==================== block 1
**Block 1: signal wires by layer**

The bar under the picture is 20 um long.
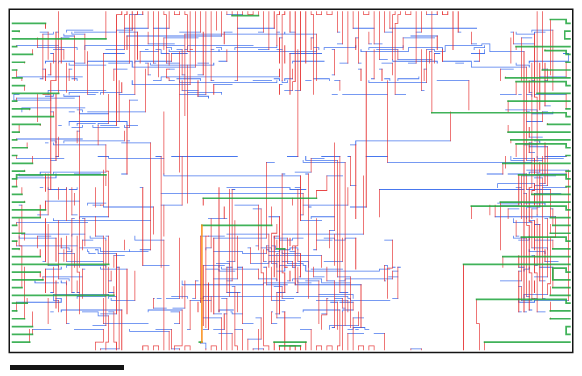
**Block 1: placement view**

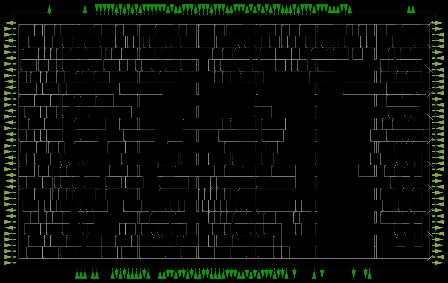
===== src/rtl/axi4_arb_pkg.sv =====
// Shared types for the AXI4 read-channel arbiter: FSM states and AXI response codes.
package axi4_arb_pkg;

  typedef enum logic [1:0] {
    IDLE,
    ADDR,
    DATA
  } state_t;

  typedef logic [1:0] resp_t;

  localparam resp_t OKAY   = 2'b00;
  localparam resp_t EXOKAY = 2'b01;
  localparam resp_t SLVERR = 2'b10;
  localparam resp_t DECERR = 2'b11;

endpackage


===== src/rtl/rr_arbiter.sv =====
// Combinational round-robin picker: first asserted request at or after ptr, wrapping.
module rr_arbiter #(
  parameter int NUM_REQ = 2
) (
  input  logic [NUM_REQ-1:0]         req,
  input  logic [$clog2(NUM_REQ)-1:0] ptr,
  output logic [$clog2(NUM_REQ)-1:0] gnt,
  output logic                       vld
);

  localparam int GW = $clog2(NUM_REQ);

  logic [GW-1:0] idx;

  // Walk offsets from farthest to nearest so the nearest request overwrites the rest.
  always_comb begin
    gnt = '0;
    vld = 1'b0;
    idx = '0;
    for (int k = NUM_REQ - 1; k >= 0; k--) begin
      idx = GW'((int'(ptr) + k) % NUM_REQ);
      if (req[idx]) begin
        gnt = idx;
        vld = 1'b1;
      end
    end
  end

endmodule


===== src/rtl/axi4_read_arbiter.sv =====
// Round-robin arbiter sharing one AXI4 read channel among NUM_REQ requesters, one burst at a time.
// Optional rlast/beat-count checking is enabled by defining AXI4_RD_ARB_LAST_CHECK_EN.
module axi4_read_arbiter
  import axi4_arb_pkg::*;
#(
  parameter int NUM_REQ = 2,
  parameter int ADDR_W  = 32,
  parameter int DATA_W  = 32,
  parameter int LEN_W   = 8
) (
  input  logic                         aclk,
  input  logic                         areset,
  input  logic [NUM_REQ-1:0]           req_arvalid,
  output logic [NUM_REQ-1:0]           req_arready,
  input  logic [NUM_REQ*ADDR_W-1:0]    req_araddr,
  input  logic [NUM_REQ*LEN_W-1:0]     req_arlen,
  output logic [NUM_REQ-1:0]           req_rvalid,
  input  logic [NUM_REQ-1:0]           req_rready,
  output logic [DATA_W-1:0]            req_rdata,
  output resp_t                        req_rresp,
  output logic                         req_rlast,
  output logic                         m_arvalid,
  input  logic                         m_arready,
  output logic [ADDR_W-1:0]            m_araddr,
  output logic [LEN_W-1:0]             m_arlen,
  input  logic                         m_rvalid,
  output logic                         m_rready,
  input  logic [DATA_W-1:0]            m_rdata,
  input  resp_t                        m_rresp,
  input  logic                         m_rlast,
  output logic [$clog2(NUM_REQ)-1:0]   grant_id,
  output logic                         busy,
  output logic                         err_last
);

  localparam int GW = $clog2(NUM_REQ);

  state_t        state;
  logic [GW-1:0] grant;
  logic [GW-1:0] rr_ptr;
  logic [GW-1:0] pick;
  logic          pick_vld;
  logic          ar_hs;
  logic          r_hs;

  rr_arbiter #(
    .NUM_REQ(NUM_REQ)
  ) u_rr (
    .req(req_arvalid),
    .ptr(rr_ptr),
    .gnt(pick),
    .vld(pick_vld)
  );

  // Address fields stay valid on the requester side, so they are muxed rather than captured.
  assign m_araddr  = req_araddr[grant*ADDR_W +: ADDR_W];
  assign m_arlen   = req_arlen[grant*LEN_W +: LEN_W];
  assign req_rdata = m_rdata;
  assign req_rresp = m_rresp;
  assign req_rlast = m_rlast;
  assign grant_id  = grant;
  assign ar_hs     = m_arvalid & m_arready;
  assign r_hs      = m_rvalid & m_rready;

  always_comb begin
    m_arvalid   = 1'b0;
    m_rready    = 1'b0;
    req_arready = '0;
    req_rvalid  = '0;
    case (state)
      ADDR: begin
        m_arvalid          = req_arvalid[grant];
        req_arready[grant] = m_arready;
      end
      DATA: begin
        m_rready          = req_rready[grant];
        req_rvalid[grant] = m_rvalid;
      end
      default: ;
    endcase
  end

  always_ff @(posedge aclk or posedge areset) begin
    if (areset) begin
      state  <= IDLE;
      grant  <= '0;
      rr_ptr <= '0;
      busy   <= 1'b0;
    end else begin
      case (state)
        IDLE: begin
          if (pick_vld) begin
            grant <= pick;
            state <= ADDR;
            busy  <= 1'b1;
          end
        end
        ADDR: begin
          if (ar_hs) state <= DATA;
        end
        DATA: begin
          // The slave's rlast alone ends the burst; the pointer moves past the served requester.
          if (r_hs && m_rlast) begin
            state  <= IDLE;
            busy   <= 1'b0;
            rr_ptr <= (grant == GW'(NUM_REQ - 1)) ? '0 : grant + GW'(1);
          end
        end
        default: begin
          state <= IDLE;
          busy  <= 1'b0;
        end
      endcase
    end
  end

`ifdef AXI4_RD_ARB_LAST_CHECK_EN
  logic [LEN_W-1:0] beat_cnt;

  // beat_cnt counts the beats still owed after the current one; it never steers the FSM.
  always_ff @(posedge aclk or posedge areset) begin
    if (areset) begin
      beat_cnt <= '0;
      err_last <= 1'b0;
    end else begin
      err_last <= 1'b0;
      if (state == ADDR && ar_hs) beat_cnt <= m_arlen;
      if (state == DATA && r_hs) begin
        err_last <= m_rlast ? (beat_cnt != '0) : (beat_cnt == '0);
        if (beat_cnt != '0) beat_cnt <= beat_cnt - LEN_W'(1);
      end
    end
  end
`else
  assign err_last = 1'b0;
`endif

endmodule


===== config.mk =====
export PLATFORM = sky130hd
export DESIGN_NAME = axi4_read_arbiter
export DESIGN_NICKNAME = d
export VERILOG_FILES = /design/src/rtl/axi4_arb_pkg.sv /design/src/rtl/rr_arbiter.sv /design/src/rtl/axi4_read_arbiter.sv
export SDC_FILE = /design/constraint.sdc
export NUM_CORES = 1
export LEC_CHECK = 0
export ABC_AREA = 1
export CORE_ASPECT_RATIO = 0.6
export CORE_UTILIZATION = 20
export DETAILED_ROUTE_END_ITERATION = 10
export PLACE_DENSITY = 0.8
export SLEW_MARGIN = 0
export SYNTH_ARGS = -nofsm -noshare
export SYNTH_HDL_FRONTEND = slang
export SYNTH_SLANG_ARGS = --single-unit

===== constraint.sdc =====
create_clock -name aclk -period 1.27 [get_ports aclk]
set_input_delay 0.127 -clock aclk [delete_from_list [all_inputs] [get_ports aclk]]
set_output_delay 0.127 -clock aclk [all_outputs]
set_load 0.005 [all_outputs]

==> metrics.csv <==
stage,metric,value,unit
sta,timing.final.ws_setup,-0.171,ns
clock_network,clkTransAtPathRegs,0.04,ns
flow_run,warnings,28,
status,violations,"design-rule violations, negative setup slack",
yosys,ys_sh_xor,0,%
sta,setup_viol,49,
worst_setup_path,cp-end-kind,primary output,
yosys,ys_sh_adder,0,%
pwr,leakage,0.00141,uW
route,vias_per_cell,4.15,
grt,grt_pass1_wl,7.15,mm
worst_setup_path,cp.required,1.14,ns
placement,routabilityCongestion,0.797,
floorplan,ios,207,
sta,timing.fmax,694,MHz
yosys,edf_count,0,
clock_network,root_buffer,clkbuf_8,
grt,met3_usage,6.20,%
layout,nClkBuffers,4,
yosys,syn-cell-area,1110,um2
pwr,vdd_drop_max,730,uV
worst_setup_path,critical-path-top-delay-family,buffers and inverters,
route,drc_errors,11,
yosys,syn-mean-instance-area,5.13,um2
route,routedLengthMet1,1.88,mm
yosys,muxShareOfSynthArea,0,%
status,status,"finished, violations left",
grt,antenna_found_initial,0,
About 'signal wires by layer' of block 1:
- M3: green (wire length 514 um)
- M1: blue (wire length 1880 um)
- M2: red (wire length 2540 um)
- M4: orange (wire length 20.4 um)
gr usage total: 15.4%
average wire per standard cell: 12.2 um
Via Count: 1691
final WL: 4.96 mm

About 'placement view' of block 1:
final core utilization: 52.1%
Rows: 20
Layout Cells excl Fill: 407
core box area: 5200 um2
fill count: 514


==================== block 2
--- config.mk ---
export PLATFORM = sky130hd
export DESIGN_NAME = simd_multiproc_top
export DESIGN_NICKNAME = d
export VERILOG_FILES = /design/src/rtl/simd_multiproc_top.sv
export SDC_FILE = /design/constraint.sdc
export NUM_CORES = 1
export LEC_CHECK = 0
export CORE_ASPECT_RATIO = 1.2
export CORE_MARGIN = 2
export CORE_UTILIZATION = 58
export DETAILED_ROUTE_END_ITERATION = 8
export GPL_ROUTABILITY_DRIVEN = 0
export GPL_TIMING_DRIVEN = 0
export PLACE_DENSITY = 0.79
export SLEW_MARGIN = 20
export SYNTH_ARGS = -nofsm -noshare
export SYNTH_HDL_FRONTEND = slang
export SYNTH_SLANG_ARGS = --single-unit
--- constraint.sdc ---
create_clock -name i_clk -period 4.5 [get_ports i_clk]
set_input_delay 0.9 -clock i_clk [delete_from_list [all_inputs] [get_ports i_clk]]
set_output_delay 0.9 -clock i_clk [all_outputs]
set_load 0.01 [all_outputs]
--- src/rtl/simd_multiproc_top.sv ---
// SIMD multiprocessor.
//
// An issuer pops vector commands from an external first-word-fall-through
// command queue into a single pending register. It dispatches them in order
// to NUM_PU processing units. All PUs share one single-port word memory
// through a round-robin arbiter. Each 32-bit word is treated as 32/LANE_W
// independent SIMD lanes.
//
// Top-level ports:
//   i_clk            clock, rising edge
//   i_rstn           asynchronous active-low reset
//   queue_cmd        64-bit command {op, len, src_a, src_b, dst}
//   queue_empty      1 = queue_cmd holds nothing valid
//   issuer_rd_queue  pop strobe; queue_cmd is consumed at this rising edge
//
// Results are only visible in u_shared_mem.u_mem.mem.

`ifndef MEM_SIZE
`define MEM_SIZE 1024
`endif

package simd_pkg;
  typedef struct packed {
    logic [3:0]  op;
    logic [11:0] len;
    logic [15:0] src_a;
    logic [15:0] src_b;
    logic [15:0] dst;
  } cmd_t;

  localparam logic [3:0] OP_ADD  = 4'd1;
  localparam logic [3:0] OP_SUB  = 4'd2;
  localparam logic [3:0] OP_MUL  = 4'd3;
  localparam logic [3:0] OP_COPY = 4'd4;
  localparam logic [3:0] OP_XOR  = 4'd5;

  typedef enum logic [1:0] {PU_IDLE, PU_RD_A, PU_RD_B, PU_WR} pu_state_t;
endpackage

// Word storage. Contents are deliberately not reset.
// Ports: clk, en/we/addr/wdata (one access per cycle), rdata (valid the cycle after a read).
module simd_word_mem #(
  parameter int MEM_SIZE = 1024,
  parameter int AW       = 10
) (
  input  logic          clk,
  input  logic          en,
  input  logic          we,
  input  logic [AW-1:0] addr,
  input  logic [31:0]   wdata,
  output logic [31:0]   rdata
);
  logic [31:0] mem [MEM_SIZE];

  always_ff @(posedge clk) begin
    if (en) begin
      if (we) mem[addr] <= wdata;
      else    rdata     <= mem[addr];
    end
  end
endmodule

// Round-robin arbiter in front of the shared word memory.
// Ports: per-PU req/we/addr/wdata in, per-PU gnt out, shared rdata out.
// A granted write completes at the granted edge. A granted read returns data the next cycle.
module simd_shared_mem #(
  parameter int NUM_PU   = 2,
  parameter int MEM_SIZE = 1024,
  parameter int AW       = 10
) (
  input  logic                       clk,
  input  logic                       rst_n,
  input  logic [NUM_PU-1:0]          req,
  input  logic [NUM_PU-1:0]          we,
  input  logic [NUM_PU-1:0][AW-1:0]  addr,
  input  logic [NUM_PU-1:0][31:0]    wdata,
  output logic [NUM_PU-1:0]          gnt,
  output logic [31:0]                rdata
);
  localparam int PW = (NUM_PU > 1) ? $clog2(NUM_PU) : 1;

  logic [PW-1:0] last_gnt;
  logic [PW-1:0] sel;
  logic [PW-1:0] cand;
  logic          mem_en;
  logic          mem_we;
  logic [AW-1:0] mem_addr;
  logic [31:0]   mem_wdata;

  // Search starts just after the previous winner, so each requester is served
  // within NUM_PU grants.
  always_comb begin
    gnt    = '0;
    sel    = '0;
    cand   = '0;
    mem_en = 1'b0;
    for (int k = 1; k <= NUM_PU; k++) begin
      cand = PW'((int'(last_gnt) + k) % NUM_PU);
      if (!mem_en && req[cand]) begin
        mem_en = 1'b1;
        sel    = cand;
      end
    end
    if (mem_en) gnt[sel] = 1'b1;
    mem_we    = mem_en && we[sel];
    mem_addr  = addr[sel];
    mem_wdata = wdata[sel];
  end

  always_ff @(posedge clk or negedge rst_n) begin
    if (!rst_n)      last_gnt <= PW'(NUM_PU - 1);
    else if (mem_en) last_gnt <= sel;
  end

  simd_word_mem #(.MEM_SIZE(MEM_SIZE), .AW(AW)) u_mem (
    .clk   (clk),
    .en    (mem_en),
    .we    (mem_we),
    .addr  (mem_addr),
    .wdata (mem_wdata),
    .rdata (rdata)
  );
endmodule

// Processing unit. It walks one command element by element: RD_A -> RD_B -> WR.
// COPY skips RD_B.
// Ports: start/cmd (dispatch while idle), gnt/rdata from the arbiter,
// req/we/addr/wdata to the arbiter, cur_cmd (the command in flight), state_dbg.
module simd_pu
  import simd_pkg::*;
#(
  parameter int MEM_SIZE = 1024,
  parameter int LANE_W   = 8,
  parameter int AW       = 10
) (
  input  logic          clk,
  input  logic          rst_n,
  input  logic          start,
  input  cmd_t          cmd,
  input  logic          gnt,
  input  logic [31:0]   rdata,
  output cmd_t          cur_cmd,
  output logic          req,
  output logic          we,
  output logic [AW-1:0] addr,
  output logic [31:0]   wdata,
  output pu_state_t     state_dbg
);
  pu_state_t   state, state_nx;
  logic [11:0] idx;
  logic [31:0] a_reg, b_reg, a_val, b_val;
  logic        cap_a, cap_b;
  logic        last_elem;

  // The address is computed in 16 bits first, so it wraps at 2^16, and is then
  // reduced modulo MEM_SIZE.
  function automatic logic [AW-1:0] elem_addr(input logic [15:0] base, input logic [11:0] i);
    logic [15:0] s;
    s = base + {4'b0, i};
    return AW'(32'(s) % MEM_SIZE);
  endfunction

  function automatic logic [31:0] lane_op(input logic [3:0] op, input logic [31:0] a,
                                          input logic [31:0] b);
    logic [LANE_W-1:0] x, y, r;
    lane_op = '0;
    for (int l = 0; l < 32 / LANE_W; l++) begin
      x = a[l*LANE_W +: LANE_W];
      y = b[l*LANE_W +: LANE_W];
      case (op)
        OP_ADD:  r = x + y;
        OP_SUB:  r = x - y;
        OP_MUL:  r = x * y;
        OP_XOR:  r = x ^ y;
        default: r = x;
      endcase
      lane_op[l*LANE_W +: LANE_W] = r;
    end
  endfunction

  assign last_elem = (idx == cur_cmd.len - 12'd1);
  assign state_dbg = state;

  // Read data appears one cycle after its grant and can be overwritten by the
  // next grant. It is therefore captured in that cycle and bypassed straight
  // into the operand path.
  assign a_val = cap_a ? rdata : a_reg;
  assign b_val = cap_b ? rdata : b_reg;
  assign wdata = lane_op(cur_cmd.op, a_val, b_val);

  always_comb begin
    state_nx = state;
    req      = 1'b0;
    we       = 1'b0;
    addr     = elem_addr(cur_cmd.src_a, idx);
    case (state)
      PU_IDLE: if (start) state_nx = PU_RD_A;
      PU_RD_A: begin
        req = 1'b1;
        if (gnt) state_nx = (cur_cmd.op == OP_COPY) ? PU_WR : PU_RD_B;
      end
      PU_RD_B: begin
        req  = 1'b1;
        addr = elem_addr(cur_cmd.src_b, idx);
        if (gnt) state_nx = PU_WR;
      end
      PU_WR: begin
        req  = 1'b1;
        we   = 1'b1;
        addr = elem_addr(cur_cmd.dst, idx);
        if (gnt) state_nx = last_elem ? PU_IDLE : PU_RD_A;
      end
      default: state_nx = PU_IDLE;
    endcase
  end

  always_ff @(posedge clk or negedge rst_n) begin
    if (!rst_n) begin
      state   <= PU_IDLE;
      cur_cmd <= '0;
      idx     <= '0;
      a_reg   <= '0;
      b_reg   <= '0;
      cap_a   <= 1'b0;
      cap_b   <= 1'b0;
    end else begin
      state <= state_nx;
      cap_a <= (state == PU_RD_A) && gnt;
      cap_b <= (state == PU_RD_B) && gnt;
      if (cap_a) a_reg <= rdata;
      if (cap_b) b_reg <= rdata;
      if (state == PU_IDLE && start) begin
        cur_cmd <= cmd;
        idx     <= '0;
      end else if (state == PU_WR && gnt) begin
        idx <= idx + 12'd1;
      end
    end
  end
endmodule

module simd_multiproc_top
  import simd_pkg::*;
#(
  parameter int MEM_SIZE = `MEM_SIZE,
  parameter int NUM_PU   = 2,
  parameter int LANE_W   = 8
) (
  input  logic        i_clk,
  input  logic        i_rstn,
  input  logic [63:0] queue_cmd,
  input  logic        queue_empty,
  output logic        issuer_rd_queue
);
  localparam int AW = $clog2(MEM_SIZE);

  cmd_t                       pend;
  logic                       pend_valid, pend_nop, hazard, any_idle, dispatch;
  cmd_t      [NUM_PU-1:0]     pu_cur;
  pu_state_t                  pu_state [NUM_PU];
  logic      [NUM_PU-1:0]     pu_busy, pu_start, pu_req, pu_we, pu_gnt;
  logic      [NUM_PU-1:0][AW-1:0] pu_addr;
  logic      [NUM_PU-1:0][31:0]   pu_wdata;
  logic      [31:0]           mem_rdata;

  // Two circular ranges [x, x+len_x) and [y, y+len_y) intersect exactly when
  // one start lies inside the other range. Both lengths are nonzero here.
  function automatic logic overlap(input logic [15:0] bx, input logic [11:0] lx,
                                   input logic [15:0] by, input logic [11:0] ly);
    int unsigned x, y, dxy, dyx;
    x   = 32'(bx) % MEM_SIZE;
    y   = 32'(by) % MEM_SIZE;
    dxy = (y + MEM_SIZE - x) % MEM_SIZE;
    dyx = (x + MEM_SIZE - y) % MEM_SIZE;
    return (dxy < 32'(lx)) || (dyx < 32'(ly));
  endfunction

  // Queue handshake: queue_empty acts as !valid and issuer_rd_queue as ready.
  // The entry at the head of the queue transfers on every rising edge where
  // issuer_rd_queue is 1. The strobe depends only on the pending slot being
  // empty, never on queue_cmd. Because pend_valid is set at the pop edge, a pop
  // and a dispatch can never fall in the same cycle.
  assign issuer_rd_queue = i_rstn && !queue_empty && !pend_valid;

  assign pend_nop = (pend.op == 4'd0) || (pend.op > OP_XOR) || (pend.len == 12'd0);
  assign any_idle = !(&pu_busy);
  assign dispatch = pend_valid && !pend_nop && !hazard && any_idle;

  // RAW: pend sources against in-flight destinations.
  // WAW: pend destination against in-flight destinations.
  // WAR: pend destination against in-flight sources.
  always_comb begin
    hazard = 1'b0;
    for (int i = 0; i < NUM_PU; i++) begin
      if (pu_busy[i]) begin
        if (overlap(pend.src_a, pend.len, pu_cur[i].dst, pu_cur[i].len)) hazard = 1'b1;
        if (pend.op != OP_COPY &&
            overlap(pend.src_b, pend.len, pu_cur[i].dst, pu_cur[i].len)) hazard = 1'b1;
        if (overlap(pend.dst, pend.len, pu_cur[i].dst, pu_cur[i].len))   hazard = 1'b1;
        if (overlap(pend.dst, pend.len, pu_cur[i].src_a, pu_cur[i].len)) hazard = 1'b1;
        if (pu_cur[i].op != OP_COPY &&
            overlap(pend.dst, pend.len, pu_cur[i].src_b, pu_cur[i].len)) hazard = 1'b1;
      end
    end
  end

  // Dispatch goes to the lowest-index idle PU.
  always_comb begin
    logic taken;
    pu_start = '0;
    taken    = 1'b0;
    for (int i = 0; i < NUM_PU; i++) begin
      if (!taken && !pu_busy[i]) begin
        taken       = 1'b1;
        pu_start[i] = dispatch;
      end
    end
  end

  always_ff @(posedge i_clk or negedge i_rstn) begin
    if (!i_rstn) begin
      pend       <= '0;
      pend_valid <= 1'b0;
    end else if (issuer_rd_queue) begin
      pend       <= queue_cmd;
      pend_valid <= 1'b1;
    end else if (pend_valid && (pend_nop || dispatch)) begin
      pend_valid <= 1'b0;
    end
  end

  for (genvar g = 0; g < NUM_PU; g++) begin : g_pu
    simd_pu #(.MEM_SIZE(MEM_SIZE), .LANE_W(LANE_W), .AW(AW)) u_pu (
      .clk       (i_clk),
      .rst_n     (i_rstn),
      .start     (pu_start[g]),
      .cmd       (pend),
      .gnt       (pu_gnt[g]),
      .rdata     (mem_rdata),
      .cur_cmd   (pu_cur[g]),
      .req       (pu_req[g]),
      .we        (pu_we[g]),
      .addr      (pu_addr[g]),
      .wdata     (pu_wdata[g]),
      .state_dbg (pu_state[g])
    );
    assign pu_busy[g] = (pu_state[g] != PU_IDLE);
  end

  simd_shared_mem #(.NUM_PU(NUM_PU), .MEM_SIZE(MEM_SIZE), .AW(AW)) u_shared_mem (
    .clk   (i_clk),
    .rst_n (i_rstn),
    .req   (pu_req),
    .we    (pu_we),
    .addr  (pu_addr),
    .wdata (pu_wdata),
    .gnt   (pu_gnt),
    .rdata (mem_rdata)
  );
endmodule

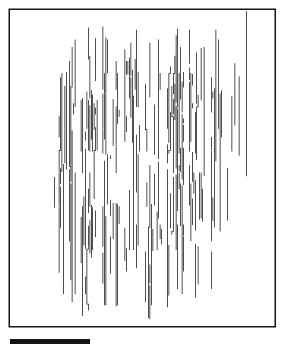
**Above:** block 2 (met4 routing).
The bar under the picture is 50 um long.
- share of all routed wire: 9.3%
- longest straight run: 107 um
- nets with wire on the layer: 134
- wire length on this layer: 5980 um
- main direction: vertical
final WL: 64.5 mm
Via Count: 17007

==> metrics.csv <==
stage,metric,value,unit
layout,drive_above_1_share,17.2,%
layout,fin_cells,2610,
hold_path,min_path_type,in -> async,
grt,grt-ovfl-total,0,
pwr,leakage,0.0101,uW
route,vias_per_cell,6.52,
worst_setup_path,arrival,5.25,ns
worst_setup_path,max_stage_delay,0.47,ns
sta,setup_viol,121,
yosys,yosysCellCount,2017,
layout,logic_area,13800,um2
pwr,internal-power,8670,uW
clock_network,cts_resized,102,
worst_setup_path,crit_type,reg -> reg,
sta,min_period,4.88,ns
status,status,"finished, violations left",
status,violations,negative setup slack,
sta,timing.final.ws_setup,-0.381,ns
floorplan,chipArea,33000,um2
flow_run,warnings,142,
pwr,pg_seq,2380,uW
worst_setup_path,startpoint,pend[1],
yosys,synth_cell_types,69,
yosys,ys_sh_xor,10.3,%
route,wl_per_cell,24.7,um
worst_setup_path,r2r_end,g_pu[0].u_pu.cur_cmd[61],
pwr,powerDensity,797,nW/um2
route,firstDrtPassIters,8,

==================== block 3
**Block 3: signal wires by layer**

The bar under the picture is 100 um long.
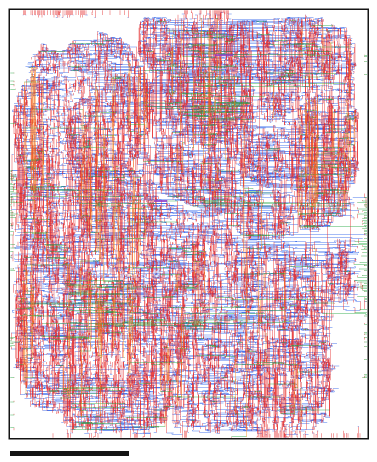
**Block 3: placement view**

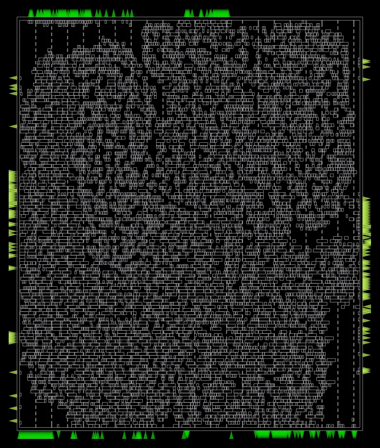
**Block 3: cells colored by class**

The bar under the picture is 100 um long. Fill, decap, tap and diode cells in gray.
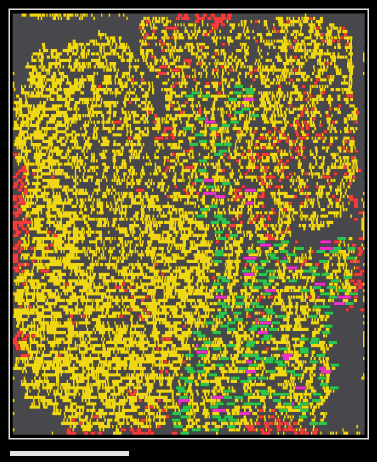
==> config.mk <==
export PLATFORM = sky130hd
export DESIGN_NAME = my_design
export DESIGN_NICKNAME = d
export VERILOG_FILES = /design/src/rtl/my_design.sv
export SDC_FILE = /design/constraint.sdc
export NUM_CORES = 2
export LEC_CHECK = 0
export ABC_AREA = 1
export CORE_ASPECT_RATIO = 1.2
export CORE_MARGIN = 2
export CORE_UTILIZATION = 45
export DETAILED_ROUTE_END_ITERATION = 7
export PLACE_DENSITY = 0.59
export SLEW_MARGIN = 20
export SYNTH_ARGS = -nofsm -noshare
export SYNTH_HDL_FRONTEND = slang
export SYNTH_SLANG_ARGS = --single-unit
==> constraint.sdc <==
create_clock -name clk -period 26.7 [get_ports clk]
set_input_delay 5.34 -clock clk [delete_from_list [all_inputs] [get_ports clk]]
set_output_delay 5.34 -clock clk [all_outputs]
set_load 0.005 [all_outputs]
==> src/rtl/my_design.sv <==
// fp32 matrix-multiply engine C = A x B over three external synchronous SRAMs; optional DIM_CHECK_EN rejects bad dimensions.
// Latency: RD_DIM + LD_DIM, then K+2 cycles per C element (K reads, one drain, one write), then DONE.
// Backpressure: none; dut_valid is only sampled in IDLE, and dut_ready stays low while a job is in flight.
module my_design #(
    parameter int SRAM_ADDR_WIDTH = 16,
    parameter int SRAM_DATA_WIDTH = 32
) (
    input  logic                       clk,
    input  logic                       reset_n,
    input  logic                       dut_valid,
    output logic                       dut_ready,
    output logic                       dut__tb__sram_input_write_enable,
    output logic [SRAM_ADDR_WIDTH-1:0] dut__tb__sram_input_write_address,
    output logic [SRAM_DATA_WIDTH-1:0] dut__tb__sram_input_write_data,
    output logic [SRAM_ADDR_WIDTH-1:0] dut__tb__sram_input_read_address,
    input  logic [SRAM_DATA_WIDTH-1:0] tb__dut__sram_input_read_data,
    output logic                       dut__tb__sram_weight_write_enable,
    output logic [SRAM_ADDR_WIDTH-1:0] dut__tb__sram_weight_write_address,
    output logic [SRAM_DATA_WIDTH-1:0] dut__tb__sram_weight_write_data,
    output logic [SRAM_ADDR_WIDTH-1:0] dut__tb__sram_weight_read_address,
    input  logic [SRAM_DATA_WIDTH-1:0] tb__dut__sram_weight_read_data,
    output logic                       dut__tb__sram_result_write_enable,
    output logic [SRAM_ADDR_WIDTH-1:0] dut__tb__sram_result_write_address,
    output logic [SRAM_DATA_WIDTH-1:0] dut__tb__sram_result_write_data,
    output logic [SRAM_ADDR_WIDTH-1:0] dut__tb__sram_result_read_address,
    input  logic [SRAM_DATA_WIDTH-1:0] tb__dut__sram_result_read_data
);

    localparam int AW = SRAM_ADDR_WIDTH;
    localparam logic [31:0] QNAN = 32'h7FC0_0000;

    typedef enum logic [2:0] {S_IDLE, S_RD_DIM, S_LD_DIM, S_MAC, S_WRITE, S_DONE} state_t;

    state_t          state, state_nxt;
    logic [15:0]     m_dim, k_dim, n_dim;
    logic [15:0]     i_cnt, j_cnt, k_cnt;
    logic [AW-1:0]   a_row, a_addr, b_col, b_addr, c_addr;
    logic [31:0]     acc, prod, acc_sum;
    logic            pend, issue, last_col, last_row, dims_bad;
    logic            unused_bits;

    // RNE multiply, denormal inputs/outputs flushed to signed zero.
    function automatic logic [31:0] fp_mul(input logic [31:0] a, input logic [31:0] b);
        logic               s, g, st;
        logic [47:0]        p;
        logic [23:0]        m;
        logic [24:0]        mr;
        logic signed [10:0] e;
        logic [31:0]        r;
        s  = a[31] ^ b[31];
        g  = 1'b0;
        st = 1'b0;
        p  = '0;
        m  = '0;
        mr = '0;
        e  = '0;
        r  = {s, 31'd0};
        if ((a[30:23] == 8'hFF && a[22:0] != 23'd0) || (b[30:23] == 8'hFF && b[22:0] != 23'd0)) begin
            r = QNAN;
        end else if (a[30:23] == 8'hFF || b[30:23] == 8'hFF) begin
            // inf * 0 is invalid; otherwise infinity carries the product sign
            r = (a[30:23] == 8'd0 || b[30:23] == 8'd0) ? QNAN : {s, 8'hFF, 23'd0};
        end else if (a[30:23] == 8'd0 || b[30:23] == 8'd0) begin
            r = {s, 31'd0};
        end else begin
            p = {24'd0, 1'b1, a[22:0]} * {24'd0, 1'b1, b[22:0]};
            e = $signed({3'd0, a[30:23]}) + $signed({3'd0, b[30:23]}) - 11'sd127;
            if (p[47]) begin
                m  = p[47:24];
                g  = p[23];
                st = |p[22:0];
                e  = e + 11'sd1;
            end else begin
                m  = p[46:23];
                g  = p[22];
                st = |p[21:0];
            end
            mr = {1'b0, m} + {24'd0, g & (st | m[0])};
            if (mr[24]) begin
                mr = mr >> 1;
                e  = e + 11'sd1;
            end
            if (e >= 11'sd255)    r = {s, 8'hFF, 23'd0};
            else if (e <= 11'sd0) r = {s, 31'd0};
            else                  r = {s, e[7:0], mr[22:0]};
        end
        return r;
    endfunction

    // RNE add with three extra bits (guard, round, sticky) on the aligned mantissas.
    function automatic logic [31:0] fp_add(input logic [31:0] a, input logic [31:0] b);
        logic               a_nan, b_nan, a_inf, b_inf;
        logic [31:0]        lg, sm, r;
        logic [7:0]         dexp;
        logic [4:0]         dsh, lz;
        logic [50:0]        sh;
        logic [26:0]        ml, ms, nrm;
        logic [27:0]        sum;
        logic [24:0]        mr;
        logic signed [10:0] e;
        a_nan = (a[30:23] == 8'hFF) && (a[22:0] != 23'd0);
        b_nan = (b[30:23] == 8'hFF) && (b[22:0] != 23'd0);
        a_inf = (a[30:23] == 8'hFF) && (a[22:0] == 23'd0);
        b_inf = (b[30:23] == 8'hFF) && (b[22:0] == 23'd0);
        lg = a;  sm = b;  r = QNAN;
        dexp = '0; dsh = '0; lz = '0; sh = '0;
        ml = '0; ms = '0; nrm = '0; sum = '0; mr = '0; e = '0;
        if (a_nan || b_nan) begin
            r = QNAN;
        end else if (a_inf && b_inf) begin
            r = (a[31] != b[31]) ? QNAN : a;
        end else if (a_inf) begin
            r = a;
        end else if (b_inf) begin
            r = b;
        end else if (a[30:23] == 8'd0) begin
            r = (b[30:23] == 8'd0) ? {a[31] & b[31], 31'd0} : b;
        end else if (b[30:23] == 8'd0) begin
            r = a;
        end else begin
            if (b[30:0] > a[30:0]) begin
                lg = b;
                sm = a;
            end
            dexp = lg[30:23] - sm[30:23];
            // beyond 27 places the smaller operand only contributes sticky
            dsh  = (dexp > 8'd27) ? 5'd27 : dexp[4:0];
            sh   = {1'b1, sm[22:0], 27'd0} >> dsh;
            ms   = sh[50:24] | {26'd0, |sh[23:0]};
            ml   = {1'b1, lg[22:0], 3'd0};
            if (lg[31] == sm[31]) sum = {1'b0, ml} + {1'b0, ms};
            else                  sum = {1'b0, ml - ms};
            e = $signed({3'd0, lg[30:23]});
            if (sum == 28'd0) begin
                r = 32'd0;
            end else begin
                if (sum[27]) begin
                    nrm = {sum[27:2], sum[1] | sum[0]};
                    e   = e + 11'sd1;
                end else begin
                    for (int bi = 0; bi < 27; bi++) begin
                        if (sum[bi]) lz = 5'(26 - bi);
                    end
                    nrm = sum[26:0] << lz;
                    e   = e - $signed({6'd0, lz});
                end
                mr = {1'b0, nrm[26:3]} + {24'd0, nrm[2] & (nrm[3] | nrm[1] | nrm[0])};
                if (mr[24]) begin
                    mr = mr >> 1;
                    e  = e + 11'sd1;
                end
                if (e >= 11'sd255)    r = {lg[31], 8'hFF, 23'd0};
                else if (e <= 11'sd0) r = {lg[31], 31'd0};
                else                  r = {lg[31], e[7:0], mr[22:0]};
            end
        end
        return r;
    endfunction

    assign issue    = (state == S_MAC) && (k_cnt != k_dim);
    assign last_col = (j_cnt == n_dim - 16'd1);
    assign last_row = (i_cnt == m_dim - 16'd1);
    assign dims_bad = (tb__dut__sram_input_read_data[31:16] == 16'd0) ||
                      (tb__dut__sram_input_read_data[15:0] == 16'd0) ||
                      (tb__dut__sram_weight_read_data[15:0] == 16'd0) ||
                      (tb__dut__sram_input_read_data[15:0] != tb__dut__sram_weight_read_data[31:16]);
    assign unused_bits = ^{tb__dut__sram_result_read_data, dims_bad};

    // One multiply-accumulate step on the pair returned by the SRAMs this cycle.
    always_comb begin
        prod    = fp_mul(tb__dut__sram_input_read_data[31:0], tb__dut__sram_weight_read_data[31:0]);
        acc_sum = fp_add(acc, prod);
    end

    // State register.
    always_ff @(posedge clk) begin
        if (reset_n) state <= S_IDLE;
        else         state <= state_nxt;
    end

    // Next-state and SRAM-facing outputs.
    always_comb begin
        state_nxt = state;
        dut_ready = 1'b0;
        dut__tb__sram_input_write_enable   = 1'b0;
        dut__tb__sram_input_write_address  = '0;
        dut__tb__sram_input_write_data     = '0;
        dut__tb__sram_input_read_address   = '0;
        dut__tb__sram_weight_write_enable  = 1'b0;
        dut__tb__sram_weight_write_address = '0;
        dut__tb__sram_weight_write_data    = '0;
        dut__tb__sram_weight_read_address  = '0;
        dut__tb__sram_result_write_enable  = 1'b0;
        dut__tb__sram_result_write_address = '0;
        dut__tb__sram_result_write_data    = '0;
        dut__tb__sram_result_read_address  = '0;
        case (state)
            S_IDLE: begin
                dut_ready = 1'b1;
                if (dut_valid) state_nxt = S_RD_DIM;
            end
            S_RD_DIM: state_nxt = S_LD_DIM;
            S_LD_DIM: begin
`ifdef DIM_CHECK_EN
                state_nxt = dims_bad ? S_DONE : S_MAC;
`else
                state_nxt = S_MAC;
`endif
            end
            S_MAC: begin
                dut__tb__sram_input_read_address  = a_addr;
                dut__tb__sram_weight_read_address = b_addr;
                if (k_cnt == k_dim) state_nxt = S_WRITE;
            end
            S_WRITE: begin
                dut__tb__sram_result_write_enable  = 1'b1;
                dut__tb__sram_result_write_address = c_addr;
                dut__tb__sram_result_write_data    = SRAM_DATA_WIDTH'(acc);
                state_nxt = (last_col && last_row) ? S_DONE : S_MAC;
            end
            S_DONE: begin
                dut_ready = 1'b1;
                state_nxt = S_IDLE;
            end
            default: state_nxt = S_IDLE;
        endcase
    end

    // Dimension latch, index/address walkers and the accumulator.
    always_ff @(posedge clk) begin
        if (reset_n) begin
            m_dim <= '0; k_dim <= '0; n_dim <= '0;
            i_cnt <= '0; j_cnt <= '0; k_cnt <= '0;
            a_row <= '0; a_addr <= '0; b_col <= '0; b_addr <= '0; c_addr <= '0;
            acc   <= '0;
            pend  <= 1'b0;
        end else begin
            case (state)
                S_LD_DIM: begin
                    m_dim  <= tb__dut__sram_input_read_data[31:16];
                    k_dim  <= tb__dut__sram_input_read_data[15:0];
                    n_dim  <= tb__dut__sram_weight_read_data[15:0];
                    i_cnt  <= '0; j_cnt <= '0; k_cnt <= '0;
                    a_row  <= AW'(1); a_addr <= AW'(1);
                    b_col  <= AW'(1); b_addr <= AW'(1);
                    c_addr <= '0;
                    acc    <= '0;
                    pend   <= 1'b0;
                end
                S_MAC: begin
                    pend <= issue;
                    if (issue) begin
                        a_addr <= a_addr + AW'(1);
                        b_addr <= b_addr + AW'(n_dim);
                        k_cnt  <= k_cnt + 16'd1;
                    end
                    if (pend) acc <= acc_sum;
                end
                S_WRITE: begin
                    acc    <= '0;
                    pend   <= 1'b0;
                    k_cnt  <= '0;
                    c_addr <= c_addr + AW'(1);
                    if (last_col) begin
                        j_cnt  <= '0;
                        i_cnt  <= i_cnt + 16'd1;
                        a_row  <= a_row + AW'(k_dim);
                        a_addr <= a_row + AW'(k_dim);
                        b_col  <= AW'(1);
                        b_addr <= AW'(1);
                    end else begin
                        j_cnt  <= j_cnt + 16'd1;
                        a_addr <= a_row;
                        b_col  <= b_col + AW'(1);
                        b_addr <= b_col + AW'(1);
                    end
                end
                default: pend <= 1'b0;
            endcase
        end
    end

endmodule

==> metrics.csv <==
stage,metric,value,unit
status,status,completed,
route,vias_per_cell,5.20,
route,dr_wl_met3,8.21,mm
layout,n_antenna_cell,0,
yosys,topCellsByArea,"fa_1 (21%), nand2_1 (16%), inv_1 (12%)",
sta,relSlewSlack,18.1,%
route,routedLengthMet1,66.5,mm
floorplan,die_w,300,um
layout,layout.nets,8563,
sta,tightest_slew,1.22,ns
layout,layout_top_cells,"nand2_1 (2022), inv_1 (1511), nand3_1 (528), nor2_1 (519), fa_1 (487)",
yosys,synthesis.instances,7448,
route,firstDrtPassIters,6,
worst_setup_path,r2r_cells,83,
## Picture notes: 'signal wires by layer' of block 3
- M3: green (wire length 8210 um)
- M2: red (wire length 78.0 mm)
- M4: orange (wire length 7660 um)
- M1: blue (wire length 66.5 mm)
- M5: purple (wire length 23.0 um)
Via Count: 47164
gr usage total: 29.6%
average wire per standard cell: 17.7 um

## Picture notes: 'placement view' of block 3
final core utilization: 50.0%
well tap count: 1386

## Picture notes: 'cells colored by class' of block 3
- remaining buffers and delay cells: red (cells 485; share of their area 8.5%)
- remaining logic cells: yellow (cells 6939; share of their area 81%)
- clock drivers and dummy loads: magenta (cells 40; share of their area 1.6%)
- registers: green (cells 212; share of their area 8.4%)
core box area: 104000 um2
Rows: 130
Seq/total area: 8.14%
Post-Layout Inst Area: 52200 um2


==================== block 4
**Block 4: gate-type map**

The bar under the picture is 50 um long.
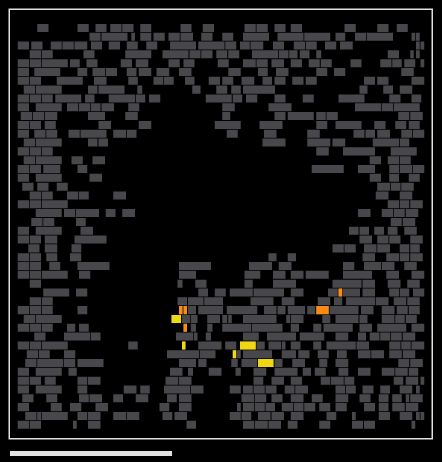
**Block 4: placement view**

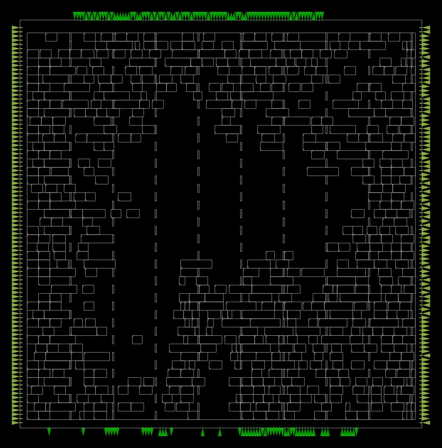
**Block 4: cells colored by class**

The bar under the picture is 50 um long. Fill, decap, tap and diode cells in gray.
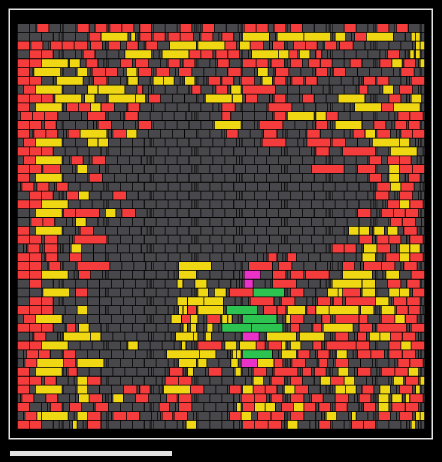
**config.mk**
```make
export PLATFORM = sky130hd
export DESIGN_NAME = axi4_m2s_read_arbiter
export DESIGN_NICKNAME = d
export VERILOG_FILES = /design/src/rtl/axi4_types_pkg.sv /design/src/rtl/rr_priority_select.sv /design/src/rtl/axi4_m2s_read_arbiter.sv
export SDC_FILE = /design/constraint.sdc
export NUM_CORES = 1
export LEC_CHECK = 0
export CORE_AREA = 2 2 128 130
export CTS_BUF_LIST = sky130_fd_sc_hd__clkbuf_2 sky130_fd_sc_hd__clkbuf_4 sky130_fd_sc_hd__clkbuf_8
export DETAILED_ROUTE_END_ITERATION = 8
export DIE_AREA = 0 0 130 132
export PLACE_DENSITY = 0.58
export SETUP_SLACK_MARGIN = 0.5
export SLEW_MARGIN = 20
export SYNTH_ARGS = -nofsm -noshare
export SYNTH_HDL_FRONTEND = slang
export SYNTH_SLANG_ARGS = --single-unit
```
**constraint.sdc**
```tcl
create_clock -name clk -period 1.7 [get_ports clk]
set_input_delay 0.425 -clock clk [delete_from_list [all_inputs] [get_ports clk]]
set_output_delay 0.425 -clock clk [all_outputs]
set_load 0.01 [all_outputs]
```
**src/rtl/axi4_types_pkg.sv**
```systemverilog
// Shared AXI4 types and constants; no logic, no latency.
// Read arbiter FSM encoding and fixed burst type; no handshakes live here.
package axi4_types_pkg;

    typedef enum logic [1:0] {
        IDLE_E     = 2'd0,
        AR_PHASE_E = 2'd1,
        R_PHASE_E  = 2'd2
    } read_arb_state_t;

    localparam logic [1:0] AXI4_BURST_INCR_C = 2'b01;
    localparam int         AXI4_BEAT_CNT_W_C = 9;

endpackage

```
**src/rtl/rr_priority_select.sv**
```systemverilog
// Round-robin pick: first set request at or after i_rr_ptr, wrapping modulo N.
// Purely combinational, zero latency; no handshakes, so no backpressure.
module rr_priority_select #(
    parameter  int N  = 4,
    localparam int IW = $clog2(N)
) (
    input  logic [N-1:0]  i_req,
    input  logic [IW-1:0] i_rr_ptr,
    output logic          o_any_req,
    output logic [IW-1:0] o_grant
);

    logic [2*N-1:0] w_dbl;

    assign w_dbl     = {i_req, i_req};
    assign o_any_req = |i_req;

    // Walk offsets from far to near so the closest requester after the pointer wins.
    always_comb begin
        o_grant = '0;
        for (int i = N - 1; i >= 0; i--) begin
            int k;
            k = int'(i_rr_ptr) + i;
            if (w_dbl[k]) begin
                if (k >= N) begin
                    k = k - N;
                end
                o_grant = IW'(k);
            end
        end
    end

endmodule

```
**src/rtl/axi4_m2s_read_arbiter.sv**
```systemverilog
// N-to-1 AXI4 read arbiter, one burst at a time; grant 1 cycle after request, AR/R paths are
// combinational from the registered grant so ready/valid pass straight through. Option: AXI4_RD_ARB_BEAT_CHECK_EN.
module axi4_m2s_read_arbiter
    import axi4_types_pkg::*;
#(
    parameter int AXI_ID_WIDTH_P   = 3,
    parameter int AXI_ADDR_WIDTH_P = 32,
    parameter int AXI_DATA_WIDTH_P = 32,
    parameter int NR_OF_MASTERS_P  = 4
) (
    input  logic                                              clk,
    input  logic                                              rst_n,
    input  logic [NR_OF_MASTERS_P-1:0][AXI_ID_WIDTH_P-1:0]   mst_arid,
    input  logic [NR_OF_MASTERS_P-1:0][AXI_ADDR_WIDTH_P-1:0] mst_araddr,
    input  logic [NR_OF_MASTERS_P-1:0][7:0]                  mst_arlen,
    input  logic [NR_OF_MASTERS_P-1:0]                       mst_arvalid,
    output logic [NR_OF_MASTERS_P-1:0]                       mst_arready,
    output logic [AXI_ID_WIDTH_P-1:0]                        mst_rid,
    output logic [AXI_DATA_WIDTH_P-1:0]                      mst_rdata,
    output logic [1:0]                                       mst_rresp,
    output logic                                             mst_rlast,
    output logic [NR_OF_MASTERS_P-1:0]                       mst_rvalid,
    input  logic [NR_OF_MASTERS_P-1:0]                       mst_rready,
    output logic [AXI_ID_WIDTH_P-1:0]                        slv_arid,
    output logic [AXI_ADDR_WIDTH_P-1:0]                      slv_araddr,
    output logic [7:0]                                       slv_arlen,
    output logic [2:0]                                       slv_arsize,
    output logic [1:0]                                       slv_arburst,
    output logic                                             slv_arlock,
    output logic [3:0]                                       slv_arcache,
    output logic [2:0]                                       slv_arprot,
    output logic [3:0]                                       slv_arqos,
    output logic                                             slv_arvalid,
    input  logic                                             slv_arready,
    input  logic [AXI_ID_WIDTH_P-1:0]                        slv_rid,
    input  logic [AXI_DATA_WIDTH_P-1:0]                      slv_rdata,
    input  logic [1:0]                                       slv_rresp,
    input  logic                                             slv_rlast,
    input  logic                                             slv_rvalid,
    output logic                                             slv_rready,
    output logic                                             rd_len_error
);

    localparam int              SEL_W  = $clog2(NR_OF_MASTERS_P);
    localparam logic [SEL_W-1:0] LAST_C = SEL_W'(NR_OF_MASTERS_P - 1);

    read_arb_state_t  r_state;
    logic [SEL_W-1:0] r_sel;
    logic [SEL_W-1:0] r_rr_ptr;
    logic             w_any_req;
    logic [SEL_W-1:0] w_grant;
    logic             w_ar_hs;
    logic             w_r_hs;

    assign slv_arsize  = 3'($clog2(AXI_DATA_WIDTH_P / 8));
    assign slv_arburst = AXI4_BURST_INCR_C;
    assign slv_arlock  = 1'b0;
    assign slv_arcache = 4'd0;
    assign slv_arprot  = 3'd0;
    assign slv_arqos   = 4'd0;

    assign w_ar_hs = (r_state == AR_PHASE_E) && mst_arvalid[r_sel] && slv_arready;
    assign w_r_hs  = (r_state == R_PHASE_E) && slv_rvalid && mst_rready[r_sel];

    rr_priority_select #(
        .N (NR_OF_MASTERS_P)
    ) u_rr_sel (
        .i_req     (mst_arvalid),
        .i_rr_ptr  (r_rr_ptr),
        .o_any_req (w_any_req),
        .o_grant   (w_grant)
    );

    always_ff @(posedge clk or negedge rst_n) begin
        if (!rst_n) begin
            r_state  <= IDLE_E;
            r_sel    <= '0;
            r_rr_ptr <= '0;
        end else begin
            case (r_state)
                IDLE_E: begin
                    if (w_any_req) begin
                        r_sel   <= w_grant;
                        r_state <= AR_PHASE_E;
                    end
                end
                AR_PHASE_E: begin
                    if (w_ar_hs) begin
                        r_state <= R_PHASE_E;
                    end
                end
                R_PHASE_E: begin
                    if (w_r_hs && slv_rlast) begin
                        r_state  <= IDLE_E;
                        r_rr_ptr <= (r_sel == LAST_C) ? '0 : r_sel + 1'b1;
                    end
                end
                default: r_state <= IDLE_E;
            endcase
        end
    end

    // Channel muxing; everything not owned by the current phase is held at zero.
    always_comb begin
        slv_arid    = '0;
        slv_araddr  = '0;
        slv_arlen   = '0;
        slv_arvalid = 1'b0;
        mst_arready = '0;
        mst_rid     = '0;
        mst_rdata   = '0;
        mst_rresp   = '0;
        mst_rlast   = 1'b0;
        mst_rvalid  = '0;
        slv_rready  = 1'b0;
        if (r_state == AR_PHASE_E) begin
            slv_arid           = mst_arid[r_sel];
            slv_araddr         = mst_araddr[r_sel];
            slv_arlen          = mst_arlen[r_sel];
            slv_arvalid        = mst_arvalid[r_sel];
            mst_arready[r_sel] = slv_arready;
        end
        if (r_state == R_PHASE_E) begin
            mst_rid           = slv_rid;
            mst_rdata         = slv_rdata;
            mst_rresp         = slv_rresp;
            mst_rlast         = slv_rlast;
            mst_rvalid[r_sel] = slv_rvalid;
            slv_rready        = mst_rready[r_sel];
        end
    end

`ifdef AXI4_RD_ARB_BEAT_CHECK_EN
    logic [7:0]                   r_arlen;
    logic [AXI4_BEAT_CNT_W_C-1:0] r_beat_cnt;
    logic                         r_len_err;
    logic [AXI4_BEAT_CNT_W_C-1:0] w_beat;
    logic [AXI4_BEAT_CNT_W_C-1:0] w_exp_beats;

    assign w_beat      = r_beat_cnt + 9'd1;
    assign w_exp_beats = {1'b0, r_arlen} + 9'd1;

    // rlast must coincide exactly with beat arlen+1; either mismatch direction is sticky.
    always_ff @(posedge clk or negedge rst_n) begin
        if (!rst_n) begin
            r_arlen    <= '0;
            r_beat_cnt <= '0;
            r_len_err  <= 1'b0;
        end else begin
            if (w_ar_hs) begin
                r_arlen    <= mst_arlen[r_sel];
                r_beat_cnt <= '0;
            end
            if (w_r_hs) begin
                r_beat_cnt <= w_beat;
                if (slv_rlast != (w_beat == w_exp_beats)) begin
                    r_len_err <= 1'b1;
                end
            end
        end
    end

    assign rd_len_error = r_len_err;
`else
    assign rd_len_error = 1'b0;
`endif

endmodule

```
==> metrics.csv <==
stage,metric,value,unit
placement,place_ws,-0.930,ns
sta,timing.final.ws_setup,-0.600,ns
clock_network,cts-buffers-inserted,3,
hold_path,min_path_type,in -> async,
sta,timing.fmax,435,MHz
pwr,powerComb,8680,uW
yosys,ys_sh_simple,28.1,%
route,drtAntennaViolNets,0,
floorplan,initial_core_util,15.1,%
status,status,"finished, violations left",
clock_network,clock_path_buffers,2,
layout,buffers,394,
clock_network,root_buffer,clkbuf_8,
yosys,ys_sh_xor,0,%
worst_setup_path,critical_path.endpoint,slv_arid[1],
status,violations,negative setup slack,
grt,use_met2,30.4,%
yosys,synth_cell_types,36,
flow_run,warnings,33,
floorplan,taps,216,
sta,setup_viol,82,
route,dr_wl_met3,1.29,mm
About 'gate-type map' of block 4:
- inv cells: orange (cells 5)
- nor cells: yellow (cells 5; where bottom middle)
Comb area share: 33.3%
most frequent logic cell in the layout: clkdlybuf4s50_1

About 'placement view' of block 4:
Rows: 46
core box area: 15700 um2
fill count: 1451

About 'cells colored by class' of block 4:
- clock drivers and dummy loads: magenta (cells 4; share of their area 0.70%)
- remaining buffers and delay cells: red (cells 394; share of their area 62%)
- remaining logic cells: yellow (cells 201; share of their area 35%)
- registers: green (cells 6; share of their area 2.3%)
Seq/total area: 2.18%
final core utilization: 45.9%


==================== block 5
## config.mk

```make
export PLATFORM = sky130hd
export DESIGN_NAME = seg_decode
export DESIGN_NICKNAME = d
export VERILOG_FILES = /design/src/rtl/seg_decode.sv
export SDC_FILE = /design/constraint.sdc
export NUM_CORES = 1
export LEC_CHECK = 0
export CAP_MARGIN = 20
export CORE_AREA = 2 2 103 105
export CTS_CLUSTER_DIAMETER = 120
export DETAILED_ROUTE_END_ITERATION = 10
export DIE_AREA = 0 0 105 107
export PLACE_DENSITY = 0.47
export SLEW_MARGIN = 20
export SYNTH_ARGS = -nofsm -noshare
export SYNTH_HDL_FRONTEND = slang
export SYNTH_SLANG_ARGS = --single-unit
```

## constraint.sdc

```tcl
create_clock -name clk -period 3.9 [get_ports clk]
set_input_delay 0.39 -clock clk [delete_from_list [all_inputs] [get_ports clk]]
set_output_delay 0.39 -clock clk [all_outputs]
set_load 0.02 [all_outputs]
```

## src/rtl/seg_decode.sv

```systemverilog
// Seven-segment bus decoder: synchronizes an active-low segment/enable bus,
// debounces the pattern over STABLE_CYCLES samples and reports the hex digit.
module seg_decode #(
  parameter int unsigned STABLE_CYCLES = 16
) (
  input  logic       clk,
  input  logic       rst_n,
  input  logic [7:0] seg_in,
  input  logic       en_in,
  output logic [3:0] value,
  output logic       dp,
  output logic       valid,
  output logic       err,
  output logic [7:0] err_cnt,
  output logic       locked
);

  localparam int unsigned SEG_W = 8;
  localparam int unsigned CNT_W = 8;
  localparam int unsigned VAL_W = 4;
  localparam logic [CNT_W-1:0] CNT_LAST = CNT_W'(STABLE_CYCLES - 1);
  localparam logic [CNT_W-1:0] CNT_FULL = CNT_W'(STABLE_CYCLES);
  localparam logic [CNT_W-1:0] ERR_MAX  = '1;

  typedef enum logic [1:0] {
    IDLE   = 2'd0,
    SETTLE = 2'd1,
    LOCKED = 2'd2
  } state_e;

  state_e             state_q;
  logic [SEG_W-1:0]   seg_s1_q, seg_s2_q;
  logic               en_s1_q, en_s2_q;
  logic [SEG_W-1:0]   cand_q;
  logic [CNT_W-1:0]   cnt_q;
  logic [VAL_W-1:0]   value_q;
  logic               dp_q;
  logic               valid_q;
  logic               err_q;
  logic [CNT_W-1:0]   err_cnt_q;
  logic               locked_q;
  logic               legal_c;
  logic [VAL_W-1:0]   digit_c;
  logic               differ_c;

  // Two-flop synchronizers; reset to the idle (all-off, disabled) bus level.
  always_ff @(posedge clk or negedge rst_n) begin
    if (!rst_n) begin
      seg_s1_q <= '1;
      seg_s2_q <= '1;
      en_s1_q  <= 1'b1;
      en_s2_q  <= 1'b1;
    end else begin
      seg_s1_q <= seg_in;
      seg_s2_q <= seg_s1_q;
      en_s1_q  <= en_in;
      en_s2_q  <= en_s1_q;
    end
  end

  // Segment decode of the candidate; the decimal point is not part of the match.
  always_comb begin
    legal_c = 1'b1;
    digit_c = '0;
    case (cand_q[6:0])
      7'h40: digit_c = 4'h0;
      7'h79: digit_c = 4'h1;
      7'h24: digit_c = 4'h2;
      7'h30: digit_c = 4'h3;
      7'h19: digit_c = 4'h4;
      7'h12: digit_c = 4'h5;
      7'h02: digit_c = 4'h6;
      7'h78: digit_c = 4'h7;
      7'h00: digit_c = 4'h8;
      7'h10: digit_c = 4'h9;
      7'h08: digit_c = 4'hA;
      7'h03: digit_c = 4'hB;
      7'h46: digit_c = 4'hC;
      7'h21: digit_c = 4'hD;
      7'h06: digit_c = 4'hE;
      7'h0E: digit_c = 4'hF;
      default: legal_c = 1'b0;
    endcase
  end

  assign differ_c = (seg_s2_q != cand_q);

  // Debounce FSM with registered pulses and status.
  always_ff @(posedge clk or negedge rst_n) begin
    if (!rst_n) begin
      state_q   <= IDLE;
      cand_q    <= '1;
      cnt_q     <= '0;
      value_q   <= '0;
      dp_q      <= 1'b0;
      valid_q   <= 1'b0;
      err_q     <= 1'b0;
      err_cnt_q <= '0;
      locked_q  <= 1'b0;
    end else begin
      valid_q <= 1'b0;
      err_q   <= 1'b0;
      if (en_s2_q) begin
        state_q  <= IDLE;
        cnt_q    <= '0;
        locked_q <= 1'b0;
      end else begin
        case (state_q)
          IDLE: begin
            cand_q  <= seg_s2_q;
            cnt_q   <= CNT_W'(1);
            state_q <= SETTLE;
          end
          SETTLE: begin
            if (differ_c) begin
              cand_q <= seg_s2_q;
              cnt_q  <= CNT_W'(1);
            end else if (cnt_q >= CNT_LAST) begin
              cnt_q    <= CNT_FULL;
              state_q  <= LOCKED;
              locked_q <= 1'b1;
              if (legal_c) begin
                valid_q <= 1'b1;
                value_q <= digit_c;
                dp_q    <= ~cand_q[7];
              end else begin
                err_q <= 1'b1;
                if (err_cnt_q != ERR_MAX) err_cnt_q <= err_cnt_q + CNT_W'(1);
              end
            end else begin
              cnt_q <= cnt_q + CNT_W'(1);
            end
          end
          LOCKED: begin
            if (differ_c) begin
              cand_q   <= seg_s2_q;
              cnt_q    <= CNT_W'(1);
              state_q  <= SETTLE;
              locked_q <= 1'b0;
            end
          end
          default: begin
            state_q  <= IDLE;
            cnt_q    <= '0;
            locked_q <= 1'b0;
          end
        endcase
      end
    end
  end

  assign value   = value_q;
  assign dp      = dp_q;
  assign valid   = valid_q;
  assign err     = err_q;
  assign err_cnt = err_cnt_q;
  assign locked  = locked_q;

endmodule

```

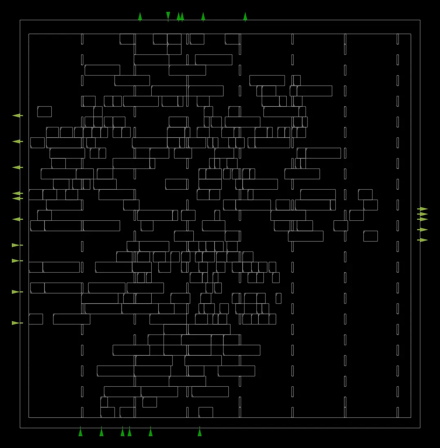
**Above:** block 5 (placement view).
Layout Cells excl Fill: 380
well tap count: 136

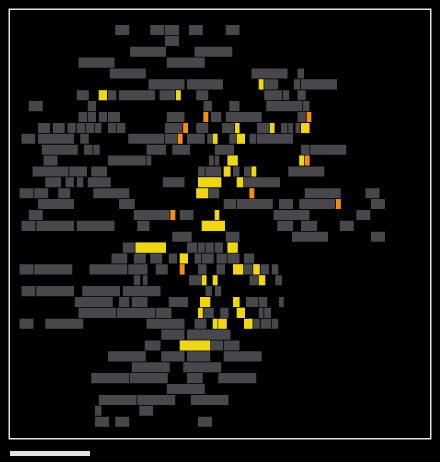
**Above:** block 5 (gate-type map).
The bar under the picture is 20 um long.
- inv cells: orange (cells 9)
- nor cells: yellow (cells 33; where middle)
Comb area share: 37.0%

==> metrics.csv <==
stage,metric,value,unit
yosys,ys_sh_simple,19.5,%
yosys,ys_warn_count,0,
pwr,leakage,0.00123,uW
yosys,ys_chip_area,2570,um2
worst_setup_path,cp.depth,6,
route,firstDrtPassIters,4,
worst_setup_path,r2r_cells,6,
layout,clkCellAreaFrac,3.50,%
route,routedLengthMet1,2.39,mm
sta,drv_slew,0,
grt,track_usage,9.05,%
layout,seqAreaFraction,43.9,%
yosys,ys_sh_adder,2.92,%
route,route.vias.total,1692,
status,status,completed,
yosys,synth_top_cell_by_area,dfstp_2,
sta,relSlewSlack,42.3,%
worst_setup_path,crit_buf_inv,0,
yosys,yosysCellCount,218,
sta,tightest_slew,0.866,ns
yosys,ys_top_cells_by_count,"dfrtp_1 (26), dfstp_2 (26), nor2_1 (12), nand3_1 (10)",
floorplan,initial_core_util,25.5,%
worst_setup_path,startpoint_type,register,
yosys,syn-mean-instance-area,11.8,um2
placement,place_area,2930,um2
layout,layout.nets,260,
route,top_layer,met4,
clock_network,clkTransAtPathRegs,0.10,ns

==================== block 6
==> config.mk <==
export PLATFORM = sky130hd
export DESIGN_NAME = pipe_wb_stage
export DESIGN_NICKNAME = d
export VERILOG_FILES = /design/src/rtl/pipe_pkg.sv /design/src/rtl/pipe_skid_buf.sv /design/src/rtl/pipe_wb_stage.sv
export SDC_FILE = /design/constraint.sdc
export NUM_CORES = 1
export LEC_CHECK = 0
export CAP_MARGIN = 40
export CORE_MARGIN = 8
export CORE_UTILIZATION = 49
export DETAILED_ROUTE_END_ITERATION = 10
export GPL_ROUTABILITY_DRIVEN = 0
export PLACE_DENSITY = 0.89
export SLEW_MARGIN = 20
export SYNTH_ARGS = -nofsm -noshare
export SYNTH_HDL_FRONTEND = slang
export SYNTH_SLANG_ARGS = --single-unit
==> constraint.sdc <==
create_clock -name clk -period 2.66 [get_ports clk]
set_clock_uncertainty 0.1 [all_clocks]
set_input_delay 0.798 -clock clk [delete_from_list [all_inputs] [get_ports clk]]
set_output_delay 0.798 -clock clk [all_outputs]
set_load 0.1 [all_outputs]
==> src/rtl/pipe_pkg.sv <==
// pipe_pkg: shared widths and write-back payload bundle for the MEM->WB stage
package pipe_pkg;
    localparam int DEF_DATA_W = 32;
    localparam int DEF_REG_W  = 5;

    typedef struct packed {
        logic [DEF_DATA_W-1:0] mem_data;
        logic [DEF_DATA_W-1:0] alu_result;
        logic [DEF_REG_W-1:0]  rd;
        logic                  mem_to_reg;
        logic                  reg_write;
    } wb_payload_t;

    localparam int WB_PAYLOAD_W = $bits(wb_payload_t);
endpackage

==> src/rtl/pipe_skid_buf.sv <==
// pipe_skid_buf: valid/ready register with flush; PIPE_WB_SKID_EN adds a second (skid) entry
module pipe_skid_buf
    import pipe_pkg::*;
#(
    parameter int W = WB_PAYLOAD_W
) (
    input  logic         clk,
    input  logic         rst_n,
    input  logic         flush,
    input  logic         in_valid,
    output logic         in_ready,
    input  logic [W-1:0] in_data,
    output logic         out_valid,
    input  logic         out_ready,
    output logic [W-1:0] out_data
);
    logic         main_v_q, main_v_d;
    logic [W-1:0] main_q, main_d;
    logic         in_xfer, out_xfer;

    assign in_xfer   = in_valid & in_ready;
    assign out_xfer  = main_v_q & out_ready;
    assign out_valid = main_v_q;
    assign out_data  = main_q;

`ifdef PIPE_WB_SKID_EN
    logic         skid_v_q, skid_v_d;
    logic [W-1:0] skid_q, skid_d;
    logic         load_main, to_skid;

    assign in_ready  = rst_n & ~skid_v_q;
    assign load_main = in_xfer & (~main_v_q | out_xfer);
    assign to_skid   = in_xfer & main_v_q & ~out_ready;

    // main refills from skid first to keep order; a stalled full main diverts input into skid
    always_comb begin
        main_v_d = ~flush & (load_main | (skid_v_q & out_xfer) | (main_v_q & ~out_xfer));
        main_d   = (skid_v_q & out_xfer) ? skid_q : load_main ? in_data : main_q;
        skid_v_d = ~flush & (to_skid | (skid_v_q & ~out_xfer));
        skid_d   = to_skid ? in_data : skid_q;
    end

    // skid storage, cleared asynchronously
    always_ff @(posedge clk or negedge rst_n) begin
        if (!rst_n) begin
            skid_v_q <= 1'b0;
            skid_q   <= '0;
        end else begin
            skid_v_q <= skid_v_d;
            skid_q   <= skid_d;
        end
    end
`else
    assign in_ready = rst_n & (~main_v_q | out_ready);

    // single entry: accepted input always lands in main, which is empty or draining
    always_comb begin
        main_v_d = ~flush & (in_xfer | (main_v_q & ~out_xfer));
        main_d   = in_xfer ? in_data : main_q;
    end
`endif

    // main storage, cleared asynchronously
    always_ff @(posedge clk or negedge rst_n) begin
        if (!rst_n) begin
            main_v_q <= 1'b0;
            main_q   <= '0;
        end else begin
            main_v_q <= main_v_d;
            main_q   <= main_d;
        end
    end
endmodule

==> src/rtl/pipe_wb_stage.sv <==
// pipe_wb_stage: MEM->WB stage with flush, reg_write gating and write-back mux (skid buffer under PIPE_WB_SKID_EN)
module pipe_wb_stage
    import pipe_pkg::*;
#(
    parameter int DATA_W = DEF_DATA_W,
    parameter int REG_W  = DEF_REG_W
) (
    input  logic              clk,
    input  logic              rst_n,
    input  logic              in_valid,
    output logic              in_ready,
    input  logic [DATA_W-1:0] in_mem_data,
    input  logic [DATA_W-1:0] in_alu_result,
    input  logic [REG_W-1:0]  in_rd,
    input  logic              in_mem_to_reg,
    input  logic              in_reg_write,
    input  logic              flush,
    output logic              out_valid,
    input  logic              out_ready,
    output logic [REG_W-1:0]  out_rd,
    output logic              out_reg_write,
    output logic [DATA_W-1:0] out_wb_data,
    output logic              out_mem_to_reg
);
    typedef struct packed {
        logic [DATA_W-1:0] mem_data;
        logic [DATA_W-1:0] alu_result;
        logic [REG_W-1:0]  rd;
        logic              mem_to_reg;
        logic              reg_write;
    } payload_t;

    payload_t in_p, out_p;

    assign in_p = '{mem_data: in_mem_data, alu_result: in_alu_result, rd: in_rd,
                    mem_to_reg: in_mem_to_reg, reg_write: in_reg_write};

    pipe_skid_buf #(.W($bits(payload_t))) u_buf (
        .clk       (clk),
        .rst_n     (rst_n),
        .flush     (flush),
        .in_valid  (in_valid),
        .in_ready  (in_ready),
        .in_data   (in_p),
        .out_valid (out_valid),
        .out_ready (out_ready),
        .out_data  (out_p)
    );

    assign out_rd         = out_p.rd;
    assign out_mem_to_reg = out_p.mem_to_reg;
    assign out_reg_write  = out_p.reg_write & out_valid;
    assign out_wb_data    = out_p.mem_to_reg ? out_p.mem_data : out_p.alu_result;
endmodule
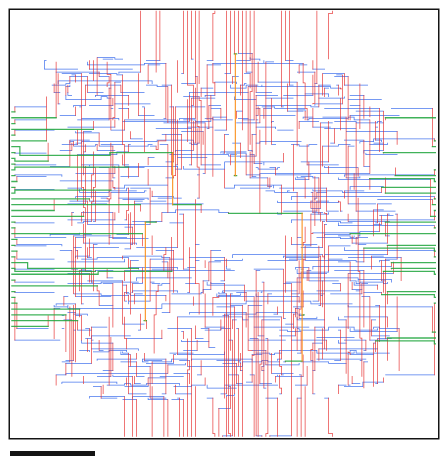
**Above:** block 6 (signal wires by layer).
The bar under the picture is 20 um long.
- M4: orange (wire length 98.6 um)
- M2: red (wire length 3460 um)
- M3: green (wire length 675 um)
- M1: blue (wire length 3450 um)
average wire per standard cell: 18.5 um
gr usage total: 16.1%
final WL: 7.68 mm
Via Count: 2001

==> metrics.csv <==
stage,metric,value,unit
grt,grt_pass1_wl,12.7,mm
yosys,synth_cell_types,13,
yosys,syn-mean-instance-area,17.6,um2
route,routed-wl-met2,3.46,mm
status,status,completed,
yosys,synthesis.instances,198,
yosys,top_cell,dfrtp_1,
worst_setup_path,cp-end-kind,primary output,
route,firstDrtPassIters,3,
route,dr_wl_met3,675,um
hold_path,min_path_type,reg -> reg,
hold_path,whs_path_depth,1,
pwr,pg_seq,1370,uW
floorplan,ios,117,
layout,final_common_cell,clkdlybuf4s50_1,
yosys,muxShareOfSynthArea,40.7,%
floorplan,initial_core_util,51.1,%
yosys,ys_chip_area,3490,um2

==================== block 7
**Block 7: signal wires by layer**

The bar under the picture is 50 um long.
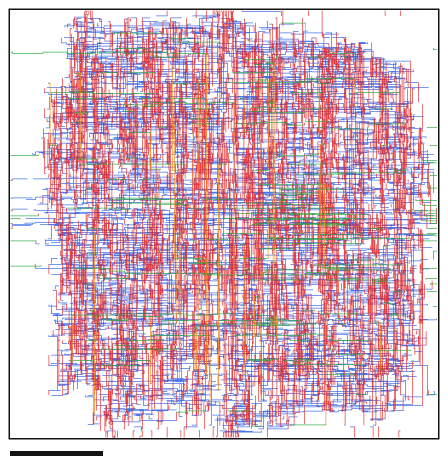
**Block 7: gate-type map**

The bar under the picture is 50 um long.
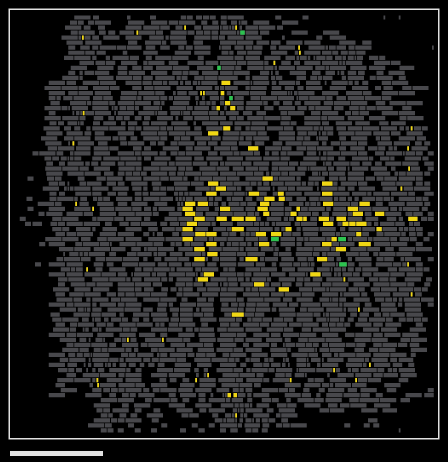
## src/rtl/axi4lite_pkg.sv

```systemverilog
// Shared AXI4-Lite response codes and channel FSM state types for the register slave.
// Build option AXI4LITE_SLV_DECERR_EN is consumed in axi4lite_reg_slave.sv.
package axi4lite_pkg;

  localparam logic [1:0] RESP_OKAY   = 2'b00;
  localparam logic [1:0] RESP_EXOKAY = 2'b01;
  localparam logic [1:0] RESP_SLVERR = 2'b10;
  localparam logic [1:0] RESP_DECERR = 2'b11;

  typedef enum logic [1:0] {
    W_IDLE    = 2'd0,
    W_HAVE_AW = 2'd1,
    W_HAVE_W  = 2'd2,
    W_RESP    = 2'd3
  } wr_state_t;

  typedef enum logic [0:0] {
    R_IDLE = 1'b0,
    R_RESP = 1'b1
  } rd_state_t;

endpackage

```

## src/rtl/axi4lite_reg_slave_if.sv

```systemverilog
// AXI4-Lite bus bundle (AW/W/B/AR/R) with master and slave views.
// Handshake rule on every channel: a transfer happens on the rising edge where VALID and READY
// are both 1; VALID, once raised, and its payload stay constant until that edge.
interface axi4lite_if #(
  parameter int ADDR_WIDTH = 32,
  parameter int DATA_WIDTH = 32
);
  logic [ADDR_WIDTH-1:0]   AWADDR;
  logic [2:0]              AWPROT;
  logic                    AWVALID;
  logic                    AWREADY;
  logic [DATA_WIDTH-1:0]   WDATA;
  logic [DATA_WIDTH/8-1:0] WSTRB;
  logic                    WVALID;
  logic                    WREADY;
  logic [1:0]              BRESP;
  logic                    BVALID;
  logic                    BREADY;
  logic [ADDR_WIDTH-1:0]   ARADDR;
  logic [2:0]              ARPROT;
  logic                    ARVALID;
  logic                    ARREADY;
  logic [DATA_WIDTH-1:0]   RDATA;
  logic [1:0]              RRESP;
  logic                    RVALID;
  logic                    RREADY;

  modport slave (
    input  AWADDR, AWPROT, AWVALID, output AWREADY,
    input  WDATA, WSTRB, WVALID,    output WREADY,
    output BRESP, BVALID,           input  BREADY,
    input  ARADDR, ARPROT, ARVALID, output ARREADY,
    output RDATA, RRESP, RVALID,    input  RREADY
  );

  modport master (
    output AWADDR, AWPROT, AWVALID, input  AWREADY,
    output WDATA, WSTRB, WVALID,    input  WREADY,
    input  BRESP, BVALID,           output BREADY,
    output ARADDR, ARPROT, ARVALID, input  ARREADY,
    input  RDATA, RRESP, RVALID,    output RREADY
  );
endinterface

```

## src/rtl/axi4lite_reg_bank.sv

```systemverilog
// Register storage: NUM_REGS words, one byte-strobed write port, one combinational read port.
module axi4lite_reg_bank #(
  parameter int DATA_WIDTH = 32,
  parameter int NUM_REGS   = 16
) (
  input  logic                        clk,
  input  logic                        rst_n,
  input  logic                        we,
  input  logic [$clog2(NUM_REGS)-1:0] widx,
  input  logic [DATA_WIDTH-1:0]       wdata,
  input  logic [DATA_WIDTH/8-1:0]     wstrb,
  input  logic [$clog2(NUM_REGS)-1:0] ridx,
  output logic [DATA_WIDTH-1:0]       rdata
);
  localparam int STRB_W = DATA_WIDTH / 8;

  logic [DATA_WIDTH-1:0] regs_q [NUM_REGS];
  logic [DATA_WIDTH-1:0] regs_d [NUM_REGS];

  always_comb begin
    regs_d = regs_q;
    if (we) begin
      for (int b = 0; b < STRB_W; b++) begin
        if (wstrb[b]) regs_d[widx][8*b +: 8] = wdata[8*b +: 8];
      end
    end
  end

  always_ff @(posedge clk or negedge rst_n) begin
    if (!rst_n) begin
      for (int i = 0; i < NUM_REGS; i++) regs_q[i] <= '0;
    end else begin
      regs_q <= regs_d;
    end
  end

  // Read sees the pre-edge contents, so a same-edge commit is not visible to it.
  assign rdata = regs_q[ridx];

endmodule

```

## src/rtl/axi4lite_reg_slave.sv

```systemverilog
// AXI4-Lite register slave: independent write (AW/W/B) and read (AR/R) FSMs over a register bank.
// Define AXI4LITE_SLV_DECERR_EN to answer DECERR for addresses with bits set above the index field.
module axi4lite_reg_slave
  import axi4lite_pkg::*;
#(
  parameter int DATA_WIDTH = 32,
  parameter int ADDR_WIDTH = 32,
  parameter int NUM_REGS   = 16
) (
  input  logic      ACLK,
  input  logic      ARESETn,
  axi4lite_if.slave s_axi,
  output wr_state_t wr_state_dbg,
  output rd_state_t rd_state_dbg
);
  localparam int STRB_W   = DATA_WIDTH / 8;
  localparam int IDX_W    = $clog2(NUM_REGS);
  localparam int ADDR_LSB = $clog2(STRB_W);
`ifdef AXI4LITE_SLV_DECERR_EN
  localparam logic DECERR_EN = 1'b1;
`else
  localparam logic DECERR_EN = 1'b0;
`endif

  if (DATA_WIDTH != 32 && DATA_WIDTH != 64) begin : g_bad_data_width
    $error("axi4lite_reg_slave: DATA_WIDTH must be 32 or 64");
  end
  if (NUM_REGS < 2 || (NUM_REGS & (NUM_REGS - 1)) != 0) begin : g_bad_num_regs
    $error("axi4lite_reg_slave: NUM_REGS must be a power of 2 and >= 2");
  end

  function automatic logic addr_err(input logic [ADDR_WIDTH-1:0] a);
    return DECERR_EN && (|(a >> (ADDR_LSB + IDX_W)));
  endfunction

  wr_state_t             wr_state_q, wr_state_d;
  logic                  awready_q, awready_d, wready_q, wready_d, bvalid_q, bvalid_d;
  logic [1:0]            bresp_q, bresp_d;
  logic [ADDR_WIDTH-1:0] awaddr_q, awaddr_d;
  logic [DATA_WIDTH-1:0] wdata_q, wdata_d;
  logic [STRB_W-1:0]     wstrb_q, wstrb_d;
  logic                  commit;
  logic [ADDR_WIDTH-1:0] c_addr;
  logic [DATA_WIDTH-1:0] c_data;
  logic [STRB_W-1:0]     c_strb;
  logic                  aw_hs, w_hs;

  rd_state_t             rd_state_q, rd_state_d;
  logic                  arready_q, arready_d, rvalid_q, rvalid_d;
  logic [1:0]            rresp_q, rresp_d;
  logic [DATA_WIDTH-1:0] rdata_q, rdata_d, bank_rdata;
  logic                  ar_hs;
  logic                  unused_prot;

  assign aw_hs = s_axi.AWVALID && awready_q;
  assign w_hs  = s_axi.WVALID && wready_q;
  assign ar_hs = s_axi.ARVALID && arready_q;
  assign unused_prot = ^{s_axi.AWPROT, s_axi.ARPROT};

  // The commit happens on the edge completing the second of AW/W, taking the live channel
  // for whichever half arrives last.
  always_comb begin
    wr_state_d = wr_state_q;
    awready_d  = awready_q;
    wready_d   = wready_q;
    bvalid_d   = bvalid_q;
    bresp_d    = bresp_q;
    awaddr_d   = awaddr_q;
    wdata_d    = wdata_q;
    wstrb_d    = wstrb_q;
    commit     = 1'b0;
    c_addr     = s_axi.AWADDR;
    c_data     = s_axi.WDATA;
    c_strb     = s_axi.WSTRB;
    case (wr_state_q)
      W_IDLE: begin
        awready_d = 1'b1;
        wready_d  = 1'b1;
        if (aw_hs && w_hs) begin
          commit    = 1'b1;
          awready_d = 1'b0;
          wready_d  = 1'b0;
        end else if (aw_hs) begin
          awaddr_d   = s_axi.AWADDR;
          awready_d  = 1'b0;
          wr_state_d = W_HAVE_AW;
        end else if (w_hs) begin
          wdata_d    = s_axi.WDATA;
          wstrb_d    = s_axi.WSTRB;
          wready_d   = 1'b0;
          wr_state_d = W_HAVE_W;
        end
      end
      W_HAVE_AW: begin
        if (w_hs) begin
          commit   = 1'b1;
          c_addr   = awaddr_q;
          wready_d = 1'b0;
        end
      end
      W_HAVE_W: begin
        if (aw_hs) begin
          commit    = 1'b1;
          c_data    = wdata_q;
          c_strb    = wstrb_q;
          awready_d = 1'b0;
        end
      end
      W_RESP: begin
        if (s_axi.BREADY) begin
          bvalid_d   = 1'b0;
          bresp_d    = RESP_OKAY;
          awready_d  = 1'b1;
          wready_d   = 1'b1;
          wr_state_d = W_IDLE;
        end
      end
      default: wr_state_d = W_IDLE;
    endcase
    if (commit) begin
      bvalid_d   = 1'b1;
      bresp_d    = addr_err(c_addr) ? RESP_DECERR : RESP_OKAY;
      wr_state_d = W_RESP;
    end
  end

  always_comb begin
    rd_state_d = rd_state_q;
    arready_d  = arready_q;
    rvalid_d   = rvalid_q;
    rresp_d    = rresp_q;
    rdata_d    = rdata_q;
    case (rd_state_q)
      R_IDLE: begin
        arready_d = 1'b1;
        if (ar_hs) begin
          arready_d  = 1'b0;
          rvalid_d   = 1'b1;
          rresp_d    = addr_err(s_axi.ARADDR) ? RESP_DECERR : RESP_OKAY;
          rdata_d    = addr_err(s_axi.ARADDR) ? '0 : bank_rdata;
          rd_state_d = R_RESP;
        end
      end
      R_RESP: begin
        if (s_axi.RREADY) begin
          rvalid_d   = 1'b0;
          rresp_d    = RESP_OKAY;
          arready_d  = 1'b1;
          rd_state_d = R_IDLE;
        end
      end
      default: rd_state_d = R_IDLE;
    endcase
  end

  always_ff @(posedge ACLK or negedge ARESETn) begin
    if (!ARESETn) begin
      wr_state_q <= W_IDLE;
      awready_q  <= 1'b0;
      wready_q   <= 1'b0;
      bvalid_q   <= 1'b0;
      bresp_q    <= RESP_OKAY;
      awaddr_q   <= '0;
      wdata_q    <= '0;
      wstrb_q    <= '0;
      rd_state_q <= R_IDLE;
      arready_q  <= 1'b0;
      rvalid_q   <= 1'b0;
      rresp_q    <= RESP_OKAY;
      rdata_q    <= '0;
    end else begin
      wr_state_q <= wr_state_d;
      awready_q  <= awready_d;
      wready_q   <= wready_d;
      bvalid_q   <= bvalid_d;
      bresp_q    <= bresp_d;
      awaddr_q   <= awaddr_d;
      wdata_q    <= wdata_d;
      wstrb_q    <= wstrb_d;
      rd_state_q <= rd_state_d;
      arready_q  <= arready_d;
      rvalid_q   <= rvalid_d;
      rresp_q    <= rresp_d;
      rdata_q    <= rdata_d;
    end
  end

  axi4lite_reg_bank #(
    .DATA_WIDTH(DATA_WIDTH),
    .NUM_REGS  (NUM_REGS)
  ) u_bank (
    .clk  (ACLK),
    .rst_n(ARESETn),
    .we   (commit && !addr_err(c_addr)),
    .widx (c_addr[ADDR_LSB +: IDX_W]),
    .wdata(c_data),
    .wstrb(c_strb),
    .ridx (s_axi.ARADDR[ADDR_LSB +: IDX_W]),
    .rdata(bank_rdata)
  );

  assign s_axi.AWREADY = awready_q;
  assign s_axi.WREADY  = wready_q;
  assign s_axi.BVALID  = bvalid_q;
  assign s_axi.BRESP   = bresp_q;
  assign s_axi.ARREADY = arready_q;
  assign s_axi.RVALID  = rvalid_q;
  assign s_axi.RRESP   = rresp_q;
  assign s_axi.RDATA   = rdata_q;
  assign wr_state_dbg  = wr_state_q;
  assign rd_state_dbg  = rd_state_q;

endmodule

```

## src/flat_wrapper.sv

```systemverilog
// flat-port wrapper written by rule: the top's interface ports become plain ports
module axi4lite_reg_slave_flat import axi4lite_pkg::*;
#(
  parameter int DATA_WIDTH = 32,
  parameter int ADDR_WIDTH = 32,
  parameter int NUM_REGS   = 16
)
  (ACLK, ARESETn, wr_state_dbg, rd_state_dbg, s_axi_AWADDR, s_axi_AWPROT, s_axi_AWVALID, s_axi_AWREADY, s_axi_WDATA, s_axi_WSTRB, s_axi_WVALID, s_axi_WREADY, s_axi_BRESP, s_axi_BVALID, s_axi_BREADY, s_axi_ARADDR, s_axi_ARPROT, s_axi_ARVALID, s_axi_ARREADY, s_axi_RDATA, s_axi_RRESP, s_axi_RVALID, s_axi_RREADY);
  axi4lite_if #(.ADDR_WIDTH(ADDR_WIDTH), .DATA_WIDTH(DATA_WIDTH)) s_axi_i ();
  input  logic ACLK;
  input  logic ARESETn;
  output wr_state_t wr_state_dbg;
  output rd_state_t rd_state_dbg;
  input wire logic [$bits(s_axi_i.AWADDR)-1:0] s_axi_AWADDR;
  input wire logic [$bits(s_axi_i.AWPROT)-1:0] s_axi_AWPROT;
  input wire logic [$bits(s_axi_i.AWVALID)-1:0] s_axi_AWVALID;
  output wire logic [$bits(s_axi_i.AWREADY)-1:0] s_axi_AWREADY;
  input wire logic [$bits(s_axi_i.WDATA)-1:0] s_axi_WDATA;
  input wire logic [$bits(s_axi_i.WSTRB)-1:0] s_axi_WSTRB;
  input wire logic [$bits(s_axi_i.WVALID)-1:0] s_axi_WVALID;
  output wire logic [$bits(s_axi_i.WREADY)-1:0] s_axi_WREADY;
  output wire logic [$bits(s_axi_i.BRESP)-1:0] s_axi_BRESP;
  output wire logic [$bits(s_axi_i.BVALID)-1:0] s_axi_BVALID;
  input wire logic [$bits(s_axi_i.BREADY)-1:0] s_axi_BREADY;
  input wire logic [$bits(s_axi_i.ARADDR)-1:0] s_axi_ARADDR;
  input wire logic [$bits(s_axi_i.ARPROT)-1:0] s_axi_ARPROT;
  input wire logic [$bits(s_axi_i.ARVALID)-1:0] s_axi_ARVALID;
  output wire logic [$bits(s_axi_i.ARREADY)-1:0] s_axi_ARREADY;
  output wire logic [$bits(s_axi_i.RDATA)-1:0] s_axi_RDATA;
  output wire logic [$bits(s_axi_i.RRESP)-1:0] s_axi_RRESP;
  output wire logic [$bits(s_axi_i.RVALID)-1:0] s_axi_RVALID;
  input wire logic [$bits(s_axi_i.RREADY)-1:0] s_axi_RREADY;
  assign s_axi_i.AWADDR = s_axi_AWADDR;
  assign s_axi_i.AWPROT = s_axi_AWPROT;
  assign s_axi_i.AWVALID = s_axi_AWVALID;
  assign s_axi_AWREADY = s_axi_i.AWREADY;
  assign s_axi_i.WDATA = s_axi_WDATA;
  assign s_axi_i.WSTRB = s_axi_WSTRB;
  assign s_axi_i.WVALID = s_axi_WVALID;
  assign s_axi_WREADY = s_axi_i.WREADY;
  assign s_axi_BRESP = s_axi_i.BRESP;
  assign s_axi_BVALID = s_axi_i.BVALID;
  assign s_axi_i.BREADY = s_axi_BREADY;
  assign s_axi_i.ARADDR = s_axi_ARADDR;
  assign s_axi_i.ARPROT = s_axi_ARPROT;
  assign s_axi_i.ARVALID = s_axi_ARVALID;
  assign s_axi_ARREADY = s_axi_i.ARREADY;
  assign s_axi_RDATA = s_axi_i.RDATA;
  assign s_axi_RRESP = s_axi_i.RRESP;
  assign s_axi_RVALID = s_axi_i.RVALID;
  assign s_axi_i.RREADY = s_axi_RREADY;
  axi4lite_reg_slave #(.DATA_WIDTH(DATA_WIDTH), .ADDR_WIDTH(ADDR_WIDTH), .NUM_REGS(NUM_REGS)) u_core (.ACLK(ACLK), .ARESETn(ARESETn), .s_axi(s_axi_i), .wr_state_dbg(wr_state_dbg), .rd_state_dbg(rd_state_dbg));
endmodule
```

## config.mk

```make
export PLATFORM = sky130hd
export DESIGN_NAME = axi4lite_reg_slave_flat
export DESIGN_NICKNAME = d
export VERILOG_FILES = /design/src/rtl/axi4lite_pkg.sv /design/src/rtl/axi4lite_reg_slave_if.sv /design/src/rtl/axi4lite_reg_bank.sv /design/src/rtl/axi4lite_reg_slave.sv /design/src/flat_wrapper.sv
export SDC_FILE = /design/constraint.sdc
export NUM_CORES = 1
export LEC_CHECK = 0
export CAP_MARGIN = 5
export CORE_MARGIN = 2
export CORE_UTILIZATION = 54
export DETAILED_ROUTE_END_ITERATION = 8
export PLACE_DENSITY = 0.76
export SKIP_CTS_REPAIR_TIMING = 1
export SYNTH_ARGS = -nofsm -noshare
export SYNTH_HDL_FRONTEND = slang
export SYNTH_SLANG_ARGS = --single-unit
```

## constraint.sdc

```tcl
create_clock -name ACLK -period 2.18 [get_ports ACLK]
set_clock_uncertainty 0.2 [all_clocks]
set_input_delay 0.327 -clock ACLK [delete_from_list [all_inputs] [get_ports ACLK]]
set_output_delay 0.327 -clock ACLK [all_outputs]
set_load 0.03 [all_outputs]
```

==> metrics.csv <==
stage,metric,value,unit
sta,timing.fmax,409,MHz
floorplan,die_w,231,um
worst_setup_path,startpoint_type,register,
grt,antenna_found_initial,0,
yosys,synth_top_cell_by_area,dfrtp_1,
worst_setup_path,cp-end-kind,register,
worst_setup_path,r2r_cells,7,
sta,timing.final.ws_setup,-0.268,ns
worst_setup_path,path_cells,nand4b_4 > buf_12 > mux2i_4 > clkbuf_16 > nor3b_4 > buf_12 > mux2_4,
yosys,logic_family,multiplexers,
yosys,synthesis.instances,1882,
status,status,"finished, violations left",
sta,setup_viol,541,
layout,fin_util,70.0,%
clock_network,worstSkewPairLatency,0.63,ns
status,violations,negative setup slack,
About 'signal wires by layer' of block 7:
- M1: blue (wire length 31.2 mm)
- M4: orange (wire length 2680 um)
- M3: green (wire length 3740 um)
- M2: red (wire length 36.7 mm)
Via Count: 17889
final WL: 74.4 mm
average wire per standard cell: 25.7 um
gr usage total: 26.5%

About 'gate-type map' of block 7:
- nor cells: yellow (cells 109)
- and/or cells: green (cells 6)
most frequent logic cell in the layout: dfrtp_1
Comb area share: 38.6%
Layout Cells excl Fill: 2888


==================== block 8
**Block 8: placement view**

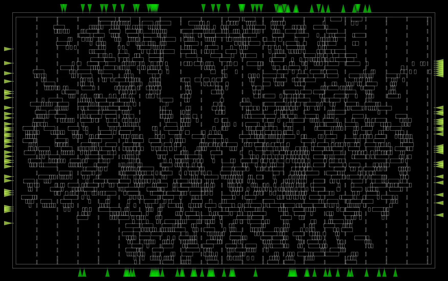
**Block 8: signal wires by layer**

The bar under the picture is 100 um long.
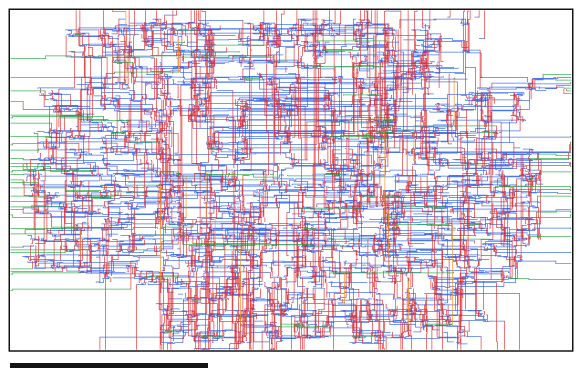
**Block 8: cells colored by class**

The bar under the picture is 100 um long. Fill, decap, tap and diode cells in gray.
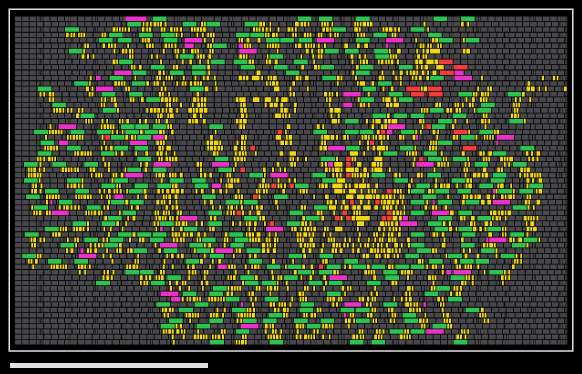
`src/rtl/s3g_pkg.sv`:
```
// Shared S3G framing definitions: start byte, framer states and the CRC-8/MAXIM step.
// Used by both the transmit framer and the receiver.
package s3g_pkg;

    localparam logic [7:0] S3G_START = 8'hD5;

    typedef enum logic [2:0] {
        ST_IDLE,
        ST_START,
        ST_LEN,
        ST_DATA,
        ST_CRC
    } s3g_state_e;

    // One byte of reflected CRC-8/MAXIM (poly 0x8C, LSB first).
    function automatic logic [7:0] crc8_maxim(input logic [7:0] crc, input logic [7:0] data_byte);
        logic [7:0] c;
        c = crc ^ data_byte;
        for (int k = 0; k < 8; k++) begin
            c = c[0] ? ((c >> 1) ^ 8'h8C) : (c >> 1);
        end
        return c;
    endfunction

endpackage

```
`src/rtl/s3g_pkt_slot.sv`:
```
// One packet holding register (length + flat payload) with a valid flag.
// Load wins over clear.
module s3g_pkt_slot #(
    parameter int MAX_PAYLOAD = 16
) (
    input  logic                     clk,
    input  logic                     rst,
    input  logic                     load,
    input  logic                     clear,
    input  logic [7:0]               len_in,
    input  logic [8*MAX_PAYLOAD-1:0] data_in,
    output logic                     valid,
    output logic [7:0]               len,
    output logic [8*MAX_PAYLOAD-1:0] data
);

    logic                     valid_q, valid_d;
    logic [7:0]               len_q, len_d;
    logic [8*MAX_PAYLOAD-1:0] data_q, data_d;

    always_comb begin
        valid_d = valid_q;
        len_d   = len_q;
        data_d  = data_q;
        if (load) begin
            valid_d = 1'b1;
            len_d   = len_in;
            data_d  = data_in;
        end else if (clear) begin
            valid_d = 1'b0;
        end
    end

    always_ff @(posedge clk) begin
        if (rst) begin
            valid_q <= 1'b0;
            len_q   <= '0;
            data_q  <= '0;
        end else begin
            valid_q <= valid_d;
            len_q   <= len_d;
            data_q  <= data_d;
        end
    end

    assign valid = valid_q;
    assign len   = len_q;
    assign data  = data_q;

endmodule

```
`src/rtl/s3g_tx_pkt.sv`:
```
// S3G packet framer: START, LEN, payload, CRC8 written byte-by-byte to a UART TX,
// with an active slot being sent and a pending slot for the next packet.
module s3g_tx_pkt
    import s3g_pkg::*;
#(
    parameter int         MAX_PAYLOAD = 16,
    parameter logic [7:0] START_BYTE  = S3G_START,
    parameter bit         LEN_CHECK   = 1'b1
) (
    input  logic                     clk,
    input  logic                     rst,
    input  logic                     packet_wr,
    input  logic [7:0]               payload_len,
    input  logic [8*MAX_PAYLOAD-1:0] payload,
    output logic                     ready,
    output logic                     busy,
    output logic [7:0]               tx_data,
    output logic                     tx_wr,
    input  logic                     tx_done,
    output logic                     pkt_sent,
    output logic                     len_err,
    output logic                     ovf_err
);

    localparam int         IW      = $clog2(MAX_PAYLOAD + 1);
    localparam logic [7:0] MAX_LEN = 8'(MAX_PAYLOAD);

    s3g_state_e state_q, state_d;
    logic [IW-1:0] idx_q, idx_d;
    logic [7:0]    crc_q, crc_d;
    logic [7:0]    tx_data_q, tx_data_d;
    logic          tx_wr_q, tx_wr_d;
    logic          pkt_sent_q, pkt_sent_d;
    logic          len_err_q, len_err_d;
    logic          ovf_err_q, ovf_err_d;

    logic                     act_valid, pend_valid;
    logic [7:0]               act_len, pend_len, act_len_in, in_len, cur_byte;
    logic [8*MAX_PAYLOAD-1:0] act_data, pend_data, act_data_in;
    logic                     len_bad, accept, cap_act, cap_pend;
    logic                     promote, act_load, act_clear;

    always_comb begin
        len_bad  = LEN_CHECK && (payload_len > MAX_LEN);
        in_len   = (payload_len > MAX_LEN) ? MAX_LEN : payload_len;
        accept   = packet_wr && !pend_valid && !len_bad;
        cap_act  = accept && (state_q == ST_IDLE) && !act_valid;
        cap_pend = accept && !cap_act;
    end

    always_comb begin
        cur_byte = '0;
        for (int i = 0; i < MAX_PAYLOAD; i++) begin
            if (idx_q == IW'(i)) cur_byte = act_data[8*i +: 8];
        end
    end

    always_comb begin
        state_d    = state_q;
        idx_d      = idx_q;
        crc_d      = crc_q;
        tx_data_d  = tx_data_q;
        tx_wr_d    = 1'b0;
        pkt_sent_d = 1'b0;
        len_err_d  = packet_wr && !pend_valid && len_bad;
        ovf_err_d  = packet_wr && pend_valid;
        promote    = 1'b0;
        act_clear  = 1'b0;
        case (state_q)
            ST_IDLE: begin
                // A pending packet can be stranded here if it was captured
                // while the previous frame was closing; pick it up directly.
                if (cap_act || pend_valid) begin
                    promote   = !cap_act;
                    tx_data_d = START_BYTE;
                    tx_wr_d   = 1'b1;
                    state_d   = ST_START;
                end
            end
            ST_START: begin
                if (tx_done) begin
                    tx_data_d = act_len;
                    tx_wr_d   = 1'b1;
                    idx_d     = '0;
                    crc_d     = '0;
                    state_d   = ST_LEN;
                end
            end
            ST_LEN, ST_DATA: begin
                if (tx_done) begin
                    tx_wr_d = 1'b1;
                    if (8'(idx_q) < act_len) begin
                        tx_data_d = cur_byte;
                        crc_d     = crc8_maxim(crc_q, cur_byte);
                        idx_d     = idx_q + IW'(1);
                        state_d   = ST_DATA;
                    end else begin
                        tx_data_d = crc_q;
                        state_d   = ST_CRC;
                    end
                end
            end
            ST_CRC: begin
                if (tx_done) begin
                    pkt_sent_d = 1'b1;
                    if (pend_valid) begin
                        promote   = 1'b1;
                        tx_data_d = START_BYTE;
                        tx_wr_d   = 1'b1;
                        state_d   = ST_START;
                    end else begin
                        act_clear = 1'b1;
                        state_d   = ST_IDLE;
                    end
                end
            end
            default: state_d = ST_IDLE;
        endcase
    end

    always_ff @(posedge clk) begin
        if (rst) begin
            state_q    <= ST_IDLE;
            idx_q      <= '0;
            crc_q      <= '0;
            tx_data_q  <= '0;
            tx_wr_q    <= 1'b0;
            pkt_sent_q <= 1'b0;
            len_err_q  <= 1'b0;
            ovf_err_q  <= 1'b0;
        end else begin
            state_q    <= state_d;
            idx_q      <= idx_d;
            crc_q      <= crc_d;
            tx_data_q  <= tx_data_d;
            tx_wr_q    <= tx_wr_d;
            pkt_sent_q <= pkt_sent_d;
            len_err_q  <= len_err_d;
            ovf_err_q  <= ovf_err_d;
        end
    end

    assign act_load    = cap_act || promote;
    assign act_len_in  = promote ? pend_len : in_len;
    assign act_data_in = promote ? pend_data : payload;

    s3g_pkt_slot #(.MAX_PAYLOAD(MAX_PAYLOAD)) u_active (
        .clk     (clk),
        .rst     (rst),
        .load    (act_load),
        .clear   (act_clear),
        .len_in  (act_len_in),
        .data_in (act_data_in),
        .valid   (act_valid),
        .len     (act_len),
        .data    (act_data)
    );

    s3g_pkt_slot #(.MAX_PAYLOAD(MAX_PAYLOAD)) u_pending (
        .clk     (clk),
        .rst     (rst),
        .load    (cap_pend),
        .clear   (promote),
        .len_in  (in_len),
        .data_in (payload),
        .valid   (pend_valid),
        .len     (pend_len),
        .data    (pend_data)
    );

    assign ready    = !pend_valid;
    // pkt_sent_q keeps busy up through the pkt_sent cycle of the last packet.
    assign busy     = act_valid || pend_valid || pkt_sent_q;
    assign tx_data  = tx_data_q;
    assign tx_wr    = tx_wr_q;
    assign pkt_sent = pkt_sent_q;
    assign len_err  = len_err_q;
    assign ovf_err  = ovf_err_q;

endmodule

```
`config.mk`:
```
export PLATFORM = sky130hd
export DESIGN_NAME = s3g_tx_pkt
export DESIGN_NICKNAME = d
export VERILOG_FILES = /design/src/rtl/s3g_pkg.sv /design/src/rtl/s3g_pkt_slot.sv /design/src/rtl/s3g_tx_pkt.sv
export SDC_FILE = /design/constraint.sdc
export NUM_CORES = 1
export LEC_CHECK = 0
export ABC_AREA = 1
export CORE_ASPECT_RATIO = 0.6
export CORE_MARGIN = 2
export CORE_UTILIZATION = 32
export DETAILED_ROUTE_END_ITERATION = 12
export DONT_BUFFER_PORTS = 1
export PLACE_DENSITY_LB_ADDON = 0.2
export REMOVE_ABC_BUFFERS = 1
export SLEW_MARGIN = 20
export SYNTH_ARGS = -nofsm -noshare
export SYNTH_HDL_FRONTEND = slang
export SYNTH_HIERARCHICAL = 1
export SYNTH_SLANG_ARGS = --single-unit
export TNS_END_PERCENT = 10
```
`constraint.sdc`:
```
create_clock -name clk -period 3.55 [get_ports clk]
set_input_delay 0.71 -clock clk [delete_from_list [all_inputs] [get_ports clk]]
set_output_delay 0.71 -clock clk [all_outputs]
set_load 0.03 [all_outputs]
```
==> metrics.csv <==
stage,metric,value,unit
worst_setup_path,worstPathMaxFanout,10,
layout,nClkBuffers,51,
grt,grt-busiest-layer,met1,
route,drc_errors,0,
status,status,completed,
grt,grt_pass1_wl,72.6,mm
placement,routabilityCongestion,0.827,
layout,comb_cells,1757,
pwr,power.share.clock,47.6,%
pwr,pg_seq,3510,uW
yosys,synth_cell_types,42,
route,drtAntennaViolNets,0,
layout,fillers,5027,
yosys,ys_sh_xor,0,%
route,vias_per_cell,4.73,
clock_network,cts_resized,0,
pwr,internal-power,5610,uW
layout,ff_count,302,
## Picture notes: 'placement view' of block 8
Rows: 61
final core utilization: 35.7%

## Picture notes: 'signal wires by layer' of block 8
- M2: red (wire length 18600 um)
- M4: orange (wire length 507 um)
- M1: blue (wire length 23.8 mm)
- M3: green (wire length 2710 um)
gr usage total: 18.4%
Via Count: 13826
final WL: 45.5 mm
average wire per standard cell: 15.6 um

## Picture notes: 'cells colored by class' of block 8
- remaining logic cells: yellow (cells 1893; share of their area 52%)
- clock drivers and dummy loads: magenta (cells 62; share of their area 7.0%)
- remaining buffers and delay cells: red (cells 35; share of their area 2.4%)
- registers: green (cells 302; share of their area 38%)
core box area: 46300 um2
Seq/total area: 36.6%
Post-Layout Inst Area: 16500 um2


==================== block 9
**Block 9: register map, names as in the netlist**

The bar under the picture is 20 um long. Other sequential cells in the stronger gray, the rest of the logic in the fainter gray.
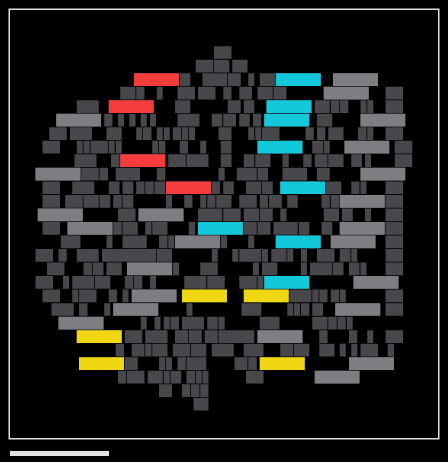
$ cat config.mk
export PLATFORM = sky130hd
export DESIGN_NAME = booth_seq_divider
export DESIGN_NICKNAME = d
export VERILOG_FILES = /design/src/rtl/booth_seq_divider_pkg.sv /design/src/rtl/booth_div_step.sv /design/src/rtl/booth_seq_divider.sv
export SDC_FILE = /design/constraint.sdc
export NUM_CORES = 1
export LEC_CHECK = 0
export CORE_MARGIN = 5
export CORE_UTILIZATION = 45
export DETAILED_ROUTE_END_ITERATION = 7
export GPL_TIMING_DRIVEN = 0
export PLACE_DENSITY = 0.7
export RECOVER_POWER = 25
export SYNTH_ARGS = -nofsm -noshare
export SYNTH_HDL_FRONTEND = slang
export SYNTH_HIERARCHICAL = 1
export SYNTH_SLANG_ARGS = --single-unit
$ cat constraint.sdc
create_clock -name clk -period 5.4 [get_ports clk]
set_input_delay 1.08 -clock clk [delete_from_list [all_inputs] [get_ports clk]]
set_output_delay 1.08 -clock clk [all_outputs]
set_load 0.05 [all_outputs]
$ cat src/rtl/booth_seq_divider_pkg.sv
// Shared types and default widths for the sequential signed divider.
package booth_seq_divider_pkg;

  // Default widths: dividend/quotient match the multiplier product,
  // divisor/remainder match the multiplier operand.
  localparam int DIVIDEND_W_DEF = 8;
  localparam int DIVISOR_W_DEF  = 4;

  // Iteration counter must hold the value DIVIDEND_W itself.
  localparam int CNT_W = $clog2(DIVIDEND_W_DEF + 1);

  typedef enum logic [1:0] {
    IDLE = 2'd0,
    CALC = 2'd1,
    FIX  = 2'd2,
    DONE = 2'd3
  } state_e;

endpackage

$ cat src/rtl/booth_div_step.sv
// One restoring-division iteration: shift in a dividend bit, trial-subtract
// the divisor magnitude, keep the difference or restore.
module booth_div_step #(
  parameter int DIVISOR_W = 4
) (
  input  logic [DIVISOR_W:0]   prem_in,
  input  logic                 dvd_bit,
  input  logic [DIVISOR_W-1:0] dvs_mag,
  output logic [DIVISOR_W:0]   prem_out,
  output logic                 q_bit
);

  logic [DIVISOR_W+1:0] shifted;
  logic [DIVISOR_W+1:0] diff;

  // Trial subtract is one bit wider than the shifted remainder so its MSB
  // is a clean borrow (negative-result) indicator.
  always_comb begin
    shifted = {prem_in, dvd_bit};
    diff    = shifted - {2'b00, dvs_mag};
    q_bit   = ~diff[DIVISOR_W+1];
    // Whichever value is kept is below |divisor|, so it fits the narrower register.
    prem_out = q_bit ? diff[DIVISOR_W:0] : shifted[DIVISOR_W:0];
  end

endmodule

$ cat src/rtl/booth_seq_divider.sv
// Multi-cycle signed divider: restoring division on magnitudes, one quotient
// bit per cycle, sign fix-up in a final cycle, valid/ready on both sides.
module booth_seq_divider
  import booth_seq_divider_pkg::*;
#(
  parameter int DIVIDEND_W = DIVIDEND_W_DEF,
  parameter int DIVISOR_W  = DIVISOR_W_DEF
) (
  input  logic                  clk,
  input  logic                  rst_n,
  input  logic                  in_valid,
  output logic                  in_ready,
  input  logic [DIVIDEND_W-1:0] dividend,
  input  logic [DIVISOR_W-1:0]  divisor,
  output logic                  out_valid,
  input  logic                  out_ready,
  output logic [DIVIDEND_W-1:0] quotient,
  output logic [DIVISOR_W-1:0]  remainder,
  output logic                  div_by_zero,
  output logic                  overflow
);

  // Counter is never narrower than the package default, and grows if the
  // dividend width is overridden upward.
  localparam int CW = (CNT_W > $clog2(DIVIDEND_W + 1)) ? CNT_W : $clog2(DIVIDEND_W + 1);

  state_e                state, state_nxt;
  logic [CW-1:0]         count;
  logic [DIVIDEND_W-1:0] work;      // dividend bits shift out, quotient bits shift in
  logic [DIVISOR_W:0]    prem;
  logic [DIVISOR_W-1:0]  dvs_mag;
  logic                  neg_q;
  logic                  neg_r;
  logic                  ovf_case;

  logic                  accept;
  logic                  dvs_zero;
  logic                  last_step;
  logic [DIVIDEND_W-1:0] dvd_mag_in;
  logic [DIVISOR_W-1:0]  dvs_mag_in;
  logic                  ovf_in;
  logic [DIVISOR_W:0]    prem_nxt;
  logic                  q_bit;
  logic [DIVISOR_W-1:0]  rem_mag;

  booth_div_step #(.DIVISOR_W(DIVISOR_W)) u_step (
    .prem_in  (prem),
    .dvd_bit  (work[DIVIDEND_W-1]),
    .dvs_mag  (dvs_mag),
    .prem_out (prem_nxt),
    .q_bit    (q_bit)
  );

  // Operand decode: magnitudes are unsigned, so the most negative value maps
  // to its true magnitude (e.g. -8 -> 8 in four bits).
  always_comb begin
    accept     = in_valid && in_ready;
    dvs_zero   = (divisor == '0);
    dvd_mag_in = dividend[DIVIDEND_W-1] ? -dividend : dividend;
    dvs_mag_in = divisor[DIVISOR_W-1]   ? -divisor  : divisor;
    ovf_in     = (dividend == {1'b1, {(DIVIDEND_W-1){1'b0}}}) && (divisor == '1);
    last_step  = (count == CW'(1));
    rem_mag    = prem[DIVISOR_W-1:0];
  end

  // State register.
  always_ff @(posedge clk or negedge rst_n) begin
    if (!rst_n) state <= IDLE;
    else        state <= state_nxt;
  end

  // Next-state and handshake outputs.
  always_comb begin
    // NOTE: every output of a combinational block gets a default up front;
    // a path that leaves one unassigned infers a latch.
    state_nxt = state;
    in_ready  = 1'b0;
    out_valid = 1'b0;
    unique case (state)
      IDLE: begin
        in_ready = 1'b1;
        if (accept) state_nxt = dvs_zero ? DONE : CALC;
      end
      CALC: if (last_step) state_nxt = FIX;
      FIX:  state_nxt = DONE;
      DONE: begin
        out_valid = 1'b1;
        if (out_ready) state_nxt = IDLE;
      end
      default: state_nxt = IDLE;
    endcase
  end

  // Datapath: operand capture, iteration, sign fix-up and result hold.
  always_ff @(posedge clk or negedge rst_n) begin
    if (!rst_n) begin
      // NOTE: sequential state uses non-blocking assignment so every register
      // samples pre-edge values regardless of statement order.
      count       <= '0;
      work        <= '0;
      prem        <= '0;
      dvs_mag     <= '0;
      neg_q       <= 1'b0;
      neg_r       <= 1'b0;
      ovf_case    <= 1'b0;
      quotient    <= '0;
      remainder   <= '0;
      div_by_zero <= 1'b0;
      overflow    <= 1'b0;
    end else begin
      unique case (state)
        IDLE: begin
          if (accept) begin
            count       <= CW'(DIVIDEND_W);
            work        <= dvd_mag_in;
            prem        <= '0;
            dvs_mag     <= dvs_mag_in;
            neg_q       <= dividend[DIVIDEND_W-1] ^ divisor[DIVISOR_W-1];
            neg_r       <= dividend[DIVIDEND_W-1];
            ovf_case    <= ovf_in;
            div_by_zero <= dvs_zero;
            overflow    <= 1'b0;
            if (dvs_zero) begin
              quotient  <= '1;
              remainder <= '0;
            end
          end
        end
        CALC: begin
          prem  <= prem_nxt;
          work  <= {work[DIVIDEND_W-2:0], q_bit};
          count <= count - CW'(1);
        end
        FIX: begin
          // A magnitude of 2^(W-1) with matching signs wraps to the most
          // negative value, which is exactly the overflow result.
          quotient  <= neg_q ? -work : work;
          remainder <= neg_r ? -rem_mag : rem_mag;
          overflow  <= ovf_case;
        end
        DONE: ;
        default: ;
      endcase
    end
  end

endmodule

==> metrics.csv <==
stage,metric,value,unit
status,status,"finished, violations left",
status,violations,"max-capacitance violations, max-slew violations",
sta,hold_slack,0.490,ns
sta,drv_slew,41,
grt,track_usage,16.4,%
worst_setup_path,cp.required,4.32,ns
layout,largestClassByArea,combinational gates,
route,vias_per_cell,5.57,
yosys,seq_area_frac_synth,38.4,%
worst_setup_path,max_stage_delay,0.85,ns
yosys,yosysTopAreaCellShare,38.4,%
flow_run,drv_cap,1,
placement,dp.cells,384,
worst_setup_path,crit_type,reg -> out,
layout,comb_area_share,46.5,%
sta,timing.fmax,332,MHz
grt,grt_max_degree,41,
sta,timing.final.ws_setup,2.39,ns
layout,nonClkBufAreaFrac,11.6,%
clock_network,post_cts.repair.setup_buffers,0,
hold_path,whs_path_depth,2,
placement,routabilityCongestion,0.819,
yosys,edf_count,0,
worst_setup_path,r2r_start,work[7],
grt,use_met1,23.6,%
yosys,synth_top_cell_by_area,dfrtp_1,
## Picture notes: 'register map, names as in the netlist' of block 9
- `count`: red (placed flops 4)
- `work`: cyan (placed flops 8)
- `prem`: yellow (placed flops 5)
- not colored: 23
P_seq: 542 uW
register area: 1000 um2
Seq/total area: 32.4%


==================== block 10
**Block 10: signal wires by layer**

The bar under the picture is 20 um long.
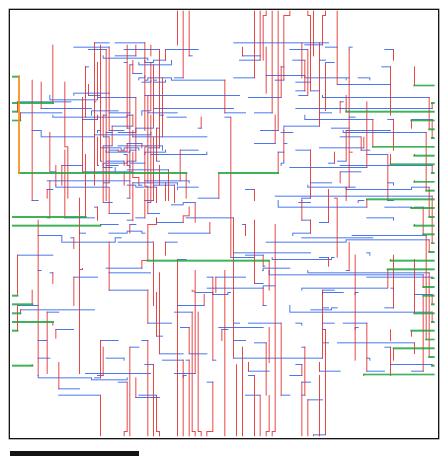
**config.mk**
```make
export PLATFORM = sky130hd
export DESIGN_NAME = digit_mask_gen
export DESIGN_NICKNAME = d
export VERILOG_FILES = /design/src/rtl/digit_mask_gen.sv
export SDC_FILE = /design/constraint.sdc
export NUM_CORES = 1
export LEC_CHECK = 0
export CAP_MARGIN = 20
export CORE_MARGIN = 3
export CORE_UTILIZATION = 36
export CTS_CLUSTER_DIAMETER = 200
export DETAILED_ROUTE_END_ITERATION = 7
export PLACE_DENSITY_LB_ADDON = 0.08
export SLEW_MARGIN = 20
export SYNTH_ARGS = -nofsm -noshare
export SYNTH_HDL_FRONTEND = slang
export SYNTH_SLANG_ARGS = --single-unit
export TNS_END_PERCENT = 30
```
**constraint.sdc**
```tcl
create_clock -name clk -period 1.9 [get_ports clk]
set_input_delay 0.38 -clock clk [delete_from_list [all_inputs] [get_ports clk]]
set_output_delay 0.38 -clock clk [all_outputs]
set_load 0.02 [all_outputs]
```
**src/rtl/digit_mask_gen.sv**
```systemverilog
// -----------------------------------------------------------------------------
// digit_mask_gen
//
// Purpose:
//   Sits between shift_reg and segment_controller. It counts the hex digits
//   entered since the last clear and registers the NUMB word. It also drives
//   a per-digit enable mask, so digits that have not been entered stay dark.
//   As an option, it blinks the newest digit (digit 0) as an entry cursor.
//
// Optional feature:
//   CURSOR_BLINK_EN - when defined, digit 0 blinks while
//   1 <= digit_count < DIGITS. When undefined, no prescaler or phase logic
//   is built and digit_en is the plain base mask.
//
// Parameters:
//   DIGITS     number of display digits (nibbles in numb_in)
//   BLINK_DIV  clk cycles per cursor half-period (>= 2)
//
// Ports:
//   clk          in   system clock
//   rst          in   asynchronous, active-high reset
//   clr          in   1-cycle clear pulse (clears the digit count)
//   enter        in   1-cycle enter pulse (adds one digit, saturating)
//   numb_in      in   NUMB word from shift_reg; digit 0 = bits [3:0] = newest
//   numb_out     out  registered copy of numb_in (1-cycle latency)
//   digit_en     out  per-digit enable; bit i gates digit i
//   digit_count  out  number of digits entered, 0..DIGITS
//   full         out  high when digit_count == DIGITS
// -----------------------------------------------------------------------------
module digit_mask_gen #(
    parameter int DIGITS    = 8,
    parameter int BLINK_DIV = 50_000_000
) (
    input  logic                          clk,
    input  logic                          rst,
    input  logic                          clr,
    input  logic                          enter,
    input  logic [4*DIGITS-1:0]           numb_in,
    output logic [4*DIGITS-1:0]           numb_out,
    output logic [DIGITS-1:0]             digit_en,
    output logic [$clog2(DIGITS+1)-1:0]   digit_count,
    output logic                          full
);

    localparam int                CNT_W   = $clog2(DIGITS + 1);
    localparam logic [CNT_W-1:0]  CNT_MAX = CNT_W'(DIGITS);

    logic [4*DIGITS-1:0] numb_q;
    logic [CNT_W-1:0]    cnt_q, cnt_d;
    logic [DIGITS-1:0]   en_q, en_d;

    // Digit 0 stays lit at count 0, so an empty display still shows "0".
    function automatic logic [DIGITS-1:0] base_mask(input logic [CNT_W-1:0] cnt);
        logic [DIGITS-1:0] m;
        m = '0;
        for (int i = 0; i < DIGITS; i++) begin
            m[i] = (i == 0) || (i < int'(cnt));
        end
        return m;
    endfunction

    // clr wins over enter; enter saturates at DIGITS because shift_reg simply
    // drops its oldest nibble once full.
    always_comb begin
        cnt_d = cnt_q;
        if (clr) begin
            cnt_d = '0;
        end else if (enter && (cnt_q != CNT_MAX)) begin
            cnt_d = cnt_q + 1'b1;
        end
    end

`ifdef CURSOR_BLINK_EN
    localparam int                 PRE_W   = $clog2(BLINK_DIV);
    localparam logic [PRE_W-1:0]   PRE_TOP = PRE_W'(BLINK_DIV - 1);

    logic [PRE_W-1:0] pre_q, pre_d;
    logic             phase_q, phase_d;
    logic             cursor_live;

    // Any key restarts the half-period with the cursor visible. This also
    // covers enter while full, so every keypress gives immediate feedback.
    always_comb begin
        pre_d   = pre_q;
        phase_d = phase_q;
        if (clr || enter) begin
            pre_d   = '0;
            phase_d = 1'b1;
        end else if (pre_q == PRE_TOP) begin
            pre_d   = '0;
            phase_d = ~phase_q;
        end else begin
            pre_d   = pre_q + 1'b1;
        end
    end

    // The next-state count and phase are used so the mask moves on the same
    // edge as digit_count and is never a cycle stale.
    assign cursor_live = (cnt_d != '0) && (cnt_d != CNT_MAX);

    always_comb begin
        en_d = base_mask(cnt_d);
        if (cursor_live) begin
            en_d[0] = en_d[0] & phase_d;
        end
    end

    always_ff @(posedge clk or posedge rst) begin
        if (rst) begin
            pre_q   <= '0;
            phase_q <= 1'b1;
        end else begin
            pre_q   <= pre_d;
            phase_q <= phase_d;
        end
    end
`else
    always_comb begin
        en_d = base_mask(cnt_d);
    end
`endif

    always_ff @(posedge clk or posedge rst) begin
        if (rst) begin
            numb_q <= '0;
            cnt_q  <= '0;
            en_q   <= DIGITS'(1);
        end else begin
            numb_q <= numb_in;
            cnt_q  <= cnt_d;
            en_q   <= en_d;
        end
    end

    assign numb_out    = numb_q;
    assign digit_count = cnt_q;
    assign digit_en    = en_q;
    assign full        = (cnt_q == CNT_MAX);

endmodule

```
==> metrics.csv <==
stage,metric,value,unit
grt,antenna_found_initial,0,
placement,dpl.hpwl,2.29,mm
yosys,ys_sh_adder,1.90,%
yosys,muxShareOfSynthArea,3.23,%
yosys,syn-cell-area,1320,um2
layout,largestClassByArea,sequential cells,
pwr,maxPowerGroup,sequential cells,
yosys,logic_family,simple AND/OR/NAND/NOR gates,
floorplan,die_h,66.5,um
layout,clkCellAreaFrac,3.31,%
layout,drive_above_1_share,13.1,%
layout,syn2layout_area_growth,72.2,%
clock_network,cts-buffers-inserted,5,
worst_setup_path,r2r_start,digit_count[1],
pwr,powerComb,300,uW
status,status,completed,
sta,hold_slack,0.377,ns
yosys,ff_type,dfrtp_1,
pwr,powerDensity,787,nW/um2
yosys,ys_chip_area,1320,um2
About 'signal wires by layer' of block 10:
- M2: red (wire length 1520 um)
- M4: orange (wire length 15.0 um)
- M1: blue (wire length 1180 um)
- M3: green (wire length 210 um)
average wire per standard cell: 13.7 um
Via Count: 909
final WL: 2.93 mm
gr usage total: 14.3%


==================== block 11
**Block 11: placement view**

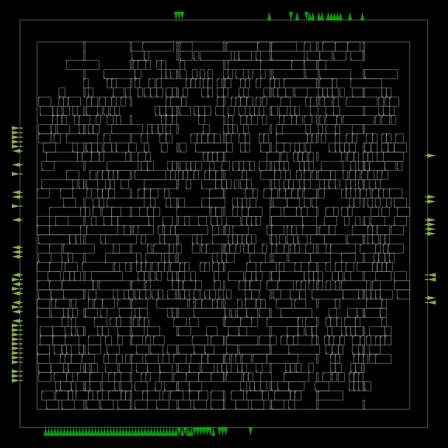
File: config.mk
export PLATFORM = sky130hd
export DESIGN_NAME = vending_ctrl_param
export DESIGN_NICKNAME = d
export VERILOG_FILES = /design/src/rtl/vm_pkg.sv /design/src/rtl/vm_change_pick.sv /design/src/rtl/vending_ctrl_param.sv
export SDC_FILE = /design/constraint.sdc
export NUM_CORES = 1
export LEC_CHECK = 0
export ABC_AREA = 1
export CAP_MARGIN = 20
export CORE_MARGIN = 5
export CORE_UTILIZATION = 45
export CTS_CLUSTER_SIZE = 12
export DETAILED_ROUTE_END_ITERATION = 12
export GPL_TIMING_DRIVEN = 0
export PLACE_DENSITY = 0.73
export SLEW_MARGIN = 15
export SYNTH_ARGS = -nofsm -noshare
export SYNTH_HDL_FRONTEND = slang
export SYNTH_SLANG_ARGS = --single-unit
export TNS_END_PERCENT = 50
File: constraint.sdc
create_clock -name clk -period 4.7 [get_ports clk]
set_input_delay 0.94 -clock clk [delete_from_list [all_inputs] [get_ports clk]]
set_output_delay 0.94 -clock clk [all_outputs]
set_load 0.05 [all_outputs]
File: src/rtl/vm_pkg.sv
// Shared coin encodings, unit values and controller state for the vending controller.
// Pure definitions: no timing, no flow control.
package vm_pkg;

    localparam logic [2:0] COIN_NONE    = 3'b000;
    localparam logic [2:0] COIN_NICKEL  = 3'b001;
    localparam logic [2:0] COIN_DIME    = 3'b010;
    localparam logic [2:0] COIN_QUARTER = 3'b011;
    localparam logic [2:0] COIN_HALF    = 3'b100;
    localparam logic [2:0] COIN_DOLLAR  = 3'b101;

    localparam int U_NICKEL  = 1;
    localparam int U_DIME    = 2;
    localparam int U_QUARTER = 5;
    localparam int U_HALF    = 10;
    localparam int U_DOLLAR  = 20;

    typedef enum logic [1:0] {
        ST_IDLE   = 2'd0,
        ST_CREDIT = 2'd1,
        ST_VEND   = 2'd2,
        ST_CHANGE = 2'd3
    } state_t;

    function automatic logic [4:0] coin_units(input logic [2:0] t);
        case (t)
            COIN_NICKEL:  return 5'(U_NICKEL);
            COIN_DIME:    return 5'(U_DIME);
            COIN_QUARTER: return 5'(U_QUARTER);
            COIN_HALF:    return 5'(U_HALF);
            COIN_DOLLAR:  return 5'(U_DOLLAR);
            default:      return 5'd0;
        endcase
    endfunction

    // Coins nickel..half map onto inventory slots 0..3; dollars go to the vault.
    function automatic logic coin_in_inv(input logic [2:0] t);
        return (t >= COIN_NICKEL) && (t <= COIN_HALF);
    endfunction

    function automatic logic [1:0] coin_slot(input logic [2:0] t);
        return t[1:0] - 2'd1;
    endfunction

    // A dollar on top of the ceiling must still fit in the credit register.
    function automatic bit max_credit_ok(input int credit_w, input int max_credit);
        return max_credit < ((1 << credit_w) - 20);
    endfunction

endpackage

File: src/rtl/vm_change_pick.sv
// Greedy change picker: largest in-stock coin not exceeding the credit.
// Latency: combinational; no backpressure.
module vm_change_pick
    import vm_pkg::*;
#(
    parameter int CREDIT_W = 8,
    parameter int INV_W    = 6
) (
    input  logic [CREDIT_W-1:0] credit,
    input  logic [INV_W-1:0]    inv_nickel,
    input  logic [INV_W-1:0]    inv_dime,
    input  logic [INV_W-1:0]    inv_quarter,
    input  logic [INV_W-1:0]    inv_half,
    output logic [2:0]          coin_type,
    output logic                found
);

    always_comb begin
        coin_type = COIN_NONE;
        found     = 1'b0;
        if (credit >= CREDIT_W'(U_HALF) && inv_half != '0) begin
            coin_type = COIN_HALF;
            found     = 1'b1;
        end else if (credit >= CREDIT_W'(U_QUARTER) && inv_quarter != '0) begin
            coin_type = COIN_QUARTER;
            found     = 1'b1;
        end else if (credit >= CREDIT_W'(U_DIME) && inv_dime != '0) begin
            coin_type = COIN_DIME;
            found     = 1'b1;
        end else if (credit >= CREDIT_W'(U_NICKEL) && inv_nickel != '0) begin
            coin_type = COIN_NICKEL;
            found     = 1'b1;
        end
    end

endmodule

File: src/rtl/vending_ctrl_param.sv
// Vending controller: N priced slots, nickel-unit credit, coin inventory, one-coin-per-cycle change.
// Registered outputs update one cycle after the strobe; change waits on chg_ready with chg_type held.
module vending_ctrl_param
    import vm_pkg::*;
#(
    parameter int N_PROD     = 6,
    parameter int CREDIT_W   = 8,
    parameter int MAX_CREDIT = 200,
    parameter int INV_W      = 6,
    parameter int INV_INIT   = 10,
    localparam int SEL_W     = (N_PROD > 1) ? $clog2(N_PROD) : 1
) (
    input  logic                       clk,
    input  logic                       rst,
    input  logic                       coin_valid,
    input  logic [2:0]                 coin_type,
    input  logic                       sel_valid,
    input  logic [SEL_W-1:0]           sel_idx,
    input  logic                       refund,
    input  logic [N_PROD*CREDIT_W-1:0] prices,
    input  logic [N_PROD-1:0]          sold_out,
    input  logic                       vend_ack,
    input  logic                       chg_ready,
    input  logic                       svc_load,
    input  logic [2:0]                 svc_type,
    input  logic [INV_W-1:0]           svc_count,
    output logic [CREDIT_W-1:0]        credit,
    output logic [1:0]                 state,
    output logic                       vend_valid,
    output logic [SEL_W-1:0]           vend_idx,
    output logic                       chg_valid,
    output logic [2:0]                 chg_type,
    output logic                       coin_reject,
    output logic                       err_sold_out,
    output logic                       err_funds,
    output logic                       err_short,
    output logic                       exact_change,
    output logic [INV_W-1:0]           inv_nickel,
    output logic [INV_W-1:0]           inv_dime,
    output logic [INV_W-1:0]           inv_quarter,
    output logic [INV_W-1:0]           inv_half
);

    localparam int CW1 = CREDIT_W + 1;

    if (!max_credit_ok(CREDIT_W, MAX_CREDIT)) begin : g_cfg_bad
        $error("MAX_CREDIT does not leave headroom for a dollar in CREDIT_W bits");
    end

    state_t              st_q, st_d;
    logic [CREDIT_W-1:0] credit_d;
    logic [SEL_W-1:0]    vend_idx_d;
    logic [INV_W-1:0]    inv_q [4];
    logic [INV_W-1:0]    inv_d [4];
    logic                rej_d, eso_d, efu_d, esh_d, exact_d;

    logic [CREDIT_W-1:0] coin_val, sel_price, pick_val;
    logic [CW1-1:0]      coin_sum;
    logic                coin_ok, sel_so;
    logic [2:0]          pick_type;
    logic                pick_found;

    vm_change_pick #(
        .CREDIT_W (CREDIT_W),
        .INV_W    (INV_W)
    ) u_pick (
        .credit      (credit),
        .inv_nickel  (inv_q[0]),
        .inv_dime    (inv_q[1]),
        .inv_quarter (inv_q[2]),
        .inv_half    (inv_q[3]),
        .coin_type   (pick_type),
        .found       (pick_found)
    );

    assign pick_val  = CREDIT_W'(coin_units(pick_type));
    assign chg_valid = (st_q == ST_CHANGE) && pick_found;
    assign chg_type  = chg_valid ? pick_type : COIN_NONE;

    // Out-of-range indices read as sold out so they never reach the price compare.
    always_comb begin
        sel_price = '0;
        sel_so    = 1'b1;
        for (int i = 0; i < N_PROD; i++) begin
            if (sel_idx == SEL_W'(i)) begin
                sel_price = prices[i*CREDIT_W +: CREDIT_W];
                sel_so    = sold_out[i];
            end
        end
    end

    always_comb begin
        st_d       = st_q;
        credit_d   = credit;
        vend_idx_d = vend_idx;
        inv_d      = inv_q;
        rej_d      = 1'b0;
        eso_d      = 1'b0;
        efu_d      = 1'b0;
        esh_d      = 1'b0;

        coin_val = CREDIT_W'(coin_units(coin_type));
        coin_sum = {1'b0, credit} + {1'b0, coin_val};
        coin_ok  = coin_valid && (st_q == ST_IDLE || st_q == ST_CREDIT)
                   && !refund && !sel_valid && (coin_val != '0)
                   && (coin_sum <= CW1'(MAX_CREDIT));

        if (coin_valid && !coin_ok)
            rej_d = 1'b1;
        if (coin_ok) begin
            credit_d = coin_sum[CREDIT_W-1:0];
            if (st_q == ST_IDLE)
                st_d = ST_CREDIT;
            if (coin_in_inv(coin_type) && inv_q[coin_slot(coin_type)] != '1)
                inv_d[coin_slot(coin_type)] = inv_q[coin_slot(coin_type)] + INV_W'(1);
        end

        case (st_q)
            ST_IDLE: begin
                if (svc_load && coin_in_inv(svc_type))
                    inv_d[coin_slot(svc_type)] = svc_count;
            end
            ST_CREDIT: begin
                if (refund) begin
                    st_d = ST_CHANGE;
                end else if (sel_valid) begin
                    if (sel_so) begin
                        eso_d = 1'b1;
                    end else if (credit < sel_price) begin
                        efu_d = 1'b1;
                    end else begin
                        credit_d   = credit - sel_price;
                        vend_idx_d = sel_idx;
                        st_d       = ST_VEND;
                    end
                end
            end
            ST_VEND: begin
                if (vend_ack)
                    st_d = (credit != '0) ? ST_CHANGE : ST_IDLE;
            end
            ST_CHANGE: begin
                if (credit == '0) begin
                    st_d = ST_IDLE;
                end else if (!pick_found) begin
                    esh_d = 1'b1;
                    st_d  = ST_CREDIT;
                end else if (chg_ready) begin
                    credit_d = credit - pick_val;
                    inv_d[coin_slot(pick_type)] = inv_q[coin_slot(pick_type)] - INV_W'(1);
                    if (credit_d == '0)
                        st_d = ST_IDLE;
                end
            end
            default: st_d = ST_IDLE;
        endcase

        exact_d = (inv_d[0] == '0) || (inv_d[1] == '0);
    end

    always_ff @(posedge clk or negedge rst) begin
        if (!rst) begin
            st_q         <= ST_IDLE;
            credit       <= '0;
            vend_valid   <= 1'b0;
            vend_idx     <= '0;
            coin_reject  <= 1'b0;
            err_sold_out <= 1'b0;
            err_funds    <= 1'b0;
            err_short    <= 1'b0;
            exact_change <= (INV_INIT == 0);
            for (int i = 0; i < 4; i++)
                inv_q[i] <= INV_W'(INV_INIT);
        end else begin
            st_q         <= st_d;
            credit       <= credit_d;
            vend_valid   <= (st_d == ST_VEND);
            vend_idx     <= vend_idx_d;
            coin_reject  <= rej_d;
            err_sold_out <= eso_d;
            err_funds    <= efu_d;
            err_short    <= esh_d;
            exact_change <= exact_d;
            for (int i = 0; i < 4; i++)
                inv_q[i] <= inv_d[i];
        end
    end

    assign state       = st_q;
    assign inv_nickel  = inv_q[0];
    assign inv_dime    = inv_q[1];
    assign inv_quarter = inv_q[2];
    assign inv_half    = inv_q[3];

endmodule

==> metrics.csv <==
stage,metric,value,unit
layout,nClkBuffers,5,
layout,drive_above_1_share,8.87,%
layout,largest_register,credit,
worst_setup_path,cp.depth,25,
grt,use_met1,41.0,%
status,status,completed,
route,drtIter0Drc,499,
worst_setup_path,arrival,4.55,ns
grt,grt-busiest-layer,met2,
worst_setup_path,cp-end-kind,register,
clock_network,cts_tree,built,
hold_path,whs_path_depth,2,
sta,timing.final.ws_setup,0.334,ns
sta,timing.fmax,229,MHz
worst_setup_path,r2r_end,vend_valid,
yosys,yosysTopAreaCellShare,18.5,%
route,routedLengthMet1,9.23,mm
yosys,ys_sh_aoi,16.5,%
placement,place_area,6950,um2
layout,n_antenna_cell,0,
grt,grt_pass1_wl,31.9,mm
route,wl_per_cell,17.5,um
sta,clock_skew,0.00779,ns
layout,final_cell_area,7160,um2
layout,regArea,1090,um2
placement,place_ws,-0.395,ns
yosys,ys_sh_adder,8.57,%
worst_setup_path,r2r_slack,0.49,ns
## Picture notes: 'placement view' of block 11
core box area: 12000 um2
Rows: 40
Seq/total area: 15.2%
Layout Cells excl Fill: 1162


==================== block 12
`src/rtl/serializador.sv`:
```
`default_nettype none
// ============================================================================
//  Module   : serializador
//  Purpose  : Parallel-to-serial byte transmitter. Accepts a byte over a
//             valid/ready handshake, shifts it out MSB-first framed by
//             write_out for DATA_W clocks, then waits for ack_in, giving up
//             with a one-cycle error_out pulse after ACK_TIMEOUT cycles
//             (ACK_TIMEOUT = 0 waits forever).
//  Ports    : clock_100KHz   - single clock, rising edge
//             reset          - synchronous, active-high
//             data_in/valid_in/ready_out - upstream byte handshake
//             data_out/write_out         - serial bit and frame strobe
//             ack_in         - receiver consumed the byte
//             busy_out       - frame or acknowledge wait in progress
//             error_out      - one-cycle pulse on acknowledge timeout
//             sent_count_out - acknowledged bytes, modulo 256
//  Revision : 1.0 - initial release
// ============================================================================
module serializador #(
    parameter int DATA_W      = 8,
    parameter int ACK_TIMEOUT = 16
) (
    input  logic              clock_100KHz,
    input  logic              reset,
    input  logic [DATA_W-1:0] data_in,
    input  logic              valid_in,
    output logic              ready_out,
    output logic              data_out,
    output logic              write_out,
    input  logic              ack_in,
    output logic              busy_out,
    output logic              error_out,
    output logic [7:0]        sent_count_out
);

    localparam int CNT_W  = (DATA_W > 1) ? $clog2(DATA_W) : 1;
    localparam int WAIT_W = (ACK_TIMEOUT > 1) ? $clog2(ACK_TIMEOUT) : 1;

    localparam logic [CNT_W-1:0]  c_bit_last  = CNT_W'(DATA_W - 1);
    localparam logic [WAIT_W-1:0] c_wait_last = WAIT_W'((ACK_TIMEOUT > 0) ? ACK_TIMEOUT - 1 : 0);
    localparam logic              c_to_en     = (ACK_TIMEOUT != 0);

    typedef enum logic [1:0] {
        ST_IDLE     = 2'd0,
        ST_SHIFT    = 2'd1,
        ST_WAIT_ACK = 2'd2
    } state_t;

    state_t              state_q;
    logic [DATA_W-1:0]   shreg_q;
    logic [CNT_W-1:0]    bit_cnt_q;
    logic [WAIT_W-1:0]   wait_cnt_q;
    logic                ready_q;
    logic                write_q;
    logic                busy_q;
    logic                error_q;
    logic [7:0]          count_q;

    always_ff @(posedge clock_100KHz) begin
        if (reset) begin
            state_q    <= ST_IDLE;
            shreg_q    <= '0;
            bit_cnt_q  <= '0;
            wait_cnt_q <= '0;
            ready_q    <= 1'b1;
            write_q    <= 1'b0;
            busy_q     <= 1'b0;
            error_q    <= 1'b0;
            count_q    <= 8'd0;
        end else begin
            // error_out is a single-cycle pulse unless re-armed below
            error_q <= 1'b0;
            case (state_q)
                ST_IDLE: begin
                    if (valid_in) begin
                        shreg_q   <= data_in;
                        bit_cnt_q <= '0;
                        state_q   <= ST_SHIFT;
                        ready_q   <= 1'b0;
                        busy_q    <= 1'b1;
                        write_q   <= 1'b1;
                    end
                end
                ST_SHIFT: begin
                    if (bit_cnt_q == c_bit_last) begin
                        state_q    <= ST_WAIT_ACK;
                        wait_cnt_q <= '0;
                        write_q    <= 1'b0;
                    end else begin
                        shreg_q   <= shreg_q << 1;
                        bit_cnt_q <= bit_cnt_q + 1'b1;
                    end
                end
                ST_WAIT_ACK: begin
                    // ack has priority over a timeout on the same edge
                    if (ack_in) begin
                        state_q <= ST_IDLE;
                        count_q <= count_q + 8'd1;
                        ready_q <= 1'b1;
                        busy_q  <= 1'b0;
                    end else if (c_to_en && (wait_cnt_q == c_wait_last)) begin
                        state_q <= ST_IDLE;
                        error_q <= 1'b1;
                        ready_q <= 1'b1;
                        busy_q  <= 1'b0;
                    end else if (c_to_en) begin
                        wait_cnt_q <= wait_cnt_q + 1'b1;
                    end
                end
                default: begin
                    state_q <= ST_IDLE;
                    ready_q <= 1'b1;
                    busy_q  <= 1'b0;
                    write_q <= 1'b0;
                end
            endcase
        end
    end

    // Serial bit is the register MSB, gated by the registered frame strobe so
    // the line rests at 0 outside a frame.
    assign data_out       = write_q & shreg_q[DATA_W-1];
    assign ready_out      = ready_q;
    assign write_out      = write_q;
    assign busy_out       = busy_q;
    assign error_out      = error_q;
    assign sent_count_out = count_q;

endmodule
`default_nettype wire

```
`config.mk`:
```
export PLATFORM = sky130hd
export DESIGN_NAME = serializador
export DESIGN_NICKNAME = d
export VERILOG_FILES = /design/src/rtl/serializador.sv
export SDC_FILE = /design/constraint.sdc
export NUM_CORES = 1
export LEC_CHECK = 0
export CAP_MARGIN = 20
export CORE_MARGIN = 2
export CORE_UTILIZATION = 35
export DETAILED_ROUTE_END_ITERATION = 8
export GPL_TIMING_DRIVEN = 0
export PLACE_DENSITY = 0.57
export SETUP_SLACK_MARGIN = 0.5
export SYNTH_ARGS = -nofsm -noshare
export SYNTH_HDL_FRONTEND = slang
export SYNTH_SLANG_ARGS = --single-unit
```
`constraint.sdc`:
```
create_clock -name clock_100KHz -period 4.8 [get_ports clock_100KHz]
set_input_delay 0.96 -clock clock_100KHz [delete_from_list [all_inputs] [get_ports clock_100KHz]]
set_output_delay 0.96 -clock clock_100KHz [all_outputs]
set_load 0.02 [all_outputs]
```
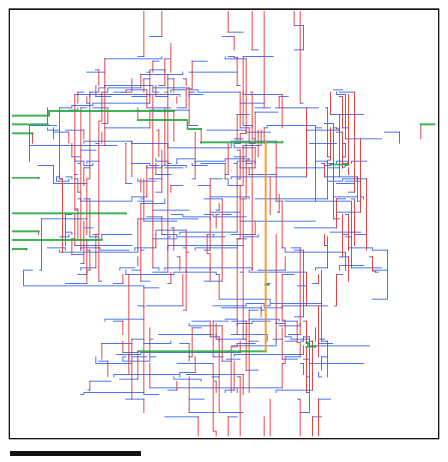
**Above:** block 12 (signal wires by layer).
The bar under the picture is 20 um long.
- M1: blue (wire length 1200 um)
- M4: orange (wire length 32.0 um)
- M2: red (wire length 1270 um)
- M3: green (wire length 125 um)
final WL: 2.62 mm
gr usage total: 13.7%
Via Count: 1090

==> metrics.csv <==
stage,metric,value,unit
status,status,completed,
clock_network,post_cts.repair.setup_buffers,0,
layout,ff_count,29,
floorplan,taps,48,
floorplan,rows,22,
clock_network,worstSkewPairLatency,0.28,ns
layout,syn2layout_area_growth,28.2,%
route,dr_wl_met3,124,um
grt,grt_max_degree,11,
grt,use_met2,21.3,%
pwr,totalPowerFinal,503,uW
placement,place_area,1610,um2
clock_network,holdBufCountCts,0,
yosys,ys_sh_aoi,12.8,%
yosys,ys_warn_count,0,
hold_path,min-delay-start,bit_cnt_q[1],

==================== block 13
**Block 13: gate-type map**

The bar under the picture is 20 um long.
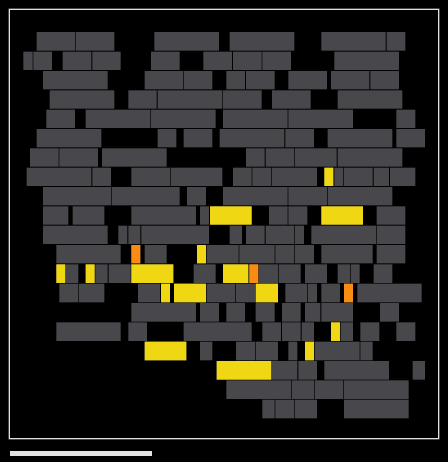
**Block 13: signal wires by layer**

The bar under the picture is 20 um long.
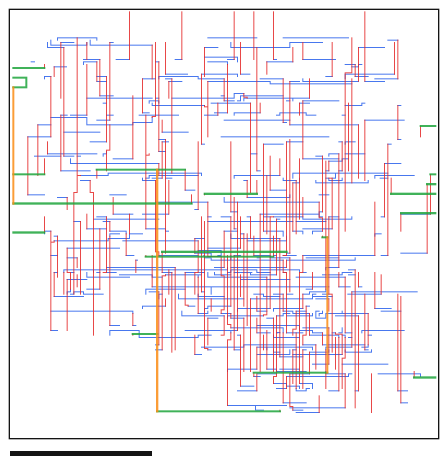
## src/rtl/serial_rx.sv

```systemverilog
// -----------------------------------------------------------------------------
// serial_rx
//
// Oversampling asynchronous serial receiver (UART style, 8N1 by default).
// The rx_i line is brought into the clk domain through a two-flop
// synchronizer. Frames are reassembled LSB first. Each completed word is
// presented on a one-entry valid/ready output buffer.
//
// Optional feature: define SERIAL_RX_PARITY_EN to insert one even-parity bit
// between the data bits and the stop bit. When the macro is undefined,
// parity_err_o is tied low.
//
// Parameters:
//   DATA_W        data bits per frame (1..16)
//   CLKS_PER_BIT  clk cycles per bit period (even, >= 4)
//
// Ports:
//   clk           system clock, all logic on the rising edge
//   rst_n         asynchronous active-low reset
//   rx_i          serial line, idle high, asynchronous to clk
//   data_o        received word, LSB = first data bit
//   valid_o       data_o holds an unconsumed word
//   ready_i       consumer takes data_o when valid_o && ready_i
//   frame_err_o   one-cycle pulse: stop bit sampled low
//   overrun_o     one-cycle pulse: word completed while buffer full (dropped)
//   parity_err_o  one-cycle pulse: parity mismatch at the stop sample
// -----------------------------------------------------------------------------
module serial_rx #(
    parameter int DATA_W       = 8,
    parameter int CLKS_PER_BIT = 16
) (
    input  logic              clk,
    input  logic              rst_n,
    input  logic              rx_i,
    output logic [DATA_W-1:0] data_o,
    output logic              valid_o,
    input  logic              ready_i,
    output logic              frame_err_o,
    output logic              overrun_o,
    output logic              parity_err_o
);

    localparam int CNT_W = $clog2(CLKS_PER_BIT);
    localparam int BIT_W = $clog2(DATA_W + 1);

    // The START state counts half a bit so that every later sample
    // lands in the middle of its bit cell.
    localparam logic [CNT_W-1:0] HALF_LAST = CNT_W'(CLKS_PER_BIT / 2 - 1);
    localparam logic [CNT_W-1:0] FULL_LAST = CNT_W'(CLKS_PER_BIT - 1);
    localparam logic [BIT_W-1:0] LAST_BIT  = BIT_W'(DATA_W - 1);

    typedef enum logic [2:0] {
        S_IDLE,
        S_START,
        S_DATA,
        S_PARITY,
        S_STOP
    } state_t;

    state_t            state_q, state_d;
    logic              sync1_q, sync1_d;
    logic              sync2_q, sync2_d;
    logic              rx_prev_q, rx_prev_d;
    logic [CNT_W-1:0]  cnt_q, cnt_d;
    logic [BIT_W-1:0]  bit_cnt_q, bit_cnt_d;
    logic [DATA_W-1:0] shift_q, shift_d;
    logic [DATA_W-1:0] data_q, data_d;
    logic              valid_q, valid_d;
    logic              frame_err_q, frame_err_d;
    logic              overrun_q, overrun_d;
    logic              word_done;
    logic              rx_s;

`ifdef SERIAL_RX_PARITY_EN
    logic              par_q, par_d;
    logic              parity_err_q, parity_err_d;
`endif

    assign rx_s = sync2_q;

    always_comb begin
        sync1_d     = rx_i;
        sync2_d     = sync1_q;
        rx_prev_d   = rx_s;
        state_d     = state_q;
        cnt_d       = cnt_q;
        bit_cnt_d   = bit_cnt_q;
        shift_d     = shift_q;
        data_d      = data_q;
        // A handshake empties the buffer unless a new word loads below.
        valid_d     = valid_q & ~ready_i;
        frame_err_d = 1'b0;
        overrun_d   = 1'b0;
        word_done   = 1'b0;
`ifdef SERIAL_RX_PARITY_EN
        par_d        = par_q;
        parity_err_d = 1'b0;
`endif

        case (state_q)
            S_IDLE: begin
                cnt_d     = '0;
                bit_cnt_d = '0;
                // Needs a real falling edge; a line stuck low (break) is ignored.
                if (rx_prev_q && !rx_s) begin
                    state_d = S_START;
                end
            end

            S_START: begin
                if (cnt_q == HALF_LAST) begin
                    cnt_d   = '0;
                    // A high sample at mid-start is a glitch: drop it silently.
                    state_d = rx_s ? S_IDLE : S_DATA;
                end else begin
                    cnt_d = cnt_q + CNT_W'(1);
                end
            end

            S_DATA: begin
                if (cnt_q == FULL_LAST) begin
                    cnt_d = '0;
                    // Shift right so the first received bit ends up at the LSB.
                    shift_d             = shift_q >> 1;
                    shift_d[DATA_W-1]   = rx_s;
                    bit_cnt_d           = bit_cnt_q + BIT_W'(1);
                    if (bit_cnt_q == LAST_BIT) begin
`ifdef SERIAL_RX_PARITY_EN
                        state_d = S_PARITY;
`else
                        state_d = S_STOP;
`endif
                    end
                end else begin
                    cnt_d = cnt_q + CNT_W'(1);
                end
            end

`ifdef SERIAL_RX_PARITY_EN
            S_PARITY: begin
                if (cnt_q == FULL_LAST) begin
                    cnt_d   = '0;
                    par_d   = rx_s;
                    state_d = S_STOP;
                end else begin
                    cnt_d = cnt_q + CNT_W'(1);
                end
            end
`endif

            S_STOP: begin
                if (cnt_q == FULL_LAST) begin
                    cnt_d   = '0;
                    state_d = S_IDLE;
                    if (!rx_s) begin
                        frame_err_d = 1'b1;
                    end
`ifdef SERIAL_RX_PARITY_EN
                    // Even parity: data bits plus parity bit XOR to zero.
                    if (^{shift_q, par_q}) begin
                        parity_err_d = 1'b1;
                    end
                    word_done = rx_s & ~(^{shift_q, par_q});
`else
                    word_done = rx_s;
`endif
                end else begin
                    cnt_d = cnt_q + CNT_W'(1);
                end
            end

            default: begin
                state_d = S_IDLE;
            end
        endcase

        // Load into the output buffer if it is empty or being drained this
        // cycle; otherwise keep the held word and flag the loss.
        if (word_done) begin
            if (!valid_q || ready_i) begin
                data_d  = shift_q;
                valid_d = 1'b1;
            end else begin
                overrun_d = 1'b1;
            end
        end
    end

    always_ff @(posedge clk or negedge rst_n) begin
        if (!rst_n) begin
            state_q     <= S_IDLE;
            sync1_q     <= 1'b1;
            sync2_q     <= 1'b1;
            rx_prev_q   <= 1'b1;
            cnt_q       <= '0;
            bit_cnt_q   <= '0;
            shift_q     <= '0;
            data_q      <= '0;
            valid_q     <= 1'b0;
            frame_err_q <= 1'b0;
            overrun_q   <= 1'b0;
        end else begin
            state_q     <= state_d;
            sync1_q     <= sync1_d;
            sync2_q     <= sync2_d;
            rx_prev_q   <= rx_prev_d;
            cnt_q       <= cnt_d;
            bit_cnt_q   <= bit_cnt_d;
            shift_q     <= shift_d;
            data_q      <= data_d;
            valid_q     <= valid_d;
            frame_err_q <= frame_err_d;
            overrun_q   <= overrun_d;
        end
    end

`ifdef SERIAL_RX_PARITY_EN
    always_ff @(posedge clk or negedge rst_n) begin
        if (!rst_n) begin
            par_q        <= 1'b0;
            parity_err_q <= 1'b0;
        end else begin
            par_q        <= par_d;
            parity_err_q <= parity_err_d;
        end
    end

    assign parity_err_o = parity_err_q;
`else
    assign parity_err_o = 1'b0;
`endif

    assign data_o      = data_q;
    assign valid_o     = valid_q;
    assign frame_err_o = frame_err_q;
    assign overrun_o   = overrun_q;

endmodule

```

## config.mk

```make
export PLATFORM = sky130hd
export DESIGN_NAME = serial_rx
export DESIGN_NICKNAME = d
export VERILOG_FILES = /design/src/rtl/serial_rx.sv
export SDC_FILE = /design/constraint.sdc
export NUM_CORES = 1
export LEC_CHECK = 0
export CAP_MARGIN = 20
export CORE_MARGIN = 1.5
export CORE_UTILIZATION = 45
export CTS_BUF_LIST = sky130_fd_sc_hd__clkbuf_4 sky130_fd_sc_hd__clkbuf_8
export CTS_CLUSTER_DIAMETER = 30
export DETAILED_ROUTE_END_ITERATION = 8
export GPL_TIMING_DRIVEN = 0
export PLACE_DENSITY = 0.68
export SETUP_SLACK_MARGIN = 0.5
export SLEW_MARGIN = 0
export SYNTH_ARGS = -nofsm -noshare
export SYNTH_HDL_FRONTEND = slang
export SYNTH_SLANG_ARGS = --single-unit
```

## constraint.sdc

```tcl
create_clock -name clk -period 1.6 [get_ports clk]
set_input_delay 0.32 -clock clk [delete_from_list [all_inputs] [get_ports clk]]
set_output_delay 0.32 -clock clk [all_outputs]
set_load 0.05 [all_outputs]
```

==> metrics.csv <==
stage,metric,value,unit
status,status,"finished, violations left",
layout,syn2layout_area_growth,43.8,%
status,violations,negative setup slack,
sta,timing.fmax,609,MHz
floorplan,ios,16,
layout,ff_count,33,
worst_setup_path,r2r_end,shift_q[4],
layout,comb_cells,78,
clock_network,cts_resized,105,
grt,met3_usage,7.14,%
sta,rsz0062_at_grt,yes,
sta,fin_setup_tns,-0.273,ns
yosys,ys_sh_adder,1.70,%
grt,grt-ovfl-total,0,
sta,timing.final.ws_setup,-0.0430,ns
sta,setup_viol,8,
yosys,async_reset_ff_share,100,%
pwr,power.share.clock,22.4,%
pwr,comb_power_share,29.6,%
layout,clkCellAreaFrac,2.60,%
sta,finalCritPeriodShare,103,%
clock_network,root_buffer,clkbuf_4,
clock_network,clkTransAtPathRegs,0.10,ns
yosys,yosysCellCount,120,
route,routed-wl-met2,1.49,mm
pwr,leakage,0.00104,uW
grt,grt_max_degree,34,
layout,nClkBuffers,6,
yosys,syn-cell-area,1470,um2
sta,hold_slack,0.0227,ns
## Picture notes: 'gate-type map' of block 13
- nor cells: yellow (cells 15)
- inv cells: orange (cells 3)
most frequent logic cell in the layout: dfrtp_1
Layout Cells excl Fill: 207
Comb area share: 35.5%

## Picture notes: 'signal wires by layer' of block 13
- M3: green (wire length 148 um)
- M4: orange (wire length 69.4 um)
- M2: red (wire length 1490 um)
- M1: blue (wire length 1270 um)
average wire per standard cell: 14.4 um
gr usage total: 19.0%
final WL: 2.98 mm
Via Count: 1058


==================== block 14
--- config.mk ---
export PLATFORM = sky130hd
export DESIGN_NAME = arc4_key_search
export DESIGN_NICKNAME = d
export VERILOG_FILES = /design/src/rtl/arc4_key_search.sv
export SDC_FILE = /design/constraint.sdc
export NUM_CORES = 1
export LEC_CHECK = 0
export ABC_AREA = 1
export CORE_MARGIN = 2
export CORE_UTILIZATION = 52
export CTS_CLUSTER_DIAMETER = 60
export DETAILED_ROUTE_END_ITERATION = 8
export GPL_TIMING_DRIVEN = 0
export PLACE_DENSITY = 0.89
export SLEW_MARGIN = 20
export SYNTH_ARGS = -nofsm -noshare
export SYNTH_HDL_FRONTEND = slang
export SYNTH_SLANG_ARGS = --single-unit
--- constraint.sdc ---
create_clock -name clk -period 3.21 [get_ports clk]
set_input_delay 0.642 -clock clk [delete_from_list [all_inputs] [get_ports clk]]
set_output_delay 0.642 -clock clk [all_outputs]
set_load 0.005 [all_outputs]
--- src/rtl/arc4_key_search.sv ---
// arc4_key_search: sweeps a 24-bit key range through arc4 and reports the first key whose plaintext is printable ASCII.
// Optional feature KEY_SEARCH_ABORT_EN adds arc_abort, which cuts a candidate short on its first bad byte.
module arc4_key_search #(
   parameter logic [23:0] KEY_FIRST = 24'h000000,
   parameter logic [23:0] KEY_LAST  = 24'hFFFFFF
) (
   input  logic        clk,
   input  logic        rst,
   input  logic        en,
   output logic        rdy,
   output logic        key_valid,
   output logic [23:0] key,
   output logic        arc_en,
   input  logic        arc_rdy,
   output logic [23:0] arc_key,
   input  logic [7:0]  mon_pt_addr,
   input  logic [7:0]  mon_pt_wrdata,
   input  logic        mon_pt_wren
`ifdef KEY_SEARCH_ABORT_EN
   ,
   output logic        arc_abort
`endif
);

   localparam int unsigned KEY_W  = 24;
   localparam int unsigned BYTE_W = 8;

   typedef enum logic [2:0] {
      S_IDLE,
      S_LAUNCH,
      S_WAIT_BUSY,
      S_RUN,
      S_EVAL
`ifdef KEY_SEARCH_ABORT_EN
      ,
      S_ABORT
`endif
   } state_e;

   state_e             state_q, state_d;
   logic               rdy_q, rdy_d;
   logic               key_valid_q, key_valid_d;
   logic [KEY_W-1:0]   key_q, key_d;
   logic [KEY_W-1:0]   arc_key_q, arc_key_d;
   logic               bad_q, bad_d;
   logic               bad_wr;
   logic               last_key;

   // Length byte at address 0 is exempt from the printable check.
   assign bad_wr = mon_pt_wren && (mon_pt_addr != BYTE_W'(0)) &&
                   ((mon_pt_wrdata < BYTE_W'(8'h20)) || (mon_pt_wrdata > BYTE_W'(8'h7E)));
   assign last_key = (arc_key_q == KEY_LAST);

   always_ff @(posedge clk) begin
      if (rst) begin
         state_q     <= S_IDLE;
         rdy_q       <= 1'b1;
         key_valid_q <= 1'b0;
         key_q       <= '0;
         arc_key_q   <= KEY_FIRST;
         bad_q       <= 1'b0;
      end else begin
         state_q     <= state_d;
         rdy_q       <= rdy_d;
         key_valid_q <= key_valid_d;
         key_q       <= key_d;
         arc_key_q   <= arc_key_d;
         bad_q       <= bad_d;
      end
   end

   always_comb begin
      state_d     = state_q;
      rdy_d       = rdy_q;
      key_valid_d = key_valid_q;
      key_d       = key_q;
      arc_key_d   = arc_key_q;
      bad_d       = bad_q;
      arc_en      = 1'b0;
`ifdef KEY_SEARCH_ABORT_EN
      arc_abort   = 1'b0;
`endif
      unique case (state_q)
         S_IDLE: begin
            if (en) begin
               state_d     = S_LAUNCH;
               arc_key_d   = KEY_FIRST;
               key_valid_d = 1'b0;
               key_d       = '0;
            end
         end
         S_LAUNCH: begin
            if (arc_rdy) begin
               arc_en  = 1'b1;
               bad_d   = 1'b0;
               state_d = S_WAIT_BUSY;
            end
         end
         // Skips arc4's lingering ready until it actually goes busy.
         S_WAIT_BUSY: begin
            if (bad_wr) bad_d = 1'b1;
            if (!arc_rdy) state_d = S_RUN;
         end
         S_RUN: begin
            if (bad_wr) bad_d = 1'b1;
`ifdef KEY_SEARCH_ABORT_EN
            if (bad_wr || bad_q) state_d = S_ABORT;
            else
`endif
            if (arc_rdy) state_d = S_EVAL;
         end
         S_EVAL: begin
            if (!bad_q) begin
               key_d       = arc_key_q;
               key_valid_d = 1'b1;
               state_d     = S_IDLE;
            end else if (last_key) begin
               state_d = S_IDLE;
            end else begin
               arc_key_d = arc_key_q + KEY_W'(1);
               state_d   = S_LAUNCH;
            end
         end
`ifdef KEY_SEARCH_ABORT_EN
         S_ABORT: begin
            arc_abort = 1'b1;
            if (last_key) begin
               state_d = S_IDLE;
            end else begin
               arc_key_d = arc_key_q + KEY_W'(1);
               state_d   = S_LAUNCH;
            end
         end
`endif
         default: state_d = S_IDLE;
      endcase
      rdy_d = (state_d == S_IDLE);
   end

   assign rdy       = rdy_q;
   assign key_valid = key_valid_q;
   assign key       = key_q;
   assign arc_key   = arc_key_q;

endmodule

==> metrics.csv <==
stage,metric,value,unit
pwr,powerComb,126,uW
clock_network,worstSkewPairLatency,0.31,ns
worst_setup_path,max_stage_delay,0.50,ns
layout,layout_top_cells,"nand2_1 (85), clkdlybuf4s50_1 (71), nand3_1 (58), dfxtp_1 (54), nor2_1 (48)",
pwr,p_switching,309,uW
floorplan,ios,72,
sta,timing.fmax,406,MHz
floorplan,taps,67,
hold_path,min-delay-start,key_valid,
layout,logic_area,1330,um2
route,drc_errors,0,
placement,place_area,3420,um2
yosys,syn-cell-area,2620,um2
placement,numPortBuffers,71,
yosys,ys_sh_aoi,8.78,%
yosys,top_cell,nand2_1,
status,status,completed,
worst_setup_path,path_cells,clkdlybuf4s50_1 > nand2_1 > inv_1 > clkdlybuf4s50_1,
worst_setup_path,cp.required,2.57,ns
layout,syn2layout_area_growth,33.9,%
yosys,topCellsByArea,"dfxtp_1 (41%), nand2_1 (12%), nand3_1 (11%)",
grt,grt_pass1_vias,2512,
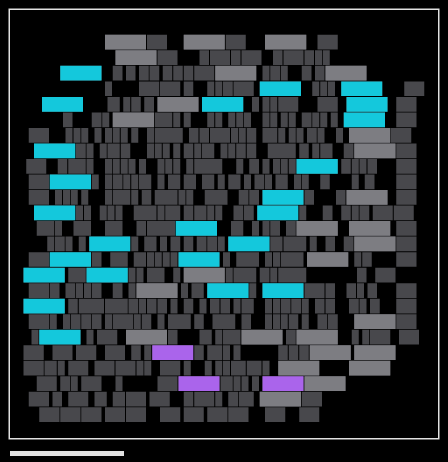
**Above:** block 14 (register map, names as in the netlist).
The bar under the picture is 20 um long. Other sequential cells in the stronger gray, the rest of the logic in the fainter gray.
- `state_q`: purple (placed flops 3)
- `arc_key`: cyan (placed flops 24)
Seq/total area: 30.8%
P_seq: 682 uW
final core utilization: 73.3%
register area: 1080 um2

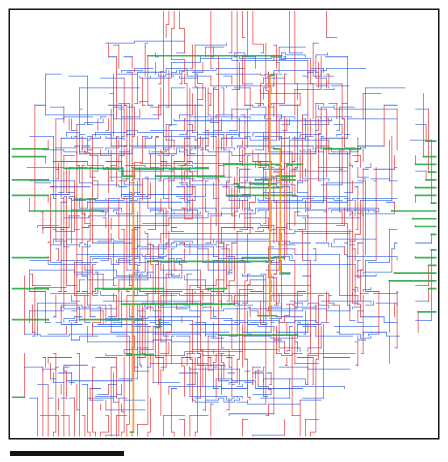
**Above:** block 14 (signal wires by layer).
The bar under the picture is 20 um long.
- M3: green (wire length 339 um)
- M1: blue (wire length 3030 um)
- M4: orange (wire length 110 um)
- M2: red (wire length 3410 um)
final WL: 6.89 mm
gr usage total: 26.5%
Via Count: 2734
average wire per standard cell: 13.2 um

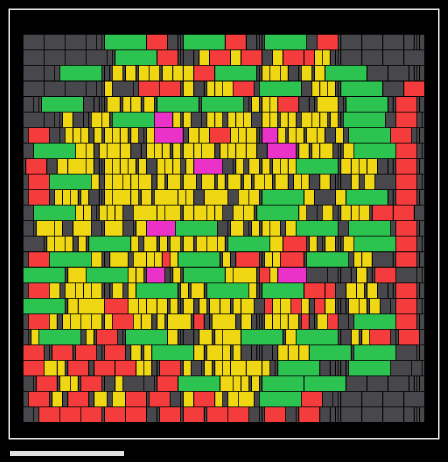
**Above:** block 14 (cells colored by class).
The bar under the picture is 20 um long. Fill, decap, tap and diode cells in gray.
- remaining logic cells: yellow (cells 307; share of their area 42%)
- registers: green (cells 54; share of their area 32%)
- clock drivers and dummy loads: magenta (cells 8; share of their area 2.7%)
- remaining buffers and delay cells: red (cells 85; share of their area 23%)
core box area: 4790 um2
Rows: 25


==================== block 15
**Block 15: cells colored by class**

The bar under the picture is 20 um long. Fill, decap, tap and diode cells in gray.
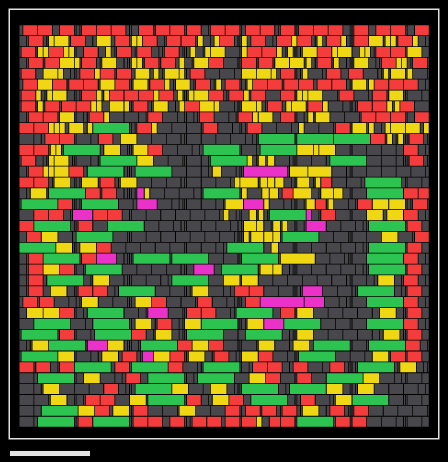
==> src/rtl/kamacore_mem_arbiter_if.sv <==
// Request/response bundle for one requester of the shared kamacore_memory port.
// The requester drives the request fields; the arbiter returns ready and the response.
interface kamacore_mem_arbiter_if #(
  parameter int AW = 10,
  parameter int DW = 32
);
  logic          req_valid;
  logic          req_ready;
  logic          req_we;
  logic [AW-1:0] req_addr;
  logic [DW-1:0] req_wdata;
  logic          rsp_valid;
  logic [DW-1:0] rsp_rdata;

  modport master (
    output req_valid, req_we, req_addr, req_wdata,
    input  req_ready, rsp_valid, rsp_rdata
  );

  modport slave (
    input  req_valid, req_we, req_addr, req_wdata,
    output req_ready, rsp_valid, rsp_rdata
  );
endinterface

==> src/rtl/kamacore_mem_arbiter.sv <==
// Arbitrates the single a/di/we/spo memory port between the core (c) and the loader (l):
// fixed priority to c, a starvation counter for l, and a lock mode giving l exclusive use.
module kamacore_mem_arbiter #(
  parameter int MEM_ADDR_WIDTH = 10,
  parameter int CPU_WIDTH      = 32,
  parameter int STARVE_LIMIT   = 4
) (
  input  logic                      clk,
  input  logic                      rst,
  kamacore_mem_arbiter_if.slave     c,
  kamacore_mem_arbiter_if.slave     l,
  input  logic                      l_lock,
  output logic                      mem_we,
  output logic [MEM_ADDR_WIDTH-1:0] mem_a,
  output logic [CPU_WIDTH-1:0]      mem_di,
  input  logic [CPU_WIDTH-1:0]      mem_spo
);

  localparam logic [7:0] STARVE_MAX = 8'(STARVE_LIMIT);

  typedef enum logic {SHARED = 1'b0, LOCKED = 1'b1} state_t;

  state_t         state_reg, state_next;
  logic [7:0]     starve_cnt_reg, starve_cnt_next;
  logic           c_grant, l_grant, l_starved;

  logic                 c_rsp_valid_reg, l_rsp_valid_reg;
  logic [CPU_WIDTH-1:0] c_rsp_rdata_reg, l_rsp_rdata_reg;

  assign l_starved = (starve_cnt_reg == STARVE_MAX) && l.req_valid;

  always_ff @(posedge clk or posedge rst) begin
    if (rst) begin
      state_reg      <= SHARED;
      starve_cnt_reg <= 8'd0;
    end else begin
      state_reg      <= state_next;
      starve_cnt_reg <= starve_cnt_next;
    end
  end

  always_comb begin
    state_next      = state_reg;
    starve_cnt_next = starve_cnt_reg;
    case (state_reg)
      SHARED:  if (l_grant && l_lock) state_next = LOCKED;
      LOCKED:  if (!l_lock)           state_next = SHARED;
      default:                        state_next = SHARED;
    endcase
    // Only waiting while blocked accumulates; any l transfer or idle l clears it.
    if (!l.req_valid || l_grant)
      starve_cnt_next = 8'd0;
    else if (starve_cnt_reg != STARVE_MAX)
      starve_cnt_next = starve_cnt_reg + 8'd1;
  end

  always_comb begin
    c_grant = 1'b0;
    l_grant = 1'b0;
    if (state_reg == LOCKED)
      l_grant = l.req_valid;
    else if (c.req_valid && !l_starved)
      c_grant = 1'b1;
    else
      l_grant = l.req_valid;

    c.req_ready = c_grant;
    l.req_ready = l_grant;

    mem_we = 1'b0;
    mem_a  = '0;
    mem_di = '0;
    if (c_grant) begin
      mem_we = c.req_we;
      mem_a  = c.req_addr;
      mem_di = c.req_wdata;
    end else if (l_grant) begin
      mem_we = l.req_we;
      mem_a  = l.req_addr;
      mem_di = l.req_wdata;
    end
  end

  // spo is an asynchronous read of mem_a, so writes return the pre-write contents.
  always_ff @(posedge clk or posedge rst) begin
    if (rst) begin
      c_rsp_valid_reg <= 1'b0;
      l_rsp_valid_reg <= 1'b0;
      c_rsp_rdata_reg <= '0;
      l_rsp_rdata_reg <= '0;
    end else begin
      c_rsp_valid_reg <= c_grant;
      l_rsp_valid_reg <= l_grant;
      if (c_grant) c_rsp_rdata_reg <= mem_spo;
      if (l_grant) l_rsp_rdata_reg <= mem_spo;
    end
  end

  assign c.rsp_valid = c_rsp_valid_reg;
  assign c.rsp_rdata = c_rsp_rdata_reg;
  assign l.rsp_valid = l_rsp_valid_reg;
  assign l.rsp_rdata = l_rsp_rdata_reg;

endmodule

==> src/flat_wrapper.sv <==
// flat-port wrapper written by rule: the top's interface ports become plain ports
module kamacore_mem_arbiter_flat 
#(
  parameter int MEM_ADDR_WIDTH = 10,
  parameter int CPU_WIDTH      = 32,
  parameter int STARVE_LIMIT   = 4
)
  (clk, rst, l_lock, mem_we, mem_a, mem_di, mem_spo, c_req_valid, c_req_we, c_req_addr, c_req_wdata, c_req_ready, c_rsp_valid, c_rsp_rdata, l_req_valid, l_req_we, l_req_addr, l_req_wdata, l_req_ready, l_rsp_valid, l_rsp_rdata);
  kamacore_mem_arbiter_if #(.AW((10)), .DW((32))) c_i ();
  kamacore_mem_arbiter_if #(.AW((10)), .DW((32))) l_i ();
  input  logic clk;
  input  logic rst;
  input  logic l_lock;
  output logic mem_we;
  output logic [MEM_ADDR_WIDTH-1:0] mem_a;
  output logic [CPU_WIDTH-1:0] mem_di;
  input  logic [CPU_WIDTH-1:0] mem_spo;
  input wire logic [$bits(c_i.req_valid)-1:0] c_req_valid;
  input wire logic [$bits(c_i.req_we)-1:0] c_req_we;
  input wire logic [$bits(c_i.req_addr)-1:0] c_req_addr;
  input wire logic [$bits(c_i.req_wdata)-1:0] c_req_wdata;
  output wire logic [$bits(c_i.req_ready)-1:0] c_req_ready;
  output wire logic [$bits(c_i.rsp_valid)-1:0] c_rsp_valid;
  output wire logic [$bits(c_i.rsp_rdata)-1:0] c_rsp_rdata;
  input wire logic [$bits(l_i.req_valid)-1:0] l_req_valid;
  input wire logic [$bits(l_i.req_we)-1:0] l_req_we;
  input wire logic [$bits(l_i.req_addr)-1:0] l_req_addr;
  input wire logic [$bits(l_i.req_wdata)-1:0] l_req_wdata;
  output wire logic [$bits(l_i.req_ready)-1:0] l_req_ready;
  output wire logic [$bits(l_i.rsp_valid)-1:0] l_rsp_valid;
  output wire logic [$bits(l_i.rsp_rdata)-1:0] l_rsp_rdata;
  assign c_i.req_valid = c_req_valid;
  assign c_i.req_we = c_req_we;
  assign c_i.req_addr = c_req_addr;
  assign c_i.req_wdata = c_req_wdata;
  assign c_req_ready = c_i.req_ready;
  assign c_rsp_valid = c_i.rsp_valid;
  assign c_rsp_rdata = c_i.rsp_rdata;
  assign l_i.req_valid = l_req_valid;
  assign l_i.req_we = l_req_we;
  assign l_i.req_addr = l_req_addr;
  assign l_i.req_wdata = l_req_wdata;
  assign l_req_ready = l_i.req_ready;
  assign l_rsp_valid = l_i.rsp_valid;
  assign l_rsp_rdata = l_i.rsp_rdata;
  kamacore_mem_arbiter #(.MEM_ADDR_WIDTH(MEM_ADDR_WIDTH), .CPU_WIDTH(CPU_WIDTH), .STARVE_LIMIT(STARVE_LIMIT)) u_core (.clk(clk), .rst(rst), .c(c_i), .l(l_i), .l_lock(l_lock), .mem_we(mem_we), .mem_a(mem_a), .mem_di(mem_di), .mem_spo(mem_spo));
endmodule
==> config.mk <==
export PLATFORM = sky130hd
export DESIGN_NAME = kamacore_mem_arbiter_flat
export DESIGN_NICKNAME = d
export VERILOG_FILES = /design/src/rtl/kamacore_mem_arbiter_if.sv /design/src/rtl/kamacore_mem_arbiter.sv /design/src/flat_wrapper.sv
export SDC_FILE = /design/constraint.sdc
export NUM_CORES = 1
export LEC_CHECK = 0
export CAP_MARGIN = 20
export CORE_MARGIN = 2
export CORE_UTILIZATION = 35
export DETAILED_ROUTE_END_ITERATION = 6
export PLACE_DENSITY = 0.77
export SLEW_MARGIN = 20
export SYNTH_ARGS = -nofsm -noshare
export SYNTH_HDL_FRONTEND = slang
export SYNTH_SLANG_ARGS = --single-unit
==> constraint.sdc <==
create_clock -name clk -period 6.2 [get_ports clk]
set_clock_uncertainty 0.1 [all_clocks]
set_input_delay 0.62 -clock clk [delete_from_list [all_inputs] [get_ports clk]]
set_output_delay 0.62 -clock clk [all_outputs]
set_load 0.01 [all_outputs]
==> metrics.csv <==
stage,metric,value,unit
layout,layout.nets,682,
pwr,vdd_drop_max,162,uV
layout,layout_top_cells,"clkdlybuf4s50_1 (233), dfrtp_1 (75), mux2_2 (55), inv_1 (49), nand2_1 (44)",
sta,relSlewSlack,37.1,%
sta,hold_slack,0.400,ns
yosys,syn-cell-area,3720,um2
pwr,pg_clk,420,uW
grt,grt_pass1_vias,3306,
worst_setup_path,cpMaxStageDelayCell,buf_4,
clock_network,cts_resized,0,
worst_setup_path,cp.required,5.48,ns
layout,nonClkBufAreaFrac,37.1,%
layout,fillers,848,
grt,antenna_found_initial,1,
placement,place_ws,2.09,ns
sta,min_period,4.06,ns
worst_setup_path,r2r_slack,3.79,ns
clock_network,root_buffer,clkbuf_8,
status,status,completed,
Notes on 'cells colored by class' of block 15 above:
- remaining buffers and delay cells: red (cells 238; share of their area 38%)
- registers: green (cells 75; share of their area 30%)
- remaining logic cells: yellow (cells 233; share of their area 28%)
- clock drivers and dummy loads: magenta (cells 16; share of their area 3.7%)
Rows: 37
final core utilization: 61.9%
core box area: 10300 um2
Post-Layout Inst Area: 6390 um2
Seq/total area: 29.4%


==================== block 16
===== config.mk =====
export PLATFORM = sky130hd
export DESIGN_NAME = packet_downsizer
export DESIGN_NICKNAME = d
export VERILOG_FILES = /design/src/rtl/packet_downsizer.sv
export SDC_FILE = /design/constraint.sdc
export NUM_CORES = 1
export LEC_CHECK = 0
export ABC_AREA = 1
export CAP_MARGIN = 20
export CORE_MARGIN = 3
export CORE_UTILIZATION = 47
export CTS_CLUSTER_SIZE = 28
export DETAILED_ROUTE_END_ITERATION = 10
export PLACE_DENSITY = 0.79
export SETUP_SLACK_MARGIN = 0.02
export SYNTH_ARGS = -nofsm -noshare
export SYNTH_HDL_FRONTEND = slang
export SYNTH_SLANG_ARGS = --single-unit
export TNS_END_PERCENT = 10

===== constraint.sdc =====
create_clock -name iclk -period 2 [get_ports iclk]
set_clock_uncertainty 0.15 [all_clocks]
set_input_delay 0.4 -clock iclk [delete_from_list [all_inputs] [get_ports iclk]]
set_output_delay 0.4 -clock iclk [all_outputs]
set_load 0.02 [all_outputs]

===== src/rtl/packet_downsizer.sv =====
// 64->32 bit transmit width translator with SOP/EOP/residual/bad sideband.
// Define PKT_DOWNSIZER_LEN_CHECK_EN to enable length/framing error checks.
module packet_downsizer #(
  parameter int IN_WIDTH  = 64,
  parameter int OUT_WIDTH = 32,
  parameter int LEN_WIDTH = 14
) (
  input  logic                 iclk,
  input  logic                 irst,
  input  logic                 ivalid,
  output logic                 iready,
  input  logic                 isop,
  input  logic                 ieop,
  input  logic [LEN_WIDTH-1:0] iplen,
  input  logic [IN_WIDTH-1:0]  idata,
  input  logic                 ibad,
  output logic                 ovalid,
  input  logic                 oready,
  output logic                 osop,
  output logic                 oeop,
  output logic [1:0]           oresidual,
  output logic [OUT_WIDTH-1:0] odata,
  output logic                 obad,
  output logic                 olen_err
);

  typedef enum logic [1:0] {
    EMPTY,
    HI,
    LO
  } state_t;

  state_t state_q, state_d;

  logic [IN_WIDTH-1:0]  hdata_q, hdata_d;
  logic                 heop_q, heop_d;
  logic                 hsingle_q, hsingle_d;
  logic [1:0]           hres_q, hres_d;
  logic                 hbad_q, hbad_d;
  logic [LEN_WIDTH-1:0] rem_q, rem_d;
  logic                 sticky_q, sticky_d;

  logic                 ovalid_q, ovalid_d;
  logic                 osop_q, osop_d;
  logic                 oeop_q, oeop_d;
  logic [1:0]           ores_q, ores_d;
  logic [OUT_WIDTH-1:0] odata_q, odata_d;
  logic                 obad_q, obad_d;

  logic                 accept;
  logic                 last_half;
  logic [LEN_WIDTH-1:0] rem_cur;
  logic                 rem_gt8;
  logic [3:0]           nbytes;
  logic                 single;
  logic                 beat_bad;
  logic                 force_bad;
  logic                 restart;

  assign last_half = (state_q == HI && hsingle_q) || state_q == LO;
  assign iready    = ~irst & (state_q == EMPTY || (oready && last_half));
  assign accept    = ivalid & iready;

  // Per-beat length bookkeeping; iplen only matters on the SOP beat.
  always_comb begin
    rem_cur  = isop ? iplen : rem_q;
    rem_gt8  = rem_cur > LEN_WIDTH'(8);
    nbytes   = (rem_cur == '0 || rem_gt8) ? 4'd8 : rem_cur[3:0];
    single   = ieop && nbytes <= 4'd4;
    beat_bad = (restart ? 1'b0 : sticky_q) | ibad | force_bad;
  end

`ifdef PKT_DOWNSIZER_LEN_CHECK_EN
  logic open_q, open_d;
  logic len_err_q, len_err_d;

  always_comb begin
    force_bad = (ieop & rem_gt8) | (~ieop & ~rem_gt8)
              | (isop & (iplen == '0));
    restart   = isop & open_q;
    len_err_d = accept & (force_bad | restart);
    open_d    = accept ? ~ieop : open_q;
  end

  always_ff @(posedge iclk) begin
    if (irst) begin
      open_q    <= 1'b0;
      len_err_q <= 1'b0;
    end else begin
      open_q    <= open_d;
      len_err_q <= len_err_d;
    end
  end

  assign olen_err = len_err_q;
`else
  assign force_bad = 1'b0;
  assign restart   = 1'b0;
  assign olen_err  = 1'b0;
`endif

  always_comb begin
    state_d   = state_q;
    hdata_d   = hdata_q;
    heop_d    = heop_q;
    hsingle_d = hsingle_q;
    hres_d    = hres_q;
    hbad_d    = hbad_q;
    rem_d     = rem_q;
    sticky_d  = sticky_q;
    ovalid_d  = ovalid_q;
    osop_d    = osop_q;
    oeop_d    = oeop_q;
    ores_d    = ores_q;
    odata_d   = odata_q;
    obad_d    = obad_q;
    if (accept) begin
      hdata_d   = idata;
      heop_d    = ieop;
      hsingle_d = single;
      hres_d    = nbytes[1:0];
      hbad_d    = beat_bad;
      rem_d     = rem_gt8 ? rem_cur - LEN_WIDTH'(8) : '0;
      // bad state is captured in the held beat, so the sticky bit restarts here
      sticky_d  = ieop ? 1'b0 : beat_bad;
      state_d   = HI;
      ovalid_d  = 1'b1;
      odata_d   = idata[IN_WIDTH-1:OUT_WIDTH];
      osop_d    = isop;
      oeop_d    = single;
      ores_d    = single ? nbytes[1:0] : 2'd0;
      obad_d    = single & beat_bad;
    end else if (oready && state_q == HI && !hsingle_q) begin
      state_d = LO;
      odata_d = hdata_q[OUT_WIDTH-1:0];
      osop_d  = 1'b0;
      oeop_d  = heop_q;
      ores_d  = heop_q ? hres_q : 2'd0;
      obad_d  = heop_q & hbad_q;
    end else if (oready && last_half) begin
      state_d  = EMPTY;
      ovalid_d = 1'b0;
      osop_d   = 1'b0;
      oeop_d   = 1'b0;
      ores_d   = 2'd0;
      obad_d   = 1'b0;
    end
  end

  always_ff @(posedge iclk) begin
    if (irst) begin
      state_q   <= EMPTY;
      hdata_q   <= '0;
      heop_q    <= 1'b0;
      hsingle_q <= 1'b0;
      hres_q    <= 2'd0;
      hbad_q    <= 1'b0;
      rem_q     <= '0;
      sticky_q  <= 1'b0;
      ovalid_q  <= 1'b0;
      osop_q    <= 1'b0;
      oeop_q    <= 1'b0;
      ores_q    <= 2'd0;
      odata_q   <= '0;
      obad_q    <= 1'b0;
    end else begin
      state_q   <= state_d;
      hdata_q   <= hdata_d;
      heop_q    <= heop_d;
      hsingle_q <= hsingle_d;
      hres_q    <= hres_d;
      hbad_q    <= hbad_d;
      rem_q     <= rem_d;
      sticky_q  <= sticky_d;
      ovalid_q  <= ovalid_d;
      osop_q    <= osop_d;
      oeop_q    <= oeop_d;
      ores_q    <= ores_d;
      odata_q   <= odata_d;
      obad_q    <= obad_d;
    end
  end

  assign ovalid    = ovalid_q;
  assign osop      = osop_q;
  assign oeop      = oeop_q;
  assign oresidual = ores_q;
  assign odata     = odata_q;
  assign obad      = obad_q;

endmodule


==> metrics.csv <==
stage,metric,value,unit
layout,final_common_cell,nand2_1,
pwr,p_switching,1360,uW
worst_setup_path,cp-end-kind,primary output,
status,status,completed,
sta,fin_setup_tns,0,ns
worst_setup_path,r2r_end,odata[9],
worst_setup_path,cpMaxStageDelayCell,clkdlybuf4s50_1,
clock_network,root_buffer,clkbuf_8,
placement,routabilityCongestion,0.878,
clock_network,cts_tree,built,
grt,grt_max_degree,52,
worst_setup_path,arrival,1.36,ns
hold_path,whs_endpoint,rem_q[2],
sta,finalCritPeriodShare,95.6,%
route,drtAntennaViolNets,0,
clock_network,cts-buffers-inserted,9,
sta,timing.fmax,523,MHz
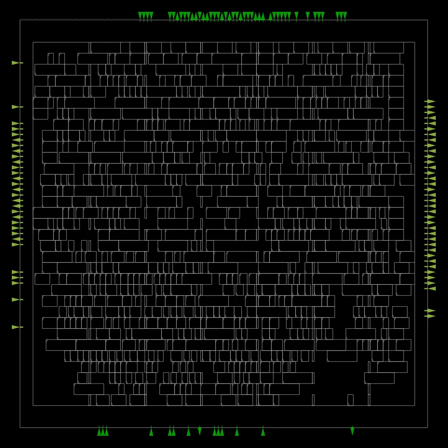
**Above:** block 16 (placement view).
Rows: 33
Seq/total area: 30.9%
well tap count: 105

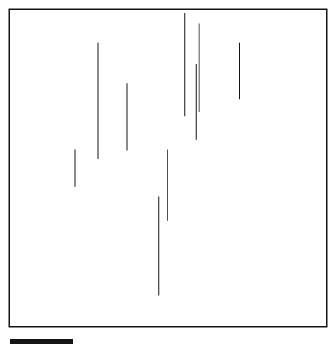
**Above:** block 16 (met4 routing).
The bar under the picture is 20 um long.
- main direction: vertical
- share of all routed wire: 1.9%
- longest straight run: 36.7 um
- nets with wire on the layer: 7
- wire length on this layer: 225 um
final WL: 11.7 mm
Via Count: 4366

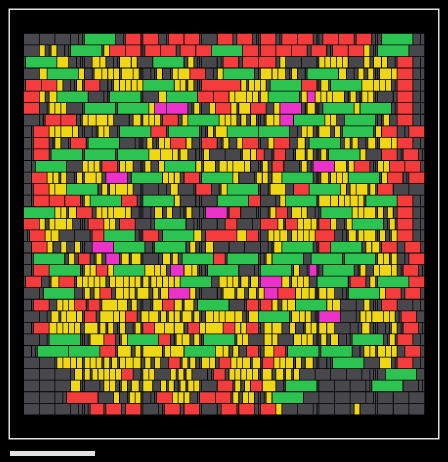
**Above:** block 16 (cells colored by class).
The bar under the picture is 20 um long. Fill, decap, tap and diode cells in gray.
- clock drivers and dummy loads: magenta (cells 16; share of their area 3.0%)
- remaining logic cells: yellow (cells 500; share of their area 38%)
- remaining buffers and delay cells: red (cells 164; share of their area 27%)
- registers: green (cells 92; share of their area 32%)
core box area: 8460 um2
final core utilization: 70.3%


==================== block 17
**Block 17: signal wires by layer**

The bar under the picture is 10 um long.
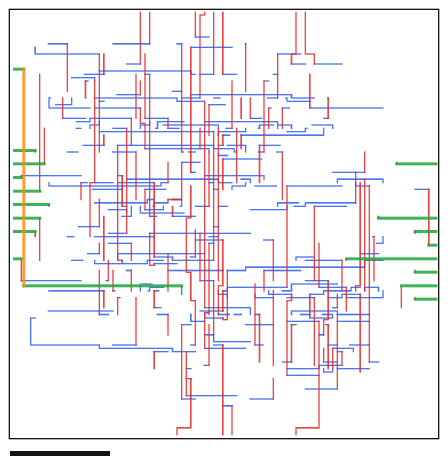
**Block 17: register map, names as in the netlist**

The bar under the picture is 10 um long. Other sequential cells in the stronger gray, the rest of the logic in the fainter gray.
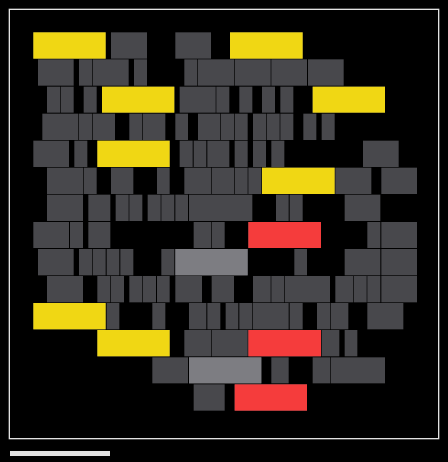
$ cat config.mk
export PLATFORM = sky130hd
export DESIGN_NAME = mux_scan_sequencer
export DESIGN_NICKNAME = d
export VERILOG_FILES = /design/src/rtl/mux_scan_sequencer.sv
export SDC_FILE = /design/constraint.sdc
export NUM_CORES = 1
export LEC_CHECK = 0
export ABC_AREA = 1
export CORE_MARGIN = 2
export CORE_UTILIZATION = 43
export DETAILED_ROUTE_END_ITERATION = 8
export PLACE_DENSITY = 0.82
export SLEW_MARGIN = 25
export SYNTH_ARGS = -nofsm -noshare
export SYNTH_HDL_FRONTEND = slang
export SYNTH_SLANG_ARGS = --single-unit
export TNS_END_PERCENT = 5
$ cat constraint.sdc
create_clock -name clk -period 2.3 [get_ports clk]
set_clock_uncertainty 0.2 [all_clocks]
set_input_delay 0.23 -clock clk [delete_from_list [all_inputs] [get_ports clk]]
set_output_delay 0.23 -clock clk [all_outputs]
set_load 0.01 [all_outputs]
$ cat src/rtl/mux_scan_sequencer.sv
// rtl/mux_scan_sequencer.sv - select/data sequencer that serializes an 8-bit word through an 8:1 bit mux
module mux_scan_sequencer #(
    parameter bit MSB_FIRST = 1'b0
) (
    input  logic       clk,
    input  logic       rst_n,
    input  logic       abort,
    input  logic       load_valid,
    input  logic [7:0] load_data,
    output logic       load_ready,
    output logic [7:0] word_out,
    output logic [2:0] sel,
    output logic       bit_valid,
    input  logic       bit_ready,
    output logic       bit_last,
    output logic       busy,
    output logic       frame_done
);

    typedef enum logic {
        IDLE  = 1'b0,
        SHIFT = 1'b1
    } state_t;

    state_t     state;
    state_t     state_nx;
    logic [2:0] cnt;
    logic [2:0] cnt_nx;
    logic [7:0] word_nx;
    logic       frame_done_nx;
    logic       accept;
    logic       load_fire;

    // Handshake qualifiers; sel and bit_last come only from registered state
    assign bit_valid  = (state == SHIFT);
    assign busy       = bit_valid;
    assign bit_last   = bit_valid & (cnt == 3'd7);
    assign accept     = bit_valid & bit_ready;
    assign load_ready = ~abort & (~bit_valid | (accept & bit_last));
    assign load_fire  = load_valid & load_ready;
    assign sel        = MSB_FIRST ? (3'd7 - cnt) : cnt;

    // State register: reset wins over abort, load and accept
    always_ff @(posedge clk) begin
        if (!rst_n) begin
            state      <= IDLE;
            cnt        <= 3'd0;
            word_out   <= 8'h00;
            frame_done <= 1'b0;
        end else begin
            state      <= state_nx;
            cnt        <= cnt_nx;
            word_out   <= word_nx;
            frame_done <= frame_done_nx;
        end
    end

    // Next state: abort cancels silently; a load on the final accept chains the next word
    always_comb begin
        state_nx      = state;
        cnt_nx        = cnt;
        word_nx       = word_out;
        frame_done_nx = 1'b0;
        if (abort) begin
            state_nx = IDLE;
            cnt_nx   = 3'd0;
        end else begin
            if (accept) begin
                if (bit_last) begin
                    state_nx      = IDLE;
                    cnt_nx        = 3'd0;
                    frame_done_nx = 1'b1;
                end else begin
                    cnt_nx = cnt + 3'd1;
                end
            end
            if (load_fire) begin
                word_nx  = load_data;
                cnt_nx   = 3'd0;
                state_nx = SHIFT;
            end
        end
    end

endmodule

==> metrics.csv <==
stage,metric,value,unit
pwr,internal-power,355,uW
yosys,ys_chip_area,654,um2
route,routed-wl-met2,638,um
worst_setup_path,crit_type,reg -> out,
pwr,comb_power_share,20.1,%
worst_setup_path,cp.required,1.87,ns
yosys,top_cell,inv_1,
status,status,completed,
layout,largest_register_ffs,8,
layout,largest_register,word_out,
floorplan,ios,29,
clock_network,worstSkewPairLatency,0.27,ns
layout,comb_cells,53,
worst_setup_path,startpoint,sel[0],
route,vias_per_cell,4.60,
worst_setup_path,r2r_end,sel[1],
layout,ff_count,13,
sta,finalCritPeriodShare,91.2,%
flow_run,drv_cap,0,
worst_setup_path,r2r_slack,0.56,ns
worst_setup_path,cp.depth,5,
yosys,synth_cell_types,16,
Notes on 'signal wires by layer' of block 17 above:
- M4: orange (wire length 21.8 um)
- M2: red (wire length 639 um)
- M1: blue (wire length 600 um)
- M3: green (wire length 62.8 um)
average wire per standard cell: 9.25 um
Via Count: 658
final WL: 1.32 mm
gr usage total: 16.5%

Notes on 'register map, names as in the netlist' of block 17 above:
- `sel`: red (placed flops 3)
- `word_out`: yellow (placed flops 8)
- not colored: 2
Seq/total area: 26.9%
P_seq: 242 uW
final core utilization: 65.6%
register area: 260 um2


==================== block 18
==> config.mk <==
export PLATFORM = sky130hd
export DESIGN_NAME = imm_gen_pipe
export DESIGN_NICKNAME = d
export VERILOG_FILES = /design/src/rtl/imm_gen_pipe.sv
export SDC_FILE = /design/constraint.sdc
export NUM_CORES = 1
export LEC_CHECK = 0
export CAP_MARGIN = 25
export CELL_PAD_IN_SITES_DETAIL_PLACEMENT = 1
export CELL_PAD_IN_SITES_GLOBAL_PLACEMENT = 1
export CORE_MARGIN = 1.5
export CORE_UTILIZATION = 38
export CTS_CLUSTER_SIZE = 30
export DETAILED_ROUTE_END_ITERATION = 12
export HOLD_SLACK_MARGIN = 0.05
export PLACE_DENSITY_LB_ADDON = 0.3
export SLEW_MARGIN = 0
export SYNTH_ARGS = -nofsm -noshare
export SYNTH_HDL_FRONTEND = slang
export SYNTH_SLANG_ARGS = --single-unit
==> constraint.sdc <==
create_clock -name clk -period 3.41 [get_ports clk]
set_input_delay 0.682 -clock clk [delete_from_list [all_inputs] [get_ports clk]]
set_output_delay 0.682 -clock clk [all_outputs]
set_load 0.03 [all_outputs]
==> src/rtl/imm_gen_pipe.sv <==
// Registered immediate generator with IMM-prefix support.
// One pipeline stage, valid/ready on both sides, flush for redirects.
module imm_gen_pipe #(
    parameter int DATA_W    = 16,
    parameter bit PREFIX_EN = 1'b1
) (
    input  logic              clk,
    input  logic              rst_n,
    input  logic              in_valid,
    output logic              in_ready,
    input  logic [15:0]       instruction,
    input  logic [2:0]        ImmSrc,
    input  logic              flush,
    output logic              out_valid,
    input  logic              out_ready,
    output logic [DATA_W-1:0] imm_out,
    output logic              imm_prefixed
);

    typedef enum logic [2:0] {
        M_ZX8   = 3'b000,
        M_SX6   = 3'b001,
        M_SHAMT = 3'b010,
        M_PFX   = 3'b011,
        M_SX8   = 3'b100,
        M_RSV5  = 3'b101,
        M_RSV6  = 3'b110,
        M_RSV7  = 3'b111
    } imm_mode_e;

    logic              out_valid_q, out_valid_d;
    logic [DATA_W-1:0] imm_q, imm_d;
    logic              pfx_used_q, pfx_used_d;
    logic              prefix_pend_q, prefix_pend_d;
    logic [11:0]       prefix_reg_q, prefix_reg_d;

    imm_mode_e         mode;
    logic              accept;
    logic              is_prefix;
    logic              ext_pfx;
    logic              unused_hi;

    assign unused_hi = ^instruction[15:12];

    // Builds a 32-bit candidate; the caller keeps the low DATA_W bits.
    function automatic logic [31:0] build_imm(
        input imm_mode_e   m,
        input logic [15:0] ins,
        input logic        pend,
        input logic [11:0] preg
    );
        logic [7:0]  f8;
        logic [5:0]  f6;
        logic [31:0] r;
        f8 = ins[11:4];
        f6 = ins[5:0];
        r  = '0;
        case (m)
            M_ZX8: begin
                if (pend) r = {12'b0, preg, f8};
                else      r = {24'b0, f8};
            end
            M_SX8: begin
                if (pend) r = {{12{preg[11]}}, preg, f8};
                else      r = {{24{f8[7]}}, f8};
            end
            M_SX6: begin
                if (pend) r = {{14{preg[11]}}, preg, f6};
                else      r = {{26{f6[5]}}, f6};
            end
            M_SHAMT: r = {29'b0, ins[5:3]};
            default: r = '0;
        endcase
        return r;
    endfunction

    assign mode      = imm_mode_e'(ImmSrc);
    assign in_ready  = !out_valid_q || out_ready;
    assign accept    = in_valid && in_ready;
    assign is_prefix = PREFIX_EN && (mode == M_PFX);

    always_comb begin
        ext_pfx = 1'b0;
        case (mode)
            M_ZX8, M_SX8, M_SX6: ext_pfx = prefix_pend_q;
            default:             ext_pfx = 1'b0;
        endcase
    end

    always_comb begin
        out_valid_d   = out_valid_q;
        imm_d         = imm_q;
        pfx_used_d    = pfx_used_q;
        prefix_pend_d = prefix_pend_q;
        prefix_reg_d  = prefix_reg_q;

        if (out_ready) out_valid_d = 1'b0;

        if (accept && is_prefix) begin
            prefix_reg_d  = instruction[11:0];
            prefix_pend_d = 1'b1;
        end else if (accept) begin
            out_valid_d   = 1'b1;
            imm_d         = DATA_W'(build_imm(mode, instruction,
                                              prefix_pend_q,
                                              prefix_reg_q));
            pfx_used_d    = ext_pfx;
            prefix_pend_d = 1'b0;
        end

        // A redirect kills both the output beat and any pending prefix.
        if (flush) begin
            out_valid_d   = 1'b0;
            imm_d         = imm_q;
            pfx_used_d    = 1'b0;
            prefix_pend_d = 1'b0;
            prefix_reg_d  = prefix_reg_q;
        end
    end

    always_ff @(posedge clk or negedge rst_n) begin
        if (!rst_n) begin
            out_valid_q   <= 1'b0;
            imm_q         <= '0;
            pfx_used_q    <= 1'b0;
            prefix_pend_q <= 1'b0;
            prefix_reg_q  <= '0;
        end else begin
            out_valid_q   <= out_valid_d;
            imm_q         <= imm_d;
            pfx_used_q    <= pfx_used_d;
            prefix_pend_q <= prefix_pend_d;
            prefix_reg_q  <= prefix_reg_d;
        end
    end

    assign out_valid    = out_valid_q;
    assign imm_out      = imm_q;
    assign imm_prefixed = pfx_used_q;

endmodule

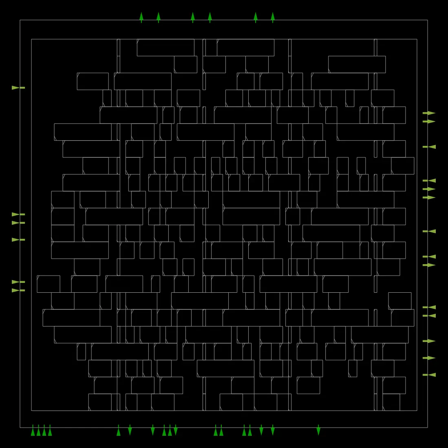
**Above:** block 18 (placement view).
Rows: 22
Seq/total area: 36.5%

==> metrics.csv <==
stage,metric,value,unit
worst_setup_path,r2r_cells,5,
worst_setup_path,cp.depth,3,
clock_network,post_cts.repair.setup_buffers,0,
pwr,internal-power,645,uW
grt,track_usage,19.9,%
worst_setup_path,crit_type,in -> out,
route,vias_per_cell,5.29,
flow_run,warnings,30,
clock_network,worstSkewPairLatency,0.28,ns
pwr,comb_power_share,24.0,%
pwr,powerDensity,461,nW/um2
worst_setup_path,arrival,2.08,ns
layout,layout.nets,212,
placement,place_ws,0.662,ns
yosys,ys_top_cells_by_count,"dfrtp_1 (29), o21ai_0 (21), a21oi_1 (19), nand2_1 (13), mux2_2 (10)",
pwr,power.share.clock,29.8,%
status,status,completed,
layout,ff_count,29,
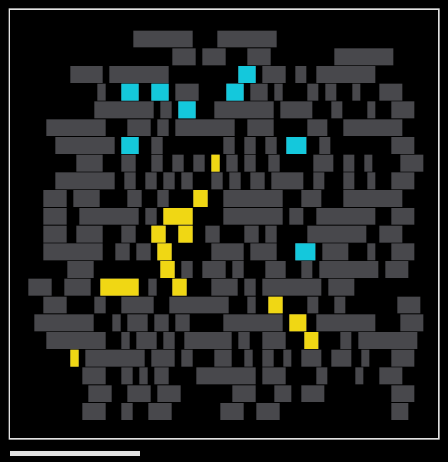
**Above:** block 18 (gate-type map).
The bar under the picture is 20 um long.
- non-inverting ao/oa cells: cyan (cells 8; where top middle)
- nor cells: yellow (cells 13)
Comb area share: 35.8%
most frequent logic cell in the layout: clkdlybuf4s50_1


==================== block 19
[src/rtl/mouse_pkg.sv]
// mouse_pkg
//   Shared definitions for the PS/2 mouse initialisation controller:
//   - PS/2 command / response codes used by the start-up script
//   - FSM state enumeration
//   - script step type {is_tx, code} and the 10-entry script ROM
//   - small lookup helpers over the script ROM
package mouse_pkg;

  // PS/2 codes used by the initialisation script
  localparam logic [7:0] PS2_RESET     = 8'hFF;  // host: reset
  localparam logic [7:0] PS2_ACK       = 8'hFA;  // device: acknowledge
  localparam logic [7:0] PS2_BAT_OK    = 8'hAA;  // device: self-test passed
  localparam logic [7:0] PS2_MOUSE_ID  = 8'h00;  // device: standard mouse ID
  localparam logic [7:0] PS2_RESEND    = 8'hFE;  // device: resend last command
  localparam logic [7:0] PS2_SET_RATE  = 8'hF3;  // host: set sample rate
  localparam logic [7:0] PS2_RATE_100  = 8'h64;  // host: rate argument, 100 samples/s
  localparam logic [7:0] PS2_EN_STREAM = 8'hF4;  // host: enable data reporting

  typedef enum logic [2:0] {
    ST_STARTUP = 3'd0,
    ST_SEND    = 3'd1,
    ST_WAIT_TX = 3'd2,
    ST_WAIT_RX = 3'd3,
    ST_DONE    = 3'd4,
    ST_ERROR   = 3'd5
  } state_t;

  // One script entry: either a byte to transmit or a byte to expect back.
  typedef struct packed {
    logic       is_tx;
    logic [7:0] code;
  } step_t;

  localparam logic [3:0] LAST_STEP = 4'd9;

  localparam step_t [0:9] SCRIPT_ROM = '{
    '{1'b1, PS2_RESET},
    '{1'b0, PS2_ACK},
    '{1'b0, PS2_BAT_OK},
    '{1'b0, PS2_MOUSE_ID},
    '{1'b1, PS2_SET_RATE},
    '{1'b0, PS2_ACK},
    '{1'b1, PS2_RATE_100},
    '{1'b0, PS2_ACK},
    '{1'b1, PS2_EN_STREAM},
    '{1'b0, PS2_ACK}
  };

  // Byte of a step; indices past the end of the script read as 00.
  function automatic logic [7:0] step_code(input logic [3:0] idx);
    logic [7:0] code;
    code = 8'h00;
    if (idx <= LAST_STEP) code = SCRIPT_ROM[idx].code;
    return code;
  endfunction

  // Direction of a step; indices past the end of the script read as RX.
  function automatic logic step_is_tx(input logic [3:0] idx);
    logic is_tx;
    is_tx = 1'b0;
    if (idx <= LAST_STEP) is_tx = SCRIPT_ROM[idx].is_tx;
    return is_tx;
  endfunction

  // Nearest TX step strictly before idx (where a resend request returns to).
  function automatic logic [3:0] prev_tx_step(input logic [3:0] idx);
    logic [3:0] tgt;
    tgt = 4'd0;
    for (int k = 0; k <= 9; k++) begin
      if ((4'(k) < idx) && SCRIPT_ROM[4'(k)].is_tx) tgt = 4'(k);
    end
    return tgt;
  endfunction

endpackage

[src/rtl/delay_timer.sv]
// delay_timer
//   Up-counter that reports when LIMIT cycles have elapsed since the last load.
//   The count is cleared by reset or i_load and then advances once per cycle,
//   saturating on its last value; o_expired is high during the LIMIT-th cycle
//   after the load (and stays high until the next load). LIMIT must be >= 1.
// Ports
//   clk        system clock
//   rst        synchronous active-high reset (clears the count)
//   i_load     restart the interval
//   o_expired  interval has elapsed
module delay_timer #(
  parameter int unsigned LIMIT = 4
) (
  input  logic clk,
  input  logic rst,
  input  logic i_load,
  output logic o_expired
);

  localparam int unsigned W = (LIMIT > 2) ? $clog2(LIMIT) : 1;
  localparam logic [W-1:0] LAST = W'(LIMIT - 1);

  logic [W-1:0] r_count;
  logic         w_at_last;

  assign w_at_last = (r_count == LAST);
  assign o_expired = w_at_last;

  always_ff @(posedge clk) begin
    if (rst || i_load) begin
      r_count <= '0;
    end else if (!w_at_last) begin
      r_count <= r_count + W'(1);
    end
  end

endmodule

[src/rtl/mouse_init_ctrl.sv]
// mouse_init_ctrl
//   Walks a PS/2 mouse through its power-up script (reset, set sample rate
//   100, enable streaming), handling resend requests, bad responses and
//   per-step timeouts with a bounded number of retries.
// Ports
//   clk         system clock
//   rst         synchronous active-high reset
//   reinit      one-cycle restart request, honoured only in DONE / ERROR
//   tx_data     command byte to the transmit engine
//   tx_valid    tx_data valid; held with tx_data until tx_ready
//   tx_ready    transmit engine accepts the byte
//   tx_done     one-cycle pulse: byte fully sent
//   rx_data     received byte
//   rx_valid    one-cycle strobe qualifying rx_data
//   init_done   mouse is streaming
//   init_error  retries exhausted
//   step_idx    current script step
//   retry_cnt   failed attempts so far
module mouse_init_ctrl
  import mouse_pkg::*;
#(
  parameter int unsigned STARTUP_CYCLES = 4_000_000,
  parameter int unsigned TIMEOUT_CYCLES = 40_000_000,
  parameter int unsigned MAX_RETRIES    = 3
) (
  input  logic       clk,
  input  logic       rst,
  input  logic       reinit,
  output logic [7:0] tx_data,
  output logic       tx_valid,
  input  logic       tx_ready,
  input  logic       tx_done,
  input  logic [7:0] rx_data,
  input  logic       rx_valid,
  output logic       init_done,
  output logic       init_error,
  output logic [3:0] step_idx,
  output logic [1:0] retry_cnt
);

  // retry_cnt value at which the next failure is the last one allowed
  localparam logic [1:0] RETRY_LAST = 2'(MAX_RETRIES - 1);

  state_t     r_state, w_state_next;
  logic [3:0] r_step, w_step_next;
  logic [1:0] r_retry, w_retry_next;
  logic       r_tx_valid;
  logic [7:0] r_tx_data;
  logic       r_init_done;
  logic       r_init_error;

  logic       w_enter_step;
  logic       w_advance;
  logic       w_fail;
  logic [3:0] w_fail_target;
  logic       w_active;
  logic       w_startup_expired;
  logic       w_timeout_expired;
  logic       w_startup_load;
  logic       w_timeout_load;

  // Startup timer runs only while in STARTUP.
  assign w_startup_load = (r_state != ST_STARTUP);

  delay_timer #(
    .LIMIT (STARTUP_CYCLES)
  ) u_startup_timer (
    .clk       (clk),
    .rst       (rst),
    .i_load    (w_startup_load),
    .o_expired (w_startup_expired)
  );

  // Step timer restarts on every step entry; SEND and WAIT_TX of one TX step
  // share a single interval. Outside the active states it is held cleared.
  assign w_active       = (r_state == ST_SEND) || (r_state == ST_WAIT_TX) ||
                          (r_state == ST_WAIT_RX);
  assign w_timeout_load = w_enter_step || !w_active;

  delay_timer #(
    .LIMIT (TIMEOUT_CYCLES)
  ) u_timeout_timer (
    .clk       (clk),
    .rst       (rst),
    .i_load    (w_timeout_load),
    .o_expired (w_timeout_expired)
  );

  always_comb begin
    w_state_next  = r_state;
    w_step_next   = r_step;
    w_retry_next  = r_retry;
    w_enter_step  = 1'b0;
    w_advance     = 1'b0;
    w_fail        = 1'b0;
    w_fail_target = 4'd0;

    // A timeout is tested first so it wins over a same-cycle tx_done/rx_valid.
    unique case (r_state)
      ST_STARTUP: begin
        if (w_startup_expired) begin
          w_state_next = ST_SEND;
          w_step_next  = 4'd0;
          w_enter_step = 1'b1;
        end
      end
      ST_SEND: begin
        if (w_timeout_expired) begin
          w_fail = 1'b1;
        end else if (r_tx_valid && tx_ready) begin
          w_state_next = ST_WAIT_TX;
        end
      end
      ST_WAIT_TX: begin
        if (w_timeout_expired) begin
          w_fail = 1'b1;
        end else if (tx_done) begin
          w_advance = 1'b1;
        end
      end
      ST_WAIT_RX: begin
        if (w_timeout_expired) begin
          w_fail = 1'b1;
        end else if (rx_valid) begin
          if (rx_data == step_code(r_step)) begin
            w_advance = 1'b1;
          end else begin
            w_fail = 1'b1;
            if (rx_data == PS2_RESEND) w_fail_target = prev_tx_step(r_step);
          end
        end
      end
      ST_DONE, ST_ERROR: begin
        if (reinit) begin
          w_state_next = ST_SEND;
          w_step_next  = 4'd0;
          w_retry_next = 2'd0;
          w_enter_step = 1'b1;
        end
      end
      default: begin
        w_state_next = ST_STARTUP;
      end
    endcase

    if (w_advance) begin
      if (r_step == LAST_STEP) begin
        w_state_next = ST_DONE;
      end else begin
        w_step_next  = r_step + 4'd1;
        w_state_next = step_is_tx(r_step + 4'd1) ? ST_SEND : ST_WAIT_RX;
        w_enter_step = 1'b1;
      end
    end

    if (w_fail) begin
      w_retry_next = r_retry + 2'd1;
      if (r_retry == RETRY_LAST) begin
        w_state_next = ST_ERROR;
      end else begin
        w_state_next = ST_SEND;
        w_step_next  = w_fail_target;
        w_enter_step = 1'b1;
      end
    end
  end

  // Outputs are registered from the next state so tx_valid rises on SEND
  // entry and falls in the cycle after the handshake.
  always_ff @(posedge clk) begin
    if (rst) begin
      r_state      <= ST_STARTUP;
      r_step       <= 4'd0;
      r_retry      <= 2'd0;
      r_tx_valid   <= 1'b0;
      r_tx_data    <= 8'h00;
      r_init_done  <= 1'b0;
      r_init_error <= 1'b0;
    end else begin
      r_state      <= w_state_next;
      r_step       <= w_step_next;
      r_retry      <= w_retry_next;
      r_tx_valid   <= (w_state_next == ST_SEND);
      if (w_state_next == ST_SEND) r_tx_data <= step_code(w_step_next);
      r_init_done  <= (w_state_next == ST_DONE);
      r_init_error <= (w_state_next == ST_ERROR);
    end
  end

  assign tx_data    = r_tx_data;
  assign tx_valid   = r_tx_valid;
  assign init_done  = r_init_done;
  assign init_error = r_init_error;
  assign step_idx   = r_step;
  assign retry_cnt  = r_retry;

endmodule
[config.mk]
export PLATFORM = sky130hd
export DESIGN_NAME = mouse_init_ctrl
export DESIGN_NICKNAME = d
export VERILOG_FILES = /design/src/rtl/mouse_pkg.sv /design/src/rtl/delay_timer.sv /design/src/rtl/mouse_init_ctrl.sv
export SDC_FILE = /design/constraint.sdc
export NUM_CORES = 1
export LEC_CHECK = 0
export CAP_MARGIN = 10
export CORE_ASPECT_RATIO = 1.25
export CORE_MARGIN = 3
export CORE_UTILIZATION = 35
export DETAILED_ROUTE_END_ITERATION = 12
export GPL_ROUTABILITY_DRIVEN = 1
export GPL_TIMING_DRIVEN = 0
export REMOVE_ABC_BUFFERS = 1
export SETUP_SLACK_MARGIN = 0.05
export SLEW_MARGIN = 30
export SYNTH_ARGS = -nofsm -noshare
export SYNTH_HDL_FRONTEND = slang
export SYNTH_SLANG_ARGS = --single-unit
export TNS_END_PERCENT = 5
[constraint.sdc]
create_clock -name clk -period 3.4 [get_ports clk]
set_input_delay 0.68 -clock clk [delete_from_list [all_inputs] [get_ports clk]]
set_output_delay 0.68 -clock clk [all_outputs]
set_load 0.02 [all_outputs]
==> metrics.csv <==
stage,metric,value,unit
worst_setup_path,r2r_cells,12,
grt,use_met2,24.5,%
floorplan,initial_core_util,36.1,%
layout,clkCellAreaFrac,5.69,%
layout,final_cell_area,5220,um2
worst_setup_path,critical-path-top-delay-family,simple AND/OR/NAND/NOR gates,
yosys,seq_area_frac_synth,33.9,%
yosys,synth_flops,68,
layout,n_antenna_cell,0,
layout,largest_register_ffs,26,
status,status,completed,
placement,place_ws,-0.625,ns
yosys,topCellsByArea,"dfxtp_1 (34%), nor2_1 (7.4%), xnor2_1 (5.0%)",
layout,comb_cells,385,
sta,min_period,3.36,ns
pwr,leakage,0.00178,uW
yosys,synthesis.instances,480,
clock_network,holdBufCountCts,0,
pwr,maxPowerGroup,clock,
worst_setup_path,cp.required,3.58,ns
clock_network,worstSkewPairLatency,0.33,ns
route,wl_per_cell,14.7,um
yosys,top_cell,nor2_1,
yosys,yosysTopAreaCellShare,33.9,%
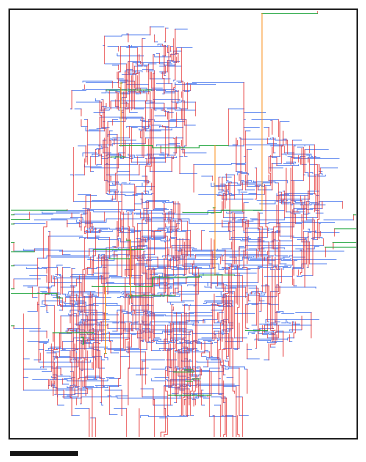
**Above:** block 19 (signal wires by layer).
The bar under the picture is 20 um long.
- M4: orange (wire length 150 um)
- M1: blue (wire length 4660 um)
- M2: red (wire length 4810 um)
- M3: green (wire length 290 um)
Via Count: 3598
gr usage total: 15.2%
final WL: 9.92 mm

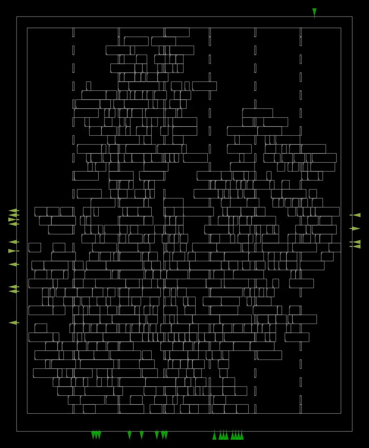
**Above:** block 19 (placement view).
core box area: 11100 um2
final core utilization: 46.8%
Rows: 43
flip-flop and latch count: 68
well tap count: 135


==================== block 20
==> config.mk <==
export PLATFORM = sky130hd
export DESIGN_NAME = psum_accum
export DESIGN_NICKNAME = d
export VERILOG_FILES = /design/src/rtl/diff_demo_pkg.sv /design/src/rtl/psum_accum_sat.sv /design/src/rtl/psum_accum.sv
export SDC_FILE = /design/constraint.sdc
export NUM_CORES = 1
export LEC_CHECK = 0
export ABC_AREA = 1
export CAP_MARGIN = 20
export CORE_MARGIN = 2
export CORE_UTILIZATION = 56
export DETAILED_ROUTE_END_ITERATION = 16
export PLACE_DENSITY_LB_ADDON = 0.25
export SETUP_SLACK_MARGIN = 0.4
export SYNTH_ARGS = -nofsm -noshare
export SYNTH_HDL_FRONTEND = slang
export SYNTH_SLANG_ARGS = --single-unit
==> constraint.sdc <==
create_clock -name clk -period 2.95 [get_ports clk]
set_input_delay 0.4425 -clock clk [delete_from_list [all_inputs] [get_ports clk]]
set_output_delay 0.4425 -clock clk [all_outputs]
set_load 0.1 [all_outputs]
==> src/rtl/diff_demo_pkg.sv <==
// Shared definitions for the multiplier / psum datapath.
// Holds the psum word width and the accumulator state encoding.
package diff_demo_pkg;

    localparam int PSUM_WIDTH = 32;

    typedef enum logic [1:0] {
        IDLE = 2'd0,
        ACC  = 2'd1,
        DONE = 2'd2
    } psum_accum_state_e;

endpackage

==> src/rtl/psum_accum_sat.sv <==
// Combinational unsigned saturating adder of WIDTH bits.
// ovf flags that the true sum did not fit and sum was clamped to all-ones.
module sat_add #(
    parameter int WIDTH = 16
) (
    input  logic [WIDTH-1:0] a,
    input  logic [WIDTH-1:0] b,
    output logic [WIDTH-1:0] sum,
    output logic             ovf
);

    logic [WIDTH:0] raw;

    always_comb begin
        raw = {1'b0, a} + {1'b0, b};
        ovf = raw[WIDTH];
        sum = raw[WIDTH] ? {WIDTH{1'b1}} : raw[WIDTH-1:0];
    end

endmodule

==> src/rtl/psum_accum.sv <==
// Accumulates a configured number of packed multiplier psum words, either as
// one full-width saturating sum or as two independent half-width lane sums.
module psum_accum
    import diff_demo_pkg::*;
#(
    parameter int PSUM_WIDTH = diff_demo_pkg::PSUM_WIDTH,
    parameter int CNT_WIDTH  = 8
) (
    input  logic                  clk,
    input  logic                  rst_n,
    input  logic                  clr,
    input  logic                  cfg_valid,
    output logic                  cfg_ready,
    input  logic                  cfg_mode,
    input  logic [CNT_WIDTH-1:0]  cfg_len,
    input  logic                  in_valid,
    output logic                  in_ready,
    input  logic [PSUM_WIDTH-1:0] in_psum,
    output logic                  out_valid,
    input  logic                  out_ready,
    output logic [PSUM_WIDTH-1:0] out_sum,
    output logic                  out_mode,
    output logic [1:0]            out_ovf,
    output logic [1:0]            dbg_state
);

    // Handshakes: a transfer happens on a rising edge where valid and ready
    // are both high; ready depends only on state, never on the matching valid.

    localparam int HW = PSUM_WIDTH / 2;

    psum_accum_state_e     state_q, state_d;
    logic [PSUM_WIDTH-1:0] acc_q, acc_d;
    logic [CNT_WIDTH-1:0]  cnt_q, cnt_d;
    logic [CNT_WIDTH-1:0]  len_q, len_d;
    logic                  mode_q, mode_d;
    logic [1:0]            ovf_q, ovf_d;

    logic [HW-1:0]         lo_sum, hi_sum;
    logic                  lo_ovf, hi_ovf;
    logic [PSUM_WIDTH:0]   full_raw;
    logic [PSUM_WIDTH-1:0] full_sum;
    logic                  full_ovf;

    sat_add #(.WIDTH(HW)) u_lane_lo (
        .a   (acc_q[HW-1:0]),
        .b   (in_psum[HW-1:0]),
        .sum (lo_sum),
        .ovf (lo_ovf)
    );

    sat_add #(.WIDTH(HW)) u_lane_hi (
        .a   (acc_q[PSUM_WIDTH-1:HW]),
        .b   (in_psum[PSUM_WIDTH-1:HW]),
        .sum (hi_sum),
        .ovf (hi_ovf)
    );

    always_comb begin
        full_raw = {1'b0, acc_q} + {1'b0, in_psum};
        full_ovf = full_raw[PSUM_WIDTH];
        full_sum = full_ovf ? {PSUM_WIDTH{1'b1}} : full_raw[PSUM_WIDTH-1:0];
    end

    always_comb begin
        state_d = state_q;
        acc_d   = acc_q;
        cnt_d   = cnt_q;
        len_d   = len_q;
        mode_d  = mode_q;
        ovf_d   = ovf_q;
        if (clr) begin
            state_d = IDLE;
            acc_d   = '0;
            cnt_d   = '0;
            ovf_d   = '0;
        end else begin
            case (state_q)
                IDLE: begin
                    if (cfg_valid) begin
                        mode_d  = cfg_mode;
                        len_d   = (cfg_len == '0) ? CNT_WIDTH'(1) : cfg_len;
                        acc_d   = '0;
                        cnt_d   = '0;
                        ovf_d   = '0;
                        state_d = ACC;
                    end
                end
                ACC: begin
                    if (in_valid) begin
                        // Saturated lanes stay at max: adding to all-ones clamps again.
                        if (mode_q) begin
                            acc_d = {hi_sum, lo_sum};
                            ovf_d = ovf_q | {hi_ovf, lo_ovf};
                        end else begin
                            acc_d = full_sum;
                            ovf_d = ovf_q | {1'b0, full_ovf};
                        end
                        cnt_d = cnt_q + CNT_WIDTH'(1);
                        if (cnt_q == len_q - CNT_WIDTH'(1)) begin
                            state_d = DONE;
                        end
                    end
                end
                DONE: begin
                    if (out_ready) begin
                        state_d = IDLE;
                    end
                end
                default: state_d = IDLE;
            endcase
        end
    end

    always_ff @(posedge clk or negedge rst_n) begin
        if (!rst_n) begin
            state_q <= IDLE;
            acc_q   <= '0;
            cnt_q   <= '0;
            len_q   <= '0;
            mode_q  <= 1'b0;
            ovf_q   <= '0;
        end else begin
            state_q <= state_d;
            acc_q   <= acc_d;
            cnt_q   <= cnt_d;
            len_q   <= len_d;
            mode_q  <= mode_d;
            ovf_q   <= ovf_d;
        end
    end

    assign cfg_ready = (state_q == IDLE);
    assign in_ready  = (state_q == ACC);
    assign out_valid = (state_q == DONE);
    assign out_sum   = acc_q;
    assign out_mode  = mode_q;
    assign out_ovf   = ovf_q;
    assign dbg_state = state_q;

endmodule

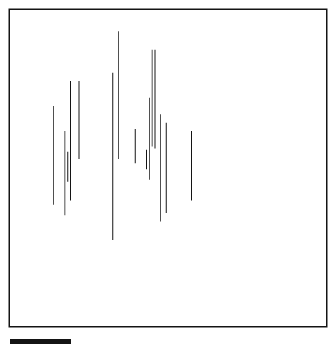
**Above:** block 20 (met4 routing).
The bar under the picture is 20 um long.
- main direction: vertical
- wire length on this layer: 422 um
- share of all routed wire: 2.8%
Via Count: 6027
final WL: 15.1 mm

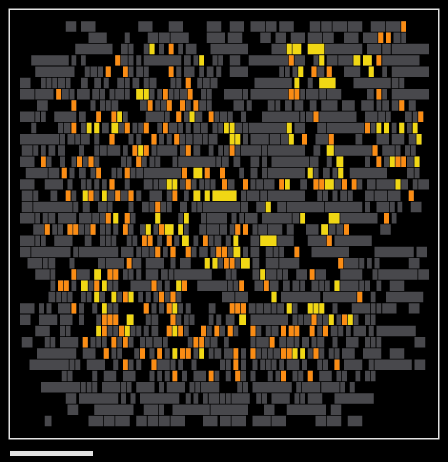
**Above:** block 20 (gate-type map).
The bar under the picture is 20 um long.
- nor cells: yellow (cells 92)
- inv cells: orange (cells 167)
Layout Cells excl Fill: 1179
Comb area share: 53.3%

==> metrics.csv <==
stage,metric,value,unit
layout,drive_above_1_share,10.8,%
pwr,power.share.clock,12.6,%
clock_network,root_buffer,clkbuf_8,
yosys,synth_cell_types,36,
floorplan,coreArea,9680,um2
clock_network,holdBufCountCts,0,
yosys,topCellsByArea,"nand2_1 (28%), dfrtp_1 (24%), inv_1 (11%)",
yosys,syn-cell-area,5520,um2
yosys,ff_type,dfrtp_1,
clock_network,clock_path_buffers,2,
yosys,ys_warn_count,0,
pwr,comb_power_share,61.5,%
floorplan,chipArea,10700,um2
sta,rsz0062_at_grt,no,
placement,dp.cells,1170,
layout,clkCellAreaFrac,1.41,%
clock_network,cts.sinks,53,
route,dr_wl_met3,914,um
status,status,completed,

==================== block 21
**Block 21: placement view**

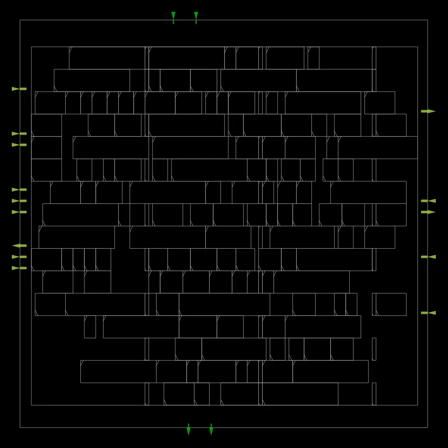
**Block 21: cells colored by class**

The bar under the picture is 10 um long. Fill, decap, tap and diode cells in gray.
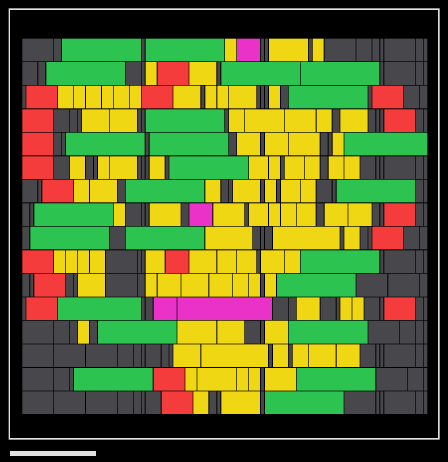
## src/rtl/spi_lcd_pkg.sv

```systemverilog
// Shared types and constants for the 12864 LCD serial path (writer, init and draw controllers).
package spi_lcd_pkg;

  typedef enum logic [2:0] {
    IDLE,
    SETUP,
    LOW,
    HIGH,
    DONE
  } spi_state_t;

  localparam int SPI_WORD_W = 10;
  localparam int SPI_CS_BIT = 9;
  localparam int SPI_A0_BIT = 8;

  // CS held high, so the LCD ignores the byte; used to pad the controllers' word streams.
  localparam logic [SPI_WORD_W-1:0] SPI_IDLE_WORD = {2'b11, 8'h2f};

endpackage

```

## src/rtl/spi_write_module_if.sv

```systemverilog
// Start/Data/Done handshake plus LCD pins of the serial writer.
// SPI_WRITE_BUSY_EN adds the Busy_Sig status line.
interface spi_write_module_if;
    import spi_lcd_pkg::*;

    logic                  Start_Sig;
    logic [SPI_WORD_W-1:0] SPI_Data;
    logic                  Done_Sig;
    logic                  LCD_CS;
    logic                  LCD_A0;
    logic                  LCD_SCL;
    logic                  LCD_SDA;
`ifdef SPI_WRITE_BUSY_EN
    logic                  Busy_Sig;
`endif

    modport master (
`ifdef SPI_WRITE_BUSY_EN
        input  Busy_Sig,
`endif
        output Start_Sig,
        output SPI_Data,
        input  Done_Sig,
        input  LCD_CS,
        input  LCD_A0,
        input  LCD_SCL,
        input  LCD_SDA
    );

    modport slave (
`ifdef SPI_WRITE_BUSY_EN
        output Busy_Sig,
`endif
        input  Start_Sig,
        input  SPI_Data,
        output Done_Sig,
        output LCD_CS,
        output LCD_A0,
        output LCD_SCL,
        output LCD_SDA
    );

endinterface

```

## src/rtl/spi_half_tick.sv

```systemverilog
// SCL half-period timer: counts 0..HALF_PERIOD-1, ticks on the last count, clear forces 0.
module spi_half_tick #(
    parameter int HALF_PERIOD = 25
) (
    input  logic CLK,
    input  logic RST,
    input  logic clr,
    output logic tick
);
    localparam int                CNT_W = $clog2(HALF_PERIOD + 1);
    localparam logic [CNT_W-1:0] LAST  = CNT_W'(HALF_PERIOD - 1);

    logic [CNT_W-1:0] cnt;

    assign tick = (cnt == LAST);

    // Wrapping on tick coincides with the state change that tick triggers.
    always_ff @(posedge CLK or posedge RST) begin
        if (RST) begin
            cnt <= '0;
        end else if (clr || tick) begin
            cnt <= '0;
        end else begin
            cnt <= cnt + CNT_W'(1);
        end
    end

endmodule

```

## src/rtl/spi_write_module.sv

```systemverilog
// 12864 LCD serial writer: latches a CS/A0/byte word and shifts the byte MSB-first on SCL/SDA.
// Define SPI_WRITE_BUSY_EN to drive Busy_Sig on the bus interface.
module spi_write_module
    import spi_lcd_pkg::*;
#(
    parameter int HALF_PERIOD = 25
) (
    input  logic               CLK,
    input  logic               RST,
    spi_write_module_if.slave  bus
);
    spi_state_t state;
    logic [7:0] shift;
    logic [2:0] bit_cnt;
    logic       cs_r;
    logic       a0_r;
    logic       scl_r;
    logic       sda_r;
    logic       done_r;
    logic       tick;
    logic       tmr_clr;
`ifdef SPI_WRITE_BUSY_EN
    logic       busy_r;
    assign bus.Busy_Sig = busy_r;
`endif

    assign bus.LCD_CS   = cs_r;
    assign bus.LCD_A0   = a0_r;
    assign bus.LCD_SCL  = scl_r;
    assign bus.LCD_SDA  = sda_r;
    assign bus.Done_Sig = done_r;

    // Timer runs only in the timed states so each one starts from a fresh count.
    assign tmr_clr = (state == IDLE) || (state == DONE);

    spi_half_tick #(
        .HALF_PERIOD(HALF_PERIOD)
    ) u_half_tick (
        .CLK  (CLK),
        .RST  (RST),
        .clr  (tmr_clr),
        .tick (tick)
    );

    always_ff @(posedge CLK or posedge RST) begin
        if (RST) begin
            state   <= IDLE;
            shift   <= '0;
            bit_cnt <= '0;
            cs_r    <= 1'b1;
            a0_r    <= 1'b0;
            scl_r   <= 1'b1;
            sda_r   <= 1'b0;
            done_r  <= 1'b0;
`ifdef SPI_WRITE_BUSY_EN
            busy_r  <= 1'b0;
`endif
        end else begin
            case (state)
                IDLE: begin
                    if (bus.Start_Sig) begin
                        shift   <= bus.SPI_Data[7:0];
                        cs_r    <= bus.SPI_Data[SPI_CS_BIT];
                        a0_r    <= bus.SPI_Data[SPI_A0_BIT];
                        bit_cnt <= 3'd7;
                        state   <= SETUP;
`ifdef SPI_WRITE_BUSY_EN
                        busy_r  <= 1'b1;
`endif
                    end
                end
                SETUP: begin
                    if (tick) begin
                        scl_r <= 1'b0;
                        sda_r <= shift[7];
                        state <= LOW;
                    end
                end
                LOW: begin
                    if (tick) begin
                        scl_r <= 1'b1;
                        state <= HIGH;
                    end
                end
                HIGH: begin
                    if (tick) begin
                        if (bit_cnt == 3'd0) begin
                            done_r <= 1'b1;
                            cs_r   <= 1'b1;
                            sda_r  <= 1'b0;
                            state  <= DONE;
                        end else begin
                            // SDA takes the next bit on the same edge SCL falls.
                            shift   <= {shift[6:0], 1'b0};
                            bit_cnt <= bit_cnt - 3'd1;
                            scl_r   <= 1'b0;
                            sda_r   <= shift[6];
                            state   <= LOW;
                        end
                    end
                end
                DONE: begin
                    done_r <= 1'b0;
                    state  <= IDLE;
`ifdef SPI_WRITE_BUSY_EN
                    busy_r <= 1'b0;
`endif
                end
                default: begin
                    state <= IDLE;
                end
            endcase
        end
    end

endmodule

```

## src/flat_wrapper.sv

```systemverilog
// flat-port wrapper written by rule: the top's interface ports become plain ports
module spi_write_module_flat import spi_lcd_pkg::*;
#(
    parameter int HALF_PERIOD = 25
)
  (CLK, RST, bus_Start_Sig, bus_SPI_Data, bus_Done_Sig, bus_LCD_CS, bus_LCD_A0, bus_LCD_SCL, bus_LCD_SDA);
  spi_write_module_if bus_i ();
  input  logic CLK;
  input  logic RST;
  input wire logic [$bits(bus_i.Start_Sig)-1:0] bus_Start_Sig;
  input wire logic [$bits(bus_i.SPI_Data)-1:0] bus_SPI_Data;
  output wire logic [$bits(bus_i.Done_Sig)-1:0] bus_Done_Sig;
  output wire logic [$bits(bus_i.LCD_CS)-1:0] bus_LCD_CS;
  output wire logic [$bits(bus_i.LCD_A0)-1:0] bus_LCD_A0;
  output wire logic [$bits(bus_i.LCD_SCL)-1:0] bus_LCD_SCL;
  output wire logic [$bits(bus_i.LCD_SDA)-1:0] bus_LCD_SDA;
  assign bus_i.Start_Sig = bus_Start_Sig;
  assign bus_i.SPI_Data = bus_SPI_Data;
  assign bus_Done_Sig = bus_i.Done_Sig;
  assign bus_LCD_CS = bus_i.LCD_CS;
  assign bus_LCD_A0 = bus_i.LCD_A0;
  assign bus_LCD_SCL = bus_i.LCD_SCL;
  assign bus_LCD_SDA = bus_i.LCD_SDA;
  spi_write_module #(.HALF_PERIOD(HALF_PERIOD)) u_core (.CLK(CLK), .RST(RST), .bus(bus_i));
endmodule
```

## config.mk

```make
export PLATFORM = sky130hd
export DESIGN_NAME = spi_write_module_flat
export DESIGN_NICKNAME = d
export VERILOG_FILES = /design/src/rtl/spi_lcd_pkg.sv /design/src/rtl/spi_write_module_if.sv /design/src/rtl/spi_half_tick.sv /design/src/rtl/spi_write_module.sv /design/src/flat_wrapper.sv
export SDC_FILE = /design/constraint.sdc
export NUM_CORES = 1
export LEC_CHECK = 0
export CAP_MARGIN = 20
export CORE_UTILIZATION = 57
export CTS_CLUSTER_SIZE = 30
export DETAILED_ROUTE_END_ITERATION = 8
export PLACE_DENSITY = 0.95
export SYNTH_ARGS = -nofsm -noshare
export SYNTH_HDL_FRONTEND = slang
export SYNTH_HIERARCHICAL = 1
export SYNTH_SLANG_ARGS = --single-unit
```

## constraint.sdc

```tcl
create_clock -name CLK -period 3 [get_ports CLK]
set_input_delay 0.6 -clock CLK [delete_from_list [all_inputs] [get_ports CLK]]
set_output_delay 0.6 -clock CLK [all_outputs]
set_load 0.01 [all_outputs]
```

==> metrics.csv <==
stage,metric,value,unit
yosys,synth_flops,24,
sta,finalCritPeriodShare,82.4,%
clock_network,clock_path_buffers,2,
worst_setup_path,path_cells,inv_1 > ha_1 > and4b_1 > nand4b_1 > nand2b_1 > mux2i_1,
layout,layout.nets,158,
yosys,syn-cell-area,1290,um2
clock_network,root_buffer,clkbuf_4,
placement,place_area,1450,um2
yosys,topCellsByArea,"dfrtp_1 (43%), a21oi_1 (5.4%), o32ai_1 (4.8%)",
status,status,completed,
layout,nNonClkInverters,7,
pwr,internal-power,771,uW
pwr,swShare,34.0,%
flow_run,drv_cap,0,
pwr,maxPowerGroup,sequential cells,
clock_network,cts-buffers-inserted,3,
worst_setup_path,critical_path.endpoint,u_core/bit_cnt[0],
## Picture notes: 'placement view' of block 21
Rows: 16
final core utilization: 73.5%
core box area: 2040 um2
well tap count: 27

## Picture notes: 'cells colored by class' of block 21
- registers: green (cells 24; share of their area 41%)
- clock drivers and dummy loads: magenta (cells 4; share of their area 3.6%)
- remaining logic cells: yellow (cells 94; share of their area 43%)
- remaining buffers and delay cells: red (cells 18; share of their area 12%)
Seq/total area: 40.2%
Post-Layout Inst Area: 1500 um2


==================== block 22
## src/rtl/fetch_stage.sv

```systemverilog
// fetch_stage: owns the PC, drives the instruction-memory address and latches
//    the returned word into the IF/ID register consumed by decode.
// Latency: word at address A appears on ifid_instr one clock edge after PC==A.
// Backpressure: stall holds PC and IF/ID; br_taken/jump redirect the PC even
//    under stall; flush loads a NOP bubble.
// Ports:
//    clk, rst            clock (rising edge), asynchronous active-high reset
//    stall, flush        hazard-unit hold / bubble insert
//    br_taken, br_target resolved branch redirect (byte address)
//    jump, jump_idx      J-format redirect, instr[25:0] of the jump
//    imem_addr/imem_data instruction memory address (= PC) / combinational data
//    ifid_instr/pc4/valid  IF/ID pipeline register
//    fetch_cnt           saturating count of valid IF/ID loads since reset
module fetch_stage #(
   parameter logic [31:0] RESET_PC = 32'h0000_0000,
   parameter int          CNT_W    = 32
) (
   input  logic             clk,
   input  logic             rst,
   input  logic             stall,
   input  logic             flush,
   input  logic             br_taken,
   input  logic [31:0]      br_target,
   input  logic             jump,
   input  logic [25:0]      jump_idx,
   output logic [31:0]      imem_addr,
   input  logic [31:0]      imem_data,
   output logic [31:0]      ifid_instr,
   output logic [31:0]      ifid_pc4,
   output logic             ifid_valid,
   output logic [CNT_W-1:0] fetch_cnt
);

   // Word alignment is enforced here so the PC low bits can never be non-zero.
   localparam logic [31:0] ALIGN_MASK = 32'hFFFF_FFFC;
   localparam logic [31:0] PC_INIT    = RESET_PC & ALIGN_MASK;
   localparam logic [CNT_W-1:0] CNT_ONE = {{(CNT_W-1){1'b0}}, 1'b1};

   logic [31:0] pc;
   logic [31:0] pc_next;
   logic [31:0] pc_plus4;
   logic        ifid_load;

   assign imem_addr = pc;
   assign pc_plus4  = pc + 32'd4;          // wraps naturally mod 2^32
   assign ifid_load = !flush && !stall;

   // Redirects take precedence over stall: a stall raised by a wrong-path
   // instruction must not swallow a resolved branch or jump.
   always_comb begin
      pc_next = pc_plus4;
      if (br_taken)
         pc_next = br_target & ALIGN_MASK;
      else if (jump)
         pc_next = {ifid_pc4[31:28], jump_idx, 2'b00};
      else if (stall)
         pc_next = pc;
   end

   always_ff @(posedge clk or posedge rst) begin
      if (rst)
         pc <= PC_INIT;
      else
         pc <= pc_next;
   end

   // IF/ID register. A redirect without flush still captures the current word
   // so the controller can use it as a delay slot.
   always_ff @(posedge clk or posedge rst) begin
      if (rst) begin
         ifid_instr <= 32'd0;
         ifid_pc4   <= 32'd0;
         ifid_valid <= 1'b0;
      end else if (flush) begin
         ifid_instr <= 32'd0;
         ifid_pc4   <= 32'd0;
         ifid_valid <= 1'b0;
      end else if (!stall) begin
         ifid_instr <= imem_data;
         ifid_pc4   <= pc_plus4;
         ifid_valid <= 1'b1;
      end
   end

   // Saturating: stops at all-ones rather than wrapping.
   always_ff @(posedge clk or posedge rst) begin
      if (rst)
         fetch_cnt <= '0;
      else if (ifid_load && (fetch_cnt != {CNT_W{1'b1}}))
         fetch_cnt <= fetch_cnt + CNT_ONE;
   end

endmodule

```

## config.mk

```make
export PLATFORM = sky130hd
export DESIGN_NAME = fetch_stage
export DESIGN_NICKNAME = d
export VERILOG_FILES = /design/src/rtl/fetch_stage.sv
export SDC_FILE = /design/constraint.sdc
export NUM_CORES = 1
export LEC_CHECK = 0
export CAP_MARGIN = 20
export CELL_PAD_IN_SITES_DETAIL_PLACEMENT = 2
export CELL_PAD_IN_SITES_GLOBAL_PLACEMENT = 2
export CORE_AREA = 2 2 159 161
export CTS_CLUSTER_DIAMETER = 60
export DETAILED_ROUTE_END_ITERATION = 8
export DIE_AREA = 0 0 161 163
export GPL_TIMING_DRIVEN = 0
export HOLD_SLACK_MARGIN = 0.03
export PLACE_DENSITY_LB_ADDON = 0.1
export RECOVER_POWER = 50
export SLEW_MARGIN = 20
export SYNTH_ARGS = -nofsm -noshare
export SYNTH_HDL_FRONTEND = slang
export SYNTH_SLANG_ARGS = --single-unit
export TNS_END_PERCENT = 100
```

## constraint.sdc

```tcl
create_clock -name clk -period 5.83 [get_ports clk]
set_input_delay 1.166 -clock clk [delete_from_list [all_inputs] [get_ports clk]]
set_output_delay 1.166 -clock clk [all_outputs]
set_load 0.03 [all_outputs]
```

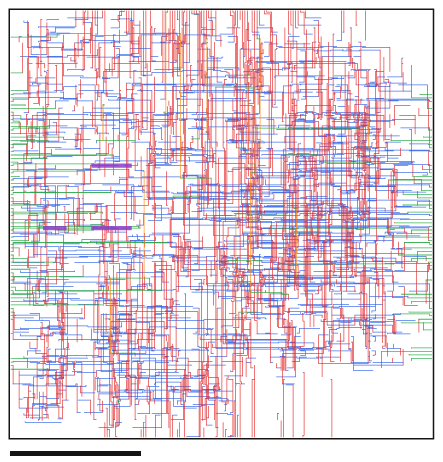
**Above:** block 22 (signal wires by layer).
The bar under the picture is 50 um long.
- M4: orange (wire length 523 um)
- M5: purple (wire length 35.0 um)
- M3: green (wire length 2020 um)
- M2: red (wire length 13400 um)
- M1: blue (wire length 11400 um)
Via Count: 6330
average wire per standard cell: 21.8 um
gr usage total: 20.9%
final WL: 27.3 mm

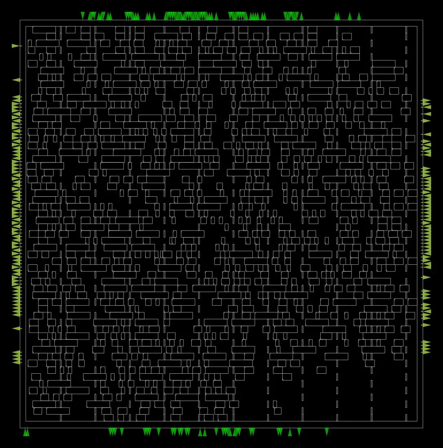
**Above:** block 22 (placement view).
core box area: 24700 um2
fill count: 2677
final core utilization: 39.6%
Layout Cells excl Fill: 1255
Seq/total area: 32.2%

==> metrics.csv <==
stage,metric,value,unit
sta,fin_setup_tns,0,ns
pwr,power.share.clock,40.2,%
placement,routabilityCongestion,0.841,
worst_setup_path,cp.depth,6,
sta,drv_slew,35,
worst_setup_path,critical_path.endpoint,imem_addr[24],
placement,place_ws,1.73,ns
grt,grt-ovfl-total,0,
pwr,vdd_drop_max,168,uV
status,violations,"max-capacitance violations, max-slew violations",
floorplan,die_w,161,um
sta,clock_skew,0.00947,ns
yosys,ff_type,dfrtp_1,
yosys,yosysCellCount,672,
route,routed-wl-met2,13.4,mm
yosys,synthesis.instances,672,
clock_network,cts.sinks,126,
route,top_layer,met5,
sta,hold_slack,0.524,ns
layout,comb_cells,493,
yosys,ys_sh_aoi,12.3,%
layout,nNonClkInverters,12,
flow_run,drv_cap,1,
layout,nClkBuffers,19,
grt,use_met2,35.8,%
sta,setup_viol,0,
status,status,"finished, violations left",
route,routedLengthMet1,11.4,mm

==================== block 23
**Block 23: met4 routing**

The bar under the picture is 50 um long.
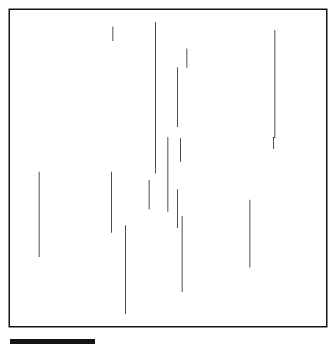
**Block 23: gate-type map**

The bar under the picture is 50 um long.
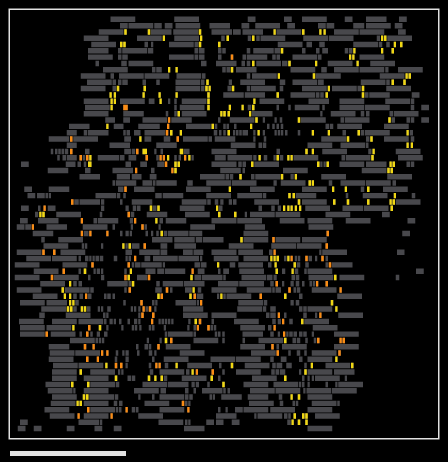
$ cat config.mk
export PLATFORM = sky130hd
export DESIGN_NAME = serial_buffer
export DESIGN_NICKNAME = d
export VERILOG_FILES = /design/src/rtl/serial_buffer.sv
export SDC_FILE = /design/constraint.sdc
export NUM_CORES = 1
export LEC_CHECK = 0
export ABC_AREA = 1
export CELL_PAD_IN_SITES_DETAIL_PLACEMENT = 0
export CELL_PAD_IN_SITES_GLOBAL_PLACEMENT = 1
export CORE_UTILIZATION = 38
export CTS_CLUSTER_DIAMETER = 100
export DETAILED_ROUTE_END_ITERATION = 6
export PLACE_DENSITY = 0.65
export SLEW_MARGIN = 20
export SYNTH_ARGS = -nofsm -noshare
export SYNTH_HDL_FRONTEND = slang
export SYNTH_SLANG_ARGS = --single-unit
export TNS_END_PERCENT = 5
$ cat constraint.sdc
create_clock -name clk -period 3.95 [get_ports clk]
set_clock_uncertainty 0.15 [all_clocks]
set_input_delay 0.395 -clock clk [delete_from_list [all_inputs] [get_ports clk]]
set_output_delay 0.395 -clock clk [all_outputs]
set_load 0.05 [all_outputs]
$ cat src/rtl/serial_buffer.sv
// CPU-facing byte buffer between a simple register bus and a serial_port.
// RX and TX each use a circular FIFO with an extra wrap bit on the pointers.
module serial_buffer #(
    parameter int DEPTH_LOG2 = 4
) (
    input  logic       clk,
    input  logic       rst,
    input  logic       bus_addr,
    input  logic       bus_read,
    input  logic       bus_write,
    input  logic [7:0] bus_wdata,
    output logic [7:0] bus_rdata,
    output logic       irq,
    input  logic       sp_int_req,
    output logic       sp_int_ack,
    input  logic [7:0] sp_data_out,
    output logic       sp_write_enable,
    input  logic       sp_write_busy,
    output logic [7:0] sp_data_in
);
    localparam int DEPTH = 1 << DEPTH_LOG2;
    localparam int PW    = DEPTH_LOG2 + 1;

    typedef enum logic [1:0] {RX_IDLE, RX_ACK, RX_WAIT} rx_state_e;
    typedef enum logic [1:0] {TX_IDLE, TX_PULSE, TX_WAIT_BUSY, TX_WAIT_DONE} tx_state_e;

    logic [7:0]    rx_mem_q [DEPTH];
    logic [7:0]    tx_mem_q [DEPTH];
    logic [PW-1:0] rx_wr_q, rx_wr_d, rx_rd_q, rx_rd_d;
    logic [PW-1:0] tx_wr_q, tx_wr_d, tx_rd_q, tx_rd_d;
    logic          rx_full, rx_empty, tx_full, tx_empty;
    logic          rx_push_req, rx_push, rx_pop;
    logic          tx_push_req, tx_push, tx_pop;
    logic [7:0]    rx_head, tx_head;

    logic          irq_en_q, irq_en_d;
    logic          rx_ovr_q, rx_ovr_d;
    logic          tx_ovr_q, tx_ovr_d;
    logic [7:0]    bus_rdata_q, bus_rdata_d;

    rx_state_e     rx_state_q;
    tx_state_e     tx_state_q;
    logic          sp_int_ack_q;
    logic          sp_write_enable_q;
    logic [7:0]    sp_data_in_q;
    logic          tx_wait_q;

    assign rx_empty = (rx_wr_q == rx_rd_q);
    assign rx_full  = (rx_wr_q[PW-1] != rx_rd_q[PW-1]) && (rx_wr_q[PW-2:0] == rx_rd_q[PW-2:0]);
    assign tx_empty = (tx_wr_q == tx_rd_q);
    assign tx_full  = (tx_wr_q[PW-1] != tx_rd_q[PW-1]) && (tx_wr_q[PW-2:0] == tx_rd_q[PW-2:0]);

    assign rx_head = rx_mem_q[rx_rd_q[PW-2:0]];
    assign tx_head = tx_mem_q[tx_rd_q[PW-2:0]];

    // A pop in the same cycle frees a slot, so a push into a full FIFO still lands.
    assign rx_push_req = (rx_state_q == RX_IDLE) && sp_int_req;
    assign rx_pop      = bus_read && !bus_addr && !rx_empty;
    assign rx_push     = rx_push_req && (!rx_full || rx_pop);

    assign tx_push_req = bus_write && !bus_addr;
    assign tx_pop      = (tx_state_q == TX_IDLE) && !tx_empty && !sp_write_busy;
    assign tx_push     = tx_push_req && (!tx_full || tx_pop);

    always_comb begin
        rx_wr_d = rx_wr_q + {{(PW-1){1'b0}}, rx_push};
        rx_rd_d = rx_rd_q + {{(PW-1){1'b0}}, rx_pop};
        tx_wr_d = tx_wr_q + {{(PW-1){1'b0}}, tx_push};
        tx_rd_d = tx_rd_q + {{(PW-1){1'b0}}, tx_pop};
    end

    // Reads see the pre-write state of every flag and FIFO.
    always_comb begin
        bus_rdata_d = bus_rdata_q;
        if (bus_read) begin
            if (bus_addr)
                bus_rdata_d = {3'b000, irq_en_q, tx_ovr_q, rx_ovr_q, !tx_full, !rx_empty};
            else if (!rx_empty)
                bus_rdata_d = rx_head;
            else
                bus_rdata_d = 8'h00;
        end
    end

    // Clears are applied first so a same-cycle set wins.
    always_comb begin
        irq_en_d = irq_en_q;
        rx_ovr_d = rx_ovr_q;
        tx_ovr_d = tx_ovr_q;
        if (bus_write && bus_addr) begin
            irq_en_d = bus_wdata[4];
            if (bus_wdata[2]) rx_ovr_d = 1'b0;
            if (bus_wdata[3]) tx_ovr_d = 1'b0;
        end
        if (rx_push_req && !rx_push) rx_ovr_d = 1'b1;
        if (tx_push_req && !tx_push) tx_ovr_d = 1'b1;
    end

    always_ff @(posedge clk) begin
        if (rx_push) rx_mem_q[rx_wr_q[PW-2:0]] <= sp_data_out;
        if (tx_push) tx_mem_q[tx_wr_q[PW-2:0]] <= bus_wdata;
    end

    always_ff @(posedge clk or negedge rst) begin
        if (!rst) begin
            rx_wr_q     <= '0;
            rx_rd_q     <= '0;
            tx_wr_q     <= '0;
            tx_rd_q     <= '0;
            irq_en_q    <= 1'b0;
            rx_ovr_q    <= 1'b0;
            tx_ovr_q    <= 1'b0;
            bus_rdata_q <= 8'h00;
        end else begin
            rx_wr_q     <= rx_wr_d;
            rx_rd_q     <= rx_rd_d;
            tx_wr_q     <= tx_wr_d;
            tx_rd_q     <= tx_rd_d;
            irq_en_q    <= irq_en_d;
            rx_ovr_q    <= rx_ovr_d;
            tx_ovr_q    <= tx_ovr_d;
            bus_rdata_q <= bus_rdata_d;
        end
    end

    // Receive handshake: capture on request, ack once, wait for request to drop.
    always_ff @(posedge clk or negedge rst) begin
        if (!rst) begin
            rx_state_q   <= RX_IDLE;
            sp_int_ack_q <= 1'b0;
        end else begin
            case (rx_state_q)
                RX_IDLE: begin
                    if (sp_int_req) begin
                        rx_state_q   <= RX_ACK;
                        sp_int_ack_q <= 1'b1;
                    end
                end
                RX_ACK: begin
                    rx_state_q   <= RX_WAIT;
                    sp_int_ack_q <= 1'b0;
                end
                RX_WAIT: begin
                    if (!sp_int_req) rx_state_q <= RX_IDLE;
                end
                default: begin
                    rx_state_q   <= RX_IDLE;
                    sp_int_ack_q <= 1'b0;
                end
            endcase
        end
    end

    // Transmit: strobe one byte, give the port up to two cycles to raise busy,
    // then hold sp_data_in until busy drops.
    always_ff @(posedge clk or negedge rst) begin
        if (!rst) begin
            tx_state_q        <= TX_IDLE;
            sp_write_enable_q <= 1'b0;
            sp_data_in_q      <= 8'h00;
            tx_wait_q         <= 1'b0;
        end else begin
            case (tx_state_q)
                TX_IDLE: begin
                    if (tx_pop) begin
                        sp_data_in_q      <= tx_head;
                        sp_write_enable_q <= 1'b1;
                        tx_state_q        <= TX_PULSE;
                    end
                end
                TX_PULSE: begin
                    sp_write_enable_q <= 1'b0;
                    tx_wait_q         <= 1'b0;
                    tx_state_q        <= TX_WAIT_BUSY;
                end
                TX_WAIT_BUSY: begin
                    if (sp_write_busy || tx_wait_q)
                        tx_state_q <= TX_WAIT_DONE;
                    else
                        tx_wait_q <= 1'b1;
                end
                TX_WAIT_DONE: begin
                    if (!sp_write_busy) tx_state_q <= TX_IDLE;
                end
                default: begin
                    tx_state_q        <= TX_IDLE;
                    sp_write_enable_q <= 1'b0;
                end
            endcase
        end
    end

    assign bus_rdata       = bus_rdata_q;
    assign irq             = irq_en_q && !rx_empty;
    assign sp_int_ack      = sp_int_ack_q;
    assign sp_write_enable = sp_write_enable_q;
    assign sp_data_in      = sp_data_in_q;

endmodule
==> metrics.csv <==
stage,metric,value,unit
status,status,completed,
floorplan,taps,442,
layout,nonClkBufAreaFrac,3.34,%
yosys,ys_sh_aoi,7.18,%
worst_setup_path,max_stage_delay,0.57,ns
layout,comb_cells,705,
pwr,power.share.clock,28.2,%
pwr,comb_power_share,33.5,%
worst_setup_path,crit_buf_inv,1,
route,drtIter0Drc,649,
route,top_layer,met4,
pwr,maxPowerGroup,sequential cells,
yosys,edf_count,256,
yosys,yosysCellCount,1157,
worst_setup_path,critical_path.endpoint,rx_wr_q[4],
placement,place_ws,1.03,ns
yosys,seq_area_frac_synth,69.5,%
layout,seqAreaFraction,60.6,%
pwr,totalPowerFinal,11000,uW
worst_setup_path,arrival,3.10,ns
sta,fin_setup_tns,0,ns
pwr,powerDensity,755,nW/um2
placement,numPortBuffers,41,
worst_setup_path,cp.depth,11,
About 'met4 routing' of block 23:
- share of all routed wire: 1.7%
- wire length on this layer: 529 um
- longest straight run: 88.4 um
- main direction: vertical
- nets with wire on the layer: 6
Via Count: 8303
final WL: 32.1 mm

About 'gate-type map' of block 23:
- nor cells: yellow (cells 217; where spread over the die)
- inv cells: orange (cells 103)
Layout Cells excl Fill: 1660
Comb area share: 22.2%


==================== block 24
**Block 24: gate-type map**

The bar under the picture is 50 um long.
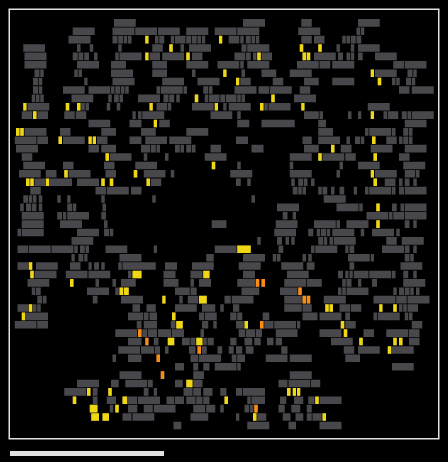
**Block 24: placement view**

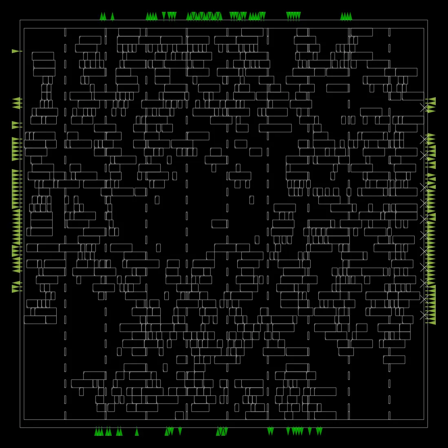
**Block 24: met4 routing**

The bar under the picture is 50 um long.
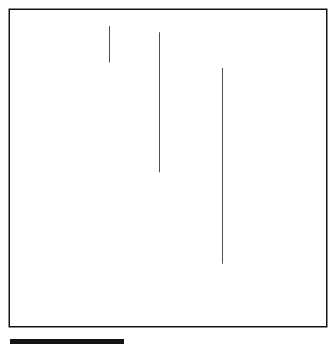
--- config.mk ---
export PLATFORM = sky130hd
export DESIGN_NAME = sorted_drain_flat
export DESIGN_NICKNAME = d
export VERILOG_FILES = /design/src/rtl/sorter_pkg.sv /design/src/rtl/sorted_drain_if.sv /design/src/rtl/stream_reg_slice.sv /design/src/rtl/sorted_drain.sv /design/src/flat_wrapper.sv
export SDC_FILE = /design/constraint.sdc
export NUM_CORES = 1
export LEC_CHECK = 0
export CAP_MARGIN = 20
export CORE_UTILIZATION = 34
export CTS_BUF_LIST = sky130_fd_sc_hd__clkbuf_8
export CTS_CLUSTER_SIZE = 12
export DETAILED_ROUTE_END_ITERATION = 8
export DONT_BUFFER_PORTS = 1
export GPL_TIMING_DRIVEN = 0
export PLACE_DENSITY = 0.49
export SYNTH_ARGS = -nofsm -noshare
export SYNTH_HDL_FRONTEND = slang
export SYNTH_SLANG_ARGS = --single-unit
--- constraint.sdc ---
create_clock -name clk -period 5.76 [get_ports clk]
set_input_delay 0.864 -clock clk [delete_from_list [all_inputs] [get_ports clk]]
set_output_delay 0.864 -clock clk [all_outputs]
set_load 0.02 [all_outputs]
--- src/rtl/sorter_pkg.sv ---
`default_nettype none
// ============================================================================
//  Package   : sorter_pkg
//  Purpose   : Types shared by the systolic sorter and its read-side drain:
//              id-pair payload, index width and the drain FSM state encoding.
//  Revision  : 1.0  initial release
// ============================================================================
package sorter_pkg;

   localparam int INDEX_WIDTH = 16;

   // Payload carried alongside each key: a pair of element ids.
   typedef struct packed {
      logic [INDEX_WIDTH-1:0] id_a;
      logic [INDEX_WIDTH-1:0] id_b;
   } id_pair_s;

   typedef enum logic [1:0] {
      ST_IDLE   = 2'd0,
      ST_PRIME  = 2'd1,
      ST_STREAM = 2'd2,
      ST_DONE   = 2'd3
   } drain_state_e;

endpackage : sorter_pkg
`default_nettype wire

--- src/rtl/sorted_drain_if.sv ---
`default_nettype none
// ============================================================================
//  Interface : sorted_drain_if
//  Purpose   : Valid/ready output stream of the sorted drain.
//  Signals   : m_valid, m_ready, m_data (key), m_metadata (payload),
//              m_index (0-based rank), m_last (final beat)
//  Modports  : master (drain side), slave (consumer side)
//  Revision  : 1.0  initial release
// ============================================================================
interface sorted_drain_if
   import sorter_pkg::*;
#(
   parameter int  BIT_WIDTH     = 32,
   parameter int  CNT_WIDTH     = 7,
   parameter type METADATA_TYPE = id_pair_s
);
   logic                 m_valid;
   logic                 m_ready;
   logic [BIT_WIDTH-1:0] m_data;
   METADATA_TYPE         m_metadata;
   logic [CNT_WIDTH-1:0] m_index;
   logic                 m_last;

   modport master (
      output m_valid, m_data, m_metadata, m_index, m_last,
      input  m_ready
   );

   modport slave (
      input  m_valid, m_data, m_metadata, m_index, m_last,
      output m_ready
   );
endinterface : sorted_drain_if
`default_nettype wire

--- src/rtl/stream_reg_slice.sv ---
`default_nettype none
// ============================================================================
//  Module    : stream_reg_slice
//  Purpose   : Single-entry registered output stage with valid/ready.
//              The owner asserts load_i only when the slot is free or being
//              drained this cycle (!valid_o || ready_i). Without a load, an
//              accepted beat empties the slot.
//  Ports     : clk, rst     clock, synchronous active-high reset
//              load_i       capture data_i into the slot
//              data_i       payload to capture
//              ready_i      consumer accepts the current beat
//              valid_o      slot holds a beat
//              data_o       held payload (stable while valid_o && !ready_i)
//  Revision  : 1.0  initial release
// ============================================================================
module stream_reg_slice #(
   parameter type PAYLOAD_T = logic [31:0]
) (
   input  logic     clk,
   input  logic     rst,
   input  logic     load_i,
   input  PAYLOAD_T data_i,
   input  logic     ready_i,
   output logic     valid_o,
   output PAYLOAD_T data_o
);

   logic     valid_q;
   PAYLOAD_T data_q;

   always_ff @(posedge clk) begin
      if (rst) begin
         valid_q <= 1'b0;
         data_q  <= '0;
      end else if (load_i) begin
         valid_q <= 1'b1;
         data_q  <= data_i;
      end else if (ready_i) begin
         valid_q <= 1'b0;
      end
   end

   assign valid_o = valid_q;
   assign data_o  = data_q;

endmodule : stream_reg_slice
`default_nettype wire

--- src/rtl/sorted_drain.sv ---
`default_nettype none
// ============================================================================
//  Module    : sorted_drain
//  Purpose   : Once the sorter has settled (s_last high), walk its read port
//              from entry 0 upward and stream entries out in ascending order,
//              stopping at the first invalid entry or at the latched limit.
//  Ports     : clk, rst          clock, synchronous active-high reset
//              s_last            sorter settled (level)
//              s_address         sorter read address
//              s_valid/s_data/
//              s_metadata        sorter entry at s_address (combinational)
//              limit             max beats, sampled at start (0 / >ELEMENTS
//                                means ELEMENTS)
//              m_stream          output stream (master modport)
//              done              drain complete and output register empty
//              count             beats accepted in this drain
//  Revision  : 1.0  initial release
// ============================================================================
module sorted_drain
   import sorter_pkg::*;
#(
   parameter int  ELEMENTS      = 64,
   parameter int  BIT_WIDTH     = 32,
   parameter type METADATA_TYPE = id_pair_s,
   localparam int ADDRESS_WIDTH = $clog2(ELEMENTS),
   localparam int CNT_WIDTH     = $clog2(ELEMENTS + 1)
) (
   input  logic                     clk,
   input  logic                     rst,
   input  logic                     s_last,
   output logic [ADDRESS_WIDTH-1:0] s_address,
   input  logic                     s_valid,
   input  logic [BIT_WIDTH-1:0]     s_data,
   input  METADATA_TYPE             s_metadata,
   input  logic [CNT_WIDTH-1:0]     limit,
   sorted_drain_if.master           m_stream,
   output logic                     done,
   output logic [CNT_WIDTH-1:0]     count
);

   localparam logic [CNT_WIDTH-1:0] C_ELEMENTS = CNT_WIDTH'(ELEMENTS);
   localparam logic [CNT_WIDTH-1:0] C_ONE      = CNT_WIDTH'(1);

   typedef struct packed {
      logic [BIT_WIDTH-1:0] data;
      METADATA_TYPE         meta;
      logic [CNT_WIDTH-1:0] index;
      logic                 last;
   } beat_t;

   drain_state_e         state_q, state_d;
   logic [CNT_WIDTH-1:0] addr_q, addr_d;
   logic [CNT_WIDTH-1:0] lim_q, lim_d;
   logic [CNT_WIDTH-1:0] count_q, count_d;

   // Prefetch register: entry already read, waiting for the output slot.
   logic                 p_valid_q, p_valid_d;
   logic [BIT_WIDTH-1:0] p_data_q, p_data_d;
   METADATA_TYPE         p_meta_q, p_meta_d;
   logic [CNT_WIDTH-1:0] p_index_q, p_index_d;

   logic                 out_load;
   logic                 out_valid;
   beat_t                out_beat;
   beat_t                beat_d;
   logic                 can_load;
   logic                 handshake;
   logic                 addr_oob;
   logic                 last_beat;
   logic [CNT_WIDTH-1:0] lim_eff;

   assign s_address = addr_q[ADDRESS_WIDTH-1:0];
   assign handshake = out_valid && m_stream.m_ready;
   assign can_load  = !out_valid || m_stream.m_ready;
   // Reading past the array wraps the address; such a read is never trusted.
   assign addr_oob  = (addr_q >= C_ELEMENTS);
   assign lim_eff   = ((limit == '0) || (limit > C_ELEMENTS)) ? C_ELEMENTS : limit;
   // The read at addr is the lookahead: the beat moving out of P is final if
   // the limit is reached or the next entry does not exist.
   assign last_beat = (addr_q == lim_q) || !s_valid || addr_oob;

   always_ff @(posedge clk) begin
      if (rst) begin
         state_q   <= ST_IDLE;
         addr_q    <= '0;
         lim_q     <= '0;
         count_q   <= '0;
         p_valid_q <= 1'b0;
         p_data_q  <= '0;
         p_meta_q  <= '0;
         p_index_q <= '0;
      end else begin
         state_q   <= state_d;
         addr_q    <= addr_d;
         lim_q     <= lim_d;
         count_q   <= count_d;
         p_valid_q <= p_valid_d;
         p_data_q  <= p_data_d;
         p_meta_q  <= p_meta_d;
         p_index_q <= p_index_d;
      end
   end

   always_comb begin
      state_d   = state_q;
      addr_d    = addr_q;
      lim_d     = lim_q;
      count_d   = handshake ? (count_q + C_ONE) : count_q;
      p_valid_d = p_valid_q;
      p_data_d  = p_data_q;
      p_meta_d  = p_meta_q;
      p_index_d = p_index_q;
      out_load  = 1'b0;
      beat_d.data  = p_data_q;
      beat_d.meta  = p_meta_q;
      beat_d.index = p_index_q;
      beat_d.last  = 1'b0;

      case (state_q)
         ST_IDLE: begin
            addr_d    = '0;
            p_valid_d = 1'b0;
            if (s_last) begin
               lim_d   = lim_eff;
               count_d = '0;
               state_d = ST_PRIME;
            end
         end

         ST_PRIME: begin
            p_valid_d = s_valid;
            p_data_d  = s_data;
            p_meta_d  = s_metadata;
            p_index_d = '0;
            addr_d    = C_ONE;
            state_d   = s_valid ? ST_STREAM : ST_DONE;
         end

         ST_STREAM: begin
            if (can_load) begin
               if (!s_last) begin
                  // Sorter was reset under us: let the current beat go and
                  // abandon the drain without issuing anything further.
                  p_valid_d = 1'b0;
                  addr_d    = '0;
                  state_d   = ST_IDLE;
               end else begin
                  out_load    = 1'b1;
                  beat_d.last = last_beat;
                  if (last_beat) begin
                     state_d = ST_DONE;
                  end else begin
                     p_valid_d = 1'b1;
                     p_data_d  = s_data;
                     p_meta_d  = s_metadata;
                     p_index_d = addr_q;
                     addr_d    = addr_q + C_ONE;
                  end
               end
            end
         end

         ST_DONE: begin
            // Wait for the final beat to leave before rearming, so IDLE
            // always starts with an empty output register.
            if (!s_last && !out_valid) begin
               addr_d    = '0;
               p_valid_d = 1'b0;
               state_d   = ST_IDLE;
            end
         end

         default: begin
            state_d = ST_IDLE;
         end
      endcase
   end

   stream_reg_slice #(
      .PAYLOAD_T (beat_t)
   ) u_out_slice (
      .clk     (clk),
      .rst     (rst),
      .load_i  (out_load),
      .data_i  (beat_d),
      .ready_i (m_stream.m_ready),
      .valid_o (out_valid),
      .data_o  (out_beat)
   );

   assign m_stream.m_valid    = out_valid;
   assign m_stream.m_data     = out_beat.data;
   assign m_stream.m_metadata = out_beat.meta;
   assign m_stream.m_index    = out_beat.index;
   assign m_stream.m_last     = out_beat.last;

   assign done  = (state_q == ST_DONE) && !out_valid;
   assign count = count_q;

endmodule : sorted_drain
`default_nettype wire

--- src/flat_wrapper.sv ---
// flat-port wrapper written by rule: the top's interface ports become plain ports
module sorted_drain_flat import sorter_pkg::*;
#(
   parameter int  ELEMENTS      = 64,
   parameter int  BIT_WIDTH     = 32,
   parameter type METADATA_TYPE = id_pair_s,
   localparam int ADDRESS_WIDTH = $clog2(ELEMENTS),
   localparam int CNT_WIDTH     = $clog2(ELEMENTS + 1)
)
  (clk, rst, s_last, s_address, s_valid, s_data, s_metadata, limit, done, count, m_stream_m_valid, m_stream_m_data, m_stream_m_metadata, m_stream_m_index, m_stream_m_last, m_stream_m_ready);
  sorted_drain_if #(.BIT_WIDTH(BIT_WIDTH), .CNT_WIDTH((7)), .METADATA_TYPE(METADATA_TYPE)) m_stream_i ();
  input  logic clk;
  input  logic rst;
  input  logic s_last;
  output logic [ADDRESS_WIDTH-1:0] s_address;
  input  logic s_valid;
  input  logic [BIT_WIDTH-1:0] s_data;
  input  METADATA_TYPE s_metadata;
  input  logic [CNT_WIDTH-1:0] limit;
  output logic done;
  output logic [CNT_WIDTH-1:0] count;
  output wire logic [$bits(m_stream_i.m_valid)-1:0] m_stream_m_valid;
  output wire logic [$bits(m_stream_i.m_data)-1:0] m_stream_m_data;
  output wire logic [$bits(m_stream_i.m_metadata)-1:0] m_stream_m_metadata;
  output wire logic [$bits(m_stream_i.m_index)-1:0] m_stream_m_index;
  output wire logic [$bits(m_stream_i.m_last)-1:0] m_stream_m_last;
  input wire logic [$bits(m_stream_i.m_ready)-1:0] m_stream_m_ready;
  assign m_stream_m_valid = m_stream_i.m_valid;
  assign m_stream_m_data = m_stream_i.m_data;
  assign m_stream_m_metadata = m_stream_i.m_metadata;
  assign m_stream_m_index = m_stream_i.m_index;
  assign m_stream_m_last = m_stream_i.m_last;
  assign m_stream_i.m_ready = m_stream_m_ready;
  sorted_drain #(.ELEMENTS(ELEMENTS), .BIT_WIDTH(BIT_WIDTH), .METADATA_TYPE(METADATA_TYPE)) u_core (.clk(clk), .rst(rst), .s_last(s_last), .s_address(s_address), .s_valid(s_valid), .s_data(s_data), .s_metadata(s_metadata), .limit(limit), .m_stream(m_stream_i), .done(done), .count(count));
endmodule
==> metrics.csv <==
stage,metric,value,unit
route,drc_errors,12,
route,dr_wl_met3,1.39,mm
sta,hold_viol,0,
clock_network,holdBufCountCts,0,
yosys,synth_cell_types,46,
layout,regArea,3340,um2
yosys,yosysTopAreaCellShare,52.5,%
clock_network,post_cts.repair.setup_buffers,0,
pwr,comb_power_share,14.9,%
status,violations,design-rule violations,
grt,track_usage,17.4,%
clock_network,root_buffer,clkbuf_8,
layout,fillers,1829,
status,status,"finished, violations left",
worst_setup_path,critical_path.endpoint,u_core.u_out_slice.data_o[38],
grt,grt-busiest-layer,met2,
## Picture notes: 'gate-type map' of block 24
- nor cells: yellow (cells 92; where spread over the die)
- inv cells: orange (cells 12)
Comb area share: 38.4%
most frequent logic cell in the layout: dfxtp_1
Layout Cells excl Fill: 961

## Picture notes: 'placement view' of block 24
final core utilization: 38.9%
Rows: 49
well tap count: 229
Seq/total area: 47.3%

## Picture notes: 'met4 routing' of block 24
- longest straight run: 85.7 um
- wire length on this layer: 163 um
- main direction: vertical
- share of all routed wire: 1.0%
Via Count: 4715
final WL: 16.3 mm


==================== block 25
**Block 25: signal wires by layer**

The bar under the picture is 20 um long.
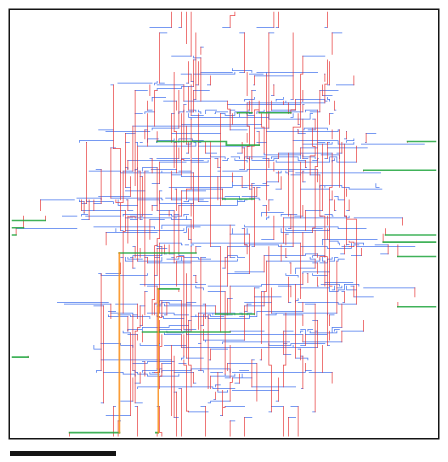
**Block 25: placement view**

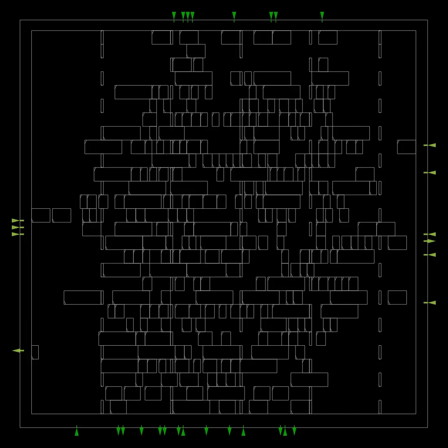
**Block 25: gate-type map**

The bar under the picture is 20 um long.
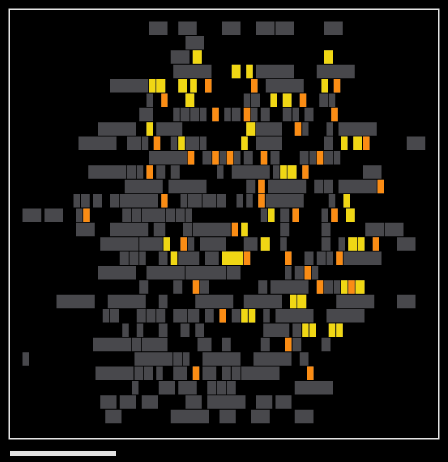
--- src/rtl/serial_adder.sv ---
// Bit-serial WIDTH-bit adder: one full adder cell plus a registered carry, LSB first.
// Optional signed-overflow flag is built only when SERIAL_ADDER_OVERFLOW_EN is defined.

module structuralFullAdder (
  input  logic a,
  input  logic b,
  input  logic carryin,
  output logic sum,
  output logic carryout
);
  logic ab_x;
  logic ab_a;
  logic cx_a;

  xor g_x0 (ab_x, a, b);
  xor g_x1 (sum, ab_x, carryin);
  and g_a0 (ab_a, a, b);
  and g_a1 (cx_a, ab_x, carryin);
  or  g_o0 (carryout, ab_a, cx_a);
endmodule

module serial_adder #(
  parameter int WIDTH = 8
) (
  input  logic             clk,
  input  logic             reset,
  input  logic             start,
  input  logic [WIDTH-1:0] a,
  input  logic [WIDTH-1:0] b,
  input  logic             carryin,
  output logic             busy,
  output logic             done,
  output logic [WIDTH-1:0] sum,
  output logic             carryout,
  output logic             overflow
);
  localparam int CW = $clog2(WIDTH);

  typedef enum logic [1:0] {
    IDLE = 2'd0,
    RUN  = 2'd1,
    DONE = 2'd2
  } state_t;

  state_t           state_q, state_d;
  logic [WIDTH-1:0] a_q, a_d;
  logic [WIDTH-1:0] b_q, b_d;
  logic [WIDTH-1:0] res_q, res_d;
  logic [WIDTH-1:0] sum_q, sum_d;
  logic [CW-1:0]    cnt_q, cnt_d;
  logic             carry_q, carry_d;
  logic             cout_q, cout_d;
  logic             fa_sum;
  logic             fa_cout;
  logic             last_bit;

  structuralFullAdder u_fa (
    .a        (a_q[0]),
    .b        (b_q[0]),
    .carryin  (carry_q),
    .sum      (fa_sum),
    .carryout (fa_cout)
  );

  assign last_bit = (state_q == RUN) && (cnt_q == CW'(WIDTH - 1));

  always_comb begin
    state_d = state_q;
    a_d     = a_q;
    b_d     = b_q;
    res_d   = res_q;
    sum_d   = sum_q;
    cnt_d   = cnt_q;
    carry_d = carry_q;
    cout_d  = cout_q;
    case (state_q)
      IDLE, DONE: begin
        state_d = IDLE;
        if (start) begin
          a_d     = a;
          b_d     = b;
          carry_d = carryin;
          cnt_d   = '0;
          state_d = RUN;
        end
      end
      RUN: begin
        // Sum bits enter at the MSB so the LSB lands at bit 0 after WIDTH shifts.
        res_d   = {fa_sum, res_q[WIDTH-1:1]};
        carry_d = fa_cout;
        a_d     = a_q >> 1;
        b_d     = b_q >> 1;
        cnt_d   = cnt_q + 1'b1;
        if (last_bit) begin
          sum_d   = {fa_sum, res_q[WIDTH-1:1]};
          cout_d  = fa_cout;
          state_d = DONE;
        end
      end
      default: state_d = IDLE;
    endcase
  end

  always_ff @(posedge clk) begin
    if (reset) begin
      state_q <= IDLE;
      a_q     <= '0;
      b_q     <= '0;
      res_q   <= '0;
      sum_q   <= '0;
      cnt_q   <= '0;
      carry_q <= 1'b0;
      cout_q  <= 1'b0;
    end else begin
      state_q <= state_d;
      a_q     <= a_d;
      b_q     <= b_d;
      res_q   <= res_d;
      sum_q   <= sum_d;
      cnt_q   <= cnt_d;
      carry_q <= carry_d;
      cout_q  <= cout_d;
    end
  end

`ifdef SERIAL_ADDER_OVERFLOW_EN
  logic ovf_q, ovf_d;

  // carry_q during the last bit is the carry into the MSB.
  always_comb begin
    ovf_d = ovf_q;
    if (last_bit) ovf_d = carry_q ^ fa_cout;
  end

  always_ff @(posedge clk) begin
    if (reset) ovf_q <= 1'b0;
    else       ovf_q <= ovf_d;
  end

  assign overflow = ovf_q;
`else
  assign overflow = 1'b0;
`endif

  assign busy     = (state_q == RUN);
  assign done     = (state_q == DONE);
  assign sum      = sum_q;
  assign carryout = cout_q;
endmodule
--- config.mk ---
export PLATFORM = sky130hd
export DESIGN_NAME = serial_adder
export DESIGN_NICKNAME = d
export VERILOG_FILES = /design/src/rtl/serial_adder.sv
export SDC_FILE = /design/constraint.sdc
export NUM_CORES = 1
export LEC_CHECK = 0
export ABC_AREA = 1
export ABC_CLOCK_PERIOD_IN_PS = 1400
export CORE_MARGIN = 2
export CORE_UTILIZATION = 30
export CTS_BUF_LIST = sky130_fd_sc_hd__clkbuf_8 sky130_fd_sc_hd__clkbuf_16
export DETAILED_ROUTE_END_ITERATION = 8
export SLEW_MARGIN = 0
export SYNTH_ARGS = -nofsm -noshare
export SYNTH_HDL_FRONTEND = slang
export SYNTH_SLANG_ARGS = --single-unit
--- constraint.sdc ---
create_clock -name clk -period 1.4 [get_ports clk]
set_input_delay 0.28 -clock clk [delete_from_list [all_inputs] [get_ports clk]]
set_output_delay 0.28 -clock clk [all_outputs]
set_load 0.01 [all_outputs]
==> metrics.csv <==
stage,metric,value,unit
yosys,top_cell,nand2_1,
status,status,completed,
clock_network,root_buffer,clkbuf_8,
grt,grt_pass1_vias,1552,
yosys,ys_warn_count,0,
pwr,internal-power,1740,uW
sta,setup_viol,0,
flow_run,drv_cap,0,
pwr,swShare,26.8,%
yosys,ys_sh_adder,2.53,%
pwr,powerComb,425,uW
hold_path,whs_endpoint,sum[4],
sta,drv_slew,0,
route,dr_wl_met3,151,um
worst_setup_path,worstPathMaxFanout,2,
layout,comb_cells,159,
worst_setup_path,cp.required,1.12,ns
yosys,logic_family,simple AND/OR/NAND/NOR gates,
floorplan,die_w,81.0,um
layout,nNonClkInverters,39,
worst_setup_path,max_stage_delay,0.36,ns
layout,n_antenna_cell,0,
route,routedLengthMet1,1.88,mm
pwr,totalPowerFinal,2380,uW
layout,seqAreaFraction,33.8,%
worst_setup_path,cp.depth,3,
## Picture notes: 'signal wires by layer' of block 25
- M2: red (wire length 1840 um)
- M4: orange (wire length 61.2 um)
- M3: green (wire length 151 um)
- M1: blue (wire length 1880 um)
Via Count: 1602
gr usage total: 13.8%
average wire per standard cell: 10.9 um
final WL: 3.92 mm

## Picture notes: 'placement view' of block 25
fill count: 652
final core utilization: 38.7%

## Picture notes: 'gate-type map' of block 25
- nor cells: yellow (cells 40)
- inv cells: orange (cells 39)
Layout Cells excl Fill: 361
Comb area share: 33.6%
most frequent logic cell in the layout: nand2_1



==> notes/layouts.md <==
Pictures saved along the way, in no particular order.

The metal 1 layer.
Plate I
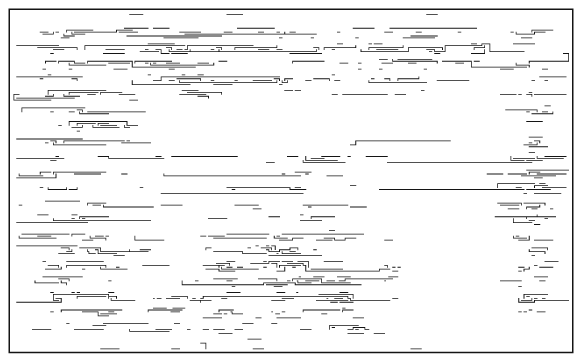
Plate II
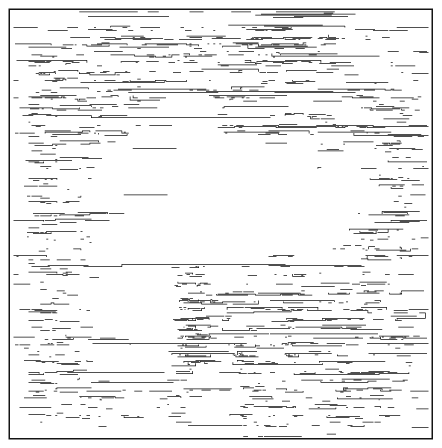
Plate III
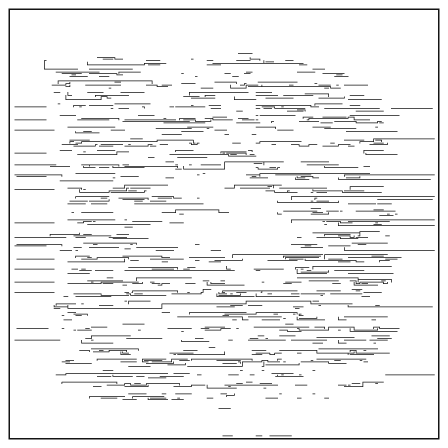
Plate II comes from block 4.
Plate III comes from block 6.
Plate I comes from block 1.

Key to Plate II:
- longest straight run: 55.2 um
- main direction: horizontal
- share of all routed wire: 34%
- nets with wire on the layer: 672


==> notes/layouts.md <==
Pictures saved along the way, in no particular order.

Signal wires by layer.
panel A
The bar under the picture is 20 um long.
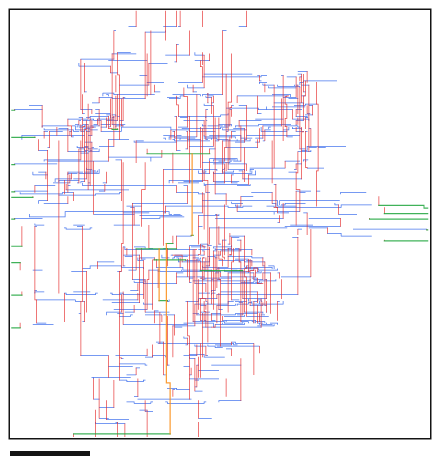
panel B
The bar under the picture is 50 um long.
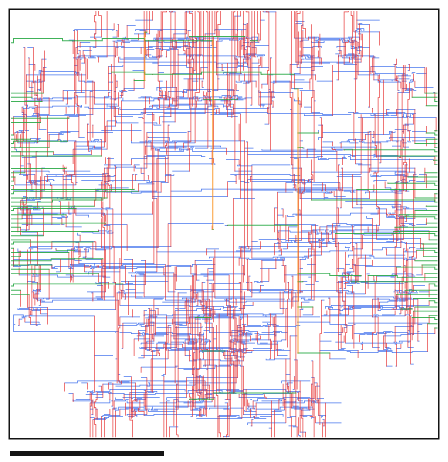
panel C
The bar under the picture is 20 um long.
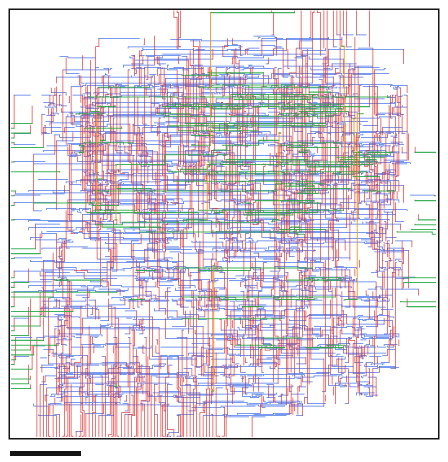
panel D
The bar under the picture is 10 um long.
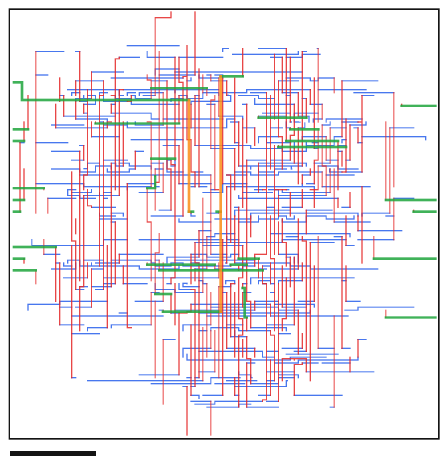
panel E
The bar under the picture is 20 um long.
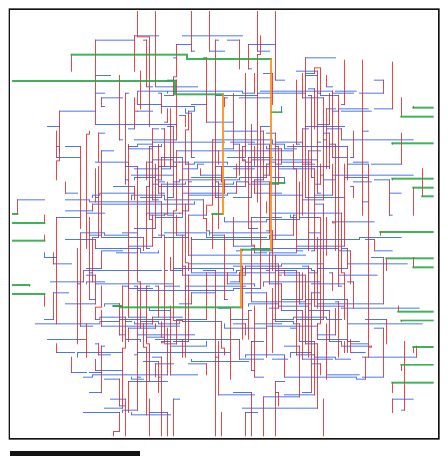
panel F
The bar under the picture is 50 um long.
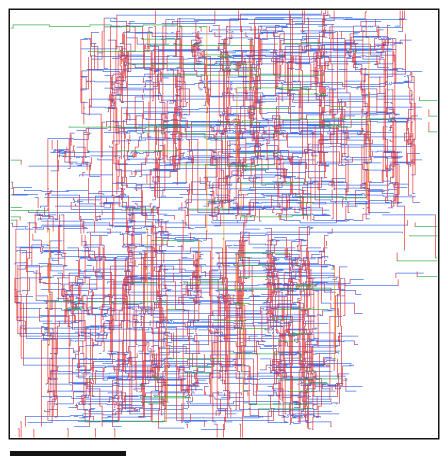
| picture | from |
|---|---|
| panel A | block 5 |
| panel D | block 21 |
| panel F | block 23 |
| panel E | block 18 |
| panel B | block 24 |
| panel C | block 11 |

Power and IR drop assume default switching activity.
